# block 1

block_1/congestion_map.png
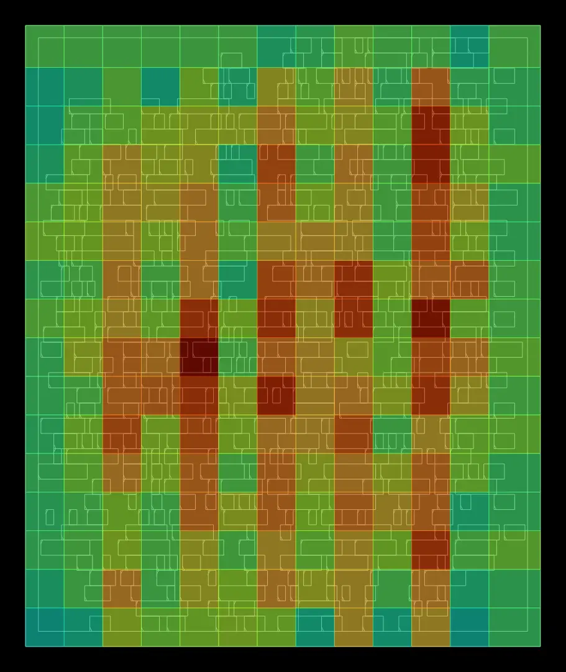
block_1/clock_wires.png
Scale bar: 20 um.
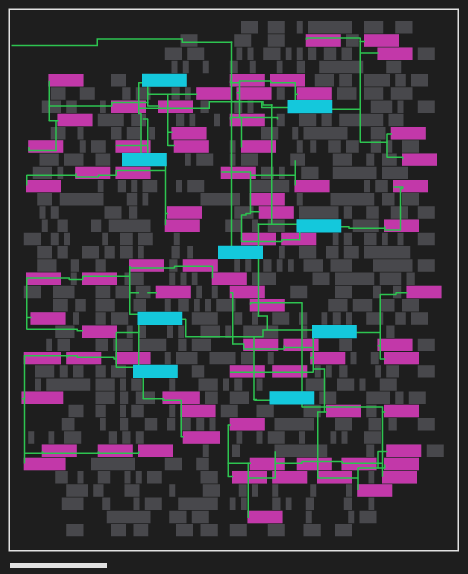
block_1/m3.png
Scale bar: 20 um. Cells faint in the background.
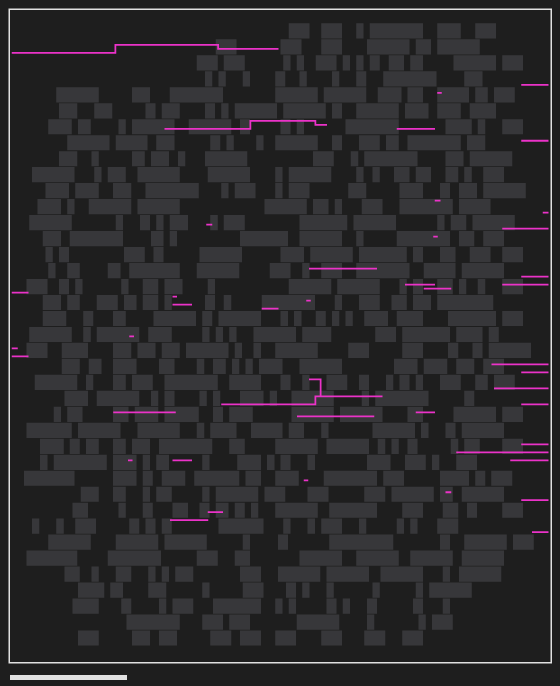
**src/rtl/seg7_scan_ctrl.sv**
```systemverilog
// Time-multiplexed scan controller for a multi-digit 7-segment display.
//
// A producer writes a full frame of hex nibbles and decimal points over a
// valid/ready port into a pending buffer. The pending frame is copied into the
// active buffer only when the scan wraps from the last digit back to digit 0,
// so a frame is never shown half old and half new. Each digit slot is a BLANK
// gap (all selects off, against ghosting) followed by a SHOW dwell. During
// SHOW a 3-bit PWM counter gates the digit for brightness control.
//
// Ports:
//   clk         clock
//   rst         synchronous reset, active-high
//   wr_valid    producer has new frame data
//   wr_ready    pending buffer empty; a write is accepted on wr_valid & wr_ready
//   wr_data     nibble i = wr_data[4i+3:4i] drives digit i
//   wr_dp       decimal point per digit
//   digit_en    live per-digit enable mask
//   bright      brightness 0..7, sampled live
//   seg_out     segments {g,f,e,d,c,b,a}, active-high, registered
//   dp_out      decimal point, active-high, registered
//   an_out      one-hot digit select, active-high, registered
//   frame_tick  one-cycle pulse marking the frame wrap, registered

module seg7_scan_ctrl #(
  parameter int unsigned NUM_DIGITS   = 4,
  parameter int unsigned DWELL_CYCLES = 10000,
  parameter int unsigned BLANK_CYCLES = 100,
  parameter int unsigned CNT_W        = 16
) (
  input  logic                    clk,
  input  logic                    rst,
  input  logic                    wr_valid,
  output logic                    wr_ready,
  input  logic [4*NUM_DIGITS-1:0] wr_data,
  input  logic [NUM_DIGITS-1:0]   wr_dp,
  input  logic [NUM_DIGITS-1:0]   digit_en,
  input  logic [2:0]              bright,
  output logic [6:0]              seg_out,
  output logic                    dp_out,
  output logic [NUM_DIGITS-1:0]   an_out,
  output logic                    frame_tick
);

  localparam int unsigned SlotW = (NUM_DIGITS > 1) ? $clog2(NUM_DIGITS) : 1;

  localparam logic [CNT_W-1:0] BlankLast = CNT_W'(BLANK_CYCLES - 1);
  localparam logic [CNT_W-1:0] DwellLast = CNT_W'(DWELL_CYCLES - 1);
  localparam logic [SlotW-1:0] SlotLast  = SlotW'(NUM_DIGITS - 1);

  typedef enum logic [0:0] {
    StBlank,
    StShow
  } state_e;

  // Segment encoding for one hex digit, bit order {g,f,e,d,c,b,a}.
  function automatic logic [6:0] hex7(input logic [3:0] v);
    logic [6:0] s;
    unique case (v)
      4'h0: s = 7'h3F;
      4'h1: s = 7'h06;
      4'h2: s = 7'h5B;
      4'h3: s = 7'h4F;
      4'h4: s = 7'h66;
      4'h5: s = 7'h6D;
      4'h6: s = 7'h7D;
      4'h7: s = 7'h07;
      4'h8: s = 7'h7F;
      4'h9: s = 7'h6F;
      4'hA: s = 7'h77;
      4'hB: s = 7'h7C;
      4'hC: s = 7'h39;
      4'hD: s = 7'h5E;
      4'hE: s = 7'h79;
      4'hF: s = 7'h71;
      default: s = 7'h00;
    endcase
    return s;
  endfunction

  // ---------------------------------------------------------------------------
  // Scan sequencer
  // ---------------------------------------------------------------------------
  state_e           state_q, state_d;
  logic [SlotW-1:0] slot_q, slot_d;
  logic [CNT_W-1:0] timer_q, timer_d;
  logic [2:0]       pwm_q, pwm_d;
  logic             wrap;

  always_ff @(posedge clk) begin
    if (rst) begin
      state_q <= StBlank;
      slot_q  <= '0;
      timer_q <= '0;
      pwm_q   <= '0;
    end else begin
      state_q <= state_d;
      slot_q  <= slot_d;
      timer_q <= timer_d;
      pwm_q   <= pwm_d;
    end
  end

  always_comb begin
    state_d = state_q;
    slot_d  = slot_q;
    timer_d = timer_q + CNT_W'(1);
    pwm_d   = pwm_q;
    wrap    = 1'b0;
    unique case (state_q)
      StBlank: begin
        if (timer_q == BlankLast) begin
          state_d = StShow;
          timer_d = '0;
          pwm_d   = '0;
        end
      end
      StShow: begin
        pwm_d = pwm_q + 3'd1;
        if (timer_q == DwellLast) begin
          state_d = StBlank;
          timer_d = '0;
          if (slot_q == SlotLast) begin
            slot_d = '0;
            wrap   = 1'b1;
          end else begin
            slot_d = slot_q + SlotW'(1);
          end
        end
      end
      default: begin
        state_d = StBlank;
        timer_d = '0;
      end
    endcase
  end

  // ---------------------------------------------------------------------------
  // Double buffer and write handshake
  // ---------------------------------------------------------------------------
  logic [4*NUM_DIGITS-1:0] pend_data_q, act_data_q;
  logic [NUM_DIGITS-1:0]   pend_dp_q, act_dp_q;
  logic                    pend_full_q;
  logic                    accept;

  assign wr_ready = ~pend_full_q;
  assign accept   = wr_valid & ~pend_full_q;

  // Accept and commit are mutually exclusive: accept needs the pending buffer
  // empty, commit needs it full.
  always_ff @(posedge clk) begin
    if (rst) begin
      pend_data_q <= '0;
      pend_dp_q   <= '0;
      act_data_q  <= '0;
      act_dp_q    <= '0;
      pend_full_q <= 1'b0;
    end else begin
      if (wrap && pend_full_q) begin
        act_data_q  <= pend_data_q;
        act_dp_q    <= pend_dp_q;
        pend_full_q <= 1'b0;
      end else if (accept) begin
        pend_data_q <= wr_data;
        pend_dp_q   <= wr_dp;
        pend_full_q <= 1'b1;
      end
    end
  end

  // ---------------------------------------------------------------------------
  // Output stage, registered one cycle behind the sequencer
  // ---------------------------------------------------------------------------
  logic [3:0]            cur_nib;
  logic                  lit;
  logic [6:0]            seg_d, seg_q;
  logic                  dp_d, dp_q;
  logic [NUM_DIGITS-1:0] an_d, an_q;
  logic                  tick_q;

  always_comb begin
    cur_nib = act_data_q[{slot_q, 2'b00} +: 4];
    // pwm < bright+1 without widening: pwm <= bright.
    lit     = (state_q == StShow) && digit_en[slot_q] && (pwm_q <= bright);
    seg_d   = '0;
    dp_d    = 1'b0;
    an_d    = '0;
    if (lit) begin
      seg_d = hex7(cur_nib);
      dp_d  = act_dp_q[slot_q];
      an_d  = NUM_DIGITS'(1) << slot_q;
    end
  end

  always_ff @(posedge clk) begin
    if (rst) begin
      seg_q  <= '0;
      dp_q   <= 1'b0;
      an_q   <= '0;
      tick_q <= 1'b0;
    end else begin
      seg_q  <= seg_d;
      dp_q   <= dp_d;
      an_q   <= an_d;
      tick_q <= wrap;
    end
  end

  assign seg_out    = seg_q;
  assign dp_out     = dp_q;
  assign an_out     = an_q;
  assign frame_tick = tick_q;

endmodule

```
**config.mk**
```make
export PLATFORM = sky130hd
export DESIGN_NAME = seg7_scan_ctrl
export DESIGN_NICKNAME = d
export VERILOG_FILES = /design/src/rtl/seg7_scan_ctrl.sv
export SDC_FILE = /design/constraint.sdc
export NUM_CORES = 1
export LEC_CHECK = 0
export CELL_PAD_IN_SITES_DETAIL_PLACEMENT = 1
export CELL_PAD_IN_SITES_GLOBAL_PLACEMENT = 1
export CORE_AREA = 2 2 90 109
export CTS_CLUSTER_DIAMETER = 40
export DETAILED_ROUTE_END_ITERATION = 10
export DIE_AREA = 0 0 92 111
export GPL_TIMING_DRIVEN = 0
export PLACE_DENSITY_LB_ADDON = 0.1
export SLEW_MARGIN = 20
export SYNTH_ARGS = -nofsm -noshare
export SYNTH_HDL_FRONTEND = slang
export SYNTH_SLANG_ARGS = --single-unit
```
**constraint.sdc**
```tcl
create_clock -name clk -period 2 [get_ports clk]
set_clock_uncertainty 0.2 [all_clocks]
set_input_delay 0.4 -clock clk [delete_from_list [all_inputs] [get_ports clk]]
set_output_delay 0.4 -clock clk [all_outputs]
set_load 0.02 [all_outputs]
```
==> ci_impl_report.md <==
## Implementation flow summary

| Metric | Value |
|---|---|
| Met3 WL | 278 um |
| Most frequent logic cell in the layout | dfxtp_1 |
| CTS clock-pin slew for the worst setup and hold paths | 0.06 ns |
| Failing checks | negative setup slack |
| Syn Nets | 409 |
| Cell depth of the worst flop-to-flop path | 8 |
| Worst hold path stage count | 2 |
| Most common cell on crit path | buf_6 |
| Yosys stat cell total | 366 |
| Top cell category | multi-input combinational cells |
| Simple share | 20.97% |
| Global-route wire length before repair | 15380 um |
| Final wirelength | 9383 um |
| Slowest cell on the critical path | mux4_2 |
| Area Overhead vs Synth | 47.95% |
| Flop share of the area | 31.12% |
| Vias per cell | 4.904 |
| LEAKAGE | 1.728 nW |
| GRT Total Usage | 19.24% |
| Non-clock buffer area fraction after layout | 18.36% |
| Post-route cell area | 4926 sq um |
| Largest regs | act_data_q: 16 flops, pend_data_q: 16 flops, timer_q: 16 flops |
| Arrival time worst endpoint | 2.18 ns |
| Outcome | finished, violations left |
| Sw Pwr | 793.9 uW |
| CP Max Fanout | 5 |
| Number of enable flip-flop cells | 0 |
| Final count of hold timing violations | 0 |
| WP data required | 2.05 ns |
| Signal inverters | 12 |
| Setup Viol. Count Final | 21 |
| Fin worst setup slack | -0.1306 ns |
| Wl on met1 | 3728 um |
| Hold path start | pend_data_q[13]$_SDFFE_PP0P_ |
| GR Util met3 | 4.215% |
| Largest net degree at the start of global routing | 15 |
| DR iter-0 viols | 77 |
| Multiplexer share | 12.21% |
| Worst r2r src | slot_q[0]$_SDFFE_PP0P_ |
| CP endpoint kind | flip-flop |
| Tool warnings | 34 |
| Avg Cell Area, Syn | 9.097 sq um |
| DRC Markers | 0 |
| Drt pass-1 iters | 4 |
| Most frequently placed logic cells in the final layout | dfxtp_1 (71), nand2_1 (55), clkdlybuf4s50_1 (40) |
| Pins over their slew limit | 0 |
| Number of I/O port buffers | 43 |
| VDD IR max | 0.0003845 V |
| R2R Setup Slk | -0.13 ns |
| Core Box Area | 9271 sq um |
| GR Overflow Total | 0 |
| Clock-cell share | 6.096% |
| P_int | 2.621 mW |
| DR vias | 2854 |
| Comb area leader | simple AND/OR/NAND/NOR gates |
| Post-synthesis cell area | 3329 sq um |
| Max layer used | met4 |
| Cells after Synth | 366 |
Notes on block_1/congestion_map.png above:
met2 usage: 35.15%
GR Util met1: 21.42%

Notes on block_1/clock_wires.png above:
Key: cyan = clock-net drivers [count 9]; green = clock wires [length 1080 um]; magenta = flip-flops [count 76]
There are 10 routed clock nets.
Clock group: 1.65 mW
Late-Pin Clk Latency: 0.34 ns

Notes on block_1/m3.png above:
30 nets have wire on it. The layer holds 3.0% of the routed length. The wires run mostly horizontal. The longest straight run is 17.5 um.

worst min-delay path, cell delays in order, from the launching register on:
cell     delay, ns
dfxtp_1       0.31
nand2_1       0.05
a21oi_1       0.05
how the worst max path moves through the flow:
stage               slack (ns)  depth (start not counted)               endpoint
floorplan                0.007                          6  seg_out[0]$_SDFF_PP0_
global placement         -0.83                          9  seg_out[5]$_SDFF_PP0_
detailed placement       -0.85                          9  seg_out[2]$_SDFF_PP0_
CTS                      -0.07                          8  seg_out[0]$_SDFF_PP0_
global route             -0.21                          8  seg_out[0]$_SDFF_PP0_
finish                   -0.13                          8  seg_out[5]$_SDFF_PP0_
per-stage QoR:
stage	util [%]	setup WS, ns	TNS (ns)
floorplan	-	0.006887	0
global placement	42.27	-0.8258	-18.88
detailed placement	42.27	-0.8472	-20.81
CTS	49.99	-0.07260	-1.149
global route	53.13	-0.2062	-3.461
finish	53.13	-0.1306	-0.7828
timing repair:
action                                  CTS  global route
endpoints found under the hold margin     0             0
setup buffers                            23             8
gates cloned                              3             1
resized                                  55            62
pin swaps                                16            30
endpoints found under the setup margin   51            44

# block 2

block_2/congestion_map.png
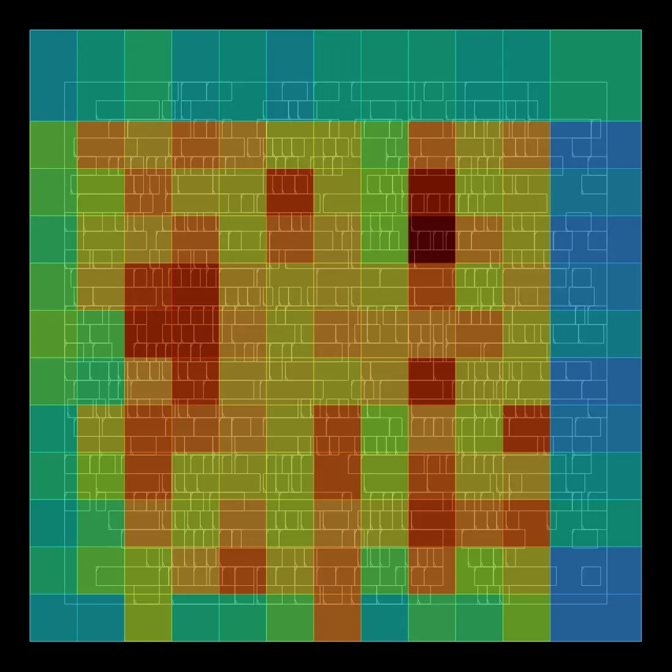
`src/rtl/pipe_skid_buf.sv`:
```
// Two-entry pipeline skid buffer: the main register drives the outputs and the skid register
// catches the beat in flight when downstream stalls. Defining SKID_FLUSH_EN adds a flush input.
module pipe_skid_buf #(
    parameter int unsigned DATA_W = 32,
    parameter int unsigned FLAG_W = 4
) (
    input  logic              clk,
    input  logic              rst,
`ifdef SKID_FLUSH_EN
    input  logic              flush,
`endif
    input  logic              in_valid,
    input  logic [DATA_W-1:0] in_data,
    input  logic [FLAG_W-1:0] in_flags,
    output logic              in_ready,
    output logic              out_valid,
    output logic [DATA_W-1:0] out_data,
    output logic [FLAG_W-1:0] out_flags,
    input  logic              out_ready,
    output logic [1:0]        occupancy
);

    typedef enum logic [1:0] {StEmpty, StBusy, StFull} state_e;

    state_e state_q, state_d;

    logic [DATA_W-1:0] main_data_q, skid_data_q;
    logic [FLAG_W-1:0] main_flags_q, skid_flags_q;

    logic load_main;
    logic load_skid;
    logic move_skid;

    always_ff @(posedge clk or negedge rst) begin
        if (!rst) begin
            state_q <= StEmpty;
        end else begin
            state_q <= state_d;
        end
    end

    always_comb begin
        state_d   = state_q;
        load_main = 1'b0;
        load_skid = 1'b0;
        move_skid = 1'b0;
        unique case (state_q)
            StEmpty: begin
                if (in_valid) begin
                    load_main = 1'b1;
                    state_d   = StBusy;
                end
            end
            StBusy: begin
                if (in_valid && out_ready) begin
                    load_main = 1'b1;
                end else if (in_valid) begin
                    load_skid = 1'b1;
                    state_d   = StFull;
                end else if (out_ready) begin
                    state_d = StEmpty;
                end
            end
            StFull: begin
                if (out_ready) begin
                    move_skid = 1'b1;
                    state_d   = StBusy;
                end
            end
            default: state_d = StEmpty;
        endcase
`ifdef SKID_FLUSH_EN
        // Flush beats every transfer: drop held beats and the offered one, keep data registers.
        if (flush) begin
            state_d   = StEmpty;
            load_main = 1'b0;
            load_skid = 1'b0;
            move_skid = 1'b0;
        end
`endif
    end

    always_comb begin
        out_valid = (state_q != StEmpty);
        in_ready  = (state_q != StFull);
        unique case (state_q)
            StBusy:  occupancy = 2'd1;
            StFull:  occupancy = 2'd2;
            default: occupancy = 2'd0;
        endcase
    end

    always_ff @(posedge clk or negedge rst) begin
        if (!rst) begin
            main_data_q  <= '0;
            main_flags_q <= '0;
            skid_data_q  <= '0;
            skid_flags_q <= '0;
        end else begin
            if (load_main) begin
                main_data_q  <= in_data;
                main_flags_q <= in_flags;
            end else if (move_skid) begin
                main_data_q  <= skid_data_q;
                main_flags_q <= skid_flags_q;
            end
            if (load_skid) begin
                skid_data_q  <= in_data;
                skid_flags_q <= in_flags;
            end
        end
    end

    assign out_data  = main_data_q;
    assign out_flags = main_flags_q;

endmodule

```
`config.mk`:
```
export PLATFORM = sky130hd
export DESIGN_NAME = pipe_skid_buf
export DESIGN_NICKNAME = d
export VERILOG_FILES = /design/src/rtl/pipe_skid_buf.sv
export SDC_FILE = /design/constraint.sdc
export NUM_CORES = 1
export LEC_CHECK = 0
export ABC_AREA = 1
export CAP_MARGIN = 25
export CORE_MARGIN = 5
export CORE_UTILIZATION = 56
export CTS_BUF_LIST = sky130_fd_sc_hd__clkbuf_8
export CTS_CLUSTER_DIAMETER = 50
export CTS_CLUSTER_SIZE = 16
export DETAILED_ROUTE_END_ITERATION = 8
export PLACE_DENSITY = 0.85
export SYNTH_ARGS = -nofsm -noshare
export SYNTH_HDL_FRONTEND = slang
export SYNTH_SLANG_ARGS = --single-unit
```
`constraint.sdc`:
```
create_clock -name clk -period 2.99 [get_ports clk]
set_input_delay 0.897 -clock clk [delete_from_list [all_inputs] [get_ports clk]]
set_output_delay 0.897 -clock clk [all_outputs]
set_load 0.1 [all_outputs]
```
==> ci_impl_report.md <==
## Implementation flow summary

| Metric | Value |
|---|---|
| Slowest cell on the critical path | dfrtp_1 |
| Synth Seq Share | 52.71% |
| CP startpoint | state_q[0]$_DFFE_PN0P_ |
| Layout net count | 551 |
| Biggest consumer | combinational cells |
| Sw Pwr | 2.035 mW |
| Vias per cell | 5.389 |
| Hold EP | skid_data_q[31]$_DFFE_PN0P_ |
| Cells after Synth | 442 |
| Combinational cell power | 1.93 mW |
| Outcome | complete, no violations |
| Placed cell areas | 4234 sq um |
| Biggest cell delay along the critical path | 0.51 ns |
| Arrival time worst endpoint | 1.43 ns |
| Fin Clk Skew | 0.007248 ns |
| Switching Fraction | 47.66% |
| CP Max Fanout | 4 |
## Picture notes: block_2/congestion_map.png
Most Crowded Layer GR: met2
GRT Total Usage: 23.02%
met2 usage: 38.11%
GR Util met3: 4.147%
WL per Instance: 14.11 um

[cell usage after synthesis]
cell     number
o21ai_1      67
nand3_2       2
nand3_1      74
o21ai_0       6
nand2_1     109
inv_1        75
nand2_4       2
nor2_1        2
buf_6         5
dfrtp_1      74
buf_2        23
nor2_2        1
inv_2         2
[logic make-up after synthesis]
| kind of cell | after synthesis | share of synthesized area, % |
|---|---|---|
| and+or+nand+nor | 190 | 23.79 |
| AOI/OAI and AO/OA | 73 | 10.40 |
| buffers and inverters | 105 | 13.11 |
| DFF | 74 | 52.71 |
[final cells by class]
cell class | count | area, sq um
fill | 446 | 1573
clock buffer | 10 | 137.6
sequential | 74 | 1852
inverter | 77 | 289.0
multi-input combinational | 263 | 1209
tap | 75 | 93.84
clock inverter | 6 | 81.33
timing repair buffer | 86 | 790.8
[placed cells by master, fill, tap and decap left out]
master           count
dfrtp_1             74
nand2_1            109
clkinv_2             2
nor2_1               1
clkdlybuf4s50_1     38
nand2_4              2
nor2_2               1
nand3_1             74
nand3_2              2
o21ai_1             67
clkbuf_8            10
buf_4               44
buf_12               4
nor2_4               1
inv_1               76
inv_2                2
o21ai_0              6
clkinvlp_4           1
bufinv_16            2

# block 3

$ cat src/rtl/prescaler_period_meter_if.sv
// Bundles the measurement control inputs and the result outputs of prescaler_period_meter.
interface prescaler_period_meter_if #(
  parameter int unsigned CNT_W = 17
);
  logic             en;
  logic             sig_in;
  logic [CNT_W-1:0] high_cnt;
  logic [CNT_W-1:0] low_cnt;
  logic [CNT_W:0]   period;
  logic [15:0]      div_est;
  logic             symmetric;
  logic             meas_valid;
  logic             locked;
  logic             timeout;

  modport master (
    output en, sig_in,
    input  high_cnt, low_cnt, period, div_est, symmetric, meas_valid, locked, timeout
  );

  modport slave (
    input  en, sig_in,
    output high_cnt, low_cnt, period, div_est, symmetric, meas_valid, locked, timeout
  );
endinterface

$ cat src/rtl/prescaler_period_meter.sv
// Measures a slow square wave in clk cycles: high/low segment lengths, period, the recovered
// divide factor, symmetry and a lock indication once the period has been stable for a while.
module prescaler_period_meter #(
  parameter int unsigned CNT_W   = 17,
  parameter int unsigned TIMEOUT = 65600,
  parameter int unsigned LOCK_N  = 4
) (
  input logic                     clk,
  input logic                     rst_n,
  prescaler_period_meter_if.slave bus
);
  localparam int unsigned LW = $clog2(LOCK_N + 1);
  // Wide enough that (period>>1)-1 never wraps before the 16-bit saturation test.
  localparam int unsigned XW = CNT_W + 17;

  typedef enum logic [1:0] {StIdle, StAcquire, StRun} state_e;

  state_e           state_q;
  logic             s1_q, s2_q, s3_q;
  logic [CNT_W-1:0] seg_cnt_q, high_cnt_q, low_cnt_q;
  logic [CNT_W:0]   period_q;
  logic [15:0]      div_est_q;
  logic             symmetric_q, meas_valid_q, locked_q, timeout_q;
  logic             have_hi_q, have_lo_q;
  logic [LW-1:0]    lock_cnt_q;

  logic             rise, fall, edge_det, seg_to;
  logic [CNT_W-1:0] seg_inc;
  logic [CNT_W:0]   period_new, half;
  logic [XW-1:0]    dm1;
  logic [15:0]      div_new;
  logic [LW-1:0]    lock_new;

  // Edge detection, segment increment, and the candidate results for a closing rise.
  always_comb begin
    rise       = s2_q & ~s3_q;
    fall       = ~s2_q & s3_q;
    edge_det   = rise | fall;
    seg_inc    = (seg_cnt_q == {CNT_W{1'b1}}) ? seg_cnt_q : seg_cnt_q + CNT_W'(1);
    // An edge on the same cycle always wins over the timeout.
    seg_to     = (seg_cnt_q == CNT_W'(TIMEOUT)) && !edge_det;
    period_new = {1'b0, high_cnt_q} + {1'b0, seg_cnt_q};
    half       = period_new >> 1;
    dm1        = XW'(half) - XW'(1);
    if (half == '0) begin
      div_new = '0;
    end else if (dm1 > XW'(65535)) begin
      div_new = '1;
    end else begin
      div_new = dm1[15:0];
    end
    // lock_cnt_q == 0 means no previous period since acquisition.
    if ((lock_cnt_q != '0) && (period_new == period_q)) begin
      lock_new = (lock_cnt_q >= LW'(LOCK_N)) ? lock_cnt_q : lock_cnt_q + LW'(1);
    end else begin
      lock_new = LW'(1);
    end
  end

  // Input synchroniser, measurement FSM and all registered outputs.
  always_ff @(posedge clk or negedge rst_n) begin
    if (!rst_n) begin
      state_q      <= StIdle;
      s1_q         <= 1'b0;
      s2_q         <= 1'b0;
      s3_q         <= 1'b0;
      seg_cnt_q    <= '0;
      high_cnt_q   <= '0;
      low_cnt_q    <= '0;
      period_q     <= '0;
      div_est_q    <= '0;
      symmetric_q  <= 1'b0;
      meas_valid_q <= 1'b0;
      locked_q     <= 1'b0;
      timeout_q    <= 1'b0;
      have_hi_q    <= 1'b0;
      have_lo_q    <= 1'b0;
      lock_cnt_q   <= '0;
    end else begin
      s1_q         <= bus.sig_in;
      s2_q         <= s1_q;
      s3_q         <= s2_q;
      meas_valid_q <= 1'b0;
      if (!bus.en) begin
        // Disabling discards any in-flight segment; captured results are held.
        state_q    <= StIdle;
        seg_cnt_q  <= '0;
        locked_q   <= 1'b0;
        lock_cnt_q <= '0;
      end else begin
        unique case (state_q)
          StIdle: begin
            state_q   <= StAcquire;
            seg_cnt_q <= '0;
            timeout_q <= 1'b0;
            have_hi_q <= 1'b0;
            have_lo_q <= 1'b0;
          end
          StAcquire: begin
            if (edge_det) begin
              state_q   <= StRun;
              seg_cnt_q <= CNT_W'(1);
            end else if (seg_to) begin
              timeout_q  <= 1'b1;
              locked_q   <= 1'b0;
              lock_cnt_q <= '0;
              have_hi_q  <= 1'b0;
              have_lo_q  <= 1'b0;
              seg_cnt_q  <= '0;
            end else begin
              seg_cnt_q <= seg_inc;
            end
          end
          StRun: begin
            if (edge_det) begin
              seg_cnt_q <= CNT_W'(1);
              if (fall) begin
                high_cnt_q <= seg_cnt_q;
                have_hi_q  <= 1'b1;
              end
              if (rise) begin
                low_cnt_q <= seg_cnt_q;
                have_lo_q <= 1'b1;
                if (have_hi_q) begin
                  meas_valid_q <= 1'b1;
                  period_q     <= period_new;
                  div_est_q    <= div_new;
                  symmetric_q  <= (high_cnt_q == seg_cnt_q);
                  lock_cnt_q   <= lock_new;
                  locked_q     <= (lock_new >= LW'(LOCK_N));
                end
              end
            end else if (seg_to) begin
              state_q    <= StAcquire;
              timeout_q  <= 1'b1;
              locked_q   <= 1'b0;
              lock_cnt_q <= '0;
              have_hi_q  <= 1'b0;
              have_lo_q  <= 1'b0;
              seg_cnt_q  <= '0;
            end else begin
              seg_cnt_q <= seg_inc;
            end
          end
          default: state_q <= StIdle;
        endcase
      end
    end
  end

  assign bus.high_cnt   = high_cnt_q;
  assign bus.low_cnt    = low_cnt_q;
  assign bus.period     = period_q;
  assign bus.div_est    = div_est_q;
  assign bus.symmetric  = symmetric_q;
  assign bus.meas_valid = meas_valid_q;
  assign bus.locked     = locked_q;
  assign bus.timeout    = timeout_q;
endmodule

$ cat src/flat_wrapper.sv
// flat-port wrapper written by rule: the top's interface ports become plain ports
module prescaler_period_meter_flat 
#(
  parameter int unsigned CNT_W   = 17,
  parameter int unsigned TIMEOUT = 65600,
  parameter int unsigned LOCK_N  = 4
)
  (clk, rst_n, bus_en, bus_sig_in, bus_high_cnt, bus_low_cnt, bus_period, bus_div_est, bus_symmetric, bus_meas_valid, bus_locked, bus_timeout);
  prescaler_period_meter_if #(.CNT_W(CNT_W)) bus_i ();
  input logic clk;
  input logic rst_n;
  input wire logic [$bits(bus_i.en)-1:0] bus_en;
  input wire logic [$bits(bus_i.sig_in)-1:0] bus_sig_in;
  output wire logic [$bits(bus_i.high_cnt)-1:0] bus_high_cnt;
  output wire logic [$bits(bus_i.low_cnt)-1:0] bus_low_cnt;
  output wire logic [$bits(bus_i.period)-1:0] bus_period;
  output wire logic [$bits(bus_i.div_est)-1:0] bus_div_est;
  output wire logic [$bits(bus_i.symmetric)-1:0] bus_symmetric;
  output wire logic [$bits(bus_i.meas_valid)-1:0] bus_meas_valid;
  output wire logic [$bits(bus_i.locked)-1:0] bus_locked;
  output wire logic [$bits(bus_i.timeout)-1:0] bus_timeout;
  assign bus_i.en = bus_en;
  assign bus_i.sig_in = bus_sig_in;
  assign bus_high_cnt = bus_i.high_cnt;
  assign bus_low_cnt = bus_i.low_cnt;
  assign bus_period = bus_i.period;
  assign bus_div_est = bus_i.div_est;
  assign bus_symmetric = bus_i.symmetric;
  assign bus_meas_valid = bus_i.meas_valid;
  assign bus_locked = bus_i.locked;
  assign bus_timeout = bus_i.timeout;
  prescaler_period_meter #(.CNT_W(CNT_W), .TIMEOUT(TIMEOUT), .LOCK_N(LOCK_N)) u_core (.clk(clk), .rst_n(rst_n), .bus(bus_i));
endmodule
$ cat config.mk
export PLATFORM = sky130hd
export DESIGN_NAME = prescaler_period_meter_flat
export DESIGN_NICKNAME = d
export VERILOG_FILES = /design/src/rtl/prescaler_period_meter_if.sv /design/src/rtl/prescaler_period_meter.sv /design/src/flat_wrapper.sv
export SDC_FILE = /design/constraint.sdc
export NUM_CORES = 1
export LEC_CHECK = 0
export ABC_AREA = 1
export CELL_PAD_IN_SITES_DETAIL_PLACEMENT = 1
export CELL_PAD_IN_SITES_GLOBAL_PLACEMENT = 1
export CORE_ASPECT_RATIO = 0.6
export CORE_MARGIN = 4
export CORE_UTILIZATION = 41
export DETAILED_ROUTE_END_ITERATION = 16
export PLACE_DENSITY = 0.91
export SYNTH_ARGS = -nofsm -noshare
export SYNTH_HDL_FRONTEND = slang
export SYNTH_SLANG_ARGS = --single-unit
$ cat constraint.sdc
create_clock -name clk -period 3.23 [get_ports clk]
set_input_delay 0.323 -clock clk [delete_from_list [all_inputs] [get_ports clk]]
set_output_delay 0.323 -clock clk [all_outputs]
set_load 0.02 [all_outputs]
block_3/layers.png
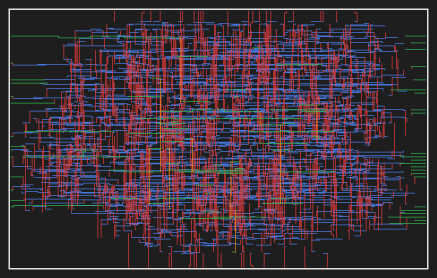
Key: blue = M1 [wire length 10100 um]; red = M2 [wire length 9250 um]; orange = M4 [wire length 216 um]; green = M3 [wire length 1060 um]
GRT Total Usage: 23.75%
WL per Instance: 17.14 um

==> ci_impl_report.md <==
## Implementation flow summary

| Metric | Value |
|---|---|
| Initial antenna violation count | 0 |
| CTS max path bufs | 2 |
| DIE HEIGHT | 104.8 um |
| WP data required | 3.51 ns |
| Failing checks | negative hold slack |
| FF-to-FF End | u_core.seg_cnt_q[13]$_DFFE_PN0P_ |
| Largest net degree at the start of global routing | 99 |
| DR vias | 6352 |
| Multi-input gate count | 661 |
| Max-capacitance violation count | 0 |
| Outcome | finished, violations left |
| Syn Nets | 934 |
| Cell Chain, Critical Path | ha_2, inv_1, nor3_2, nand2_1, nor2_2, inv_1, nor3_2, nand2_1, inv_2, nand2_1, nor3_2, buf_4, ha_1, nand2_1, nand2_2, nor2_1, buf_4, a21oi_1, o21ai_0, inv_1 |
| Repair and plain buffers | 105 |
| Worst r2r src | u_core.seg_cnt_q[0]$_DFFE_PN0P_ |
| Met2 usage | 37.50% |
| Layout net count | 1032 |
| Hold Slack | -0.005750 ns |
| XORs/XNORs by Area | 1.777% |
| Top cell family by delay on the critical path | simple AND/OR/NAND/NOR gates |
| Comb area leader | simple AND/OR/NAND/NOR gates |
| Final count of hold timing violations | 2 |
| Layout cells sized above 1 | 12.80% |
| Post-DRT Antenna Nets | 0 |
| Count leader, synth | nand2_1 |
[per-stage QoR]
step / total power [mW] / cells / area, sq um / setup slack [ns] / hold WS, ns
detailed placement: 2.290 / 1179 / 7505 / -0.1269 / 0.3363
global route: 3.728 / 1203 / 7974 / 0.001077 / 0.07460
CTS: 3.521 / 1197 / 7873 / 0.01550 / 0.06485
floorplan: 1.942 / 897 / 6409 / 0.4217 / 0.02741
finish: 3.529 / 1203 / 7974 / 0.1793 / -0.005750
global placement: 2.244 / 1179 / 7505 / 0.2050 / 0.3336
[what timing repair did]
action / CTS / global route
setup buffers: 2 / 6
endpoints found under the setup margin: 20 / 37
pin swaps: 1 / 4
gates resized: 6 / 18
[report_power, final]
part,switching (mW),internal [mW]
registers,0.0746,1.29
clock network,0.491,0.702
logic,0.601,0.367
total,1.17,2.36
[placed cells by master (no fill, tap or decap), drive strengths merged, types with 2 or more instances in the layout]
master / count
dfrtp: 98
nand4: 10
clkinv: 3
nand2: 333
clkbuf: 10
nor4: 7
a31oi: 4
o21ai: 78
bufinv: 2
buf: 31
and2: 2
nand3b: 8
xnor2: 6
clkdlybuf4s50: 74
ha: 32
inv: 120
a22oi: 3
xor2: 7
nor2: 45
a21oi: 33
nand3: 72
nor3: 16

# block 4

### config.mk
export PLATFORM = sky130hd
export DESIGN_NAME = alarm_dispatcher
export DESIGN_NICKNAME = d
export VERILOG_FILES = /design/src/rtl/alarm_dispatcher.sv
export SDC_FILE = /design/constraint.sdc
export NUM_CORES = 1
export LEC_CHECK = 0
export CORE_ASPECT_RATIO = 1.1
export CORE_MARGIN = 8
export CORE_UTILIZATION = 45
export DETAILED_ROUTE_END_ITERATION = 7
export GPL_TIMING_DRIVEN = 0
export PLACE_DENSITY = 0.79
export REMOVE_ABC_BUFFERS = 1
export SLEW_MARGIN = 20
export SYNTH_ARGS = -nofsm -noshare
export SYNTH_HDL_FRONTEND = slang
export SYNTH_SLANG_ARGS = --single-unit
export TNS_END_PERCENT = 30
### constraint.sdc
create_clock -name clk -period 1.5 [get_ports clk]
set_input_delay 0.45 -clock clk [delete_from_list [all_inputs] [get_ports clk]]
set_output_delay 0.45 -clock clk [all_outputs]
set_load 0.005 [all_outputs]
### src/rtl/alarm_dispatcher.sv
`default_nettype none
// +----------------------------------------------------------------------------+
// | Module   : alarm_dispatcher                                                |
// | Brief    : Latches alarm rises, notifies each one over a valid/ready link  |
// |            in fire > burglar > rain order, and drives siren/strobe until   |
// |            acknowledged. ALARM_DISPATCHER_REPEAT_EN adds periodic re-send. |
// | Revision : 1.0 - initial release                                           |
// +----------------------------------------------------------------------------+
module alarm_dispatcher (
  input  logic       clk,
  input  logic       reset,
  input  logic [2:0] alarms,
  input  logic       ack,
  input  logic       msg_ready,
  output logic       msg_valid,
  output logic [1:0] msg_code,
  output logic       siren,
  output logic       strobe,
  output logic [2:0] pending
);

  typedef enum logic [1:0] {
    ST_IDLE  = 2'd0,
    ST_SEND  = 2'd1,
    ST_ALERT = 2'd2
  } state_t;

  state_t     r_state;
  state_t     w_state_nxt;
  logic [2:0] r_prev;
  logic [2:0] r_pending;
  logic [2:0] r_notified;
  logic [1:0] r_code;
  logic [1:0] r_siren_cnt;

  logic [2:0] w_rise;
  logic [2:0] w_target;
  logic [1:0] w_tgt_code;
  logic [1:0] w_pend_code;
  logic       w_handshake;
  logic       w_active;
  logic [2:0] w_pending_nxt;
  logic [2:0] w_notified_nxt;
  logic [1:0] w_code_nxt;

`ifdef ALARM_DISPATCHER_REPEAT_EN
  logic [7:0] r_rep_cnt;
`endif

  function automatic logic [1:0] top_code(input logic [2:0] v);
    if (v[2])      top_code = 2'b11;
    else if (v[1]) top_code = 2'b10;
    else if (v[0]) top_code = 2'b01;
    else           top_code = 2'b00;
  endfunction

  function automatic logic [2:0] code_mask(input logic [1:0] c);
    case (c)
      2'b11:   code_mask = 3'b100;
      2'b10:   code_mask = 3'b010;
      2'b01:   code_mask = 3'b001;
      default: code_mask = 3'b000;
    endcase
  endfunction

  assign w_rise      = alarms & ~r_prev;
  assign w_target    = r_pending & ~r_notified;
  assign w_tgt_code  = top_code(w_target);
  assign w_pend_code = top_code(r_pending);
  assign w_handshake = (r_state == ST_SEND) && msg_ready;

  // A fresh rise is a new occurrence: it re-arms notification even if an ack
  // or a handshake for the same bit lands in the same cycle.
  always_comb begin
    w_state_nxt    = r_state;
    w_pending_nxt  = r_pending | w_rise;
    w_notified_nxt = r_notified & ~w_rise;
    w_code_nxt     = r_code;
    case (r_state)
      ST_IDLE: begin
        if (|w_target) begin
          w_state_nxt = ST_SEND;
          w_code_nxt  = w_tgt_code;
        end
      end
      ST_SEND: begin
        if (w_handshake) begin
          w_notified_nxt = (r_notified | code_mask(r_code)) & ~w_rise;
          w_state_nxt    = ST_ALERT;
        end
      end
      ST_ALERT: begin
        if (ack) begin
          w_pending_nxt  = (r_pending & alarms) | w_rise;
          w_notified_nxt = r_notified & alarms & ~w_rise;
          if (w_pending_nxt == 3'b000) w_state_nxt = ST_IDLE;
`ifdef ALARM_DISPATCHER_REPEAT_EN
        end else if ((r_rep_cnt == 8'hFF) && (|r_pending)) begin
          w_notified_nxt = 3'b000;
          w_state_nxt    = ST_SEND;
          w_code_nxt     = w_pend_code;
`endif
        end else if (|w_target) begin
          w_state_nxt = ST_SEND;
          w_code_nxt  = w_tgt_code;
        end
      end
      default: begin
        w_state_nxt = ST_IDLE;
      end
    endcase
  end

  always_ff @(posedge clk or posedge reset) begin
    if (reset) begin
      r_state     <= ST_IDLE;
      r_prev      <= 3'b000;
      r_pending   <= 3'b000;
      r_notified  <= 3'b000;
      r_code      <= 2'b00;
      r_siren_cnt <= 2'b00;
    end else begin
      r_state     <= w_state_nxt;
      r_prev      <= alarms;
      r_pending   <= w_pending_nxt;
      r_notified  <= w_notified_nxt;
      r_code      <= w_code_nxt;
      r_siren_cnt <= r_siren_cnt + 2'd1;
    end
  end

`ifdef ALARM_DISPATCHER_REPEAT_EN
  // Counts only while resting in ALERT with something pending; any exit,
  // entry or ack restarts it.
  always_ff @(posedge clk or posedge reset) begin
    if (reset) begin
      r_rep_cnt <= 8'd0;
    end else if ((r_state != ST_ALERT) || (w_state_nxt != ST_ALERT) || ack) begin
      r_rep_cnt <= 8'd0;
    end else if (|r_pending) begin
      r_rep_cnt <= r_rep_cnt + 8'd1;
    end
  end
`endif

  assign msg_valid = (r_state == ST_SEND);
  assign msg_code  = msg_valid ? r_code : 2'b00;
  assign pending   = r_pending;
  assign w_active  = (r_state != ST_IDLE) && (|r_pending);

  always_comb begin
    siren  = 1'b0;
    strobe = 1'b0;
    if (w_active) begin
      strobe = 1'b1;
      case (w_pend_code)
        2'b11:   siren = 1'b1;
        2'b10:   siren = r_siren_cnt[1];
        default: siren = 1'b0;
      endcase
    end
  end

endmodule
`default_nettype wire
block_4/congestion_map.png
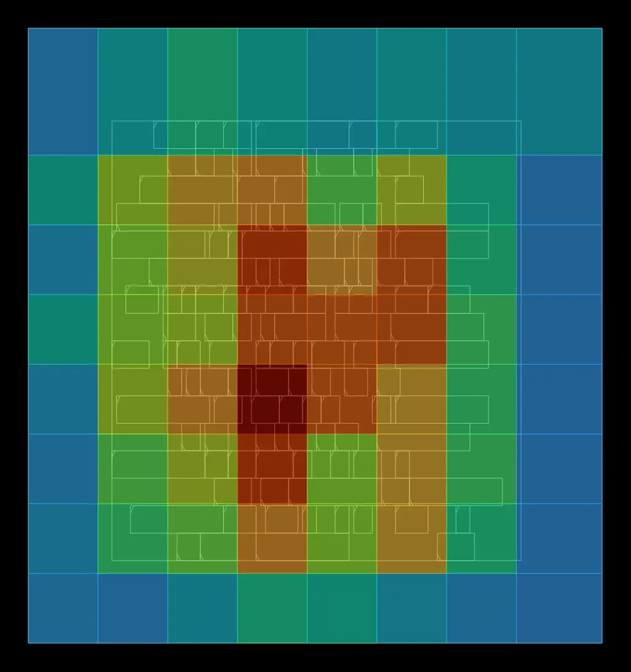
GRT Total Usage: 13.61%
Most Crowded Layer GR: met2
WL per Instance: 15.47 um

block_4/m3.png
Scale bar: 20 um. Cells faint in the background.
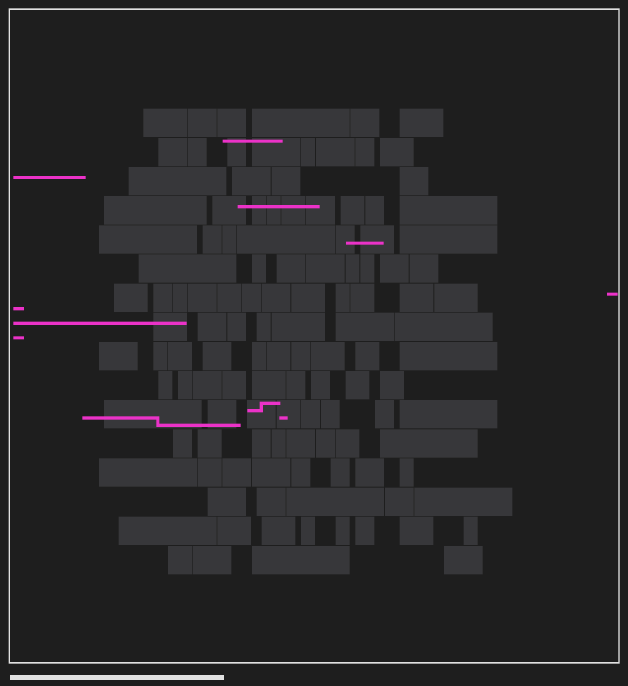
The layer holds 2.8% of the routed length. 9 nets have wire on it. The longest straight run is 15.9 um.

## logic make-up after synthesis
family,after synthesis,synth area share (%)
simple gates,33,21.58
buf+inv,8,3.648
xor+xnor,1,1.064
flops,15,45.59
fa+ha+maj,4,6.079
compound gates,29,22.04
## registers in the layout, indices dropped and copies added (netlist names)
name / count
r_state: 2
r_notified: 3
r_prev: 3
pending: 3
r_code: 2
r_siren_cnt: 2
## worst max path at each step
stage          slack (ns)                   start  cells past startpoint                      to
4_1_cts             -0.21  r_state[0]$_DFFE_PP0P_                      4             msg_code[0]
6_report            -0.21  r_state[0]$_DFFE_PP0P_                      4             msg_code[1]
5_1_grt             -0.25  r_state[0]$_DFFE_PP0P_                      4             msg_code[0]
3_5_place_dp        -0.44  r_state[1]$_DFFE_PP0P_                      4             msg_code[0]
3_3_place_gp        -0.41  r_state[1]$_DFFE_PP0P_                      4             msg_code[1]
2_1_floorplan        0.03  r_state[1]$_DFFE_PP0P_                      6  r_state[1]$_DFFE_PP0P_
## metal layers
layer  global-route usage, %  vias up
li1                        -      378
met4                   9.732        0
met5                       0        -
met3                   2.929        4
met1                   15.21      359
met2                   22.73       14
==> ci_impl_report.md <==
## Implementation flow summary

| Metric | Value |
|---|---|
| WP data required | 1.05 ns |
| DP Worst Slack | -0.4431 ns |
| Final Total Pwr | 2.159 mW |
| Slowest cell on the critical path | dfrtp_2 |
| Non-clock buffer area fraction after layout | 19.14% |
| VDD IR max | 0.001182 V |
| Repair and plain buffers | 27 |
| Tool warnings | 30 |
| Post-synth top flop | dfrtp_1 |
| Placer Congestion | 0.7943 |
| Placed cell areas | 985.9 sq um |
| Post-DRT Antenna Nets | 0 |
| Clock-cell share | 2.246% |
| Global-route wire length before repair | 3643 um |
| Yosys top cell area share | 45.59% |
| Setup Viol. Count Final | 7 |
| Outcome | finished, violations left |
| Period Utilization, post-route | 113.8% |
| Number of enable flip-flop cells | 0 |
| Vias in the first global route | 822 |
| Sw Pwr | 838.6 uW |
| Hold path start | r_siren_cnt[0]$_DFF_PP0_ |
| CTS sink count | 15 |
| Largest net degree at the start of global routing | 16 |
| CTS max path bufs | 2 |
| Pins over their slew limit | 0 |
| Failing checks | negative setup slack |
| Layout cells sized above 1 | 29.75% |
| Setup bufs post-CTS | 11 |
| Top cell family by delay on the critical path | flip-flops |
| Starting density of the core | 46.73% |
| P per Cell Area | 1846 nW/um^2 |
| Clock group | 242 uW |
| CTS buffer count | 3 |
| Signal inverters | 8 |
| Chip area in the Yosys report | 823.3 sq um |
| Vias per cell | 5.432 |
| # clk buffers | 4 |
| Met2 WL | 1093 um |
| Synth async-reset ratio | 100.0% |
| Crit path buf inv count | 2 |
| Avg Cell Area, Syn | 9.148 sq um |
| Final count of hold timing violations | 0 |
| Hold/Removal Path Class | reg2reg |
| Biggest area consumer among synthesized cells | dfrtp_1 |
| Tap cells | 18 |
| Max-capacitance violation count | 0 |
| Worst r2r src | r_state[0]$_DFFE_PP0P_ |
| DIE HEIGHT | 60.86 um |
| Layout net count | 133 |
| Final std cells w/o fill | 139 |
| R2R Setup Slk | -0.18 ns |
| Logic share of the area | 41.93% |
| Final wirelength | 2150 um |
| Most frequently placed logic cells in the final layout | dfrtp_1 (14), buf_4 (12), nand2b_1 (9) |
| Comb power frac | 61.5% |
| Fin worst setup slack | -0.2064 ns |
| Number of I/O port buffers | 14 |
| Area Overhead vs Synth | 42.10% |
| GR Overflow Total | 0 |
| Biggest consumer | combinational cells |
| TNS Setup | -1.044 ns |
| Most common cell on crit path | buf_6 |
| Placed cell count | 122 |
| Biggest cell delay along the critical path | 0.44 ns |

# block 5

block_5/blocks.png
Scale bar: 100 um. Other sequential cells in the stronger grey, the rest of the logic in the fainter grey.
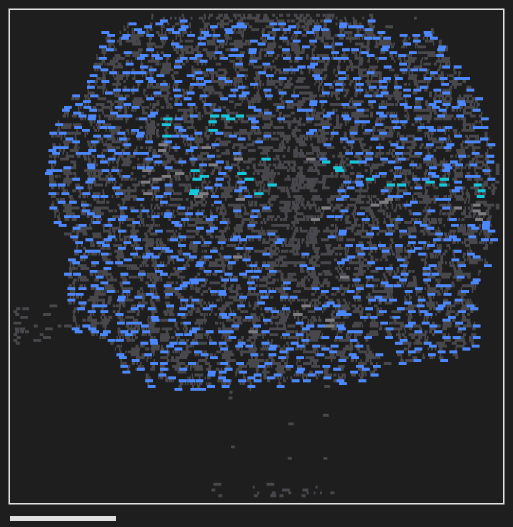
block_5/clock_wires.png
Scale bar: 100 um.
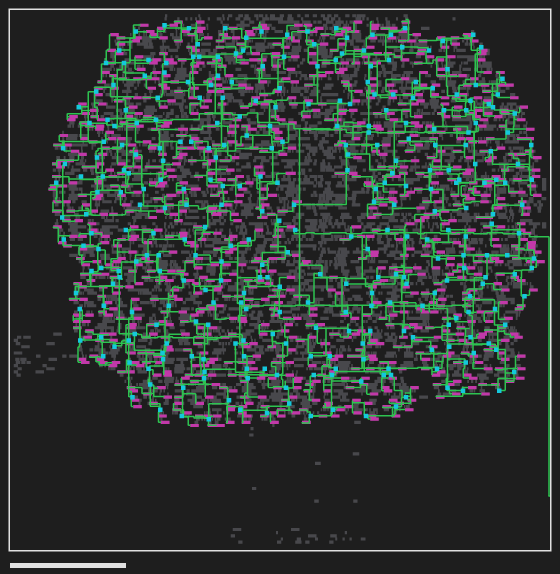
block_5/layers.png
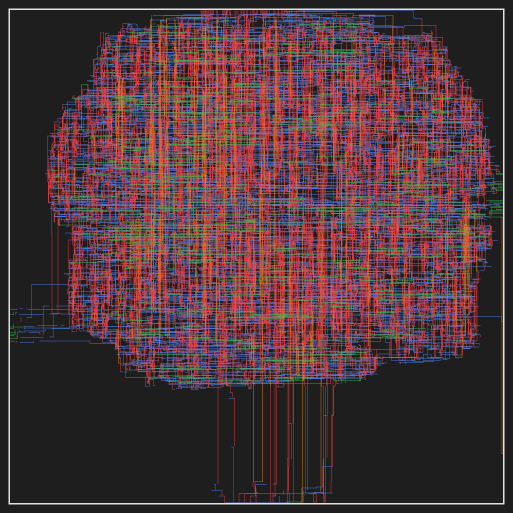
--- src/rtl/reg_file_param_pkg.sv ---
// Shared datapath sizing for the register file and the modules around it.
package reg_file_param_pkg;

  localparam int unsigned DefDataWidth = 32;
  localparam int unsigned DefAddrWidth = 5;

endpackage

--- src/rtl/reg_file_param_reg_n.sv ---
// Word-wide register with load enable and synchronous active-high clear.
module reg_file_param_reg_n #(
  parameter int unsigned Width = 32
) (
  input  logic             clk_i,
  input  logic             rst_i,
  input  logic             en_i,
  input  logic [Width-1:0] d_i,
  output logic [Width-1:0] q_o
);

  logic [Width-1:0] data_d, data_q;

  always_comb begin
    data_d = data_q;
    if (en_i) data_d = d_i;
  end

  always_ff @(posedge clk_i) begin
    if (rst_i) data_q <= '0;
    else       data_q <= data_d;
  end

  assign q_o = data_q;

endmodule

--- src/rtl/reg_file_param.sv ---
// Parametrised register file: one synchronous write port, two registered read ports,
// optional hardwired-zero word 0 and optional write-to-read forwarding.
module reg_file_param
  import reg_file_param_pkg::*;
#(
  parameter int unsigned DATA_WIDTH = DefDataWidth,
  parameter int unsigned ADDR_WIDTH = DefAddrWidth,
  parameter bit          ZERO_REG   = 1'b1,
  parameter bit          BYPASS     = 1'b1
) (
  input  logic                  CLK,
  input  logic                  RST,
  input  logic                  WE,
  input  logic [ADDR_WIDTH-1:0] WADDR,
  input  logic [DATA_WIDTH-1:0] WDATA,
  input  logic                  RE,
  input  logic [ADDR_WIDTH-1:0] RADDR1,
  input  logic [ADDR_WIDTH-1:0] RADDR2,
  output logic [DATA_WIDTH-1:0] RDATA1,
  output logic [DATA_WIDTH-1:0] RDATA2
);

  localparam int unsigned Depth = 1 << ADDR_WIDTH;

  logic [Depth-1:0]      wr_sel;
  logic [DATA_WIDTH-1:0] word_q [Depth];
  logic [DATA_WIDTH-1:0] rd1_d, rd2_d;

  // One-hot write decode; word 0 never loads when it is hardwired to zero.
  always_comb begin
    wr_sel = '0;
    if (WE) wr_sel[WADDR] = 1'b1;
    if (ZERO_REG) wr_sel[0] = 1'b0;
  end

  for (genvar i = 0; i < Depth; i++) begin : g_word
    reg_file_param_reg_n #(
      .Width (DATA_WIDTH)
    ) u_word (
      .clk_i (CLK),
      .rst_i (RST),
      .en_i  (wr_sel[i]),
      .d_i   (WDATA),
      .q_o   (word_q[i])
    );
  end

  // Forwarding feeds the output register, so WDATA never reaches RDATAn combinationally.
  always_comb begin
    rd1_d = word_q[RADDR1];
    rd2_d = word_q[RADDR2];
    if (BYPASS && WE && (WADDR == RADDR1)) rd1_d = WDATA;
    if (BYPASS && WE && (WADDR == RADDR2)) rd2_d = WDATA;
    if (ZERO_REG && (RADDR1 == '0)) rd1_d = '0;
    if (ZERO_REG && (RADDR2 == '0)) rd2_d = '0;
  end

  reg_file_param_reg_n #(
    .Width (DATA_WIDTH)
  ) u_rd1 (
    .clk_i (CLK),
    .rst_i (RST),
    .en_i  (RE),
    .d_i   (rd1_d),
    .q_o   (RDATA1)
  );

  reg_file_param_reg_n #(
    .Width (DATA_WIDTH)
  ) u_rd2 (
    .clk_i (CLK),
    .rst_i (RST),
    .en_i  (RE),
    .d_i   (rd2_d),
    .q_o   (RDATA2)
  );

endmodule

--- config.mk ---
export PLATFORM = sky130hd
export DESIGN_NAME = reg_file_param
export DESIGN_NICKNAME = d
export VERILOG_FILES = /design/src/rtl/reg_file_param_pkg.sv /design/src/rtl/reg_file_param_reg_n.sv /design/src/rtl/reg_file_param.sv
export SDC_FILE = /design/constraint.sdc
export NUM_CORES = 2
export LEC_CHECK = 0
export ABC_AREA = 0
export CORE_MARGIN = 3
export CORE_UTILIZATION = 25
export CTS_BUF_LIST = sky130_fd_sc_hd__clkbuf_4
export CTS_CLUSTER_SIZE = 25
export DETAILED_ROUTE_END_ITERATION = 8
export PLACE_DENSITY = 0.45
export SYNTH_ARGS = -nofsm -noshare
export SYNTH_HDL_FRONTEND = slang
export SYNTH_SLANG_ARGS = --single-unit
--- constraint.sdc ---
create_clock -name CLK -period 2.55 [get_ports CLK]
set_input_delay 0.51 -clock CLK [delete_from_list [all_inputs] [get_ports CLK]]
set_output_delay 0.51 -clock CLK [all_outputs]
set_load 0.01 [all_outputs]
==> ci_impl_report.md <==
## Implementation flow summary

| Metric | Value |
|---|---|
| TritonCTS clock tree | yes |
| Maximum level of the CTS H-tree | 5 |
| Signal inverters | 4 |
| Avg Cell Area, Syn | 8.740 sq um |
| Drt pass-1 iters | 6 |
| Rows | 168 |
| Root Buffer | clkbuf_4 |
| Outcome | complete, no violations |
| Yosys top cell area share | 39.96% |
| Synth Seq Share | 39.96% |
| Rel. slew slack | 12.74% |
| Hold Slack | 0.09538 ns |
| Area Overhead vs Synth | 25.67% |
| Top cells by area | dfxtp_1 (40%), mux4_2 (19%), nand2_1 (15%), a21oi_1 (9.8%), clkbuf_1 (3.3%) |
| Reg area | 21320 sq um |
| Chip area in the Yosys report | 52900 sq um |
| Initial antenna violation count | 9 |
| Die X | 466.0 um |
| Top cell family by delay on the critical path | flip-flops |
| WL per Instance | 26.21 um |
## Picture notes: block_5/blocks.png
Key: cyan = u_rd1 [sequential cells 32]; blue = g_word [sequential cells 992]
Another 32 sequential cells are not coloured.
final std cells w/o fill: 9497
post-layout util: 31.66%
die area: 217200 sq um

## Picture notes: block_5/clock_wires.png
Key: green = clock wires [length 18500 um]; cyan = clock-net drivers [count 313]; magenta = flip-flops [count 1056]
There are 314 routed clock nets.

## Picture notes: block_5/layers.png
Key: green = M3 [wire length 19300 um]; purple = M5 [wire length 13.8 um]; orange = M4 [wire length 13900 um]; red = M2 [wire length 114 mm]; blue = M1 [wire length 102 mm]
final wirelength: 248900 um
DR vias: 50045
GRT Total Usage: 22.33%

==> final timing paths <==
path / to / slack [ns] / cells after the start
worst min register to register: g_word[22].u_word.q_o[24]$_SDFFE_PP0P_ / 0.46 / 2
worst min-delay path: g_word[11].u_word.q_o[29]$_SDFFE_PP0P_ / 0.1 / 4
worst max register to register: u_rd1.q_o[6]$_SDFFE_PP0P_ / 0.38 / 6
worst max-delay path: RDATA1[31] / 0.08 / 1
==> registers in the layout (all words and copies together) (netlist names) <==
register and count:
u_rd2.q_o 32, g_word.u_word.q_o 992, u_rd1.q_o 32
==> power by group <==
group	switching, mW	internal (mW)	leakage, nW	total [mW]
Combinational	2.45	1.50	11.7	3.94
Clock	7.99	8.12	2.23	16.1
Sequential	0.179	16.6	8.56	16.8
Total	10.6	26.2	22.5	36.9
==> logic make-up after synthesis <==
logic type      share of synthesized area [%]
flops                                   39.96
compound gates                          14.31
simple gates                            17.55
xor+xnor                               0.1656
mux                                     22.85
buf+inv                                 5.163
==> worst reg2reg max path, cell delays in order, from the launching register on <==
cell and delay (ns):
dfxtp_1 0.33, mux2_2 0.26, a22o_1 0.19, mux4_2 0.58, a221oi_1 0.42, buf_4 0.18, o22ai_1 0.06

# block 6

### config.mk
export PLATFORM = sky130hd
export DESIGN_NAME = call_dispatcher
export DESIGN_NICKNAME = d
export VERILOG_FILES = /design/src/rtl/call_dispatcher.sv
export SDC_FILE = /design/constraint.sdc
export NUM_CORES = 1
export LEC_CHECK = 0
export CORE_MARGIN = 3
export CORE_UTILIZATION = 50
export DETAILED_ROUTE_END_ITERATION = 8
export PLACE_DENSITY = 0.76
export SYNTH_ARGS = -nofsm -noshare
export SYNTH_HDL_FRONTEND = slang
export SYNTH_SLANG_ARGS = --single-unit
### constraint.sdc
create_clock -name CLK -period 8.9 [get_ports CLK]
set_input_delay 0.89 -clock CLK [delete_from_list [all_inputs] [get_ports CLK]]
set_output_delay 0.89 -clock CLK [all_outputs]
set_load 0.01 [all_outputs]
### src/rtl/call_dispatcher.sv
// Elevator call dispatcher: latches floor-call buttons into a pending set and
// hands the next SCAN target to the movement controller over valid/served.
module call_dispatcher #(
    parameter int unsigned FLOORS = 8
) (
    input  logic              CLK,
    input  logic              RST,
    input  logic [FLOORS-1:0] in_btn,
    input  logic [FLOORS-1:0] ex_btn,
    input  logic              logged_in,
    input  logic [2:0]        cur_floor,
    input  logic              served,
    output logic [2:0]        req_floor,
    output logic              req_valid,
    output logic [FLOORS-1:0] pending,
    output logic [1:0]        dir
);

    localparam int unsigned FW = 3;

    typedef enum logic [1:0] {
        IDLE = 2'b00,
        UP   = 2'b01,
        DOWN = 2'b10
    } dir_t;

    dir_t              state;
    logic [FLOORS-1:0] in_q;
    logic [FLOORS-1:0] ex_q;

    logic [FLOORS-1:0] press_c;
    logic [FLOORS-1:0] clr_c;
    logic [FLOORS-1:0] pending_nxt_c;
    logic              accept_c;

    logic              here_f_c;
    logic              lo_gt_f_c;
    logic              hi_lt_f_c;
    logic [FW-1:0]     lo_gt_c;
    logic [FW-1:0]     hi_lt_c;
    logic [FW-1:0]     du_c;
    logic [FW-1:0]     dd_c;
    logic              pick_up_c;

    assign dir = state;

    // Call capture: rising edges set pending, an accepted serve clears its floor.
    always_comb begin
        accept_c = served && req_valid && (cur_floor == req_floor);
        press_c  = (ex_btn & ~ex_q) | (in_btn & ~in_q & {FLOORS{logged_in}});
        clr_c    = '0;
        for (int i = 0; i < int'(FLOORS); i++) begin
            clr_c[i] = accept_c && (req_floor == FW'(i));
        end
        pending_nxt_c = (pending | press_c) & ~clr_c;
    end

    // Nearest pending floor strictly above / strictly below / at cur_floor.
    always_comb begin
        here_f_c  = 1'b0;
        lo_gt_f_c = 1'b0;
        hi_lt_f_c = 1'b0;
        lo_gt_c   = '0;
        hi_lt_c   = '0;
        for (int i = int'(FLOORS) - 1; i >= 0; i--) begin
            if (pending[i] && (i > int'(cur_floor))) begin
                lo_gt_f_c = 1'b1;
                lo_gt_c   = FW'(i);
            end
        end
        for (int i = 0; i < int'(FLOORS); i++) begin
            if (pending[i] && (i < int'(cur_floor))) begin
                hi_lt_f_c = 1'b1;
                hi_lt_c   = FW'(i);
            end
            if (pending[i] && (i == int'(cur_floor))) begin
                here_f_c = 1'b1;
            end
        end
        du_c      = lo_gt_c - cur_floor;
        dd_c      = cur_floor - hi_lt_c;
        pick_up_c = lo_gt_f_c && (!hi_lt_f_c || (du_c <= dd_c));
    end

    // Direction FSM and request handshake; targets chosen only while req_valid is low.
    always_ff @(posedge CLK or negedge RST) begin
        if (!RST) begin
            in_q      <= '0;
            ex_q      <= '0;
            pending   <= '0;
            req_floor <= '0;
            req_valid <= 1'b0;
            state     <= IDLE;
        end else begin
            in_q    <= in_btn;
            ex_q    <= ex_btn;
            pending <= pending_nxt_c;
            if (accept_c) begin
                req_valid <= 1'b0;
            end else if (req_valid) begin
                // Retarget only toward a floor strictly between car and target.
                if (state == UP && lo_gt_f_c && (lo_gt_c < req_floor)) begin
                    req_floor <= lo_gt_c;
                end else if (state == DOWN && hi_lt_f_c && (hi_lt_c > req_floor)) begin
                    req_floor <= hi_lt_c;
                end
            end else begin
                unique case (state)
                    IDLE: begin
                        if (here_f_c) begin
                            req_floor <= cur_floor;
                            req_valid <= 1'b1;
                        end else if (lo_gt_f_c || hi_lt_f_c) begin
                            req_valid <= 1'b1;
                            if (pick_up_c) begin
                                req_floor <= lo_gt_c;
                                state     <= UP;
                            end else begin
                                req_floor <= hi_lt_c;
                                state     <= DOWN;
                            end
                        end
                    end
                    UP: begin
                        if (here_f_c) begin
                            req_floor <= cur_floor;
                            req_valid <= 1'b1;
                        end else if (lo_gt_f_c) begin
                            req_floor <= lo_gt_c;
                            req_valid <= 1'b1;
                        end else if (hi_lt_f_c) begin
                            req_floor <= hi_lt_c;
                            req_valid <= 1'b1;
                            state     <= DOWN;
                        end else begin
                            state <= IDLE;
                        end
                    end
                    DOWN: begin
                        if (here_f_c) begin
                            req_floor <= cur_floor;
                            req_valid <= 1'b1;
                        end else if (hi_lt_f_c) begin
                            req_floor <= hi_lt_c;
                            req_valid <= 1'b1;
                        end else if (lo_gt_f_c) begin
                            req_floor <= lo_gt_c;
                            req_valid <= 1'b1;
                            state     <= UP;
                        end else begin
                            state <= IDLE;
                        end
                    end
                    default: state <= IDLE;
                endcase
            end
        end
    end

endmodule

block_6/layers.png
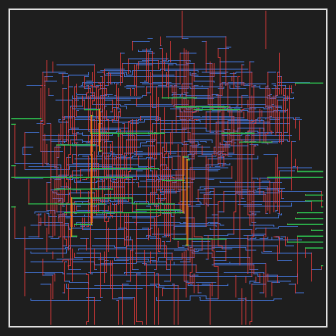
Key: red = M2 [wire length 2790 um]; green = M3 [wire length 318 um]; blue = M1 [wire length 2730 um]; orange = M4 [wire length 76.2 um]
WL per Instance: 17.62 um
DR vias: 2020
final wirelength: 5920 um

==> ci_impl_report.md <==
## Implementation flow summary

| Metric | Value |
|---|---|
| P_int | 385.9 uW |
| Outcome | complete, no violations |
| Area Overhead vs Synth | 20.50% |
| Crit path time final | 5.258 ns |
| Yosys aoi share | 25.01% |
| Yosys top cell area share | 33.43% |
| Layout net count | 324 |
| TNS Setup | 0 ns |
| Die area | 5332 sq um |
| R2R Setup Slk | 4.71 ns |
| Setup Viol. Count Final | 0 |
| Worst Setup EP | req_floor[1]$_DFFE_PN0P_ |
| Yosys warns | 0 |
| GRT Total Usage | 23.26% |
| Worst-Margin Slew | 0.8660 ns |
| Arrival time worst endpoint | 5.40 ns |
| DR iter-0 viols | 160 |
| WS Path Type | in2reg |
| TritonCTS clock tree | yes |
| Pins over their slew limit | 0 |
| Biggest area consumer among synthesized cells | dfrtp_1 |
| P per Cell Area | 239.1 nW/um^2 |
| CP Max Fanout | 23 |
| Synth flops | 30 |
| CP endpoint kind | flip-flop |
| Post-synth top flop | dfrtp_1 |
| Post-synthesis cell area | 2246 sq um |
| Number of I/O port buffers | 36 |
| Starting density of the core | 53.82% |
| Syn Nets | 295 |
| Core Box Area | 4173 sq um |
| IO Pins | 37 |
| VDD IR max | 0.0001876 V |
| Vias per cell | 6.012 |
| Root Buffer | clkbuf_8 |
| Initial antenna violation count | 0 |
| Most frequent logic cell in the layout | clkdlybuf4s50_1 |
| XORs/XNORs by Area | 2.340% |
| Most common cell on crit path | ha_1 |
| Max layer used | met4 |
| Multiplexer share | 3.955% |
block_6/clock_wires.png
Scale bar: 20 um.
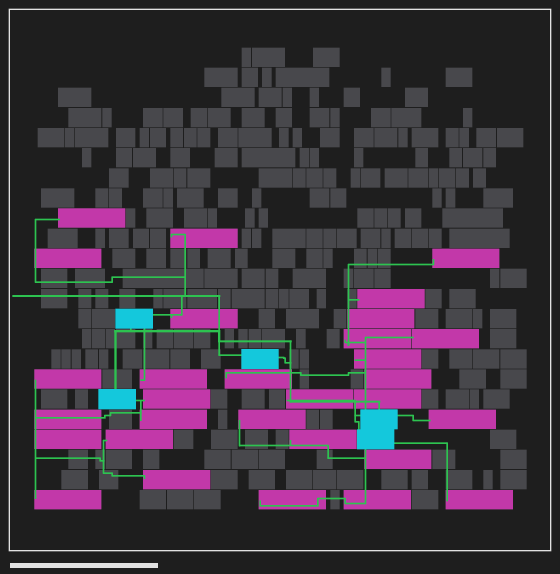
Key: green = clock wires [length 396 um]; magenta = flip-flops [count 30]; cyan = clock-net drivers [count 5]
There are 6 routed clock nets.
Clock group: 134 uW
Fin Clk Skew: 0.008697 ns
clock power share: 20.7%
Late-Pin Clk Latency: 0.28 ns

-- final cells by class --
cell class,count,share of cell area (%)
inverter,24,3.329
timing repair buffer,37,13.59
clock inverter,1,1.110
tap,50,2.312
multi-input combinational,187,49.10
sequential,30,27.74
clock buffer,7,2.820
-- metal layers --
layer | global-route usage (%) | up-vias
met4 | 6.557 | 0
met3 | 6.061 | 10
met1 | 31.77 | 958
li1 | - | 989
met2 | 36.35 | 63
met5 | 0 | -
-- state kept, by name, summed over array words and instances, names as in the netlist --
signal	cells
ex_q	8
in_q	8
pending	8
req_floor	3
dir	2
req_valid	1
-- metrics by stage --
stage,cell area [sq um],std cells,total power [mW]
after floorplan,2246,256,0.4066
after global placement,2600,328,0.5055
after detailed placement,2600,328,0.5092
after CTS,2706,336,0.6451
after global routing,2706,336,0.6951
final,2706,336,0.6471
-- critical path, delay by kind of cell --
family,cells,cell delay [ns]
buf+inv,2,1.07
fa+ha+maj,3,0.96
compound gates,8,1.77
simple gates,2,0.37
xor+xnor,2,0.34

# block 7

$ cat config.mk
export PLATFORM = sky130hd
export DESIGN_NAME = loop_nest_seq
export DESIGN_NICKNAME = d
export VERILOG_FILES = /design/src/rtl/loop_nest_seq.sv
export SDC_FILE = /design/constraint.sdc
export NUM_CORES = 1
export LEC_CHECK = 0
export ABC_AREA = 1
export CORE_ASPECT_RATIO = 2
export CORE_UTILIZATION = 40
export DETAILED_ROUTE_END_ITERATION = 16
export PLACE_DENSITY = 0.61
export SYNTH_ARGS = -nofsm -noshare
export SYNTH_HDL_FRONTEND = slang
export SYNTH_SLANG_ARGS = --single-unit
$ cat constraint.sdc
create_clock -name clk -period 8.3 [get_ports clk]
set_input_delay 1.66 -clock clk [delete_from_list [all_inputs] [get_ports clk]]
set_output_delay 1.66 -clock clk [all_outputs]
set_load 0.1 [all_outputs]
$ cat src/rtl/loop_nest_seq.sv
`default_nettype none
// ============================================================================
//  Module      : loop_nest_seq
//  Description : Two-level loop-nest index sequencer. Emits the index pairs
//                (i, j) of "for i < n_outer, for j < n_inner" on a
//                valid/ready stream. An optional product limit stops the
//                sequence at the first pair where i*j >= limit.
//  Ports       : clk, rst_n           - clock, async active-low reset
//                start                - begin a sequence (accepted in IDLE)
//                n_outer, n_inner     - trip counts, latched on start
//                limit_en, limit      - early-exit product limit, latched
//                out_valid/out_ready  - output handshake
//                out_i, out_j         - current index pair
//                out_last             - final pair of the sequence
//                busy                 - sequence in progress
//                done                 - one-cycle completion pulse
//  Revision    : 1.0 - initial release
// ============================================================================
module loop_nest_seq #(
    parameter int IW = 4,
    parameter int PW = 8
) (
    input  logic          clk,
    input  logic          rst_n,
    input  logic          start,
    input  logic [IW-1:0] n_outer,
    input  logic [IW-1:0] n_inner,
    input  logic          limit_en,
    input  logic [PW-1:0] limit,
    output logic          out_valid,
    input  logic          out_ready,
    output logic [IW-1:0] out_i,
    output logic [IW-1:0] out_j,
    output logic          out_last,
    output logic          busy,
    output logic          done
);

    typedef enum logic [1:0] {
        S_IDLE = 2'd0,
        S_RUN  = 2'd1,
        S_FIN  = 2'd2
    } state_t;

    localparam logic [IW-1:0] C_ZERO_I = '0;
    localparam logic [IW-1:0] C_ONE_I  = IW'(1);
    localparam logic [IW:0]   C_ONE_W  = (IW+1)'(1);

    state_t        state_q;
    logic [IW-1:0] n_outer_q;
    logic [IW-1:0] n_inner_q;
    logic          limit_en_q;
    logic [PW-1:0] limit_q;
    logic [IW-1:0] i_q;
    logic [IW-1:0] j_q;
    logic          valid_q;
    logic          last_q;
    logic          busy_q;
    logic          done_q;

    logic [2*IW-1:0] nxt_d;         // {i', j'} following the current pair
    logic            nxt_last_d;    // whether {i', j'} is itself the final pair
    logic            first_last_d;  // whether (0,0) is final under new config
    logic            empty_d;       // new config produces no pairs at all

    // Loop advance: step j, wrapping into i at the end of the inner loop.
    // i never overflows: a sequence always ends at i' == n_outer first.
    function automatic logic [2*IW-1:0] adv_pair(
        input logic [IW-1:0] i,
        input logic [IW-1:0] j,
        input logic [IW-1:0] nin
    );
        logic [IW:0] j_inc;
        j_inc = {1'b0, j} + C_ONE_W;
        if (j_inc < {1'b0, nin}) begin
            adv_pair = {i, j_inc[IW-1:0]};
        end else begin
            adv_pair = {i + C_ONE_I, C_ZERO_I};
        end
    endfunction

    // Loop-condition failure for a candidate pair.
    function automatic logic ends_at(
        input logic [IW-1:0] i,
        input logic [IW-1:0] j,
        input logic [IW-1:0] nout,
        input logic          le,
        input logic [PW-1:0] lim
    );
        logic [2*IW-1:0] prod;
        prod    = (2*IW)'(i) * (2*IW)'(j);
        ends_at = (i == nout) || (le && (PW'(prod) >= lim));
    endfunction

    // A pair is final when its successor fails the loop condition.
    function automatic logic is_last(
        input logic [IW-1:0] i,
        input logic [IW-1:0] j,
        input logic [IW-1:0] nin,
        input logic [IW-1:0] nout,
        input logic          le,
        input logic [PW-1:0] lim
    );
        logic [2*IW-1:0] nx;
        nx      = adv_pair(i, j, nin);
        is_last = ends_at(nx[2*IW-1:IW], nx[IW-1:0], nout, le, lim);
    endfunction

    always_comb begin
        nxt_d        = adv_pair(i_q, j_q, n_inner_q);
        // Lookahead one pair so out_last can be registered alongside the pair.
        nxt_last_d   = is_last(nxt_d[2*IW-1:IW], nxt_d[IW-1:0],
                               n_inner_q, n_outer_q, limit_en_q, limit_q);
        first_last_d = is_last(C_ZERO_I, C_ZERO_I,
                               n_inner, n_outer, limit_en, limit);
        empty_d      = (n_outer == C_ZERO_I) || (n_inner == C_ZERO_I) ||
                       (limit_en && (limit == '0));
    end

    always_ff @(posedge clk or negedge rst_n) begin
        if (!rst_n) begin
            state_q    <= S_IDLE;
            n_outer_q  <= '0;
            n_inner_q  <= '0;
            limit_en_q <= 1'b0;
            limit_q    <= '0;
            i_q        <= '0;
            j_q        <= '0;
            valid_q    <= 1'b0;
            last_q     <= 1'b0;
            busy_q     <= 1'b0;
            done_q     <= 1'b0;
        end else begin
            done_q <= 1'b0;
            case (state_q)
                S_IDLE: begin
                    if (start) begin
                        n_outer_q  <= n_outer;
                        n_inner_q  <= n_inner;
                        limit_en_q <= limit_en;
                        limit_q    <= limit;
                        i_q        <= '0;
                        j_q        <= '0;
                        if (empty_d) begin
                            state_q <= S_FIN;
                            done_q  <= 1'b1;
                        end else begin
                            state_q <= S_RUN;
                            valid_q <= 1'b1;
                            busy_q  <= 1'b1;
                            last_q  <= first_last_d;
                        end
                    end
                end
                S_RUN: begin
                    if (valid_q && out_ready) begin
                        if (last_q) begin
                            state_q <= S_FIN;
                            valid_q <= 1'b0;
                            last_q  <= 1'b0;
                            busy_q  <= 1'b0;
                            done_q  <= 1'b1;
                            i_q     <= '0;
                            j_q     <= '0;
                        end else begin
                            i_q    <= nxt_d[2*IW-1:IW];
                            j_q    <= nxt_d[IW-1:0];
                            last_q <= nxt_last_d;
                        end
                    end
                end
                S_FIN: begin
                    state_q <= S_IDLE;
                end
                default: begin
                    state_q <= S_IDLE;
                end
            endcase
        end
    end

    assign out_valid = valid_q;
    assign out_i     = i_q;
    assign out_j     = j_q;
    assign out_last  = last_q;
    assign busy      = busy_q;
    assign done      = done_q;

endmodule
`default_nettype wire

block_7/clock_wires.png
Scale bar: 20 um.
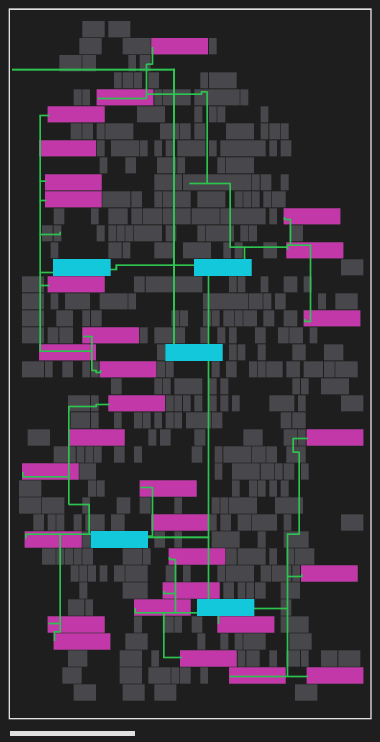
Key: green = clock wires [length 536 um]; magenta = flip-flops [count 30]; cyan = clock-net drivers [count 5]
There are 6 routed clock nets.

block_7/congestion_map.png
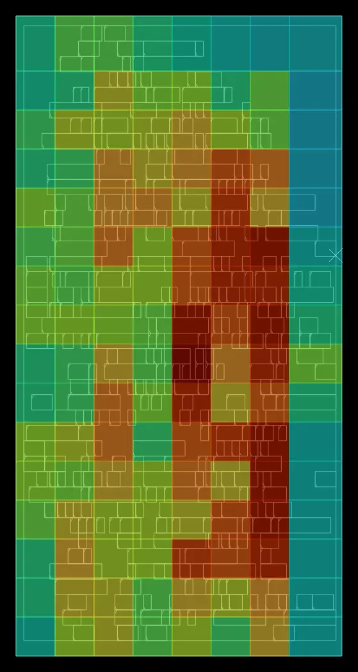
Most Crowded Layer GR: met2
GR Util met1: 17.46%
post-layout util: 50.38%
WL per Instance: 13.47 um
met2 usage: 38.68%

final cells by class:
| type | instances | share of cell area [%] |
|---|---|---|
| multi-input combinational | 233 | 48.92 |
| sequential | 30 | 24.81 |
| timing repair buffer | 33 | 10.84 |
| inverter | 60 | 7.444 |
| clock buffer | 7 | 4.384 |
| tap | 63 | 2.605 |
| clock inverter | 1 | 0.9926 |
stage by stage:
| stage | utilization [%] | cells | instance area [sq um] | hold slack, ns |
|---|---|---|---|---|
| after detailed placement | 47.67 | 419 | 2863 | 0.4733 |
| after global placement | 47.67 | 419 | 2863 | 0.4690 |
| after floorplan | - | 327 | 2475 | 0.4530 |
| after CTS | 50.38 | 427 | 3025 | 0.4870 |
| after global routing | 50.38 | 427 | 3025 | 0.5276 |
| final | 50.38 | 427 | 3025 | 0.4811 |
tightest hold or removal path, cell delays in order (launching register included):
cell and delay, ns:
dfrtp_1 0.34, nand2_1 0.05, o21ai_0 0.05
per-layer routing:
layer  GRT usage, %  share of wire [%]
met1          17.46                 37
met2          38.68                 56
met4          12.36                4.8
met5              0                  0
met3          3.543                2.8
==> ci_impl_report.md <==
## Implementation flow summary

| Metric | Value |
|---|---|
| Outcome | finished, violations left |
| Failing checks | design-rule violations |
| Drt pass-1 iters | 10 |
| Number of enable flip-flop cells | 0 |
| Arrival time worst endpoint | 7.21 ns |
| Biggest cell delay along the critical path | 0.57 ns |
| IO Pins | 33 |
| WP data required | 8.51 ns |
| Die X | 57.62 um |
| Most frequent logic cell in the layout | nand2_1 |
| Count leader, synth | nand2_1 |
| Most frequently placed logic cells in the final layout | nand2_1 (63), inv_1 (59), nor2_1 (32), clkdlybuf4s50_1 (32) |
| Crit path time final | 6.994 ns |
| DIE HEIGHT | 113.2 um |
| DR vias | 2210 |
| Final count of hold timing violations | 0 |
| Worst-Margin Slew | 0.9750 ns |
| Setup bufs post-CTS | 0 |
| Setup Viol. Count Final | 0 |
| Top cell family by delay on the critical path | adder cells |
| Worst Setup EP | out_last$_DFFE_PN0P_ |
| Synth Seq Share | 30.33% |
| Period Utilization, post-route | 84.26% |
| Reg with most FFs | limit_q |
| Yosys warns | 0 |
| Global-route wire length before repair | 9791 um |
| Core Box Area | 6006 sq um |
| Distinct cells, synth | 34 |
| CP startpoint | out_j[0]$_DFFE_PN0P_ |
| DR iter-0 viols | 53 |
| Adder share | 18.40% |
| CP endpoint kind | flip-flop |
| TNS Setup | 0 ns |
| CTS clock-pin slew for the worst setup and hold paths | 0.05 ns |
| DRC Markers | 1 |
| Max reg flops | 8 |
| Rows | 40 |
| Cell depth of the worst flop-to-flop path | 34 |
| CTS max path bufs | 2 |
| CP Launch Type | flip-flop |
| Most common cell on crit path | nand2_1 |
| Chip area in the Yosys report | 2475 sq um |
| Fin worst setup slack | 1.306 ns |
| Yosys top cell area share | 30.33% |
| Top cells by area | dfrtp_1 (30%), ha_1 (15%), nand2_1 (9.6%), inv_1 (8.9%), nor2_1 (4.9%) |
| R2R Setup Slk | 1.31 ns |
| Tool warnings | 26 |
| Largest net degree at the start of global routing | 34 |
| Biggest area consumer among synthesized cells | dfrtp_1 |
| Die area | 6525 sq um |
| GRT Total Usage | 19.79% |
| WS Path Type | reg2reg |
| Vias per cell | 5.176 |
| Hold/Removal Path Class | reg2reg |
| Number of I/O port buffers | 32 |
| Post-synth top cells | nand2_1 (63), inv_1 (59), nor2_1 (32), dfrtp_1 (30), ha_1 (30) |

# block 8

[src/rtl/bit_serial_subtractor.sv]
// Unsigned W-bit serial subtractor, LSB first, one bit per clock; done pulse W+1 cycles after accepted start.
// start is ignored while busy; a start in the DONE cycle is accepted back-to-back. Define SUB_SATURATE_EN to clamp negative results to zero.
module bit_serial_subtractor #(
  parameter int W = 8
) (
  input  logic         clk,
  input  logic         rst_n,
  input  logic         start,
  input  logic [W-1:0] a,
  input  logic [W-1:0] b,
  output logic         busy,
  output logic         done,
  output logic [W-1:0] diff,
  output logic         borrow
);

  localparam int CW = $clog2(W) + 1;

  typedef enum logic [1:0] {
    IDLE  = 2'd0,
    SHIFT = 2'd1,
    DONE  = 2'd2
  } state_t;

  state_t          state_q, state_d;
  logic [W-1:0]    a_sr_q, a_sr_d;
  logic [W-1:0]    b_sr_q, b_sr_d;
  logic [W-1:0]    res_q, res_d;
  logic            br_q, br_d;
  logic [CW-1:0]   cnt_q, cnt_d;
  logic [W-1:0]    diff_q, diff_d;
  logic            borrow_q, borrow_d;

  // Two half-subtractor stages: a-b, then minus the registered borrow.
  logic            x_bit, d_bit, br_nxt;
  logic [W-1:0]    res_shift;
  logic [W-1:0]    final_diff;

  always_comb begin
    x_bit     = a_sr_q[0] ^ b_sr_q[0];
    d_bit     = x_bit ^ br_q;
    br_nxt    = (~a_sr_q[0] & b_sr_q[0]) | (~x_bit & br_q);
    res_shift = {d_bit, res_q[W-1:1]};
`ifdef SUB_SATURATE_EN
    final_diff = br_nxt ? '0 : res_shift;
`else
    final_diff = res_shift;
`endif
  end

  always_comb begin
    state_d  = state_q;
    a_sr_d   = a_sr_q;
    b_sr_d   = b_sr_q;
    res_d    = res_q;
    br_d     = br_q;
    cnt_d    = cnt_q;
    diff_d   = diff_q;
    borrow_d = borrow_q;

    case (state_q)
      IDLE, DONE: begin
        if (start) begin
          a_sr_d  = a;
          b_sr_d  = b;
          res_d   = '0;
          br_d    = 1'b0;
          cnt_d   = '0;
          state_d = SHIFT;
        end else begin
          state_d = IDLE;
        end
      end
      SHIFT: begin
        a_sr_d = a_sr_q >> 1;
        b_sr_d = b_sr_q >> 1;
        res_d  = res_shift;
        br_d   = br_nxt;
        cnt_d  = cnt_q + CW'(1);
        // Results land on the edge entering DONE so they are valid alongside the done pulse.
        if (cnt_q == CW'(W - 1)) begin
          diff_d   = final_diff;
          borrow_d = br_nxt;
          state_d  = DONE;
        end
      end
      default: state_d = IDLE;
    endcase
  end

  always_ff @(posedge clk or negedge rst_n) begin
    if (!rst_n) begin
      state_q  <= IDLE;
      a_sr_q   <= '0;
      b_sr_q   <= '0;
      res_q    <= '0;
      br_q     <= 1'b0;
      cnt_q    <= '0;
      diff_q   <= '0;
      borrow_q <= 1'b0;
    end else begin
      state_q  <= state_d;
      a_sr_q   <= a_sr_d;
      b_sr_q   <= b_sr_d;
      res_q    <= res_d;
      br_q     <= br_d;
      cnt_q    <= cnt_d;
      diff_q   <= diff_d;
      borrow_q <= borrow_d;
    end
  end

  assign busy   = (state_q == SHIFT);
  assign done   = (state_q == DONE);
  assign diff   = diff_q;
  assign borrow = borrow_q;

endmodule

[config.mk]
export PLATFORM = sky130hd
export DESIGN_NAME = bit_serial_subtractor
export DESIGN_NICKNAME = d
export VERILOG_FILES = /design/src/rtl/bit_serial_subtractor.sv
export SDC_FILE = /design/constraint.sdc
export NUM_CORES = 1
export LEC_CHECK = 0
export ABC_AREA = 1
export ABC_CLOCK_PERIOD_IN_PS = 3000
export CORE_AREA = 2 2 62 64
export CTS_CLUSTER_DIAMETER = 100
export CTS_CLUSTER_SIZE = 10
export DETAILED_ROUTE_END_ITERATION = 12
export DIE_AREA = 0 0 64 66
export DONT_BUFFER_PORTS = 1
export SYNTH_ARGS = -nofsm -noshare
export SYNTH_HDL_FRONTEND = slang
export SYNTH_SLANG_ARGS = --single-unit
[constraint.sdc]
create_clock -name clk -period 3 [get_ports clk]
set_input_delay 0.45 -clock clk [delete_from_list [all_inputs] [get_ports clk]]
set_output_delay 0.45 -clock clk [all_outputs]
set_load 0.05 [all_outputs]
block_8/congestion_map.png
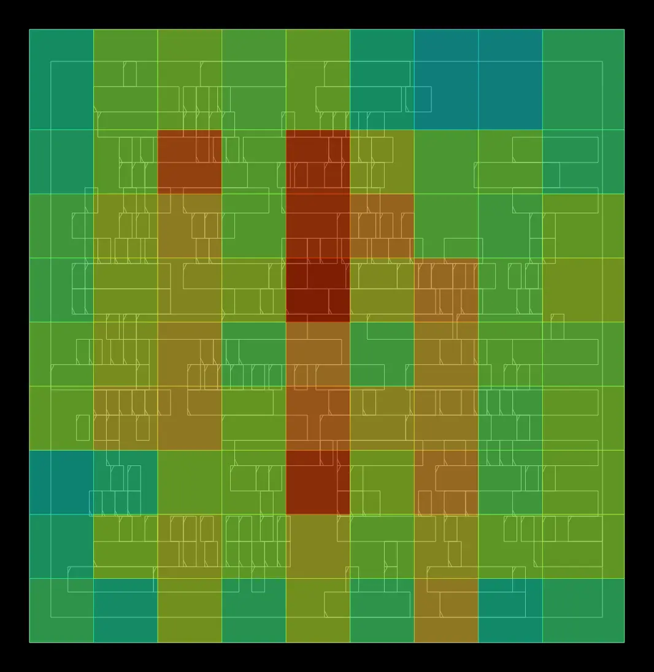
post-layout util: 53.66%
WL per Instance: 11.82 um

block_8/m2.png
Cells faint in the background.
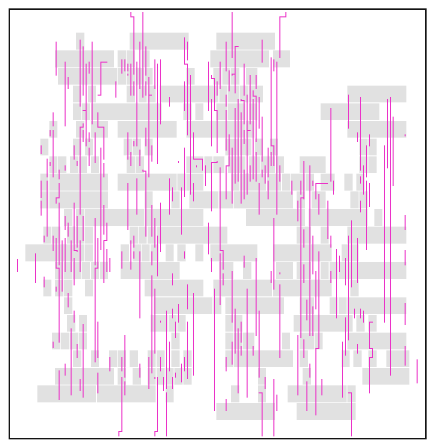
The wires run mostly vertical. The layer holds 50% of the routed length.
met2 usage: 30.47%
DR vias: 1297

==> ci_impl_report.md <==
## Implementation flow summary

| Metric | Value |
|---|---|
| Chip area in the Yosys report | 1719 sq um |
| Layout net count | 241 |
| Post-synth top cells | nand2_1 (115), dfrtp_1 (39), inv_1 (27), o22ai_1 (7) |
| Hold/Removal Path Class | in2reg |
| # diodes | 0 |
| TritonCTS clock tree | yes |
| Area Overhead vs Synth | 10.84% |
| Post-route cell area | 1906 sq um |
| Tool warnings | 26 |
| Wl on met1 | 1391 um |
| Setup bufs post-CTS | 0 |
| Arrival time worst endpoint | 1.53 ns |
| Die area | 4224 sq um |
| Post-DRT Antenna Nets | 0 |
| Placed cell count | 259 |
| Fin Clk Skew | 0.01350 ns |
| GR Overflow Total | 0 |
| Top cell family by delay on the critical path | simple AND/OR/NAND/NOR gates |
| GRT Total Usage | 17.44% |
| Fmax | 505.3 MHz |
| CTS clock-pin slew for the worst setup and hold paths | 0.12 ns |
| TNS Setup | 0 ns |
| Global-route wire length before repair | 5609 um |
| IO Pins | 30 |
| Hpwl dp | 2153 um |
| Number of I/O port buffers | 0 |
| Number of enable flip-flop cells | 0 |
| Max-capacitance violation count | 0 |
| Slowest cell on the critical path | nor2_1 |
| Vias per cell | 4.822 |
| Most frequently placed logic cells in the final layout | nand2_1 (115), dfrtp_1 (39), inv_1 (27) |
| Yosys top cell area share | 56.77% |
| Vias in the first global route | 1244 |
| WP data required | 2.55 ns |
| Synth Seq Share | 56.77% |
| Rows | 22 |
| Cells after Synth | 213 |
| Drt pass-1 iters | 4 |
| DRC Markers | 0 |
| Final std cells w/o fill | 269 |
| Outcome | complete, no violations |
report_power, final:
group	total, mW	switching, mW	internal [mW]
clock network	0.438	0.178	0.259
registers	1.12	0.357	0.759
logic	0.756	0.490	0.266
path summary, 6_finish.rpt:
kind	from	end	depth (start not counted)
setup / recovery	state_q[0]$_DFFE_PN0P_	done	1
hold / removal	a[7]	a_sr_q[7]$_DFFE_PN0P_	2
setup reg to reg	state_q[0]$_DFFE_PN0P_	diff[2]$_DFFE_PN0P_	5
hold reg to reg	res_q[4]$_DFFE_PN0P_	diff[3]$_DFFE_PN0P_	2
max in group asynchronous	rst_n	a_sr_q[3]$_DFFE_PN0P_	2
min in group asynchronous	rst_n	borrow$_DFFE_PN0P_	2
cell families after synthesis:
kind of cell             share of synthesized area, %
flip-flops                                      56.77
buffers and inverters                           8.006
AND/OR/NAND/NOR                                 29.91
adder cells (fa/ha/maj)                         1.892
AND-OR/OR-AND                                   3.420
area by class of cell:
class	instances	area [sq um]	share of cell area, %
Multi-Input combinational cell	141	608.1	31.91
Clock buffer	5	37.54	1.970
Clock inverter	3	67.56	3.546
Timing Repair Buffer	4	45.04	2.364
Sequential cell	39	975.9	51.21
Inverter	29	111.4	5.844
Tap cell	48	60.06	3.152

# block 9

block_9/layers.png
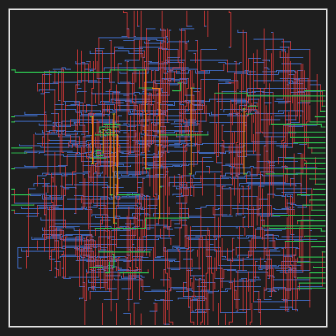
<file path="src/rtl/vga_frame_pkg.sv">
// Shared 640x480@60 timing defaults, digit blank code and the digit-update handshake states
// for the VGA frame controller slice.
package vga_frame_pkg;

    localparam int H_VIS_D = 640;
    localparam int H_FP_D  = 16;
    localparam int H_SW_D  = 96;
    localparam int H_TOT_D = 800;
    localparam int V_VIS_D = 480;
    localparam int V_FP_D  = 10;
    localparam int V_SW_D  = 2;
    localparam int V_TOT_D = 525;

    localparam int CNT_W = 11;
    localparam int DIG_N = 6;
    localparam int DIG_W = 4 * DIG_N;

    localparam logic [3:0]       BLANK      = 4'hF;
    localparam logic [DIG_W-1:0] DIGITS_RST = {DIG_N{BLANK}};

    typedef enum logic [1:0] {
        ST_IDLE,
        ST_WAIT,
        ST_ACK,
        ST_HOLD
    } upd_state_t;

endpackage

</file>
<file path="src/rtl/vga_axis_counter.sv">
// Modulo-TOTAL position counter for one raster axis; wrap flags the advancing cycle
// that takes the count from TOTAL-1 back to 0.
module vga_axis_counter
    import vga_frame_pkg::*;
#(
    parameter int TOTAL = H_TOT_D
) (
    input  logic             clk,
    input  logic             reset,
    input  logic             inc,
    output logic [CNT_W-1:0] count,
    output logic             wrap
);

    localparam logic [CNT_W-1:0] LAST = CNT_W'(TOTAL - 1);

    logic [CNT_W-1:0] r_count;

    assign wrap  = inc && (r_count == LAST);
    assign count = r_count;

    always_ff @(posedge clk or posedge reset) begin
        if (reset) begin
            r_count <= '0;
        end else if (wrap) begin
            r_count <= '0;
        end else if (inc) begin
            r_count <= r_count + 1'b1;
        end
    end

endmodule

</file>
<file path="src/rtl/vga_frame_ctrl.sv">
// VGA raster timing generator with a frame-synchronous digit update handshake:
// new BCD digits are only taken on the wrap into (0,0) so a frame never shows mixed digits.
module vga_frame_ctrl
    import vga_frame_pkg::*;
#(
    parameter int H_VIS = H_VIS_D,
    parameter int H_FP  = H_FP_D,
    parameter int H_SW  = H_SW_D,
    parameter int H_TOT = H_TOT_D,
    parameter int V_VIS = V_VIS_D,
    parameter int V_FP  = V_FP_D,
    parameter int V_SW  = V_SW_D,
    parameter int V_TOT = V_TOT_D
) (
    input  logic             clk,
    input  logic             reset,
    input  logic             en,
    input  logic [DIG_W-1:0] digits_in,
    input  logic             upd_req,
    output logic             upd_ack,
    output logic [DIG_W-1:0] digits_out,
    output logic [CNT_W-1:0] counth,
    output logic [CNT_W-1:0] countv,
    output logic             h_sinc,
    output logic             v_sinc,
    // visible-area flag; "inside" itself is a reserved word
    output logic             inside_vis,
    output logic             frame_start
);

    localparam logic [CNT_W-1:0] HS_BEG  = CNT_W'(H_VIS + H_FP);
    localparam logic [CNT_W-1:0] HS_END  = CNT_W'(H_VIS + H_FP + H_SW);
    localparam logic [CNT_W-1:0] VS_BEG  = CNT_W'(V_VIS + V_FP);
    localparam logic [CNT_W-1:0] VS_END  = CNT_W'(V_VIS + V_FP + V_SW);
    localparam logic [CNT_W-1:0] H_VIS_C = CNT_W'(H_VIS);
    localparam logic [CNT_W-1:0] V_VIS_C = CNT_W'(V_VIS);

    logic [CNT_W-1:0] w_h_cnt;
    logic [CNT_W-1:0] w_v_cnt;
    logic [CNT_W-1:0] w_h_nxt;
    logic [CNT_W-1:0] w_v_nxt;
    logic             w_h_wrap;
    logic             w_v_wrap;
    logic             w_v_inc;

    logic             r_hs;
    logic             r_vs;
    logic             r_inside;
    logic             r_fs;
    logic             r_ack;
    logic [DIG_W-1:0] r_digits;
    upd_state_t       r_state;

    function automatic logic [DIG_W-1:0] blank_invalid(input logic [DIG_W-1:0] d);
        logic [DIG_W-1:0] res;
        res = d;
        for (int i = 0; i < DIG_N; i++) begin
            if (d[i*4 +: 4] > 4'd9) begin
                res[i*4 +: 4] = BLANK;
            end
        end
        return res;
    endfunction

    assign w_v_inc = en && w_h_wrap;

    vga_axis_counter #(.TOTAL(H_TOT)) u_hcnt (
        .clk   (clk),
        .reset (reset),
        .inc   (en),
        .count (w_h_cnt),
        .wrap  (w_h_wrap)
    );

    vga_axis_counter #(.TOTAL(V_TOT)) u_vcnt (
        .clk   (clk),
        .reset (reset),
        .inc   (w_v_inc),
        .count (w_v_cnt),
        .wrap  (w_v_wrap)
    );

    // Decoding the post-edge position keeps the registered flags aligned with the counts.
    assign w_h_nxt = w_h_wrap ? '0 : (en      ? w_h_cnt + 1'b1 : w_h_cnt);
    assign w_v_nxt = w_v_wrap ? '0 : (w_v_inc ? w_v_cnt + 1'b1 : w_v_cnt);

    always_ff @(posedge clk or posedge reset) begin
        if (reset) begin
            r_hs     <= 1'b1;
            r_vs     <= 1'b1;
            r_inside <= 1'b1;
            r_fs     <= 1'b0;
        end else if (en) begin
            r_hs     <= !((w_h_nxt >= HS_BEG) && (w_h_nxt < HS_END));
            r_vs     <= !((w_v_nxt >= VS_BEG) && (w_v_nxt < VS_END));
            r_inside <= (w_h_nxt < H_VIS_C) && (w_v_nxt < V_VIS_C);
            r_fs     <= w_v_wrap;
        end else begin
            // a frozen raster must not stretch or repeat the frame pulse
            r_fs     <= 1'b0;
        end
    end

    always_ff @(posedge clk or posedge reset) begin
        if (reset) begin
            r_state  <= ST_IDLE;
            r_ack    <= 1'b0;
            r_digits <= DIGITS_RST;
        end else if (!en) begin
            r_ack    <= 1'b0;
        end else begin
            r_ack <= 1'b0;
            case (r_state)
                ST_IDLE: begin
                    if (upd_req) begin
                        r_state <= ST_WAIT;
                    end
                end
                ST_WAIT: begin
                    if (!upd_req) begin
                        r_state <= ST_IDLE;
                    end else if (w_v_wrap) begin
                        r_state  <= ST_ACK;
                        r_ack    <= 1'b1;
                        r_digits <= blank_invalid(digits_in);
                    end
                end
                ST_ACK: begin
                    r_state <= ST_HOLD;
                end
                ST_HOLD: begin
                    if (!upd_req) begin
                        r_state <= ST_IDLE;
                    end
                end
                default: begin
                    r_state <= ST_IDLE;
                end
            endcase
        end
    end

    assign counth      = w_h_cnt;
    assign countv      = w_v_cnt;
    assign h_sinc      = r_hs;
    assign v_sinc      = r_vs;
    assign inside_vis  = r_inside;
    assign frame_start = r_fs;
    assign upd_ack     = r_ack;
    assign digits_out  = r_digits;

endmodule

</file>
<file path="config.mk">
export PLATFORM = sky130hd
export DESIGN_NAME = vga_frame_ctrl
export DESIGN_NICKNAME = d
export VERILOG_FILES = /design/src/rtl/vga_frame_pkg.sv /design/src/rtl/vga_axis_counter.sv /design/src/rtl/vga_frame_ctrl.sv
export SDC_FILE = /design/constraint.sdc
export NUM_CORES = 1
export LEC_CHECK = 0
export CORE_MARGIN = 2
export CORE_UTILIZATION = 43
export DETAILED_ROUTE_END_ITERATION = 16
export PLACE_DENSITY = 0.83
export SYNTH_ARGS = -nofsm -noshare
export SYNTH_HDL_FRONTEND = slang
export SYNTH_SLANG_ARGS = --single-unit
</file>
<file path="constraint.sdc">
create_clock -name clk -period 1.8 [get_ports clk]
set_input_delay 0.18 -clock clk [delete_from_list [all_inputs] [get_ports clk]]
set_output_delay 0.18 -clock clk [all_outputs]
set_load 0.005 [all_outputs]
</file>
==> ci_impl_report.md <==
## Implementation flow summary

| Metric | Value |
|---|---|
| Outcome | finished, violations left |
| Failing checks | negative setup slack |
| IO Pins | 79 |
| # diodes | 0 |
| Flop share of the area | 29.63% |
| Post-cts resize count | 32 |
| Repair and plain buffers | 143 |
| Count leader, synth | nand2_1 |
| Multi-input gate count | 192 |
| Synth Seq Share | 51.18% |
| Top cell category | multi-input combinational cells |
| Worst r2r src | u_hcnt.count[0]$_DFF_PP0_ |
| Adder share | 1.412% |
| FF-to-FF End | digits_out[7]$_DFFE_PP1P_ |
| Setup Viol. Count Final | 30 |
| Worst Setup EP | digits_out[7]$_DFFE_PP1P_ |
| Met3 WL | 464 um |
| Post-synthesis cell area | 2658 sq um |
| Fmax | 503.7 MHz |
| Tool warnings | 30 |
| Max layer used | met4 |
| CP Launch Type | flip-flop |
| Final count of hold timing violations | 0 |
| Starting density of the core | 44.62% |
| Clock group | 816 uW |
| Initial antenna violation count | 0 |
| Avg Cell Area, Syn | 10.03 sq um |
| Fin worst setup slack | -0.1853 ns |
| Fin Clk Skew | 0.003269 ns |
| WS Path Type | reg2reg |
About block_9/layers.png:
Key: red = M2 [wire length 4380 um]; orange = M4 [wire length 181 um]; blue = M1 [wire length 3400 um]; green = M3 [wire length 465 um]

## per-stage QoR
step	area, sq um	utilization, %	setup WS [ns]	setup TNS, ns	cells
after floorplan	2683	-	-0.1085	-0.6170	265
after global placement	3919	65.80	-0.2642	-5.668	460
after detailed placement	3919	65.80	-0.3378	-7.923	460
after CTS	4233	71.07	-0.1386	-2.779	473
after global routing	4589	77.06	-0.2804	-5.878	482
final	4589	77.06	-0.1853	-3.576	482
## registers in the layout, summed over array words and instances (netlist names), named ones only
signal / count
digits_out: 24
frame_start: 1
h_sinc: 1
inside_vis: 1
r_state: 1
u_hcnt.count: 11
u_vcnt.count: 11
upd_ack: 1
v_sinc: 1
## worst max-delay path, stage by stage, from the launching register on
cell and delay [ns]:
dfrtp_1 0.37, ha_2 0.20, and4_4 0.22, and4_4 0.28
and3_4 0.22, nand3b_4 0.14, buf_12 0.19, mux2_4 0.30
## routing by layer
metal | track usage (%) | up-vias
met4 | 7.705 | 0
met2 | 42.34 | 94
met1 | 27.32 | 1294
met5 | 0 | -
met3 | 4.891 | 20
li1 | - | 1235

# block 10

<file path="src/rtl/uart_rx.sv">
// uart_rx: 16x-oversampled UART receiver with 3-sample majority vote, valid/ready byte register and error pulses; optional parity via UART_RX_PARITY_EN
module uart_rx #(
  parameter int DATA_BITS   = 8,
  parameter int SYNC_STAGES = 2,
  parameter int PARITY_ODD  = 0
) (
  input  logic                 clk,
  input  logic                 rst_n,
  input  logic                 en,
  input  logic                 baud_x16_tick,
  input  logic                 rx,
  output logic [DATA_BITS-1:0] data_out,
  output logic                 data_valid,
  input  logic                 data_ready,
  output logic                 frame_err,
  output logic                 parity_err,
  output logic                 overrun,
  output logic                 busy
);
  typedef enum logic [2:0] {IDLE, START, DATA, PARITY, STOP} state_t;
  localparam logic [2:0] LAST = 3'(DATA_BITS - 1);
  state_t state;
  logic [SYNC_STAGES-1:0] sync;
  logic [3:0] ph;
  logic [2:0] idx;
  logic [DATA_BITS-1:0] sr;
  logic s7, s8, pend, rxs, vote;
`ifdef UART_RX_PARITY_EN
  logic pbad;
`endif
  assign rxs  = sync[SYNC_STAGES-1];
  assign vote = (s7 & s8) | (s7 & rxs) | (s8 & rxs);
`ifndef UART_RX_PARITY_EN
  assign parity_err = 1'b0 & PARITY_ODD[0];
`endif
  // rx metastability synchronizer, idles high
  always_ff @(posedge clk or negedge rst_n) begin
    if (!rst_n) sync <= '1;
    else sync <= {sync[SYNC_STAGES-2:0], rx};
  end
  // bit-phase FSM: samples at ph 7/8/9, decides each bit at ph 9, advances bits on ph wrap
  always_ff @(posedge clk or negedge rst_n) begin
    if (!rst_n) begin
      state     <= IDLE;
      busy      <= 1'b0;
      ph        <= 4'd0;
      idx       <= 3'd0;
      sr        <= '0;
      s7        <= 1'b0;
      s8        <= 1'b0;
      pend      <= 1'b0;
      frame_err <= 1'b0;
`ifdef UART_RX_PARITY_EN
      pbad       <= 1'b0;
      parity_err <= 1'b0;
`endif
    end else begin
      pend      <= 1'b0;
      frame_err <= 1'b0;
`ifdef UART_RX_PARITY_EN
      parity_err <= 1'b0;
`endif
      if (!en) begin
        state <= IDLE;
        busy  <= 1'b0;
        ph    <= 4'd0;
        idx   <= 3'd0;
      end else if (baud_x16_tick) begin
        ph <= ph + 4'd1;
        if (ph == 4'd7) s7 <= rxs;
        if (ph == 4'd8) s8 <= rxs;
        case (state)
          IDLE: begin
            ph <= 4'd0;
            if (!rxs) begin
              state <= START;
              busy  <= 1'b1;
`ifdef UART_RX_PARITY_EN
              pbad  <= 1'b0;
`endif
            end
          end
          START: begin
            if (ph == 4'd9 && vote) begin
              state <= IDLE;
              busy  <= 1'b0;
              ph    <= 4'd0;
            end else if (ph == 4'd15) begin
              state <= DATA;
              idx   <= 3'd0;
            end
          end
          DATA: begin
            if (ph == 4'd9) sr <= {vote, sr[DATA_BITS-1:1]};
            if (ph == 4'd15) begin
`ifdef UART_RX_PARITY_EN
              if (idx == LAST) state <= PARITY;
`else
              if (idx == LAST) state <= STOP;
`endif
              else idx <= idx + 3'd1;
            end
          end
`ifdef UART_RX_PARITY_EN
          PARITY: begin
            if (ph == 4'd9) pbad <= vote != (^sr ^ PARITY_ODD[0]);
            if (ph == 4'd15) state <= STOP;
          end
`endif
          STOP: begin
            if (ph == 4'd9) begin
              state <= IDLE;
              busy  <= 1'b0;
              ph    <= 4'd0;
              if (!vote) frame_err <= 1'b1;
`ifdef UART_RX_PARITY_EN
              else if (pbad) parity_err <= 1'b1;
`endif
              else pend <= 1'b1;
            end
          end
          default: begin
            state <= IDLE;
            busy  <= 1'b0;
            ph    <= 4'd0;
          end
        endcase
      end
    end
  end
  // output register: load a completed byte if free or being consumed, else flag overrun
  always_ff @(posedge clk or negedge rst_n) begin
    if (!rst_n) begin
      data_out   <= '0;
      data_valid <= 1'b0;
      overrun    <= 1'b0;
    end else if (pend && (!data_valid || data_ready)) begin
      data_out   <= sr;
      data_valid <= 1'b1;
      overrun    <= 1'b0;
    end else begin
      overrun <= pend & en;
      if (data_ready) data_valid <= 1'b0;
    end
  end
endmodule

</file>
<file path="config.mk">
export PLATFORM = sky130hd
export DESIGN_NAME = uart_rx
export DESIGN_NICKNAME = d
export VERILOG_FILES = /design/src/rtl/uart_rx.sv
export SDC_FILE = /design/constraint.sdc
export NUM_CORES = 1
export LEC_CHECK = 0
export ABC_AREA = 1
export CAP_MARGIN = 30
export CORE_MARGIN = 5
export CORE_UTILIZATION = 55
export CTS_CLUSTER_SIZE = 28
export DETAILED_ROUTE_END_ITERATION = 8
export GPL_TIMING_DRIVEN = 0
export PLACE_DENSITY = 0.84
export SLEW_MARGIN = 20
export SYNTH_ARGS = -nofsm -noshare
export SYNTH_HDL_FRONTEND = slang
export SYNTH_SLANG_ARGS = --single-unit
</file>
<file path="constraint.sdc">
create_clock -name clk -period 1.73 [get_ports clk]
set_input_delay 0.519 -clock clk [delete_from_list [all_inputs] [get_ports clk]]
set_output_delay 0.519 -clock clk [all_outputs]
set_load 0.01 [all_outputs]
</file>
block_10/clock_wires.png
Scale bar: 20 um.
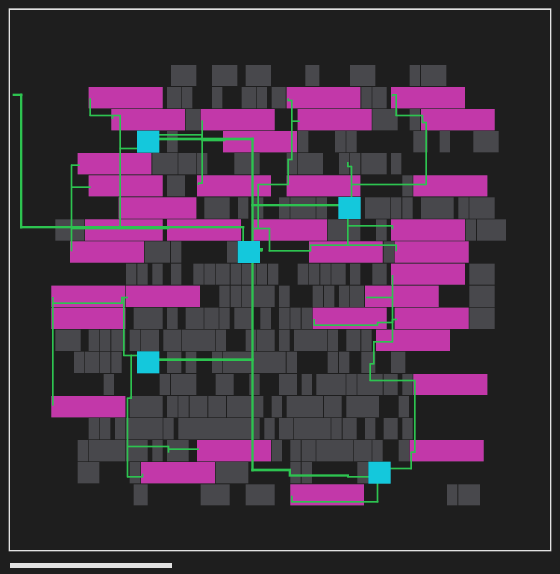
Key: green = clock wires [length 422 um]; cyan = clock-net drivers [count 5]; magenta = flip-flops [count 35]
There are 6 routed clock nets.
Clock group: 429 uW
Late-Pin Clk Latency: 0.34 ns
Fin Clk Skew: 0.007928 ns

block_10/congestion_map.png
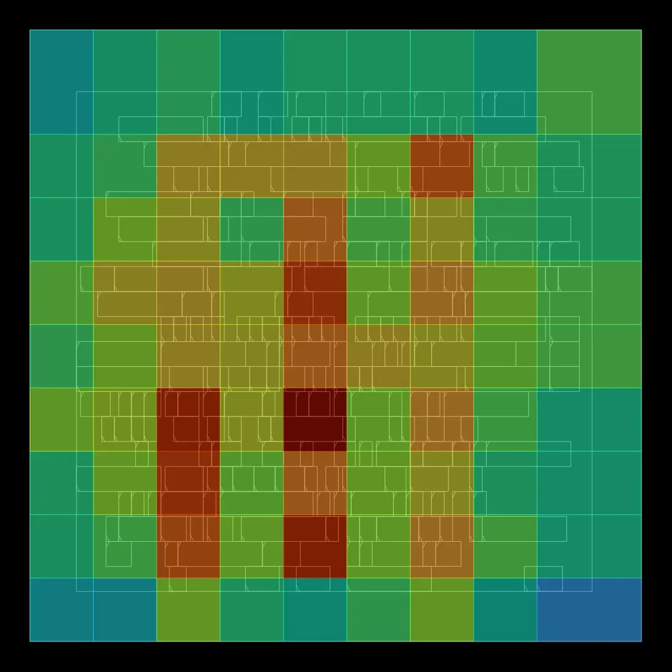
Most Crowded Layer GR: met2
GRT Total Usage: 16.65%

==> ci_impl_report.md <==
## Implementation flow summary

| Metric | Value |
|---|---|
| TritonCTS clock tree | yes |
| WP data required | 1.97 ns |
| Global-route wire length before repair | 5478 um |
| Outcome | complete, no violations |
| Seq pwr share | 56.5% |
| Placed cell count | 262 |
| Placed cell areas | 2007 sq um |
| XORs/XNORs by Area | 0.4979% |
| Vias per cell | 4.889 |
| RSZ-0062 raised after global routing | false |
| P per Cell Area | 742.2 nW/um^2 |
| CTS max path bufs | 2 |
| CP startpoint | en |
| Multiplexer share | 0.6401% |
| GR Overflow Total | 0 |
| Layout fillers | 257 |
| Worst Setup EP | sr[6]$_DFFE_PN0P_ |
| R2R Setup Slk | 0.22 ns |
| Yosys warns | 0 |
| Post-synthesis cell area | 1759 sq um |
| IO Pins | 19 |
| TNS Setup | 0 ns |
| Synth flops | 35 |
| Period Utilization, post-route | 93.32% |
| Initial antenna violation count | 0 |
| WS Path Type | in2reg |
| Hold/Removal Path Class | in2async |
| Combinational cell power | 231 uW |
| Wl on met1 | 1433 um |
| Max layer used | met4 |
| Distinct cells, synth | 26 |
| Biggest area consumer among synthesized cells | dfrtp_1 |
| Biggest consumer | registers |
| Post-cts resize count | 12 |
| Final count of hold timing violations | 0 |
| Avg Cell Area, Syn | 8.796 sq um |
| # diodes | 0 |
| Core Box Area | 3053 sq um |
| Total sequential power | 858 uW |
| Met3 WL | 134 um |
| Adder share | 3.556% |
| Area Overhead vs Synth | 16.29% |
| Switching Fraction | 29.13% |
| Setup bufs post-CTS | 0 |
| Hpwl dp | 2329 um |
| Cells after Synth | 200 |
| Synth Seq Share | 49.93% |
| DR iter-0 viols | 51 |
| Final Total Pwr | 1.518 mW |
| Post-layout util | 67.01% |
| Hold-fix buffers, CTS | 0 |
| FF-to-FF End | sr[6]$_DFFE_PN0P_ |
| Simple share | 30.87% |
| Worst r2r src | ph[1]$_DFFE_PN0N_ |
| Clock power share | 28.3% |
| Maximum level of the CTS H-tree | 2 |
| Drt pass-1 iters | 4 |
| Vias in the first global route | 1270 |
| Die area | 4430 sq um |
| CP Launch Type | input pin |
| VDD IR max | 0.0004598 V |
block_10/layers.png
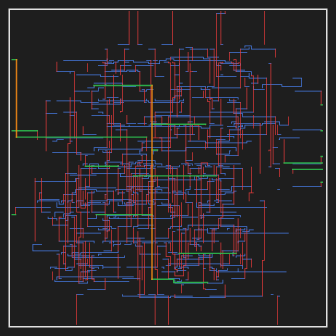
Key: orange = M4 [wire length 57.1 um]; green = M3 [wire length 135 um]; blue = M1 [wire length 1430 um]; red = M2 [wire length 1370 um]
DR vias: 1320
final wirelength: 2990 um
WL per Instance: 11.07 um

critical path, stage by stage:
cell and delay (ns):
clkdlybuf4s50_1 0.54, nand2_1 0.16, nor2_4 0.17, nand4_4 0.15, buf_6 0.20, nand2_2 0.06, o21ai_2 0.05
layout make-up:
type	instances	area, sq um	area share, %
clock inverter	2	12.51	0.6116
timing repair buffer	18	177.7	8.685
multi-input combinational	134	753.2	36.82
tap	44	55.05	2.691
buffer	3	22.52	1.101
clock buffer	6	41.29	2.018
sequential	35	878.3	42.94
inverter	28	105.1	5.138
cell usage after synthesis, drive strengths merged:
| master | instances |
|---|---|
| xor2 | 1 |
| dfstp | 2 |
| conb | 1 |
| nand3 | 15 |
| buf | 2 |
| nand4 | 5 |
| nand2 | 67 |
| nand3b | 2 |
| mux2 | 1 |
| nor3 | 1 |
| inv | 28 |
| o21ai | 18 |
| dfrtp | 33 |
| ha | 5 |
| or2 | 1 |
| clkbuf | 1 |
| nor2 | 17 |
metal layers:
metal  up-vias  track usage, %
met4         0           7.107
met2        20           25.99
met1       614           20.97
met5         -               0
li1        679               -
met3         7           5.565
flip-flops by register name, summed over array words and instances (netlist names), 2 cells and up:
signal and count:
idx 3, data_out 8, sync 2, sr 8
ph 4, state 3

# block 11

block_11/layers.png
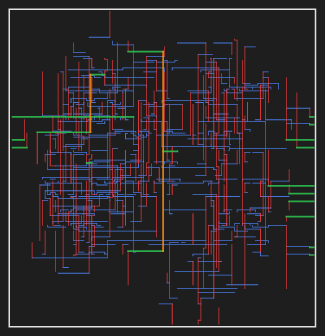
[src/rtl/reduction_serial_rx_pkg.sv]
// rtl/reduction_serial_rx_pkg.sv - shared state encodings, default width and result type
// for the reduction-operator serial link.
package reduction_serial_rx_pkg;

   localparam logic [1:0] RED_ST_IDLE = 2'd0;
   localparam logic [1:0] RED_ST_DATA = 2'd1;
   localparam logic [1:0] RED_ST_PAR  = 2'd2;
   localparam logic [1:0] RED_ST_DONE = 2'd3;

   localparam int RED_W_DEF = 4;

   typedef struct packed {
      logic r_and;
      logic r_or;
      logic r_xor;
      logic r_nand;
      logic r_nor;
   } red_res_t;

endpackage

[src/rtl/reduction_serial_rx_reduce_unit.sv]
// rtl/reduction_serial_rx_reduce_unit.sv - combinational AND/OR/XOR/NAND/NOR reduction of
// a W-bit word; also the parity source for the future transmitter.
module red_reduce_unit
   import reduction_serial_rx_pkg::*;
#(
   parameter int W = RED_W_DEF
) (
   input  logic [W-1:0] i_data,
   output red_res_t     o_res
);

   always_comb begin
      o_res        = '0;
      o_res.r_and  = &i_data;
      o_res.r_or   = |i_data;
      o_res.r_xor  = ^i_data;
      o_res.r_nand = ~&i_data;
      o_res.r_nor  = ~|i_data;
   end

endmodule

[src/rtl/reduction_serial_rx.sv]
// rtl/reduction_serial_rx.sv - LSB-first W-bit deserialiser with even-parity check and
// registered reduction results. Optional saturating error counter: RED_RX_ERR_CNT_EN.
module reduction_serial_rx
   import reduction_serial_rx_pkg::*;
#(
   parameter int W  = RED_W_DEF,
   parameter int CW = 5
) (
   input  logic         clk,
   input  logic         rst,
   input  logic         sof,
   input  logic         in_valid,
   input  logic         in_bit,
   output logic         busy,
   output logic         out_valid,
   output logic [W-1:0] out_data,
   output logic         red_and,
   output logic         red_or,
   output logic         red_xor,
   output logic         red_nand,
   output logic         red_nor,
`ifdef RED_RX_ERR_CNT_EN
   output logic [7:0]   err_cnt,
`endif
   output logic         par_err
);

   logic [1:0]    r_state;
   logic [CW-1:0] r_cnt;
   logic [W-1:0]  r_shift;
   red_res_t      w_res;
   logic          w_start;
   logic          w_finish;

   red_reduce_unit #(.W(W)) u_reduce (
      .i_data (r_shift),
      .o_res  (w_res)
   );

   // sof restarts from IDLE, DATA or PAR; in DONE it is dropped.
   assign w_start  = in_valid && sof && (r_state != RED_ST_DONE);
   assign w_finish = in_valid && !sof && (r_state == RED_ST_PAR);
   assign busy     = (r_state != RED_ST_IDLE);

   always_ff @(posedge clk or posedge rst) begin
      if (rst) begin
         r_state <= RED_ST_IDLE;
         r_cnt   <= '0;
         r_shift <= '0;
      end else if (w_start) begin
         r_state    <= RED_ST_DATA;
         r_cnt      <= CW'(1);
         r_shift[0] <= in_bit;
      end else begin
         case (r_state)
            RED_ST_DATA: begin
               if (in_valid) begin
                  for (int i = 0; i < W; i++) begin
                     if (r_cnt == CW'(i)) r_shift[i] <= in_bit;
                  end
                  r_cnt <= r_cnt + CW'(1);
                  if (r_cnt == CW'(W - 1)) r_state <= RED_ST_PAR;
               end
            end
            RED_ST_PAR: begin
               if (in_valid) r_state <= RED_ST_DONE;
            end
            RED_ST_DONE: begin
               r_state <= RED_ST_IDLE;
               r_cnt   <= '0;
            end
            default: begin
               r_state <= RED_ST_IDLE;
               r_cnt   <= '0;
            end
         endcase
      end
   end

   // Results are captured as the parity bit arrives, so they are valid during DONE.
   always_ff @(posedge clk or posedge rst) begin
      if (rst) begin
         out_valid <= 1'b0;
         out_data  <= '0;
         red_and   <= 1'b0;
         red_or    <= 1'b0;
         red_xor   <= 1'b0;
         red_nand  <= 1'b0;
         red_nor   <= 1'b0;
         par_err   <= 1'b0;
      end else begin
         out_valid <= w_finish;
         if (w_finish) begin
            out_data <= r_shift;
            red_and  <= w_res.r_and;
            red_or   <= w_res.r_or;
            red_xor  <= w_res.r_xor;
            red_nand <= w_res.r_nand;
            red_nor  <= w_res.r_nor;
            par_err  <= in_bit ^ w_res.r_xor;
         end
      end
   end

`ifdef RED_RX_ERR_CNT_EN
   always_ff @(posedge clk or posedge rst) begin
      if (rst) begin
         err_cnt <= '0;
      end else if (w_finish && (in_bit ^ w_res.r_xor) && (err_cnt != 8'hFF)) begin
         err_cnt <= err_cnt + 8'd1;
      end
   end
`endif

endmodule
[config.mk]
export PLATFORM = sky130hd
export DESIGN_NAME = reduction_serial_rx
export DESIGN_NICKNAME = d
export VERILOG_FILES = /design/src/rtl/reduction_serial_rx_pkg.sv /design/src/rtl/reduction_serial_rx_reduce_unit.sv /design/src/rtl/reduction_serial_rx.sv
export SDC_FILE = /design/constraint.sdc
export NUM_CORES = 1
export LEC_CHECK = 0
export ABC_AREA = 1
export CAP_MARGIN = 40
export CORE_AREA = 2 2 52 54
export CTS_BUF_LIST = sky130_fd_sc_hd__clkbuf_16
export DETAILED_ROUTE_END_ITERATION = 8
export DIE_AREA = 0 0 54 56
export PLACE_DENSITY = 0.85
export SYNTH_ARGS = -nofsm -noshare
export SYNTH_HDL_FRONTEND = slang
export SYNTH_SLANG_ARGS = --single-unit
[constraint.sdc]
create_clock -name clk -period 1.6 [get_ports clk]
set_input_delay 0.24 -clock clk [delete_from_list [all_inputs] [get_ports clk]]
set_output_delay 0.24 -clock clk [all_outputs]
set_load 0.01 [all_outputs]
==> ci_impl_report.md <==
## Implementation flow summary

| Metric | Value |
|---|---|
| Simple share | 24.24% |
| Synth Seq Share | 44.44% |
| Global-route wire length before repair | 4133 um |
| XORs/XNORs by Area | 2.121% |
| Hold/Removal Path Class | in2async |
| Placed cell count | 197 |
| # clk buffers | 3 |
| Final count of hold timing violations | 0 |
| Met3 WL | 86 um |
| Worst Setup EP | r_state[1]$_DFFE_PP0P_ |
| Setup bufs post-CTS | 2 |
| Rel. slew slack | 73.75% |
| Most common cell on crit path | nand2_1 |
| Repair and plain buffers | 23 |
| Fin worst setup slack | 0.1187 ns |
| Fmax | 675.1 MHz |
| Non-clock buffer area fraction after layout | 13.64% |
| Outcome | complete, no violations |
| TritonCTS clock tree | yes |
| CP startpoint | r_state[0]$_DFFE_PP0P_ |
| Post-synthesis cell area | 1239 sq um |
| Comb power frac | 45.8% |
| Root Buffer | clkbuf_16 |
| Tap cells | 30 |
| Hold-fix buffers, CTS | 0 |
| CP endpoint kind | flip-flop |
| FF-to-FF End | r_state[1]$_DFFE_PP0P_ |
| Distinct cells, synth | 20 |
| CP Max Fanout | 6 |
| GR Util met3 | 4.032% |
| Sw Pwr | 924.4 uW |
| Most frequent logic cell in the layout | nand2_1 |
| Reg area | 550.5 sq um |
| Syn Nets | 165 |
| Yosys warns | 0 |
| Die X | 54 um |
| Hold Slack | 0.3347 ns |
| Starting density of the core | 50.93% |
| Final std cells w/o fill | 202 |
| Multi-input gate area | 596.8 sq um |
| Rows | 18 |
| Biggest cell delay along the critical path | 0.39 ns |
| Worst r2r src | r_state[0]$_DFFE_PP0P_ |
| Arrival time worst endpoint | 1.63 ns |
| Area Overhead vs Synth | 25.15% |
| Seq pwr share | 34.3% |
| VDD IR max | 0.001032 V |
| Layout fillers | 219 |
| DIE HEIGHT | 56 um |
| Clock power share | 19.9% |
| Initial antenna violation count | 0 |
| Flop count | 22 |
| Crit path time final | 1.481 ns |
| CP Launch Type | flip-flop |
| Core Box Area | 2432 sq um |
| CTS max path bufs | 2 |
| Setup Viol. Count Final | 0 |
| Fin Clk Skew | 0.003735 ns |
| Multiplexer share | 0% |
| Logic share of the area | 38.50% |
| Maximum level of the CTS H-tree | 1 |
| WP data required | 1.75 ns |
Notes on block_11/layers.png above:
Key: green = M3 [wire length 86.0 um]; red = M2 [wire length 1210 um]; orange = M4 [wire length 45.6 um]; blue = M1 [wire length 993 um]
DR vias: 1014
WL per Instance: 11.53 um
final wirelength: 2330 um
GRT Total Usage: 18.35%

==> Yosys cell counts <==
cell type  count  share of area, %
xor2_1         2               1.4
buf_6          1              0.91
clkbuf_1       1              0.30
a21oi_1        1              0.40
nor3_4         1               1.3
nor2_1         8               2.4
nand2_1       46                14
nand3_1       10               4.0
o21bai_1       1              0.61
nand4_1        4               2.0
o21a_1         1              0.61
inv_2          2              0.61
dfrtp_1       22                44
inv_1         19               5.8
o21ai_0        8               3.2
o21ai_2        6               4.2
ha_1          12                12
nand2_2        1              0.51
xnor2_1        1              0.71
o21ai_1        1              0.40
==> sequential cells by signal, summed over array words and instances (netlist names) <==
| register | flops |
|---|---|
| r_state | 2 |
| red_and | 1 |
| red_nand | 1 |
| out_data | 4 |
| red_xor | 1 |
| r_shift | 4 |
| red_or | 1 |
| red_nor | 1 |
| out_valid | 1 |
| par_err | 1 |
| r_cnt | 5 |
==> power by group through the flow <==
stage	registers [mW]	clock network, mW	logic, mW
after floorplan	0.931	0	0.676
after global placement	0.892	0	1.09
after detailed placement	0.905	0	1.14
after CTS	0.879	0.529	1.18
after global routing	0.907	0.558	1.33
final	0.878	0.509	1.17

# block 12

--- src/rtl/axi_traffic_gen_if.sv ---
// AXI-style bus bundle between axi_traffic_gen and the memory slave it exercises.
//   master modport : traffic generator side (drives valids/addresses/write data, rready/bready)
//   slave  modport : memory/controller side (drives readies, write response, read data)
`timescale 1ns/1ps
interface axi_traffic_gen_if #(
  parameter int unsigned ADDR_WIDTH = 27,
  parameter int unsigned DATA_WIDTH = 32
) ();
  logic                  awvalid;
  logic                  awready;
  logic [ADDR_WIDTH-1:0] awaddr;
  logic [7:0]            awlen;
  logic                  wvalid;
  logic                  wready;
  logic [DATA_WIDTH-1:0] wdata;
  logic                  wlast;
  logic                  bvalid;
  logic                  bready;
  logic                  arvalid;
  logic                  arready;
  logic [ADDR_WIDTH-1:0] araddr;
  logic [7:0]            arlen;
  logic                  rvalid;
  logic                  rready;
  logic [DATA_WIDTH-1:0] rdata;
  logic                  rlast;

  modport master (
    output awvalid, awaddr, awlen, wvalid, wdata, wlast, bready,
    output arvalid, araddr, arlen, rready,
    input  awready, wready, bvalid, arready, rvalid, rdata, rlast
  );

  modport slave (
    input  awvalid, awaddr, awlen, wvalid, wdata, wlast, bready,
    input  arvalid, araddr, arlen, rready,
    output awready, wready, bvalid, arready, rvalid, rdata, rlast
  );
endinterface

--- src/rtl/axi_traffic_gen.sv ---
// Traffic master for DDR2 controller bring-up. Writes NUM_BURSTS bursts of BURST_LEN beats at
// START_ADDR + b*ADDR_STRIDE with data SEED + global beat index; in MODE=1 it then reads every
// burst back and counts mismatching beats.
// Ports:
//   clk, rst      : single clock, synchronous active-high reset
//   start         : run trigger (level or pulse), only honoured in idle with init_end high
//   init_end      : controller initialisation complete
//   axi           : AXI-style master bus (AW/W/B/AR/R channels)
//   busy          : run in progress
//   done          : one-cycle pulse at end of run
//   pass          : err_cnt was zero at done, held until the next start
//   err_cnt       : saturating count of bad read beats
`timescale 1ns/1ps
module axi_traffic_gen #(
  parameter int unsigned           ADDR_WIDTH  = 27,
  parameter int unsigned           DATA_WIDTH  = 32,
  parameter int unsigned           BURST_LEN   = 8,
  parameter int unsigned           NUM_BURSTS  = 4,
  parameter logic [ADDR_WIDTH-1:0] START_ADDR  = '0,
  parameter int unsigned           ADDR_STRIDE = 64,
  parameter logic [DATA_WIDTH-1:0] SEED        = '0,
  parameter int unsigned           MODE        = 1
) (
  input  logic              clk,
  input  logic              rst,
  input  logic              start,
  input  logic              init_end,
  axi_traffic_gen_if.master axi,
  output logic              busy,
  output logic              done,
  output logic              pass,
  output logic [15:0]       err_cnt
);

  localparam logic [7:0]            LastBeat  = 8'(BURST_LEN - 1);
  localparam int unsigned           BW        = (NUM_BURSTS > 1) ? $clog2(NUM_BURSTS) : 1;
  localparam logic [BW-1:0]         LastBurst = BW'(NUM_BURSTS - 1);
  localparam logic [BW-1:0]         BOne      = BW'(1);
  localparam logic [ADDR_WIDTH-1:0] Stride    = ADDR_WIDTH'(ADDR_STRIDE);
  localparam logic [DATA_WIDTH-1:0] DOne      = DATA_WIDTH'(1);

  typedef enum logic [2:0] {StIdle, StAw, StW, StB, StAr, StR, StFin} state_e;

  state_e                state_q;
  logic [BW-1:0]         b_q;
  logic [DATA_WIDTH-1:0] g_q;
  logic [DATA_WIDTH-1:0] rg_q;
  logic [7:0]            beat_q;     // beat within the current burst, shared by W and R
  logic [ADDR_WIDTH-1:0] addr_q;     // current burst address, drives both awaddr and araddr
  logic [7:0]            len_q;
  logic                  awvalid_q, wvalid_q, wlast_q, bready_q, arvalid_q, rready_q;
  logic [DATA_WIDTH-1:0] wdata_q;
  logic                  busy_q, done_q, pass_q;
  logic [15:0]           err_q;

  logic                  last_burst;
  logic                  last_beat;
  logic                  r_bad;
  logic [DATA_WIDTH-1:0] r_exp;
  logic [15:0]           err_d;

  // Read-beat check: data against the write pattern, rlast against the local beat count.
  always_comb begin
    last_burst = (b_q == LastBurst);
    last_beat  = (beat_q == LastBeat);
    r_exp      = SEED + rg_q;
    r_bad      = (axi.rdata != r_exp) || (axi.rlast != last_beat);
    err_d      = (r_bad && (err_q != 16'hFFFF)) ? err_q + 16'd1 : err_q;
  end

  always_ff @(posedge clk) begin
    if (rst) begin
      state_q   <= StIdle;
      b_q       <= '0;
      g_q       <= '0;
      rg_q      <= '0;
      beat_q    <= '0;
      addr_q    <= '0;
      len_q     <= '0;
      awvalid_q <= 1'b0;
      wvalid_q  <= 1'b0;
      wdata_q   <= '0;
      wlast_q   <= 1'b0;
      bready_q  <= 1'b0;
      arvalid_q <= 1'b0;
      rready_q  <= 1'b0;
      busy_q    <= 1'b0;
      done_q    <= 1'b0;
      pass_q    <= 1'b0;
      err_q     <= '0;
    end else begin
      unique case (state_q)
        StIdle: begin
          done_q <= 1'b0;
          if (start && init_end) begin
            state_q   <= StAw;
            busy_q    <= 1'b1;
            pass_q    <= 1'b0;
            err_q     <= '0;
            b_q       <= '0;
            g_q       <= '0;
            rg_q      <= '0;
            beat_q    <= '0;
            addr_q    <= START_ADDR;
            len_q     <= LastBeat;
            awvalid_q <= 1'b1;
          end
        end
        StAw: begin
          if (axi.awready) begin
            awvalid_q <= 1'b0;
            wvalid_q  <= 1'b1;
            wdata_q   <= SEED + g_q;
            wlast_q   <= (LastBeat == 8'd0);
            beat_q    <= '0;
            state_q   <= StW;
          end
        end
        StW: begin
          if (axi.wready) begin
            g_q <= g_q + DOne;
            if (wlast_q) begin
              wvalid_q <= 1'b0;
              wlast_q  <= 1'b0;
              bready_q <= 1'b1;
              state_q  <= StB;
            end else begin
              beat_q  <= beat_q + 8'd1;
              wdata_q <= SEED + g_q + DOne;
              wlast_q <= ((beat_q + 8'd1) == LastBeat);
            end
          end
        end
        StB: begin
          if (axi.bvalid) begin
            bready_q <= 1'b0;
            if (!last_burst) begin
              b_q       <= b_q + BOne;
              addr_q    <= addr_q + Stride;
              awvalid_q <= 1'b1;
              state_q   <= StAw;
            end else if (MODE == 1) begin
              b_q       <= '0;
              addr_q    <= START_ADDR;
              arvalid_q <= 1'b1;
              state_q   <= StAr;
            end else begin
              done_q  <= 1'b1;
              busy_q  <= 1'b0;
              pass_q  <= (err_q == 16'd0);
              state_q <= StFin;
            end
          end
        end
        StAr: begin
          if (axi.arready) begin
            arvalid_q <= 1'b0;
            rready_q  <= 1'b1;
            beat_q    <= '0;
            state_q   <= StR;
          end
        end
        StR: begin
          if (axi.rvalid) begin
            err_q  <= err_d;
            rg_q   <= rg_q + DOne;
            beat_q <= beat_q + 8'd1;
            // Burst end follows the local beat count; a misplaced rlast is only an error.
            if (last_beat) begin
              rready_q <= 1'b0;
              if (!last_burst) begin
                b_q       <= b_q + BOne;
                addr_q    <= addr_q + Stride;
                arvalid_q <= 1'b1;
                state_q   <= StAr;
              end else begin
                done_q  <= 1'b1;
                busy_q  <= 1'b0;
                pass_q  <= (err_d == 16'd0);
                state_q <= StFin;
              end
            end
          end
        end
        StFin: begin
          done_q  <= 1'b0;
          state_q <= StIdle;
        end
        default: state_q <= StIdle;
      endcase
    end
  end

  assign axi.awvalid = awvalid_q;
  assign axi.awaddr  = addr_q;
  assign axi.awlen   = len_q;
  assign axi.wvalid  = wvalid_q;
  assign axi.wdata   = wdata_q;
  assign axi.wlast   = wlast_q;
  assign axi.bready  = bready_q;
  assign axi.arvalid = arvalid_q;
  assign axi.araddr  = addr_q;
  assign axi.arlen   = len_q;
  assign axi.rready  = rready_q;

  assign busy    = busy_q;
  assign done    = done_q;
  assign pass    = pass_q;
  assign err_cnt = err_q;

endmodule

--- src/flat_wrapper.sv ---
// flat-port wrapper written by rule: the top's interface ports become plain ports
module axi_traffic_gen_flat 
#(
  parameter int unsigned           ADDR_WIDTH  = 27,
  parameter int unsigned           DATA_WIDTH  = 32,
  parameter int unsigned           BURST_LEN   = 8,
  parameter int unsigned           NUM_BURSTS  = 4,
  parameter logic [ADDR_WIDTH-1:0] START_ADDR  = '0,
  parameter int unsigned           ADDR_STRIDE = 64,
  parameter logic [DATA_WIDTH-1:0] SEED        = '0,
  parameter int unsigned           MODE        = 1
)
  (clk, rst, start, init_end, busy, done, pass, err_cnt, axi_awvalid, axi_awaddr, axi_awlen, axi_wvalid, axi_wdata, axi_wlast, axi_bready, axi_arvalid, axi_araddr, axi_arlen, axi_rready, axi_awready, axi_wready, axi_bvalid, axi_arready, axi_rvalid, axi_rdata, axi_rlast);
  axi_traffic_gen_if #(.ADDR_WIDTH(ADDR_WIDTH), .DATA_WIDTH(DATA_WIDTH)) axi_i ();
  input  logic clk;
  input  logic rst;
  input  logic start;
  input  logic init_end;
  output logic busy;
  output logic done;
  output logic pass;
  output logic [15:0] err_cnt;
  output wire logic [$bits(axi_i.awvalid)-1:0] axi_awvalid;
  output wire logic [$bits(axi_i.awaddr)-1:0] axi_awaddr;
  output wire logic [$bits(axi_i.awlen)-1:0] axi_awlen;
  output wire logic [$bits(axi_i.wvalid)-1:0] axi_wvalid;
  output wire logic [$bits(axi_i.wdata)-1:0] axi_wdata;
  output wire logic [$bits(axi_i.wlast)-1:0] axi_wlast;
  output wire logic [$bits(axi_i.bready)-1:0] axi_bready;
  output wire logic [$bits(axi_i.arvalid)-1:0] axi_arvalid;
  output wire logic [$bits(axi_i.araddr)-1:0] axi_araddr;
  output wire logic [$bits(axi_i.arlen)-1:0] axi_arlen;
  output wire logic [$bits(axi_i.rready)-1:0] axi_rready;
  input wire logic [$bits(axi_i.awready)-1:0] axi_awready;
  input wire logic [$bits(axi_i.wready)-1:0] axi_wready;
  input wire logic [$bits(axi_i.bvalid)-1:0] axi_bvalid;
  input wire logic [$bits(axi_i.arready)-1:0] axi_arready;
  input wire logic [$bits(axi_i.rvalid)-1:0] axi_rvalid;
  input wire logic [$bits(axi_i.rdata)-1:0] axi_rdata;
  input wire logic [$bits(axi_i.rlast)-1:0] axi_rlast;
  assign axi_awvalid = axi_i.awvalid;
  assign axi_awaddr = axi_i.awaddr;
  assign axi_awlen = axi_i.awlen;
  assign axi_wvalid = axi_i.wvalid;
  assign axi_wdata = axi_i.wdata;
  assign axi_wlast = axi_i.wlast;
  assign axi_bready = axi_i.bready;
  assign axi_arvalid = axi_i.arvalid;
  assign axi_araddr = axi_i.araddr;
  assign axi_arlen = axi_i.arlen;
  assign axi_rready = axi_i.rready;
  assign axi_i.awready = axi_awready;
  assign axi_i.wready = axi_wready;
  assign axi_i.bvalid = axi_bvalid;
  assign axi_i.arready = axi_arready;
  assign axi_i.rvalid = axi_rvalid;
  assign axi_i.rdata = axi_rdata;
  assign axi_i.rlast = axi_rlast;
  axi_traffic_gen #(.ADDR_WIDTH(ADDR_WIDTH), .DATA_WIDTH(DATA_WIDTH), .BURST_LEN(BURST_LEN), .NUM_BURSTS(NUM_BURSTS), .START_ADDR(START_ADDR), .ADDR_STRIDE(ADDR_STRIDE), .SEED(SEED), .MODE(MODE)) u_core (.clk(clk), .rst(rst), .start(start), .init_end(init_end), .axi(axi_i), .busy(busy), .done(done), .pass(pass), .err_cnt(err_cnt));
endmodule
--- config.mk ---
export PLATFORM = sky130hd
export DESIGN_NAME = axi_traffic_gen_flat
export DESIGN_NICKNAME = d
export VERILOG_FILES = /design/src/rtl/axi_traffic_gen_if.sv /design/src/rtl/axi_traffic_gen.sv /design/src/flat_wrapper.sv
export SDC_FILE = /design/constraint.sdc
export NUM_CORES = 1
export LEC_CHECK = 0
export CORE_ASPECT_RATIO = 0.9
export CORE_MARGIN = 2
export CORE_UTILIZATION = 57
export DETAILED_ROUTE_END_ITERATION = 7
export GPL_ROUTABILITY_DRIVEN = 0
export PLACE_DENSITY = 0.87
export SETUP_SLACK_MARGIN = 0.15
export SYNTH_ARGS = -nofsm -noshare
export SYNTH_HDL_FRONTEND = slang
export SYNTH_SLANG_ARGS = --single-unit
--- constraint.sdc ---
create_clock -name clk -period 5.5 [get_ports clk]
set_clock_uncertainty 0.1 [all_clocks]
set_input_delay 1.375 -clock clk [delete_from_list [all_inputs] [get_ports clk]]
set_output_delay 1.375 -clock clk [all_outputs]
set_load 0.02 [all_outputs]
block_12/clock_wires.png
Scale bar: 50 um.
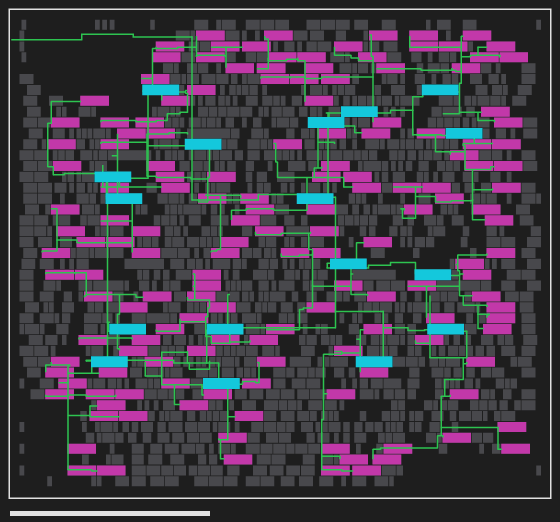
Key: magenta = flip-flops [count 156]; green = clock wires [length 1860 um]; cyan = clock-net drivers [count 17]
Position of the flops: widely spread. There are 18 routed clock nets.
clock power share: 35.4%
Clock group: 1.23 mW
Late-Pin Clk Latency: 0.43 ns

==> ci_impl_report.md <==
## Implementation flow summary

| Metric | Value |
|---|---|
| P_int | 2.370 mW |
| Most frequently placed logic cells in the final layout | nor2_1 (172), dfxtp_1 (156), clkdlybuf4s50_1 (145) |
| WP depth | 8 |
| Worst-Margin Slew | 1.058 ns |
| P per Cell Area | 326.6 nW/um^2 |
| Yosys aoi share | 16.25% |
| Die area | 16480 sq um |
| Seq pwr share | 37.9% |
| DP Worst Slack | 1.257 ns |
| Synth flops | 156 |
| Top cell family by delay on the critical path | simple AND/OR/NAND/NOR gates |
| IO Pins | 169 |
| DR vias | 8336 |
| # diodes | 0 |
| XORs/XNORs by Area | 11.42% |
| DIE HEIGHT | 122 um |
| CTS max path bufs | 2 |
| CP startpoint | init_end |
| Worst hold path stage count | 2 |
| Yosys stat cell total | 1127 |
| CTS buffer count | 17 |
| Post-synth top flop | dfxtp_1 |
| Met2 usage | 42.20% |
| DR iter-0 viols | 939 |
| Most Crowded Layer GR | met2 |
| Pins over their slew limit | 0 |
| Layout net count | 1255 |
| R2R Setup Slk | 2.27 ns |
| Outcome | complete, no violations |
| Tool warnings | 30 |
| Global-route wire length before repair | 35740 um |
cell type report:
cell class / instances / area [sq um] / area share [%]
Inverter: 20 / 75.07 / 0.7036
Multi-Input combinational cell: 856 / 5087 / 47.68
Clock inverter: 11 / 168.9 / 1.583
Timing Repair Buffer: 154 / 1519 / 14.24
Tap cell: 202 / 252.7 / 2.369
Sequential cell: 156 / 3123 / 29.27
Clock buffer: 19 / 442.9 / 4.152
Yosys cell counts (11+ instances only):
cell | number | area [sq um]
a211oi_1 | 35 | 262.8
a21oi_1 | 67 | 335.3
a22oi_1 | 12 | 90.09
a31oi_1 | 20 | 125.1
and3_1 | 21 | 131.4
buf_4 | 48 | 360.4
clkbuf_1 | 59 | 221.5
dfxtp_1 | 156 | 3123
inv_1 | 19 | 71.32
nand2_1 | 102 | 382.9
nand3_1 | 41 | 205.2
nand4_1 | 28 | 175.2
nor2_1 | 172 | 645.6
nor3_1 | 23 | 115.1
nor3b_1 | 11 | 82.58
nor4_1 | 11 | 68.82
o21ai_0 | 47 | 235.2
or3_1 | 11 | 68.82
xnor2_1 | 75 | 656.9
xor2_1 | 40 | 350.3

# block 13

`src/rtl/ifetch_queue.sv`:
```
// rtl/ifetch_queue.sv - instruction fetch front end with PC tracking, redirect squash and decode FIFO
// One request in flight at most; a redirect empties the FIFO and squashes any outstanding fetch.
module ifetch_queue #(
  parameter int          FIFO_DEPTH = 2,
  parameter logic [15:0] RESET_PC   = 16'h0000
) (
  input  logic        i_clk,
  input  logic        i_rst,
  output logic        mem_req,
  output logic [15:0] mem_addr,
  output logic        mem_ppl_submit,
  output logic        mem_cache_flush,
  input  logic        mem_ack,
  input  logic [31:0] mem_data,
  output logic        o_valid,
  output logic [31:0] o_instr,
  output logic [15:0] o_pc,
  input  logic        i_ready,
  input  logic        i_jmp,
  input  logic [15:0] i_jmp_addr,
  input  logic        i_flush
);

  localparam int AW = (FIFO_DEPTH > 1) ? $clog2(FIFO_DEPTH) : 1;
  localparam int CW = AW + 1;

  typedef enum logic [1:0] {
    IDLE    = 2'd0,
    WAIT    = 2'd1,
    DISCARD = 2'd2
  } state_t;

  state_t        state;
  logic [15:0]   fetch_pc;
  logic [31:0]   instr_mem [FIFO_DEPTH];
  logic [15:0]   pc_mem    [FIFO_DEPTH];
  logic [AW-1:0] rd_ptr;
  logic [AW-1:0] wr_ptr;
  logic [CW-1:0] count;
  logic [CW-1:0] count_after;

  logic redirect;
  logic push;
  logic pop;
  logic room;
  logic submit;

  // Room is judged on the occupancy left after this cycle's push and pop.
  always_comb begin
    redirect    = i_jmp | i_flush;
    push        = (state == WAIT) & mem_ack & ~redirect;
    pop         = o_valid & i_ready & ~redirect;
    count_after = count + CW'(push) - CW'(pop);
    room        = count_after < CW'(FIFO_DEPTH);
    submit      = ~i_rst & ~redirect & room & ((state == IDLE) | push);
  end

  assign mem_ppl_submit  = submit;
  assign mem_req         = ~i_rst & ((state != IDLE) | submit);
  assign mem_addr        = push ? (fetch_pc + 16'd1) : fetch_pc;
  assign mem_cache_flush = i_flush;

  assign o_valid = (count != '0);
  assign o_instr = instr_mem[rd_ptr];
  assign o_pc    = pc_mem[rd_ptr];

  always_ff @(posedge i_clk) begin
    if (i_rst) begin
      state    <= IDLE;
      fetch_pc <= RESET_PC;
      rd_ptr   <= '0;
      wr_ptr   <= '0;
      count    <= '0;
    end else begin
      if (redirect) begin
        fetch_pc <= i_jmp_addr;
      end else if (push) begin
        fetch_pc <= fetch_pc + 16'd1;
      end

      case (state)
        IDLE: begin
          if (submit) state <= WAIT;
        end
        WAIT: begin
          if (mem_ack) begin
            state <= submit ? WAIT : IDLE;
          end else if (redirect) begin
            state <= DISCARD;
          end
        end
        DISCARD: begin
          if (mem_ack) state <= IDLE;
        end
        default: state <= IDLE;
      endcase

      if (redirect) begin
        rd_ptr <= '0;
        wr_ptr <= '0;
        count  <= '0;
      end else begin
        if (push) wr_ptr <= wr_ptr + AW'(1);
        if (pop)  rd_ptr <= rd_ptr + AW'(1);
        count <= count_after;
      end
    end
  end

  // Storage carries no reset; entries are only read while counted valid.
  always_ff @(posedge i_clk) begin
    if (!i_rst && push) begin
      instr_mem[wr_ptr] <= mem_data;
      pc_mem[wr_ptr]    <= fetch_pc;
    end
  end

endmodule

```
`config.mk`:
```
export PLATFORM = sky130hd
export DESIGN_NAME = ifetch_queue
export DESIGN_NICKNAME = d
export VERILOG_FILES = /design/src/rtl/ifetch_queue.sv
export SDC_FILE = /design/constraint.sdc
export NUM_CORES = 1
export LEC_CHECK = 0
export CAP_MARGIN = 20
export CORE_MARGIN = 4
export CORE_UTILIZATION = 31
export CTS_BUF_LIST = sky130_fd_sc_hd__clkbuf_16
export DETAILED_ROUTE_END_ITERATION = 6
export GPL_TIMING_DRIVEN = 0
export HOLD_SLACK_MARGIN = 0.15
export PLACE_DENSITY = 0.6
export SLEW_MARGIN = 20
export SYNTH_ARGS = -nofsm -noshare
export SYNTH_HDL_FRONTEND = slang
export SYNTH_SLANG_ARGS = --single-unit
```
`constraint.sdc`:
```
create_clock -name i_clk -period 6.2 [get_ports i_clk]
set_input_delay 1.55 -clock i_clk [delete_from_list [all_inputs] [get_ports i_clk]]
set_output_delay 1.55 -clock i_clk [all_outputs]
set_load 0.005 [all_outputs]
```
block_13/m3.png
Scale bar: 50 um. Cells faint in the background.
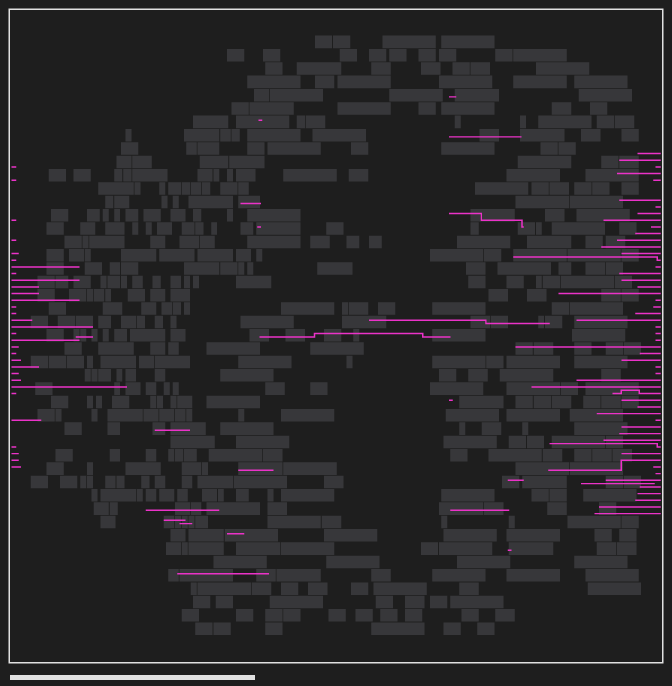
The layer carries 781 um of wire. 92 nets have wire on it. The wires run mostly horizontal. The layer holds 6.9% of the routed length. The longest straight run is 29.3 um.
DR vias: 3197
final wirelength: 11350 um
GR Util met3: 4.449%

block_13/layers.png
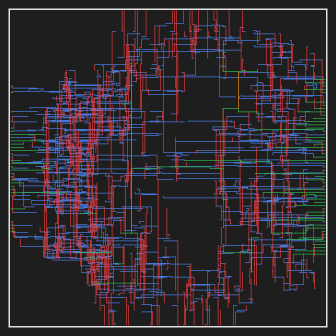
Key: orange = M4 [wire length 178 um]; red = M2 [wire length 5200 um]; green = M3 [wire length 781 um]; blue = M1 [wire length 5190 um]

==> ci_impl_report.md <==
## Implementation flow summary

| Metric | Value |
|---|---|
| Final count of hold timing violations | 0 |
| Post-synthesis cell area | 4842 sq um |
| Global-route wire length before repair | 18140 um |
| Layout fillers | 1406 |
| Yosys aoi share | 4.625% |
| Avg Cell Area, Syn | 14.94 sq um |
| Slowest cell on the critical path | clkdlybuf4s50_1 |
| Root Buffer | clkbuf_16 |
| Post-cts resize count | 0 |
| Post-synth top cells | edfxtp_1 (96), mux2_2 (51), nor2_1 (29), dfxtp_1 (23), nand2_1 (15) |
| WS Path Type | in2out |
| Yosys stat cell total | 324 |
| Layout cells sized above 1 | 19.09% |
| Initial antenna violation count | 0 |
| Post-layout util | 45.13% |
| TNS Setup | 0 ns |
| Placed cell count | 661 |
| Distinct cells, synth | 43 |
| Layout net count | 525 |
| Period Utilization, post-route | 95.78% |
| Worst r2r src | count[1]$_SDFF_PP0_ |
| Placer Congestion | 0.8120 |
| Pins over their slew limit | 0 |
| CTS sink count | 119 |
| WL per Instance | 16.38 um |
| DP Worst Slack | 0.04603 ns |
| Outcome | complete, no violations |
| Multiplexer share | 12.07% |
block_13/m2.png
Cells faint in the background.
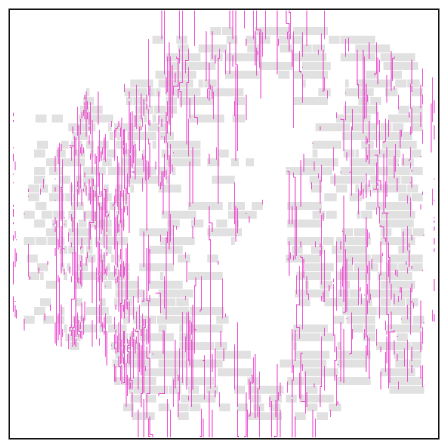
The layer carries 5200 um of wire. The longest straight run is 50.5 um. 472 nets have wire on it.
met2 usage: 20.40%

## registers in the layout (all words and copies together), names as in the netlist, named ones only
signal,flops
instr_mem,64
pc_mem,32
rd_ptr,1
state,2
wr_ptr,1
count,2
fetch_pc,16
## how the worst min path moves through the flow
stage	slack (ns)	to	cells past startpoint	from
6_report	0.50	pc_mem[0][13]$_DFFE_PP_	0	fetch_pc[13]$_SDFF_PP0_
5_1_grt	0.51	pc_mem[0][15]$_DFFE_PP_	0	fetch_pc[15]$_SDFF_PP0_
3_5_place_dp	0.48	pc_mem[0][13]$_DFFE_PP_	0	fetch_pc[13]$_SDFF_PP0_
3_3_place_gp	0.47	pc_mem[0][13]$_DFFE_PP_	0	fetch_pc[13]$_SDFF_PP0_
2_1_floorplan	0.43	pc_mem[0][15]$_DFFE_PP_	0	fetch_pc[15]$_SDFF_PP0_
4_1_cts	0.50	pc_mem[1][13]$_DFFE_PP_	0	fetch_pc[13]$_SDFF_PP0_
## layer usage
metal	GRT usage [%]	share of wire (%)	wire length [um]
met2	20.40	46	5204
met1	17.08	46	5191
met3	4.449	6.9	780
met4	6.005	1.6	177
met5	0	0	0

# block 14

`src/rtl/gray_stream_arbiter_pkg.sv`:
```
`default_nettype none
// +----------------------------------------------------------------------+
// | gray_arb_pkg                                                         |
// | Shared types and constants for the gray_stream_arbiter slice.        |
// | Revision: 1.0                                                        |
// +----------------------------------------------------------------------+
package gray_arb_pkg;

  localparam int c_max_num_req = 8;
  localparam int c_data_width  = 8;

  typedef logic [$clog2(c_max_num_req)-1:0] tag_t;

  typedef struct packed {
    logic [c_data_width-1:0] red;
    logic [c_data_width-1:0] green;
    logic [c_data_width-1:0] blue;
  } rgb_t;

  localparam logic [0:0] c_st_idle = 1'b0;
  localparam logic [0:0] c_st_hold = 1'b1;

  function automatic tag_t rr_next(input tag_t g, input int n);
    if (int'(g) >= n - 1) return '0;
    return g + tag_t'(1);
  endfunction

endpackage
`default_nettype wire

```
`src/rtl/gray_stream_arbiter_if.sv`:
```
`default_nettype none
// +----------------------------------------------------------------------+
// | gray_stream_arbiter_if                                               |
// | Requester, rgb2gray and result buses; req_last_i only exists when    |
// | GRAY_ARB_LINE_LOCK_EN is defined.                                    |
// | Revision: 1.0                                                        |
// +----------------------------------------------------------------------+
interface gray_stream_arbiter_if #(
  parameter int DATA_WIDTH = 8,
  parameter int NUM_REQ    = 4
);
  logic [NUM_REQ-1:0]            req_valid_i;
  logic [NUM_REQ*DATA_WIDTH-1:0] req_red_i;
  logic [NUM_REQ*DATA_WIDTH-1:0] req_green_i;
  logic [NUM_REQ*DATA_WIDTH-1:0] req_blue_i;
  logic [NUM_REQ-1:0]            req_ready_o;
`ifdef GRAY_ARB_LINE_LOCK_EN
  logic [NUM_REQ-1:0]            req_last_i;
`endif
  logic                          pix_valid_o;
  logic [DATA_WIDTH-1:0]         pix_red_o;
  logic [DATA_WIDTH-1:0]         pix_green_o;
  logic [DATA_WIDTH-1:0]         pix_blue_o;
  logic                          pix_ready_i;
  logic                          gray_valid_i;
  logic [DATA_WIDTH-1:0]         gray_i;
  logic                          gray_ready_o;
  logic [NUM_REQ-1:0]            res_valid_o;
  logic [DATA_WIDTH-1:0]         res_gray_o;
  logic [NUM_REQ-1:0]            res_ready_i;

  modport slave (
    input  req_valid_i, req_red_i, req_green_i, req_blue_i,
`ifdef GRAY_ARB_LINE_LOCK_EN
    input  req_last_i,
`endif
    output req_ready_o,
    output pix_valid_o, pix_red_o, pix_green_o, pix_blue_o,
    input  pix_ready_i, gray_valid_i, gray_i,
    output gray_ready_o, res_valid_o, res_gray_o,
    input  res_ready_i
  );

  modport master (
    output req_valid_i, req_red_i, req_green_i, req_blue_i,
`ifdef GRAY_ARB_LINE_LOCK_EN
    output req_last_i,
`endif
    input  req_ready_o,
    input  pix_valid_o, pix_red_o, pix_green_o, pix_blue_o,
    output pix_ready_i, gray_valid_i, gray_i,
    input  gray_ready_o, res_valid_o, res_gray_o,
    output res_ready_i
  );
endinterface
`default_nettype wire

```
`src/rtl/gray_stream_arbiter_tag_fifo.sv`:
```
`default_nettype none
// +----------------------------------------------------------------------+
// | gray_tag_fifo                                                        |
// | Synchronous FIFO of requester tags for pixels inside rgb2gray.       |
// | Revision: 1.0                                                        |
// +----------------------------------------------------------------------+
module gray_tag_fifo
  import gray_arb_pkg::*;
#(
  parameter int DEPTH = 8
) (
  input  wire logic clk_i,
  input  wire logic reset_ni,
  input  wire logic i_push,
  input  wire tag_t i_tag,
  input  wire logic i_pop,
  output tag_t      o_head,
  output logic      o_full,
  output logic      o_empty
);
  localparam int c_aw = $clog2(DEPTH);

  tag_t            r_mem [DEPTH];
  logic [c_aw:0]   r_wr_ptr;
  logic [c_aw:0]   r_rd_ptr;
  logic            w_wr;
  logic            w_rd;

  // Extra pointer bit distinguishes full from empty when the indices match.
  assign o_empty = (r_wr_ptr == r_rd_ptr);
  assign o_full  = (r_wr_ptr[c_aw] != r_rd_ptr[c_aw]) &&
                   (r_wr_ptr[c_aw-1:0] == r_rd_ptr[c_aw-1:0]);
  assign w_wr    = i_push && !o_full;
  assign w_rd    = i_pop && !o_empty;
  assign o_head  = r_mem[r_rd_ptr[c_aw-1:0]];

  always_ff @(posedge clk_i) begin
    if (!reset_ni) begin
      r_wr_ptr <= '0;
      r_rd_ptr <= '0;
    end else begin
      if (w_wr) r_wr_ptr <= r_wr_ptr + (c_aw+1)'(1);
      if (w_rd) r_rd_ptr <= r_rd_ptr + (c_aw+1)'(1);
    end
  end

  always_ff @(posedge clk_i) begin
    if (w_wr) r_mem[r_wr_ptr[c_aw-1:0]] <= i_tag;
  end

endmodule
`default_nettype wire

```
`src/rtl/gray_stream_arbiter.sv`:
```
`default_nettype none
// +----------------------------------------------------------------------+
// | gray_stream_arbiter                                                  |
// | Round-robin sharing of one rgb2gray pipeline between NUM_REQ streams,|
// | tag-based routing of results. Option: GRAY_ARB_LINE_LOCK_EN.         |
// | Revision: 1.0                                                        |
// +----------------------------------------------------------------------+
module gray_stream_arbiter
  import gray_arb_pkg::*;
#(
  parameter int DATA_WIDTH   = 8,
  parameter int NUM_REQ      = 4,
  parameter int MAX_INFLIGHT = 8
) (
  input wire logic              clk_i,
  input wire logic              reset_ni,
  gray_stream_arbiter_if.slave  bus
);
  logic [0:0]                  r_state;
  logic [0:0]                  w_state_nxt;
  tag_t                        r_grant;
  tag_t                        r_rr_ptr;
  tag_t                        w_rr_nxt;
  tag_t                        w_arb_grant;
  tag_t                        w_grant;
  tag_t                        w_head;
  logic                        w_any;
  logic                        w_pix_valid;
  logic                        w_xfer;
  logic                        w_last;
  logic                        w_full;
  logic                        w_empty;
  logic                        w_gray_ready;
  logic                        w_pop;
  logic [c_max_num_req-1:0]    w_req_valid;
  logic [c_max_num_req-1:0]    w_res_ready;
  logic [DATA_WIDTH-1:0]       w_red   [c_max_num_req];
  logic [DATA_WIDTH-1:0]       w_green [c_max_num_req];
  logic [DATA_WIDTH-1:0]       w_blue  [c_max_num_req];

  // Per-requester vectors are padded to the tag range so a tag indexes them exactly.
  assign w_req_valid = c_max_num_req'(bus.req_valid_i);
  assign w_res_ready = c_max_num_req'(bus.res_ready_i);

  for (genvar gi = 0; gi < c_max_num_req; gi++) begin : g_chan
    if (gi < NUM_REQ) begin : g_used
      assign w_red[gi]   = bus.req_red_i  [gi*DATA_WIDTH +: DATA_WIDTH];
      assign w_green[gi] = bus.req_green_i[gi*DATA_WIDTH +: DATA_WIDTH];
      assign w_blue[gi]  = bus.req_blue_i [gi*DATA_WIDTH +: DATA_WIDTH];
    end else begin : g_pad
      assign w_red[gi]   = '0;
      assign w_green[gi] = '0;
      assign w_blue[gi]  = '0;
    end
  end

`ifdef GRAY_ARB_LINE_LOCK_EN
  logic [c_max_num_req-1:0] w_req_last;
  assign w_req_last = c_max_num_req'(bus.req_last_i);
  assign w_last     = w_req_last[w_grant];
`else
  assign w_last = 1'b1;
`endif

  // Lowest offset from the pointer wins; iterate downwards so it is assigned last.
  always_comb begin
    w_arb_grant = r_rr_ptr;
    for (int k = NUM_REQ - 1; k >= 0; k--) begin
      if (w_req_valid[tag_t'((int'(r_rr_ptr) + k) % NUM_REQ)])
        w_arb_grant = tag_t'((int'(r_rr_ptr) + k) % NUM_REQ);
    end
  end

  assign w_grant     = (r_state == c_st_hold) ? r_grant : w_arb_grant;
  assign w_any       = (r_state == c_st_hold) ? w_req_valid[r_grant] : |bus.req_valid_i;
  assign w_pix_valid = reset_ni && w_any && !w_full;
  assign w_xfer      = w_pix_valid && bus.pix_ready_i;
  assign w_gray_ready = reset_ni && !w_empty && w_res_ready[w_head];
  assign w_pop       = bus.gray_valid_i && w_gray_ready;

  always_ff @(posedge clk_i) begin
    if (!reset_ni) begin
      r_state  <= c_st_idle;
      r_grant  <= '0;
      r_rr_ptr <= '0;
    end else begin
      r_state  <= w_state_nxt;
      r_grant  <= w_grant;
      r_rr_ptr <= w_rr_nxt;
    end
  end

  always_comb begin
    w_state_nxt = r_state;
    w_rr_nxt    = r_rr_ptr;
    case (r_state)
      c_st_idle: if (w_pix_valid && (!bus.pix_ready_i || !w_last)) w_state_nxt = c_st_hold;
      c_st_hold: if (w_xfer && w_last) w_state_nxt = c_st_idle;
      default:   w_state_nxt = c_st_idle;
    endcase
    if (w_xfer && w_last) w_rr_nxt = rr_next(w_grant, NUM_REQ);
  end

  always_comb begin
    bus.pix_valid_o  = w_pix_valid;
    bus.pix_red_o    = w_red[w_grant];
    bus.pix_green_o  = w_green[w_grant];
    bus.pix_blue_o   = w_blue[w_grant];
    bus.gray_ready_o = w_gray_ready;
    bus.res_gray_o   = bus.gray_i;
    bus.req_ready_o  = '0;
    bus.res_valid_o  = '0;
    for (int i = 0; i < NUM_REQ; i++) begin
      bus.req_ready_o[i] = w_xfer && (w_grant == tag_t'(i));
      bus.res_valid_o[i] = reset_ni && bus.gray_valid_i && !w_empty && (w_head == tag_t'(i));
    end
  end

  gray_tag_fifo #(.DEPTH(MAX_INFLIGHT)) u_tag_fifo (
    .clk_i    (clk_i),
    .reset_ni (reset_ni),
    .i_push   (w_xfer),
    .i_tag    (w_grant),
    .i_pop    (w_pop),
    .o_head   (w_head),
    .o_full   (w_full),
    .o_empty  (w_empty)
  );

  a_no_orphan_result: assert property (@(posedge clk_i) disable iff (!reset_ni)
    !(bus.gray_valid_i && w_empty));

endmodule
`default_nettype wire

```
`src/flat_wrapper.sv`:
```
// flat-port wrapper written by rule: the top's interface ports become plain ports
module gray_stream_arbiter_flat import gray_arb_pkg::*;
#(
  parameter int DATA_WIDTH   = 8,
  parameter int NUM_REQ      = 4,
  parameter int MAX_INFLIGHT = 8
)
  (clk_i, reset_ni, bus_req_valid_i, bus_req_red_i, bus_req_green_i, bus_req_blue_i, bus_req_ready_o, bus_pix_valid_o, bus_pix_red_o, bus_pix_green_o, bus_pix_blue_o, bus_pix_ready_i, bus_gray_valid_i, bus_gray_i, bus_gray_ready_o, bus_res_valid_o, bus_res_gray_o, bus_res_ready_i);
  gray_stream_arbiter_if #(.DATA_WIDTH(DATA_WIDTH), .NUM_REQ(NUM_REQ)) bus_i ();
  input wire logic clk_i;
  input wire logic reset_ni;
  input wire logic [$bits(bus_i.req_valid_i)-1:0] bus_req_valid_i;
  input wire logic [$bits(bus_i.req_red_i)-1:0] bus_req_red_i;
  input wire logic [$bits(bus_i.req_green_i)-1:0] bus_req_green_i;
  input wire logic [$bits(bus_i.req_blue_i)-1:0] bus_req_blue_i;
  output wire logic [$bits(bus_i.req_ready_o)-1:0] bus_req_ready_o;
  output wire logic [$bits(bus_i.pix_valid_o)-1:0] bus_pix_valid_o;
  output wire logic [$bits(bus_i.pix_red_o)-1:0] bus_pix_red_o;
  output wire logic [$bits(bus_i.pix_green_o)-1:0] bus_pix_green_o;
  output wire logic [$bits(bus_i.pix_blue_o)-1:0] bus_pix_blue_o;
  input wire logic [$bits(bus_i.pix_ready_i)-1:0] bus_pix_ready_i;
  input wire logic [$bits(bus_i.gray_valid_i)-1:0] bus_gray_valid_i;
  input wire logic [$bits(bus_i.gray_i)-1:0] bus_gray_i;
  output wire logic [$bits(bus_i.gray_ready_o)-1:0] bus_gray_ready_o;
  output wire logic [$bits(bus_i.res_valid_o)-1:0] bus_res_valid_o;
  output wire logic [$bits(bus_i.res_gray_o)-1:0] bus_res_gray_o;
  input wire logic [$bits(bus_i.res_ready_i)-1:0] bus_res_ready_i;
  assign bus_i.req_valid_i = bus_req_valid_i;
  assign bus_i.req_red_i = bus_req_red_i;
  assign bus_i.req_green_i = bus_req_green_i;
  assign bus_i.req_blue_i = bus_req_blue_i;
  assign bus_req_ready_o = bus_i.req_ready_o;
  assign bus_pix_valid_o = bus_i.pix_valid_o;
  assign bus_pix_red_o = bus_i.pix_red_o;
  assign bus_pix_green_o = bus_i.pix_green_o;
  assign bus_pix_blue_o = bus_i.pix_blue_o;
  assign bus_i.pix_ready_i = bus_pix_ready_i;
  assign bus_i.gray_valid_i = bus_gray_valid_i;
  assign bus_i.gray_i = bus_gray_i;
  assign bus_gray_ready_o = bus_i.gray_ready_o;
  assign bus_res_valid_o = bus_i.res_valid_o;
  assign bus_res_gray_o = bus_i.res_gray_o;
  assign bus_i.res_ready_i = bus_res_ready_i;
  gray_stream_arbiter #(.DATA_WIDTH(DATA_WIDTH), .NUM_REQ(NUM_REQ), .MAX_INFLIGHT(MAX_INFLIGHT)) u_core (.clk_i(clk_i), .reset_ni(reset_ni), .bus(bus_i));
endmodule
```
`config.mk`:
```
export PLATFORM = sky130hd
export DESIGN_NAME = gray_stream_arbiter_flat
export DESIGN_NICKNAME = d
export VERILOG_FILES = /design/src/rtl/gray_stream_arbiter_pkg.sv /design/src/rtl/gray_stream_arbiter_if.sv /design/src/rtl/gray_stream_arbiter_tag_fifo.sv /design/src/rtl/gray_stream_arbiter.sv /design/src/flat_wrapper.sv
export SDC_FILE = /design/constraint.sdc
export NUM_CORES = 1
export LEC_CHECK = 0
export ABC_AREA = 1
export CORE_MARGIN = 4
export CORE_UTILIZATION = 35
export CTS_CLUSTER_DIAMETER = 150
export DETAILED_ROUTE_END_ITERATION = 6
export PLACE_DENSITY = 0.79
export SYNTH_ARGS = -nofsm -noshare
export SYNTH_HDL_FRONTEND = slang
export SYNTH_SLANG_ARGS = --single-unit
```
`constraint.sdc`:
```
create_clock -name clk_i -period 2.3 [get_ports clk_i]
set_input_delay 0.46 -clock clk_i [delete_from_list [all_inputs] [get_ports clk_i]]
set_output_delay 0.46 -clock clk_i [all_outputs]
set_load 0.01 [all_outputs]
```
==> ci_impl_report.md <==
## Implementation flow summary

| Metric | Value |
|---|---|
| Outcome | finished, violations left |
| Failing checks | negative setup slack |
| P per Cell Area | 1474 nW/um^2 |
| Hpwl dp | 8861 um |
| Hold/Removal Path Class | reg2reg |
| Vias per cell | 5.326 |
| Worst-Margin Slew | 0.5498 ns |
| WL per Instance | 15.78 um |
| Vias in the first global route | 4153 |
| Yosys aoi share | 5.424% |
| Number of I/O port buffers | 141 |
| LEAKAGE | 2.475 nW |
| Largest net degree at the start of global routing | 49 |
| Fin worst setup slack | -0.5666 ns |
| Tool warnings | 28 |
| Yosys stat cell total | 489 |
| Post-cts resize count | 162 |
| Post-DRT Antenna Nets | 0 |
| Number of enable flip-flop cells | 24 |
| Fmax | 348.9 MHz |
| Synth Seq Share | 33.00% |
| CTS sink count | 42 |
| Biggest cell delay along the critical path | 0.43 ns |
| Post-route cell area | 5540 sq um |
| Root Buffer | clkbuf_8 |
| Period Utilization, post-route | 124.6% |
| CTS max path bufs | 2 |
| Post-layout util | 60.24% |
| Top cells by area | edfxtp_1 (22%), nand2_1 (13%), dfxtp_1 (11%), nand3_1 (11%), nand4_1 (9.5%) |
| Slowest cell on the critical path | dfxtp_4 |
| Placed cell areas | 5080 sq um |
| Layout fillers | 817 |
| Comb area leader | simple AND/OR/NAND/NOR gates |
| Die area | 10970 sq um |
| R2R Setup Slk | 0.10 ns |
| Hold path start | u_core.u_tag_fifo.r_wr_ptr[3]$_SDFFE_PN0P_ |
| Worst hold path stage count | 1 |
| Core Box Area | 9196 sq um |
| Crit path time final | 2.867 ns |
| WS Path Type | reg2out |
| Post-synth top cells | nand2_1 (115), nor2_1 (83), nand3_1 (69), nand4_1 (50), edfxtp_1 (24) |
| Placer Congestion | 0.8999 |
| CP endpoint kind | output port |
| Worst r2r src | u_core.r_rr_ptr[0]$_SDFFE_PN0P_ |
| RSZ-0062 raised after global routing | true |
| DR iter-0 viols | 214 |
| Pins over their slew limit | 0 |
| Most frequent logic cell in the layout | clkdlybuf4s50_1 |
| Multiplexer share | 0% |
| GRT Total Usage | 21.08% |
| Final Total Pwr | 8.168 mW |
| Die X | 104.7 um |
| Synth async-reset ratio | 0% |
| Placed cell count | 754 |
| DP Worst Slack | -1.074 ns |
| Final std cells w/o fill | 780 |
| Setup Viol. Count Final | 29 |
| Hold-fix buffers, CTS | 0 |
| Drt pass-1 iters | 5 |
| Rel. slew slack | 63.26% |
| CTS clock-pin slew for the worst setup and hold paths | 0.08 ns |
| Initial antenna violation count | 0 |
| Switching Fraction | 47.98% |
| # diodes | 0 |
| Hold Slack | 0.4770 ns |
| Yosys warns | 0 |
| Yosys top cell area share | 22.00% |
## worst max-delay path: cells and delay by family (launching register included)
family          cells  cell delay (ns)
simple gates       13             1.01
buf+inv             4             0.60
compound gates      1             0.06
flops               1             0.43
## per-layer routing
| metal | share of wire (%) | up-vias | track usage [%] |
|---|---|---|---|
| li1 | - | 2013 | - |
| met1 | 37 | 1925 | 22.52 |
| met2 | 53 | 187 | 40.56 |
| met3 | 7.6 | 29 | 5.127 |
| met4 | 2.2 | 0 | 6.092 |
| met5 | 0 | - | 0 |
## final cells by class
type,count,area [sq um],area share (%)
repair buffers,210,1994,36.00
flip-flops and latches,42,1096,19.78
clock buffers,6,82.58,1.491
clock inverters,2,11.26,0.2033
inverters,28,120.1,2.168
well taps,111,138.9,2.507
multi-input cells,381,2097,37.85
## power groups by stage
stage / Sequential, mW / Clock [mW] / Combinational [mW]
floorplan: 0.987 / 0 / 3.28
detailed placement: 1.00 / 0 / 5.81
finish: 1.03 / 0.495 / 6.64
CTS: 1.03 / 0.502 / 6.41
global placement: 1.00 / 0 / 5.70
global route: 1.04 / 0.537 / 7.21
block_14/congestion_map.png
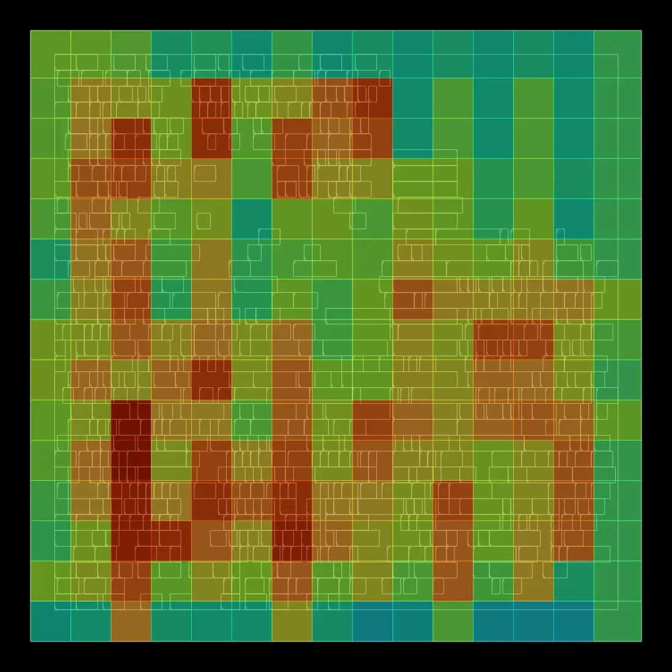
Most Crowded Layer GR: met2
GR Util met1: 22.52%

block_14/layers.png
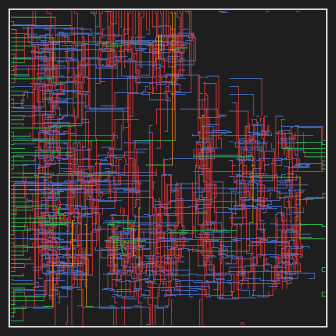
Key: blue = M1 [wire length 4540 um]; orange = M4 [wire length 269 um]; red = M2 [wire length 6560 um]; green = M3 [wire length 934 um]


# block 15

block_15/clock_wires.png
Scale bar: 20 um.
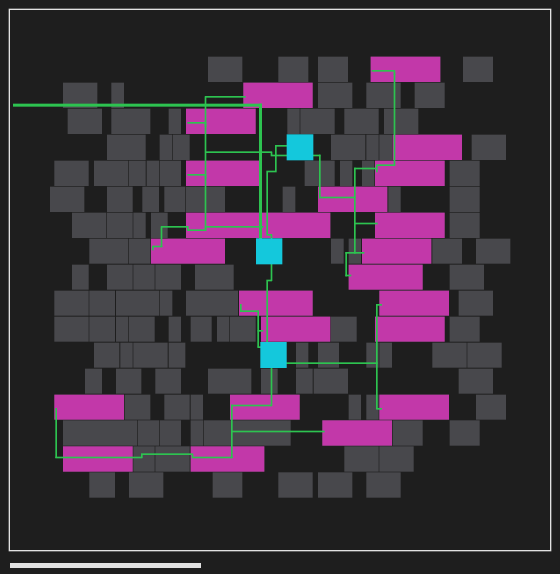
block_15/m3.png
Scale bar: 20 um. Cells faint in the background.
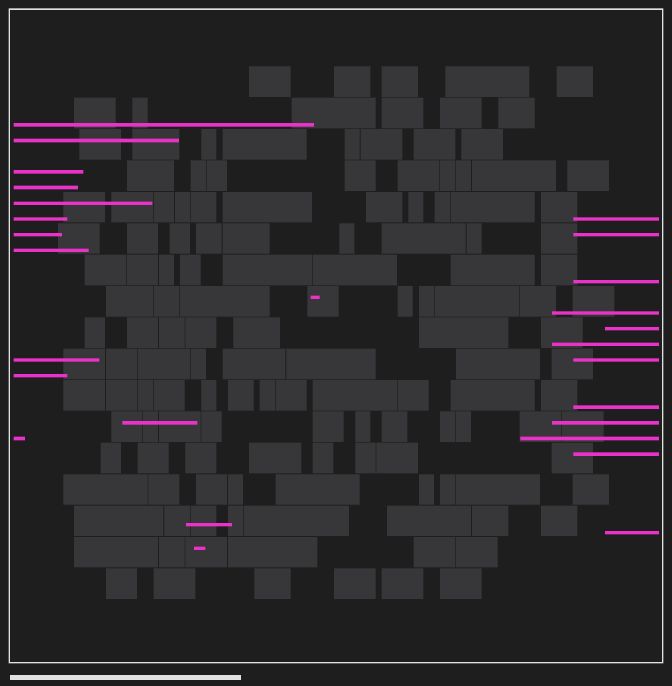
===== config.mk =====
export PLATFORM = sky130hd
export DESIGN_NAME = vc_pop_arbiter
export DESIGN_NICKNAME = d
export VERILOG_FILES = /design/src/rtl/vc_pkg.sv /design/src/rtl/vc_wrr_grant.sv /design/src/rtl/vc_pop_arbiter.sv
export SDC_FILE = /design/constraint.sdc
export NUM_CORES = 1
export LEC_CHECK = 0
export CORE_MARGIN = 4
export CORE_UTILIZATION = 35
export DETAILED_ROUTE_END_ITERATION = 8
export GPL_ROUTABILITY_DRIVEN = 0
export PLACE_DENSITY_LB_ADDON = 0.08
export SYNTH_ARGS = -nofsm -noshare
export SYNTH_HDL_FRONTEND = slang
export SYNTH_SLANG_ARGS = --single-unit

===== constraint.sdc =====
create_clock -name clk -period 1.35 [get_ports clk]
set_clock_uncertainty 0.15 [all_clocks]
set_input_delay 0.27 -clock clk [delete_from_list [all_inputs] [get_ports clk]]
set_output_delay 0.27 -clock clk [all_outputs]
set_load 0.005 [all_outputs]

===== src/rtl/vc_pkg.sv =====
// Shared definitions for the VC pop arbiter: FSM encodings and default widths.
package vc_pkg;

  localparam int DATA_WIDTH_DEF = 6;
  // Wide enough for any VC0 weight in 1..15.
  localparam int WRR_CW = 4;

  typedef enum logic [1:0] {
    ST_IDLE   = 2'd0,
    ST_ACTIVE = 2'd1,
    ST_STALL  = 2'd2,
    ST_ERROR  = 2'd3
  } vc_state_e;

endpackage


===== src/rtl/vc_wrr_grant.sv =====
// Weighted round-robin grant between VC0 and VC1. VC0 wins up to
// VC0_WEIGHT times in a row whenever VC1 also has data.
module vc_wrr_grant
  import vc_pkg::*;
#(
  parameter int VC0_WEIGHT = 3
) (
  input  logic              en,
  input  logic              empty_vc0,
  input  logic              empty_vc1,
  input  logic [WRR_CW-1:0] wrr_cnt,
  output logic [1:0]        grant,
  output logic [WRR_CW-1:0] wrr_cnt_nxt
);

  localparam logic [WRR_CW-1:0] W = WRR_CW'(VC0_WEIGHT);

  // One-hot grant plus next counter value; counter saturates at the weight.
  always_comb begin
    grant       = 2'b00;
    wrr_cnt_nxt = wrr_cnt;
    if (en && !empty_vc0 && (empty_vc1 || (wrr_cnt < W))) begin
      grant       = 2'b01;
      wrr_cnt_nxt = (wrr_cnt >= W) ? W : wrr_cnt + 1'b1;
    end else if (en && !empty_vc1) begin
      grant       = 2'b10;
      wrr_cnt_nxt = '0;
    end
  end

endmodule


===== src/rtl/vc_pop_arbiter.sv =====
// Read side of the VC0/VC1 FIFO pair: pops with weighted priority and
// steers each word into D0 or D1 by its destination bit.
module vc_pop_arbiter
  import vc_pkg::*;
#(
  parameter int DATA_WIDTH = DATA_WIDTH_DEF,
  parameter int DEST_BIT   = 4,
  parameter int VC0_WEIGHT = 3
) (
  input  logic                  clk,
  input  logic                  reset,
  input  logic                  init,
  input  logic                  empty_vc0,
  input  logic                  empty_vc1,
  input  logic                  error_vc0,
  input  logic                  error_vc1,
  input  logic [DATA_WIDTH-1:0] data_vc0,
  input  logic [DATA_WIDTH-1:0] data_vc1,
  input  logic                  almost_full_d0,
  input  logic                  almost_full_d1,
  output logic                  pop_vc0,
  output logic                  pop_vc1,
  output logic                  push_d0,
  output logic                  push_d1,
  output logic [DATA_WIDTH-1:0] data_d0,
  output logic [DATA_WIDTH-1:0] data_d1,
  output logic                  error_out,
  output logic [1:0]            state
);

  vc_state_e         st_q, st_d;
  logic [WRR_CW-1:0] wrr_q, wrr_d;
  logic [1:0]        grant;
  logic              pop_en;
  logic              rd_valid_q, rd_sel_q;
  logic [DATA_WIDTH-1:0] word;
  logic              dest;
  logic              af_any;

  assign af_any = almost_full_d0 | almost_full_d1;
  assign state  = st_q;

  // Destination is unknown before the read, so either almost_full blocks a pop.
  assign pop_en = reset && (st_q == ST_ACTIVE) && !af_any;

  vc_wrr_grant #(.VC0_WEIGHT(VC0_WEIGHT)) u_grant (
    .en          (pop_en),
    .empty_vc0   (empty_vc0),
    .empty_vc1   (empty_vc1),
    .wrr_cnt     (wrr_q),
    .grant       (grant),
    .wrr_cnt_nxt (wrr_d)
  );

  assign pop_vc0 = grant[0];
  assign pop_vc1 = grant[1];

  // Read data arrives the cycle after the pop; pick the FIFO that was popped.
  assign word = rd_sel_q ? data_vc1 : data_vc0;
  assign dest = word[DEST_BIT];

  // Next-state logic; an error on either VC overrides everything and is terminal.
  always_comb begin
    st_d = st_q;
    if (error_vc0 || error_vc1) begin
      st_d = ST_ERROR;
    end else begin
      case (st_q)
        ST_IDLE:   if (!init) st_d = ST_ACTIVE;
        ST_ACTIVE: if (af_any) st_d = ST_STALL;
                   else if (init) st_d = ST_IDLE;
        ST_STALL:  if (!af_any) st_d = ST_ACTIVE;
                   else if (init) st_d = ST_IDLE;
        default:   st_d = ST_ERROR;
      endcase
    end
  end

  // State, WRR counter, read pipeline and registered demux outputs.
  // An issued pop always completes its push regardless of state changes.
  always_ff @(posedge clk) begin
    if (!reset) begin
      st_q       <= ST_IDLE;
      wrr_q      <= '0;
      rd_valid_q <= 1'b0;
      rd_sel_q   <= 1'b0;
      push_d0    <= 1'b0;
      push_d1    <= 1'b0;
      data_d0    <= '0;
      data_d1    <= '0;
      error_out  <= 1'b0;
    end else begin
      st_q       <= st_d;
      wrr_q      <= wrr_d;
      rd_valid_q <= |grant;
      rd_sel_q   <= grant[1];
      push_d0    <= rd_valid_q && !dest;
      push_d1    <= rd_valid_q && dest;
      data_d0    <= (rd_valid_q && !dest) ? word : '0;
      data_d1    <= (rd_valid_q && dest)  ? word : '0;
      error_out  <= error_out | (st_q == ST_ERROR);
    end
  end

endmodule


==> ci_impl_report.md <==
## Implementation flow summary

| Metric | Value |
|---|---|
| Hold path start | error_out$_SDFF_PN0_ |
| Post-cts resize count | 38 |
| Post-synth top cells | dfxtp_1 (23), nor2_1 (13), mux2i_1 (6), nand2_1 (5), inv_1 (4) |
| Biggest cell delay along the critical path | 0.36 ns |
| Post-DRT Antenna Nets | 0 |
| FF-to-FF End | wrr_q[0]$_SDFFE_PN0P_ |
| P_int | 910.4 uW |
| Failing checks | negative setup slack |
| Biggest area consumer among synthesized cells | dfxtp_1 |
| IO Pins | 40 |
| Cell Chain, Critical Path | ha_4, nor4_4, buf_4, o211ai_2, inv_1, buf_2 |
| Syn Nets | 104 |
| Synth flops | 23 |
| Chip area in the Yosys report | 824.5 sq um |
| Period Utilization, post-route | 134.1% |
| CP endpoint kind | output port |
| Vias per cell | 4.583 |
| Area Overhead vs Synth | 71.32% |
| DRC Markers | 0 |
| Outcome | finished, violations left |
| R2R Setup Slk | -0.18 ns |
| DIE HEIGHT | 56.54 um |
| Initial antenna violation count | 0 |
| GRT Total Usage | 12.62% |
| Total sequential power | 697 uW |
| Met2 WL | 984 um |
| Reg area | 467.9 sq um |
| Top cells by area | dfxtp_1 (56%), mux2i_1 (7.3%), nor2_1 (5.9%), nor4_4 (2.6%), and3_1 (2.3%) |
| CTS max path bufs | 2 |
| Final Total Pwr | 1.169 mW |
| Setup Viol. Count Final | 4 |
| Post-synth top flop | dfxtp_1 |
| Cell depth of the worst flop-to-flop path | 6 |
| Sw Pwr | 258.4 uW |
| Arrival time worst endpoint | 1.39 ns |
| WL per Instance | 11.39 um |
| Tool warnings | 29 |
| Starting density of the core | 36.92% |
| # diodes | 0 |
| Max layer used | met4 |
| Clock group | 304 uW |
| TNS Setup | -1.109 ns |
| Worst r2r src | wrr_q[0]$_SDFFE_PN0P_ |
| TritonCTS clock tree | yes |
| Met3 WL | 190 um |
| Post-synthesis cell area | 824.5 sq um |
| Placed cell count | 160 |
| Biggest consumer | registers |
| Fmax | 552.2 MHz |
| Root Buffer | clkbuf_4 |
| Synth Seq Share | 55.84% |
| Layout cells sized above 1 | 30.71% |
| P per Cell Area | 827.4 nW/um^2 |
| Yosys warns | 0 |
| Fin worst setup slack | -0.4609 ns |
| Vias in the first global route | 763 |
| Avg Cell Area, Syn | 10.06 sq um |
| Switching Fraction | 22.11% |
| Count leader, synth | dfxtp_1 |
| Maximum level of the CTS H-tree | 1 |
| Core Box Area | 2233 sq um |
| Crit path time final | 1.811 ns |
| RSZ-0062 raised after global routing | true |
| Rows | 17 |
| CP Launch Type | flip-flop |
Notes on block_15/clock_wires.png above:
Key: cyan = clock-net drivers [count 3]; green = clock wires [length 236 um]; magenta = flip-flops [count 23]
There are 4 routed clock nets.
clock power share: 26.0%
Late-Pin Clk Latency: 0.30 ns

Notes on block_15/m3.png above:
The layer carries 190 um of wire. The wires run mostly horizontal. The layer holds 9.9% of the routed length.
DR vias: 770
GR Util met3: 4.138%
final wirelength: 1914 um

worst max-delay path by stage:
stage | startpoint | end | depth (start not counted)
after floorplan | wrr_q[0]$_SDFFE_PN0P_ | pop_vc0 | 4
after global placement | reset | pop_vc1 | 5
after detailed placement | reset | pop_vc1 | 5
after CTS | wrr_q[0]$_SDFFE_PN0P_ | pop_vc0 | 6
after global routing | wrr_q[0]$_SDFFE_PN0P_ | pop_vc0 | 6
final | wrr_q[0]$_SDFFE_PN0P_ | pop_vc0 | 6
flip-flops by register name, indices dropped and copies added, names as in the netlist:
name	cells
data_d0	6
data_d1	6
wrr_q	4
state	2
error_out	1
push_d0	1
push_d1	1
rd_sel_q	1
rd_valid_q	1
logic make-up after synthesis:
logic type | share of synthesized area, %
AND/OR/NAND/NOR | 20.94
adder cells (fa/ha/maj) | 1.517
buffers and inverters | 4.703
flip-flops | 55.84
AND-OR/OR-AND | 9.255
other | 0.4548
multiplexers | 7.284
final cells by class:
cell class / count / share of cell area, %
clock buffer: 3 / 1.594
clock inverter: 1 / 0.3543
inverter: 7 / 1.860
multi-input combinational: 50 / 25.16
sequential: 23 / 33.13
tap: 28 / 2.480
timing repair buffer: 56 / 35.43

# block 16

[src/rtl/wb_stage.sv]
// Writeback stage: merges single-cycle pipeline results with a queue of
// long-latency results into one registered register-file write port.
module wb_stage #(
    parameter int REG_W      = 5,
    parameter int DATA_W     = 32,
    parameter int FIFO_D     = 4,
    parameter int STARVE_MAX = 8
) (
    input  logic                      clk,
    input  logic                      rst_n,
    input  logic                      p_valid,
    input  logic [REG_W-1:0]          p_rd,
    input  logic [DATA_W-1:0]         p_data,
    output logic                      p_stall,
    input  logic                      l_valid,
    output logic                      l_ready,
    input  logic [REG_W-1:0]          l_rd,
    input  logic [DATA_W-1:0]         l_data,
    output logic [REG_W-1:0]          rf_a3,
    output logic [DATA_W-1:0]         rf_wd,
    output logic                      rf_we,
    input  logic [REG_W-1:0]          q_addr,
    output logic                      q_pend,
    output logic [$clog2(FIFO_D):0]   occ
);

    localparam int AW = $clog2(FIFO_D);
    localparam int SW = $clog2(STARVE_MAX + 1);
    localparam logic [AW:0]   DEPTH = (AW + 1)'(FIFO_D);
    localparam logic [SW-1:0] SMAX  = SW'(STARVE_MAX);

    logic [REG_W-1:0]  r_mem_rd [FIFO_D];
    logic [DATA_W-1:0] r_mem_wd [FIFO_D];
    logic [FIFO_D-1:0] r_vld;
    logic [AW-1:0]     r_wptr;
    logic [AW-1:0]     r_rptr;
    logic [AW:0]       r_occ;
    logic [SW-1:0]     r_starve;
    logic [REG_W-1:0]  r_a3;
    logic [DATA_W-1:0] r_wd;
    logic              r_we;

    logic              w_empty;
    logic              w_take_p;
    logic              w_pop;
    logic              w_enq;
    logic              w_hit;
    logic [FIFO_D-1:0] w_vld_nxt;

    assign w_empty  = (r_occ == '0);
    assign l_ready  = rst_n && (r_occ < DEPTH);
    assign p_stall  = (r_starve == SMAX) && !w_empty;
    assign w_take_p = !p_stall && p_valid && (p_rd != '0);
    assign w_pop    = !w_empty && !w_take_p;
    assign w_enq    = l_valid && l_ready && (l_rd != '0);

    always_comb begin
        w_vld_nxt = r_vld;
        if (w_pop) w_vld_nxt[r_rptr] = 1'b0;
        if (w_enq) w_vld_nxt[r_wptr] = 1'b1;
    end

    // Hazard check covers every live queue slot plus the write in flight.
    always_comb begin
        w_hit = 1'b0;
        for (int i = 0; i < FIFO_D; i++) begin
            if (r_vld[i] && (r_mem_rd[i] == q_addr)) w_hit = 1'b1;
        end
        if (r_we && (r_a3 == q_addr)) w_hit = 1'b1;
        q_pend = (q_addr != '0) && w_hit;
    end

    always_ff @(posedge clk or negedge rst_n) begin
        if (!rst_n) begin
            for (int i = 0; i < FIFO_D; i++) begin
                r_mem_rd[i] <= '0;
                r_mem_wd[i] <= '0;
            end
            r_vld    <= '0;
            r_wptr   <= '0;
            r_rptr   <= '0;
            r_occ    <= '0;
            r_starve <= '0;
        end else begin
            r_vld <= w_vld_nxt;
            if (w_enq) begin
                r_mem_rd[r_wptr] <= l_rd;
                r_mem_wd[r_wptr] <= l_data;
                r_wptr           <= r_wptr + 1'b1;
            end
            if (w_pop) r_rptr <= r_rptr + 1'b1;
            case ({w_enq, w_pop})
                2'b10:   r_occ <= r_occ + 1'b1;
                2'b01:   r_occ <= r_occ - 1'b1;
                default: r_occ <= r_occ;
            endcase
            if (w_pop || w_empty) r_starve <= '0;
            else if (r_starve != SMAX) r_starve <= r_starve + 1'b1;
        end
    end

    always_ff @(posedge clk or negedge rst_n) begin
        if (!rst_n) begin
            r_we <= 1'b0;
            r_a3 <= '0;
            r_wd <= '0;
        end else begin
            unique case (1'b1)
                w_take_p: begin
                    r_we <= 1'b1;
                    r_a3 <= p_rd;
                    r_wd <= p_data;
                end
                w_pop: begin
                    r_we <= 1'b1;
                    r_a3 <= r_mem_rd[r_rptr];
                    r_wd <= r_mem_wd[r_rptr];
                end
                default: r_we <= 1'b0;
            endcase
        end
    end

    assign rf_we = r_we;
    assign rf_a3 = r_a3;
    assign rf_wd = r_wd;
    assign occ   = r_occ;

endmodule

[config.mk]
export PLATFORM = sky130hd
export DESIGN_NAME = wb_stage
export DESIGN_NICKNAME = d
export VERILOG_FILES = /design/src/rtl/wb_stage.sv
export SDC_FILE = /design/constraint.sdc
export NUM_CORES = 1
export LEC_CHECK = 0
export CORE_ASPECT_RATIO = 0.5
export CORE_MARGIN = 2
export CORE_UTILIZATION = 35
export DETAILED_ROUTE_END_ITERATION = 6
export GPL_ROUTABILITY_DRIVEN = 0
export GPL_TIMING_DRIVEN = 1
export PLACE_DENSITY = 0.58
export SLEW_MARGIN = 20
export SYNTH_ARGS = -nofsm -noshare
export SYNTH_HDL_FRONTEND = slang
export SYNTH_SLANG_ARGS = --single-unit
[constraint.sdc]
create_clock -name clk -period 2.9 [get_ports clk]
set_clock_uncertainty 0.1 [all_clocks]
set_input_delay 0.58 -clock clk [delete_from_list [all_inputs] [get_ports clk]]
set_output_delay 0.58 -clock clk [all_outputs]
set_load 0.02 [all_outputs]
block_16/clock_wires.png
Scale bar: 50 um.
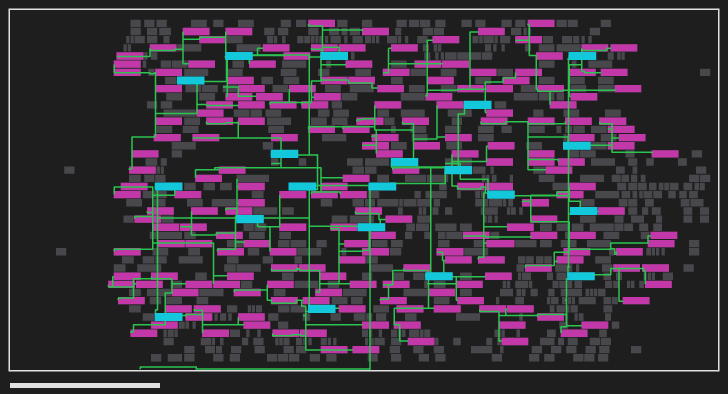
Key: cyan = clock-net drivers [count 20]; magenta = flip-flops [count 201]; green = clock wires [length 2580 um]
There are 21 routed clock nets.
Clock group: 2.74 mW
Late-Pin Clk Latency: 0.49 ns
clock power share: 21.3%

block_16/m3.png
Scale bar: 50 um. Cells faint in the background.
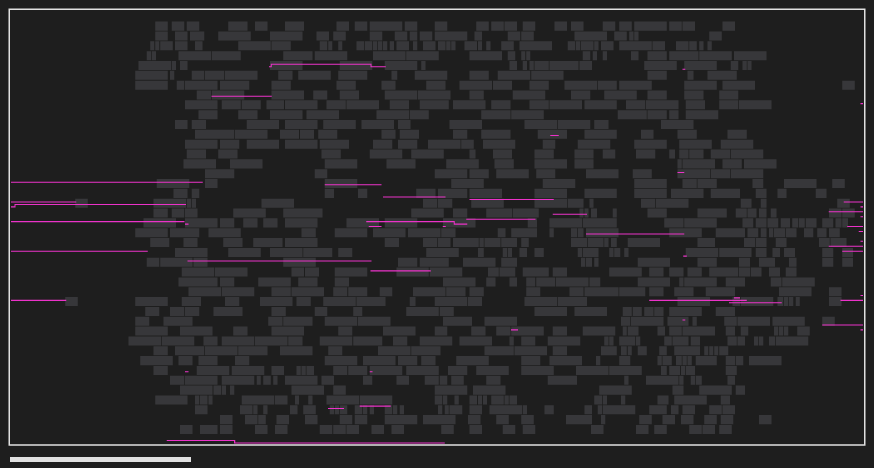
The layer carries 671 um of wire. The layer holds 3.1% of the routed length. The wires run mostly horizontal.
DR vias: 5670
GR Util met3: 2.692%

==> ci_impl_report.md <==
## Implementation flow summary

| Metric | Value |
|---|---|
| Area Overhead vs Synth | 25.99% |
| Fmax | 368.3 MHz |
| WL per Instance | 18.62 um |
| Die X | 236.1 um |
| Global-route wire length before repair | 34890 um |
| R2R Setup Slk | 0.70 ns |
| Outcome | complete, no violations |
| Yosys aoi share | 3.370% |
| Adder share | 1.672% |
| Multi-input gate area | 4074 sq um |
| Final count of hold timing violations | 0 |
| Avg Cell Area, Syn | 14.42 sq um |
| GR Overflow Total | 0 |
| CP Max Fanout | 4 |
| CTS buffer count | 20 |
| VDD IR max | 0.0004377 V |
| Max layer used | met4 |
| Post-route cell area | 11880 sq um |
| TNS Setup | 0 ns |
| Arrival time worst endpoint | 2.04 ns |
| Root Buffer | clkbuf_16 |
| Hold/Removal Path Class | in2async |
| Top cell category | registers |
| RSZ-0062 raised after global routing | false |
| Pins over their slew limit | 0 |
| Tool warnings | 36 |
| Placed cell count | 1122 |
| CTS clock-pin slew for the worst setup and hold paths | 0.06 ns |
| Synth flops | 201 |
| Met2 usage | 25.42% |
| Layout fillers | 2348 |
| Chip area in the Yosys report | 9429 sq um |
| TritonCTS clock tree | yes |
| GR Util met1 | 22.22% |
| Setup Viol. Count Final | 0 |
| Top cells by area | dfrtp_1 (53%), mux2_4 (12%), mux4_2 (8.8%), mux2_2 (8.6%), nor2_1 (3.1%) |
| Multi-input gate count | 396 |
| DIE HEIGHT | 120.1 um |
| Number of I/O port buffers | 126 |
| Most frequently placed logic cells in the final layout | dfrtp_1 (199), clkdlybuf4s50_1 (120), nor2_1 (79) |
| FF-to-FF End | occ[2]$_DFFE_PN0P_ |
| Initial antenna violation count | 0 |
| Synth Seq Share | 53.34% |
## how the worst max path moves through the flow
stage	from	endpoint	slack, ns	cells after the start
2_1_floorplan	p_rd[2]	occ[2]$_DFFE_PN0P_	0.47	10
6_report	q_addr[3]	q_pend	0.18	5
3_3_place_gp	q_addr[2]	q_pend	-0.38	7
3_5_place_dp	q_addr[4]	q_pend	-0.44	7
5_1_grt	r_starve[0]$_DFFE_PN0P_	p_stall	0.09	5
4_1_cts	q_addr[3]	q_pend	0.03	5
## registers in the layout, indices dropped and copies added, names as in the netlist
name      count
r_mem_wd    128
rf_we         1
r_rptr        2
rf_wd        32
occ           3
r_vld         4
rf_a3         5
r_starve      4
r_wptr        2
r_mem_rd     20
## repair_timing
item                                    CTS  global route
resized                                   6             3
hold buffers                              0             0
endpoints found under the setup margin    1             1
## where the power goes
group          switching [mW]  leakage [nW]  internal (mW)  total, mW
combinational            1.98          2.59           3.03       5.01
sequential              0.945          2.43           4.19       5.14
clock                    1.10         0.342           1.64       2.74

# block 17

block_17/m3.png
Scale bar: 20 um. Cells faint in the background.
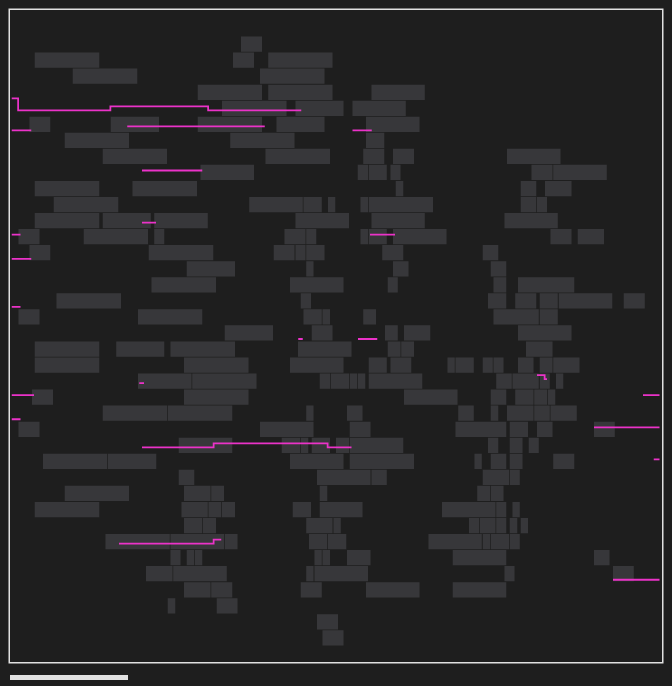
block_17/m2.png
Cells faint in the background.
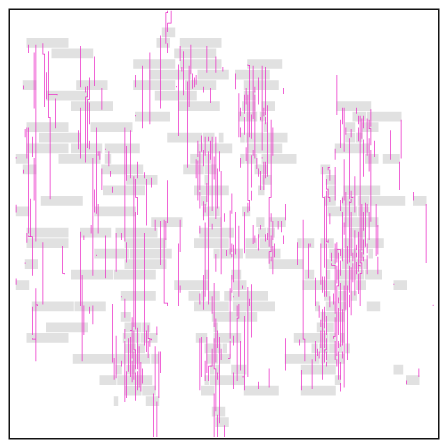
block_17/layers.png
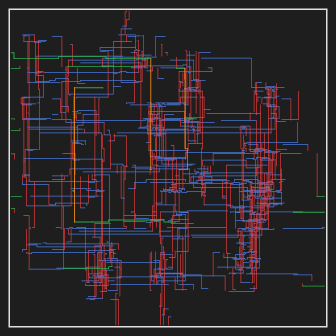
[src/rtl/smallcpu_pkg.sv]
// Shared types and constants for the smallcpu serial path.
// Both the transmitter and the future receiver use this 8N1 frame format.
package smallcpu_pkg;

  typedef enum logic [1:0] {
    IDLE,
    START,
    DATA,
    STOP
  } uart_tx_state_t;

  localparam int   UART_DATA_BITS  = 8;
  localparam int   UART_FRAME_BITS = 10;
  localparam logic UART_IDLE_LEVEL = 1'b1;

endpackage

[src/rtl/smallcpu_sync_fifo.sv]
// Small register-file FIFO with a combinational head read.
// Push is ignored when full and pop is ignored when empty.
module smallcpu_sync_fifo #(
  parameter int WIDTH = 8,
  parameter int DEPTH = 4
) (
  input  logic                     clk,
  input  logic                     rst_n,
  input  logic                     push,
  input  logic [WIDTH-1:0]         push_data,
  input  logic                     pop,
  output logic [WIDTH-1:0]         pop_data,
  output logic                     full,
  output logic                     empty,
  output logic [$clog2(DEPTH):0]   level
);

  localparam int AW = $clog2(DEPTH);
  localparam int LW = AW + 1;

  generate
    if (DEPTH < 2 || DEPTH > 16 || (DEPTH & (DEPTH - 1)) != 0) begin : g_bad_depth
      $error("smallcpu_sync_fifo: DEPTH must be a power of two in 2..16");
    end
  endgenerate

  logic [WIDTH-1:0] mem [DEPTH];
  logic [AW-1:0]    wr_ptr_q, wr_ptr_d;
  logic [AW-1:0]    rd_ptr_q, rd_ptr_d;
  logic [LW-1:0]    count_q, count_d;
  logic             do_push, do_pop;

  assign full     = (count_q == LW'(DEPTH));
  assign empty    = (count_q == '0);
  assign level    = count_q;
  assign do_push  = push && !full;
  assign do_pop   = pop && !empty;
  assign pop_data = mem[rd_ptr_q];

  // Pointers wrap naturally because DEPTH is a power of two.
  always_comb begin
    wr_ptr_d = wr_ptr_q;
    rd_ptr_d = rd_ptr_q;
    count_d  = count_q;
    if (do_push) wr_ptr_d = wr_ptr_q + AW'(1);
    if (do_pop)  rd_ptr_d = rd_ptr_q + AW'(1);
    if (do_push && !do_pop)      count_d = count_q + LW'(1);
    else if (do_pop && !do_push) count_d = count_q - LW'(1);
  end

  always_ff @(posedge clk or negedge rst_n) begin
    if (!rst_n) begin
      wr_ptr_q <= '0;
      rd_ptr_q <= '0;
      count_q  <= '0;
    end else begin
      wr_ptr_q <= wr_ptr_d;
      rd_ptr_q <= rd_ptr_d;
      count_q  <= count_d;
    end
  end

  always_ff @(posedge clk) begin
    if (do_push) mem[wr_ptr_q] <= push_data;
  end

endmodule

[src/rtl/smallcpu_uart_tx.sv]
// 8N1 UART transmitter fed by a byte FIFO; ena low freezes the serialiser.
// tx is driven from a flop computed from the next state, so it never glitches.
module smallcpu_uart_tx
  import smallcpu_pkg::*;
#(
  parameter int CLKS_PER_BIT = 16,
  parameter int FIFO_DEPTH   = 4
) (
  input  logic                         clk,
  input  logic                         rst_n,
  input  logic                         ena,
  input  logic [7:0]                   wr_data,
  input  logic                         wr_valid,
  output logic                         wr_ready,
  output logic                         tx,
  output logic                         busy,
  output logic [$clog2(FIFO_DEPTH):0]  fifo_level
);

  localparam int CW = $clog2(CLKS_PER_BIT);
  localparam logic [CW-1:0] BAUD_LAST = CW'(CLKS_PER_BIT - 1);
  localparam logic [2:0]    LAST_BIT  = 3'(UART_DATA_BITS - 1);

  generate
    if (CLKS_PER_BIT < 2 || CLKS_PER_BIT > 65535) begin : g_bad_clks
      $error("smallcpu_uart_tx: CLKS_PER_BIT must be in 2..65535");
    end
  endgenerate

  uart_tx_state_t state_q, state_d;
  logic [CW-1:0]  baud_q, baud_d;
  logic [2:0]     bit_idx_q, bit_idx_d;
  logic [7:0]     shift_q, shift_d;
  logic           tx_q, tx_d;
  logic           pop;
  logic           bit_end;
  logic [7:0]     fifo_data;
  logic           fifo_full, fifo_empty;

  smallcpu_sync_fifo #(
    .WIDTH (8),
    .DEPTH (FIFO_DEPTH)
  ) u_fifo (
    .clk       (clk),
    .rst_n     (rst_n),
    .push      (wr_valid),
    .push_data (wr_data),
    .pop       (pop),
    .pop_data  (fifo_data),
    .full      (fifo_full),
    .empty     (fifo_empty),
    .level     (fifo_level)
  );

  assign wr_ready = !fifo_full;
  assign busy     = (state_q != IDLE) || (fifo_level != '0);
  assign tx       = tx_q;
  assign bit_end  = (baud_q == BAUD_LAST);

  always_comb begin
    state_d   = state_q;
    baud_d    = baud_q;
    bit_idx_d = bit_idx_q;
    shift_d   = shift_q;
    pop       = 1'b0;
    if (ena) begin
      case (state_q)
        IDLE: begin
          if (!fifo_empty) begin
            pop       = 1'b1;
            shift_d   = fifo_data;
            baud_d    = '0;
            bit_idx_d = '0;
            state_d   = START;
          end
        end
        START: begin
          if (bit_end) begin
            baud_d  = '0;
            state_d = DATA;
          end else begin
            baud_d = baud_q + CW'(1);
          end
        end
        DATA: begin
          if (bit_end) begin
            baud_d = '0;
            if (bit_idx_q == LAST_BIT) begin
              state_d = STOP;
            end else begin
              shift_d   = shift_q >> 1;
              bit_idx_d = bit_idx_q + 3'd1;
            end
          end else begin
            baud_d = baud_q + CW'(1);
          end
        end
        STOP: begin
          if (bit_end) begin
            baud_d = '0;
            // Chain straight into the next frame when a byte is waiting.
            if (!fifo_empty) begin
              pop       = 1'b1;
              shift_d   = fifo_data;
              bit_idx_d = '0;
              state_d   = START;
            end else begin
              state_d = IDLE;
            end
          end else begin
            baud_d = baud_q + CW'(1);
          end
        end
        default: state_d = IDLE;
      endcase
    end

    case (state_d)
      START:   tx_d = 1'b0;
      DATA:    tx_d = shift_d[0];
      default: tx_d = UART_IDLE_LEVEL;
    endcase
  end

  always_ff @(posedge clk or negedge rst_n) begin
    if (!rst_n) begin
      state_q   <= IDLE;
      baud_q    <= '0;
      bit_idx_q <= '0;
      shift_q   <= '0;
      tx_q      <= UART_IDLE_LEVEL;
    end else begin
      state_q   <= state_d;
      baud_q    <= baud_d;
      bit_idx_q <= bit_idx_d;
      shift_q   <= shift_d;
      tx_q      <= tx_d;
    end
  end

endmodule

[config.mk]
export PLATFORM = sky130hd
export DESIGN_NAME = smallcpu_uart_tx
export DESIGN_NICKNAME = d
export VERILOG_FILES = /design/src/rtl/smallcpu_pkg.sv /design/src/rtl/smallcpu_sync_fifo.sv /design/src/rtl/smallcpu_uart_tx.sv
export SDC_FILE = /design/constraint.sdc
export NUM_CORES = 1
export LEC_CHECK = 0
export CAP_MARGIN = 30
export CORE_UTILIZATION = 23
export CTS_CLUSTER_SIZE = 16
export DETAILED_ROUTE_END_ITERATION = 12
export GPL_TIMING_DRIVEN = 1
export PLACE_DENSITY_LB_ADDON = 0.05
export SLEW_MARGIN = 40
export SYNTH_ARGS = -nofsm -noshare
export SYNTH_HDL_FRONTEND = slang
export SYNTH_SLANG_ARGS = --single-unit
[constraint.sdc]
create_clock -name clk -period 2.75 [get_ports clk]
set_input_delay 0.4125 -clock clk [delete_from_list [all_inputs] [get_ports clk]]
set_output_delay 0.4125 -clock clk [all_outputs]
set_load 0.01 [all_outputs]
==> ci_impl_report.md <==
## Implementation flow summary

| Metric | Value |
|---|---|
| Multi-input gate area | 1074 sq um |
| Die X | 110.5 um |
| RSZ-0062 raised after global routing | false |
| Outcome | complete, no violations |
| Post-synth top cells | edfxtp_1 (32), dfrtp_1 (24), nand2_1 (15), o21ai_0 (15), ha_1 (13) |
| Top cell category | registers |
| Late-Pin Clk Latency | 0.32 ns |
| Yosys stat cell total | 194 |
| Switching Fraction | 33.26% |
| Global-route wire length before repair | 10080 um |
| Setup bufs post-CTS | 0 |
| Synth Seq Share | 58.64% |
| Placer Congestion | 0.7189 |
| CP Max Fanout | 6 |
| WS Path Type | reg2reg |
| Post-layout util | 29.81% |
| WP data required | 2.99 ns |
| Post-DRT Antenna Nets | 0 |
| P per Cell Area | 1185 nW/um^2 |
| Worst-Margin Slew | 0.6735 ns |
| Adder share | 6.747% |
## Picture notes: block_17/m3.png
The wires run mostly horizontal. The layer holds 3.1% of the routed length. 15 nets have wire on it. The longest straight run is 23.0 um.

## Picture notes: block_17/m2.png
The wires run mostly vertical. The layer holds 49% of the routed length. 218 nets have wire on it. The layer carries 2960 um of wire. The longest straight run is 50.7 um.

## Picture notes: block_17/layers.png
Key: blue = M1 [wire length 2820 um]; green = M3 [wire length 188 um]; orange = M4 [wire length 122 um]; red = M2 [wire length 2960 um]

## path summary, 6_finish.rpt
path,from,end,slack [ns],depth (start not counted)
max in group asynchronous,rst_n,tx$_DFF_PN1_,1.98,2
min,rst_n,baud_q[3]$_DFFE_PN0P_,0.47,2
max reg2reg,baud_q[0]$_DFFE_PN0P_,u_fifo.level[2]$_DFFE_PN0P_,0.21,11
min reg2reg,bit_idx_q[1]$_DFFE_PN0P_,bit_idx_q[1]$_DFFE_PN0P_,0.51,1
max,baud_q[0]$_DFFE_PN0P_,u_fifo.level[2]$_DFFE_PN0P_,0.21,11
min in group clk,bit_idx_q[1]$_DFFE_PN0P_,bit_idx_q[1]$_DFFE_PN0P_,0.51,1
## state kept, by name, indices dropped and copies added, names as in the netlist
signal           flops
u_fifo.wr_ptr_q      2
shift_q              8
u_fifo.level         3
baud_q               4
bit_idx_q            3
state_q              2
u_fifo.mem          32
u_fifo.rd_ptr_q      2
tx                   1
## worst max-delay path, cell delays in order, from the launching register on
cell,delay [ns]
dfrtp_1,0.40
ha_1,0.27
and3_1,0.24
a21oi_1,0.30
nor4b_4,0.10
inv_1,0.08
ha_1,0.17
inv_1,0.06
fa_1,0.38
xor2_1,0.16
nor2_1,0.13
xor2_1,0.17


==> screenshots <==
Wiring by layer.
(a)
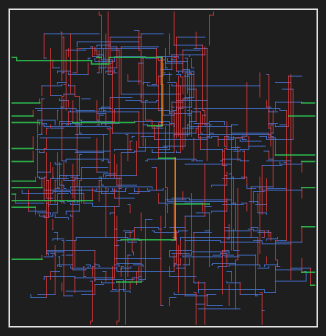
(b)
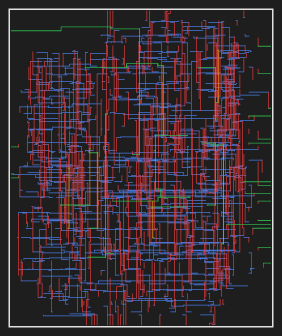
(c)
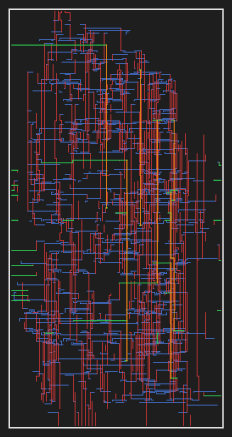
(d)
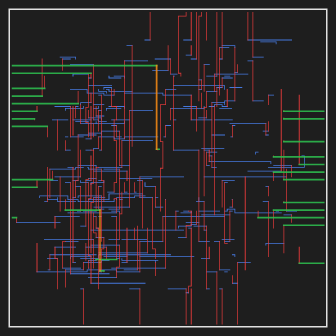
(e)
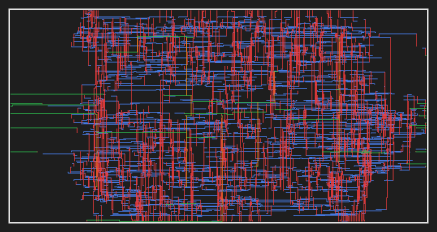
(f)
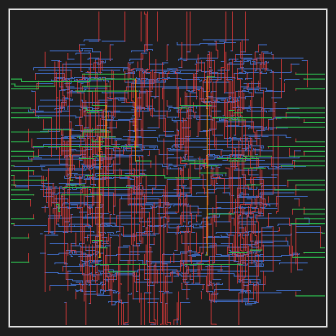
(d) -> block 15
(e) -> block 16
(a) -> block 8
(f) -> block 2
(c) -> block 7
(b) -> block 1

Key to (f):
Key: red = M2 [wire length 3990 um]; blue = M1 [wire length 3490 um]; green = M3 [wire length 736 um]; orange = M4 [wire length 131 um]


==> screenshots <==
Clock network drawn from the DEF.
shot_01.png
Scale bar: 20 um.
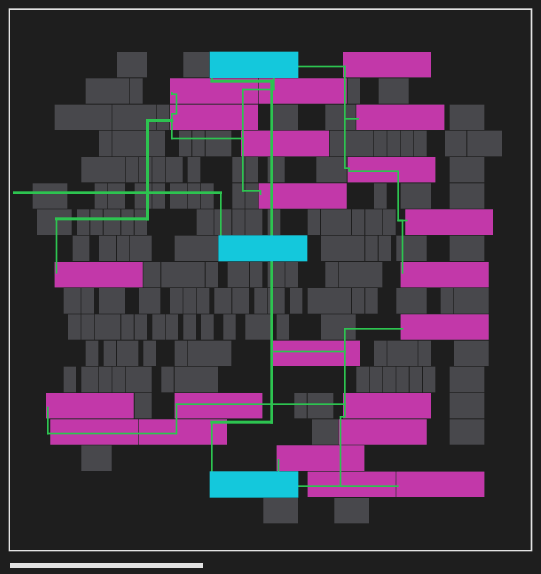
shot_02.png
Scale bar: 20 um.
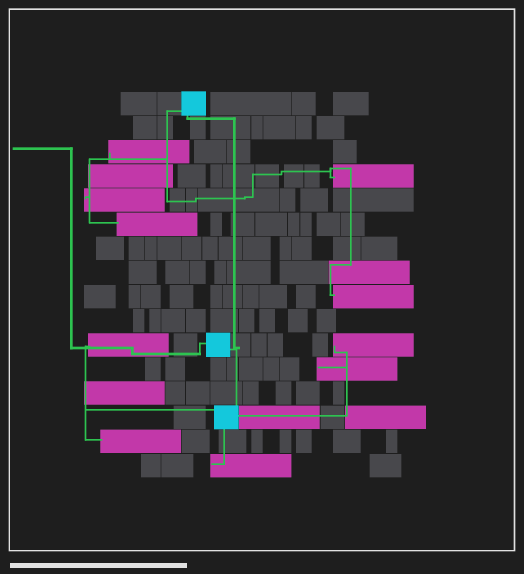
shot_03.png
Scale bar: 50 um.
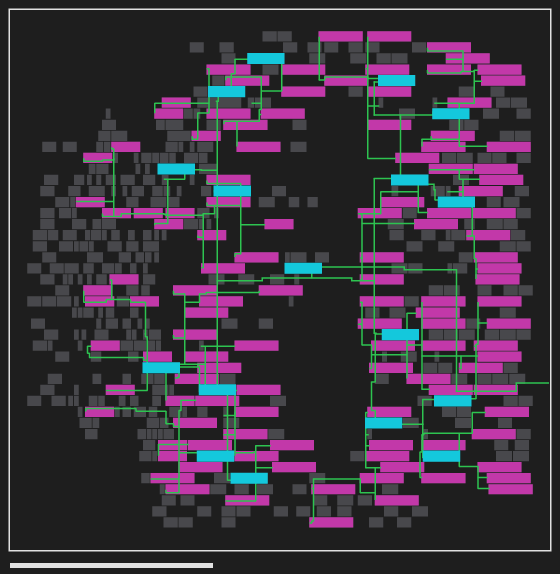
shot_04.png
Scale bar: 20 um.
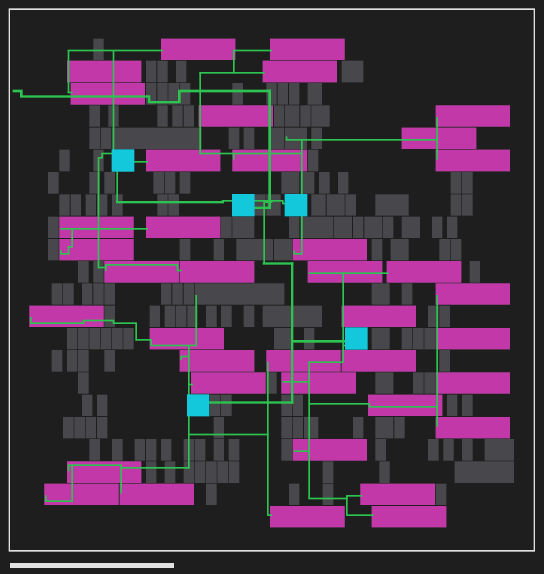
shot_05.png
Scale bar: 20 um.
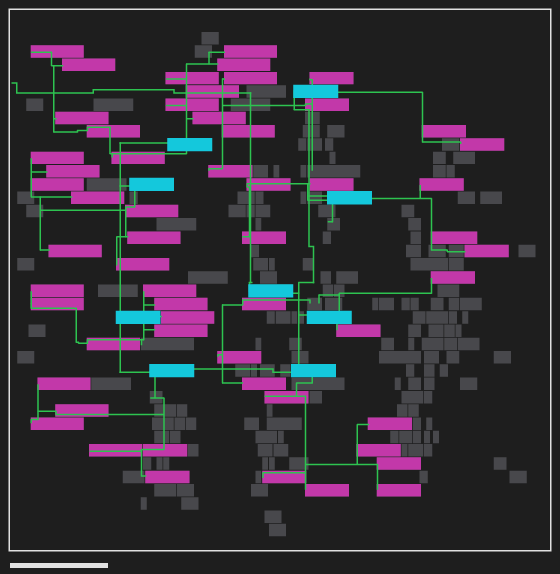
shot_06.png
Scale bar: 20 um.
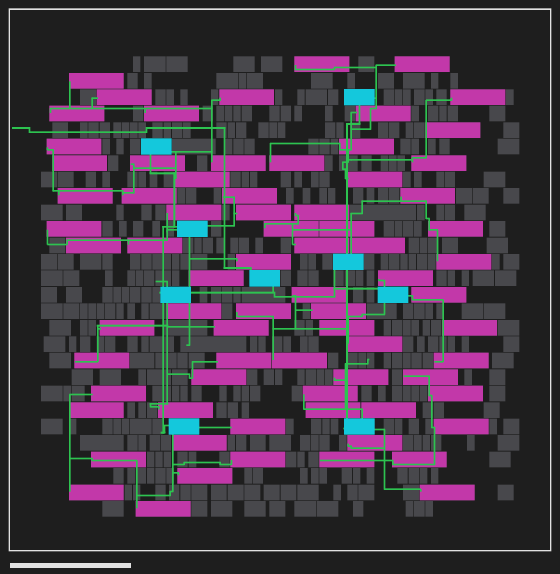
| picture | from |
|---|---|
| shot_02.png | block 4 |
| shot_01.png | block 11 |
| shot_03.png | block 13 |
| shot_06.png | block 2 |
| shot_05.png | block 17 |
| shot_04.png | block 8 |

Key to shot_03.png:
Key: cyan = clock-net drivers [count 17]; magenta = flip-flops [count 119]; green = clock wires [length 1530 um]
Position of the flops: widely spread. There are 18 routed clock nets.

Power is estimated from default activity; no workload was simulated.
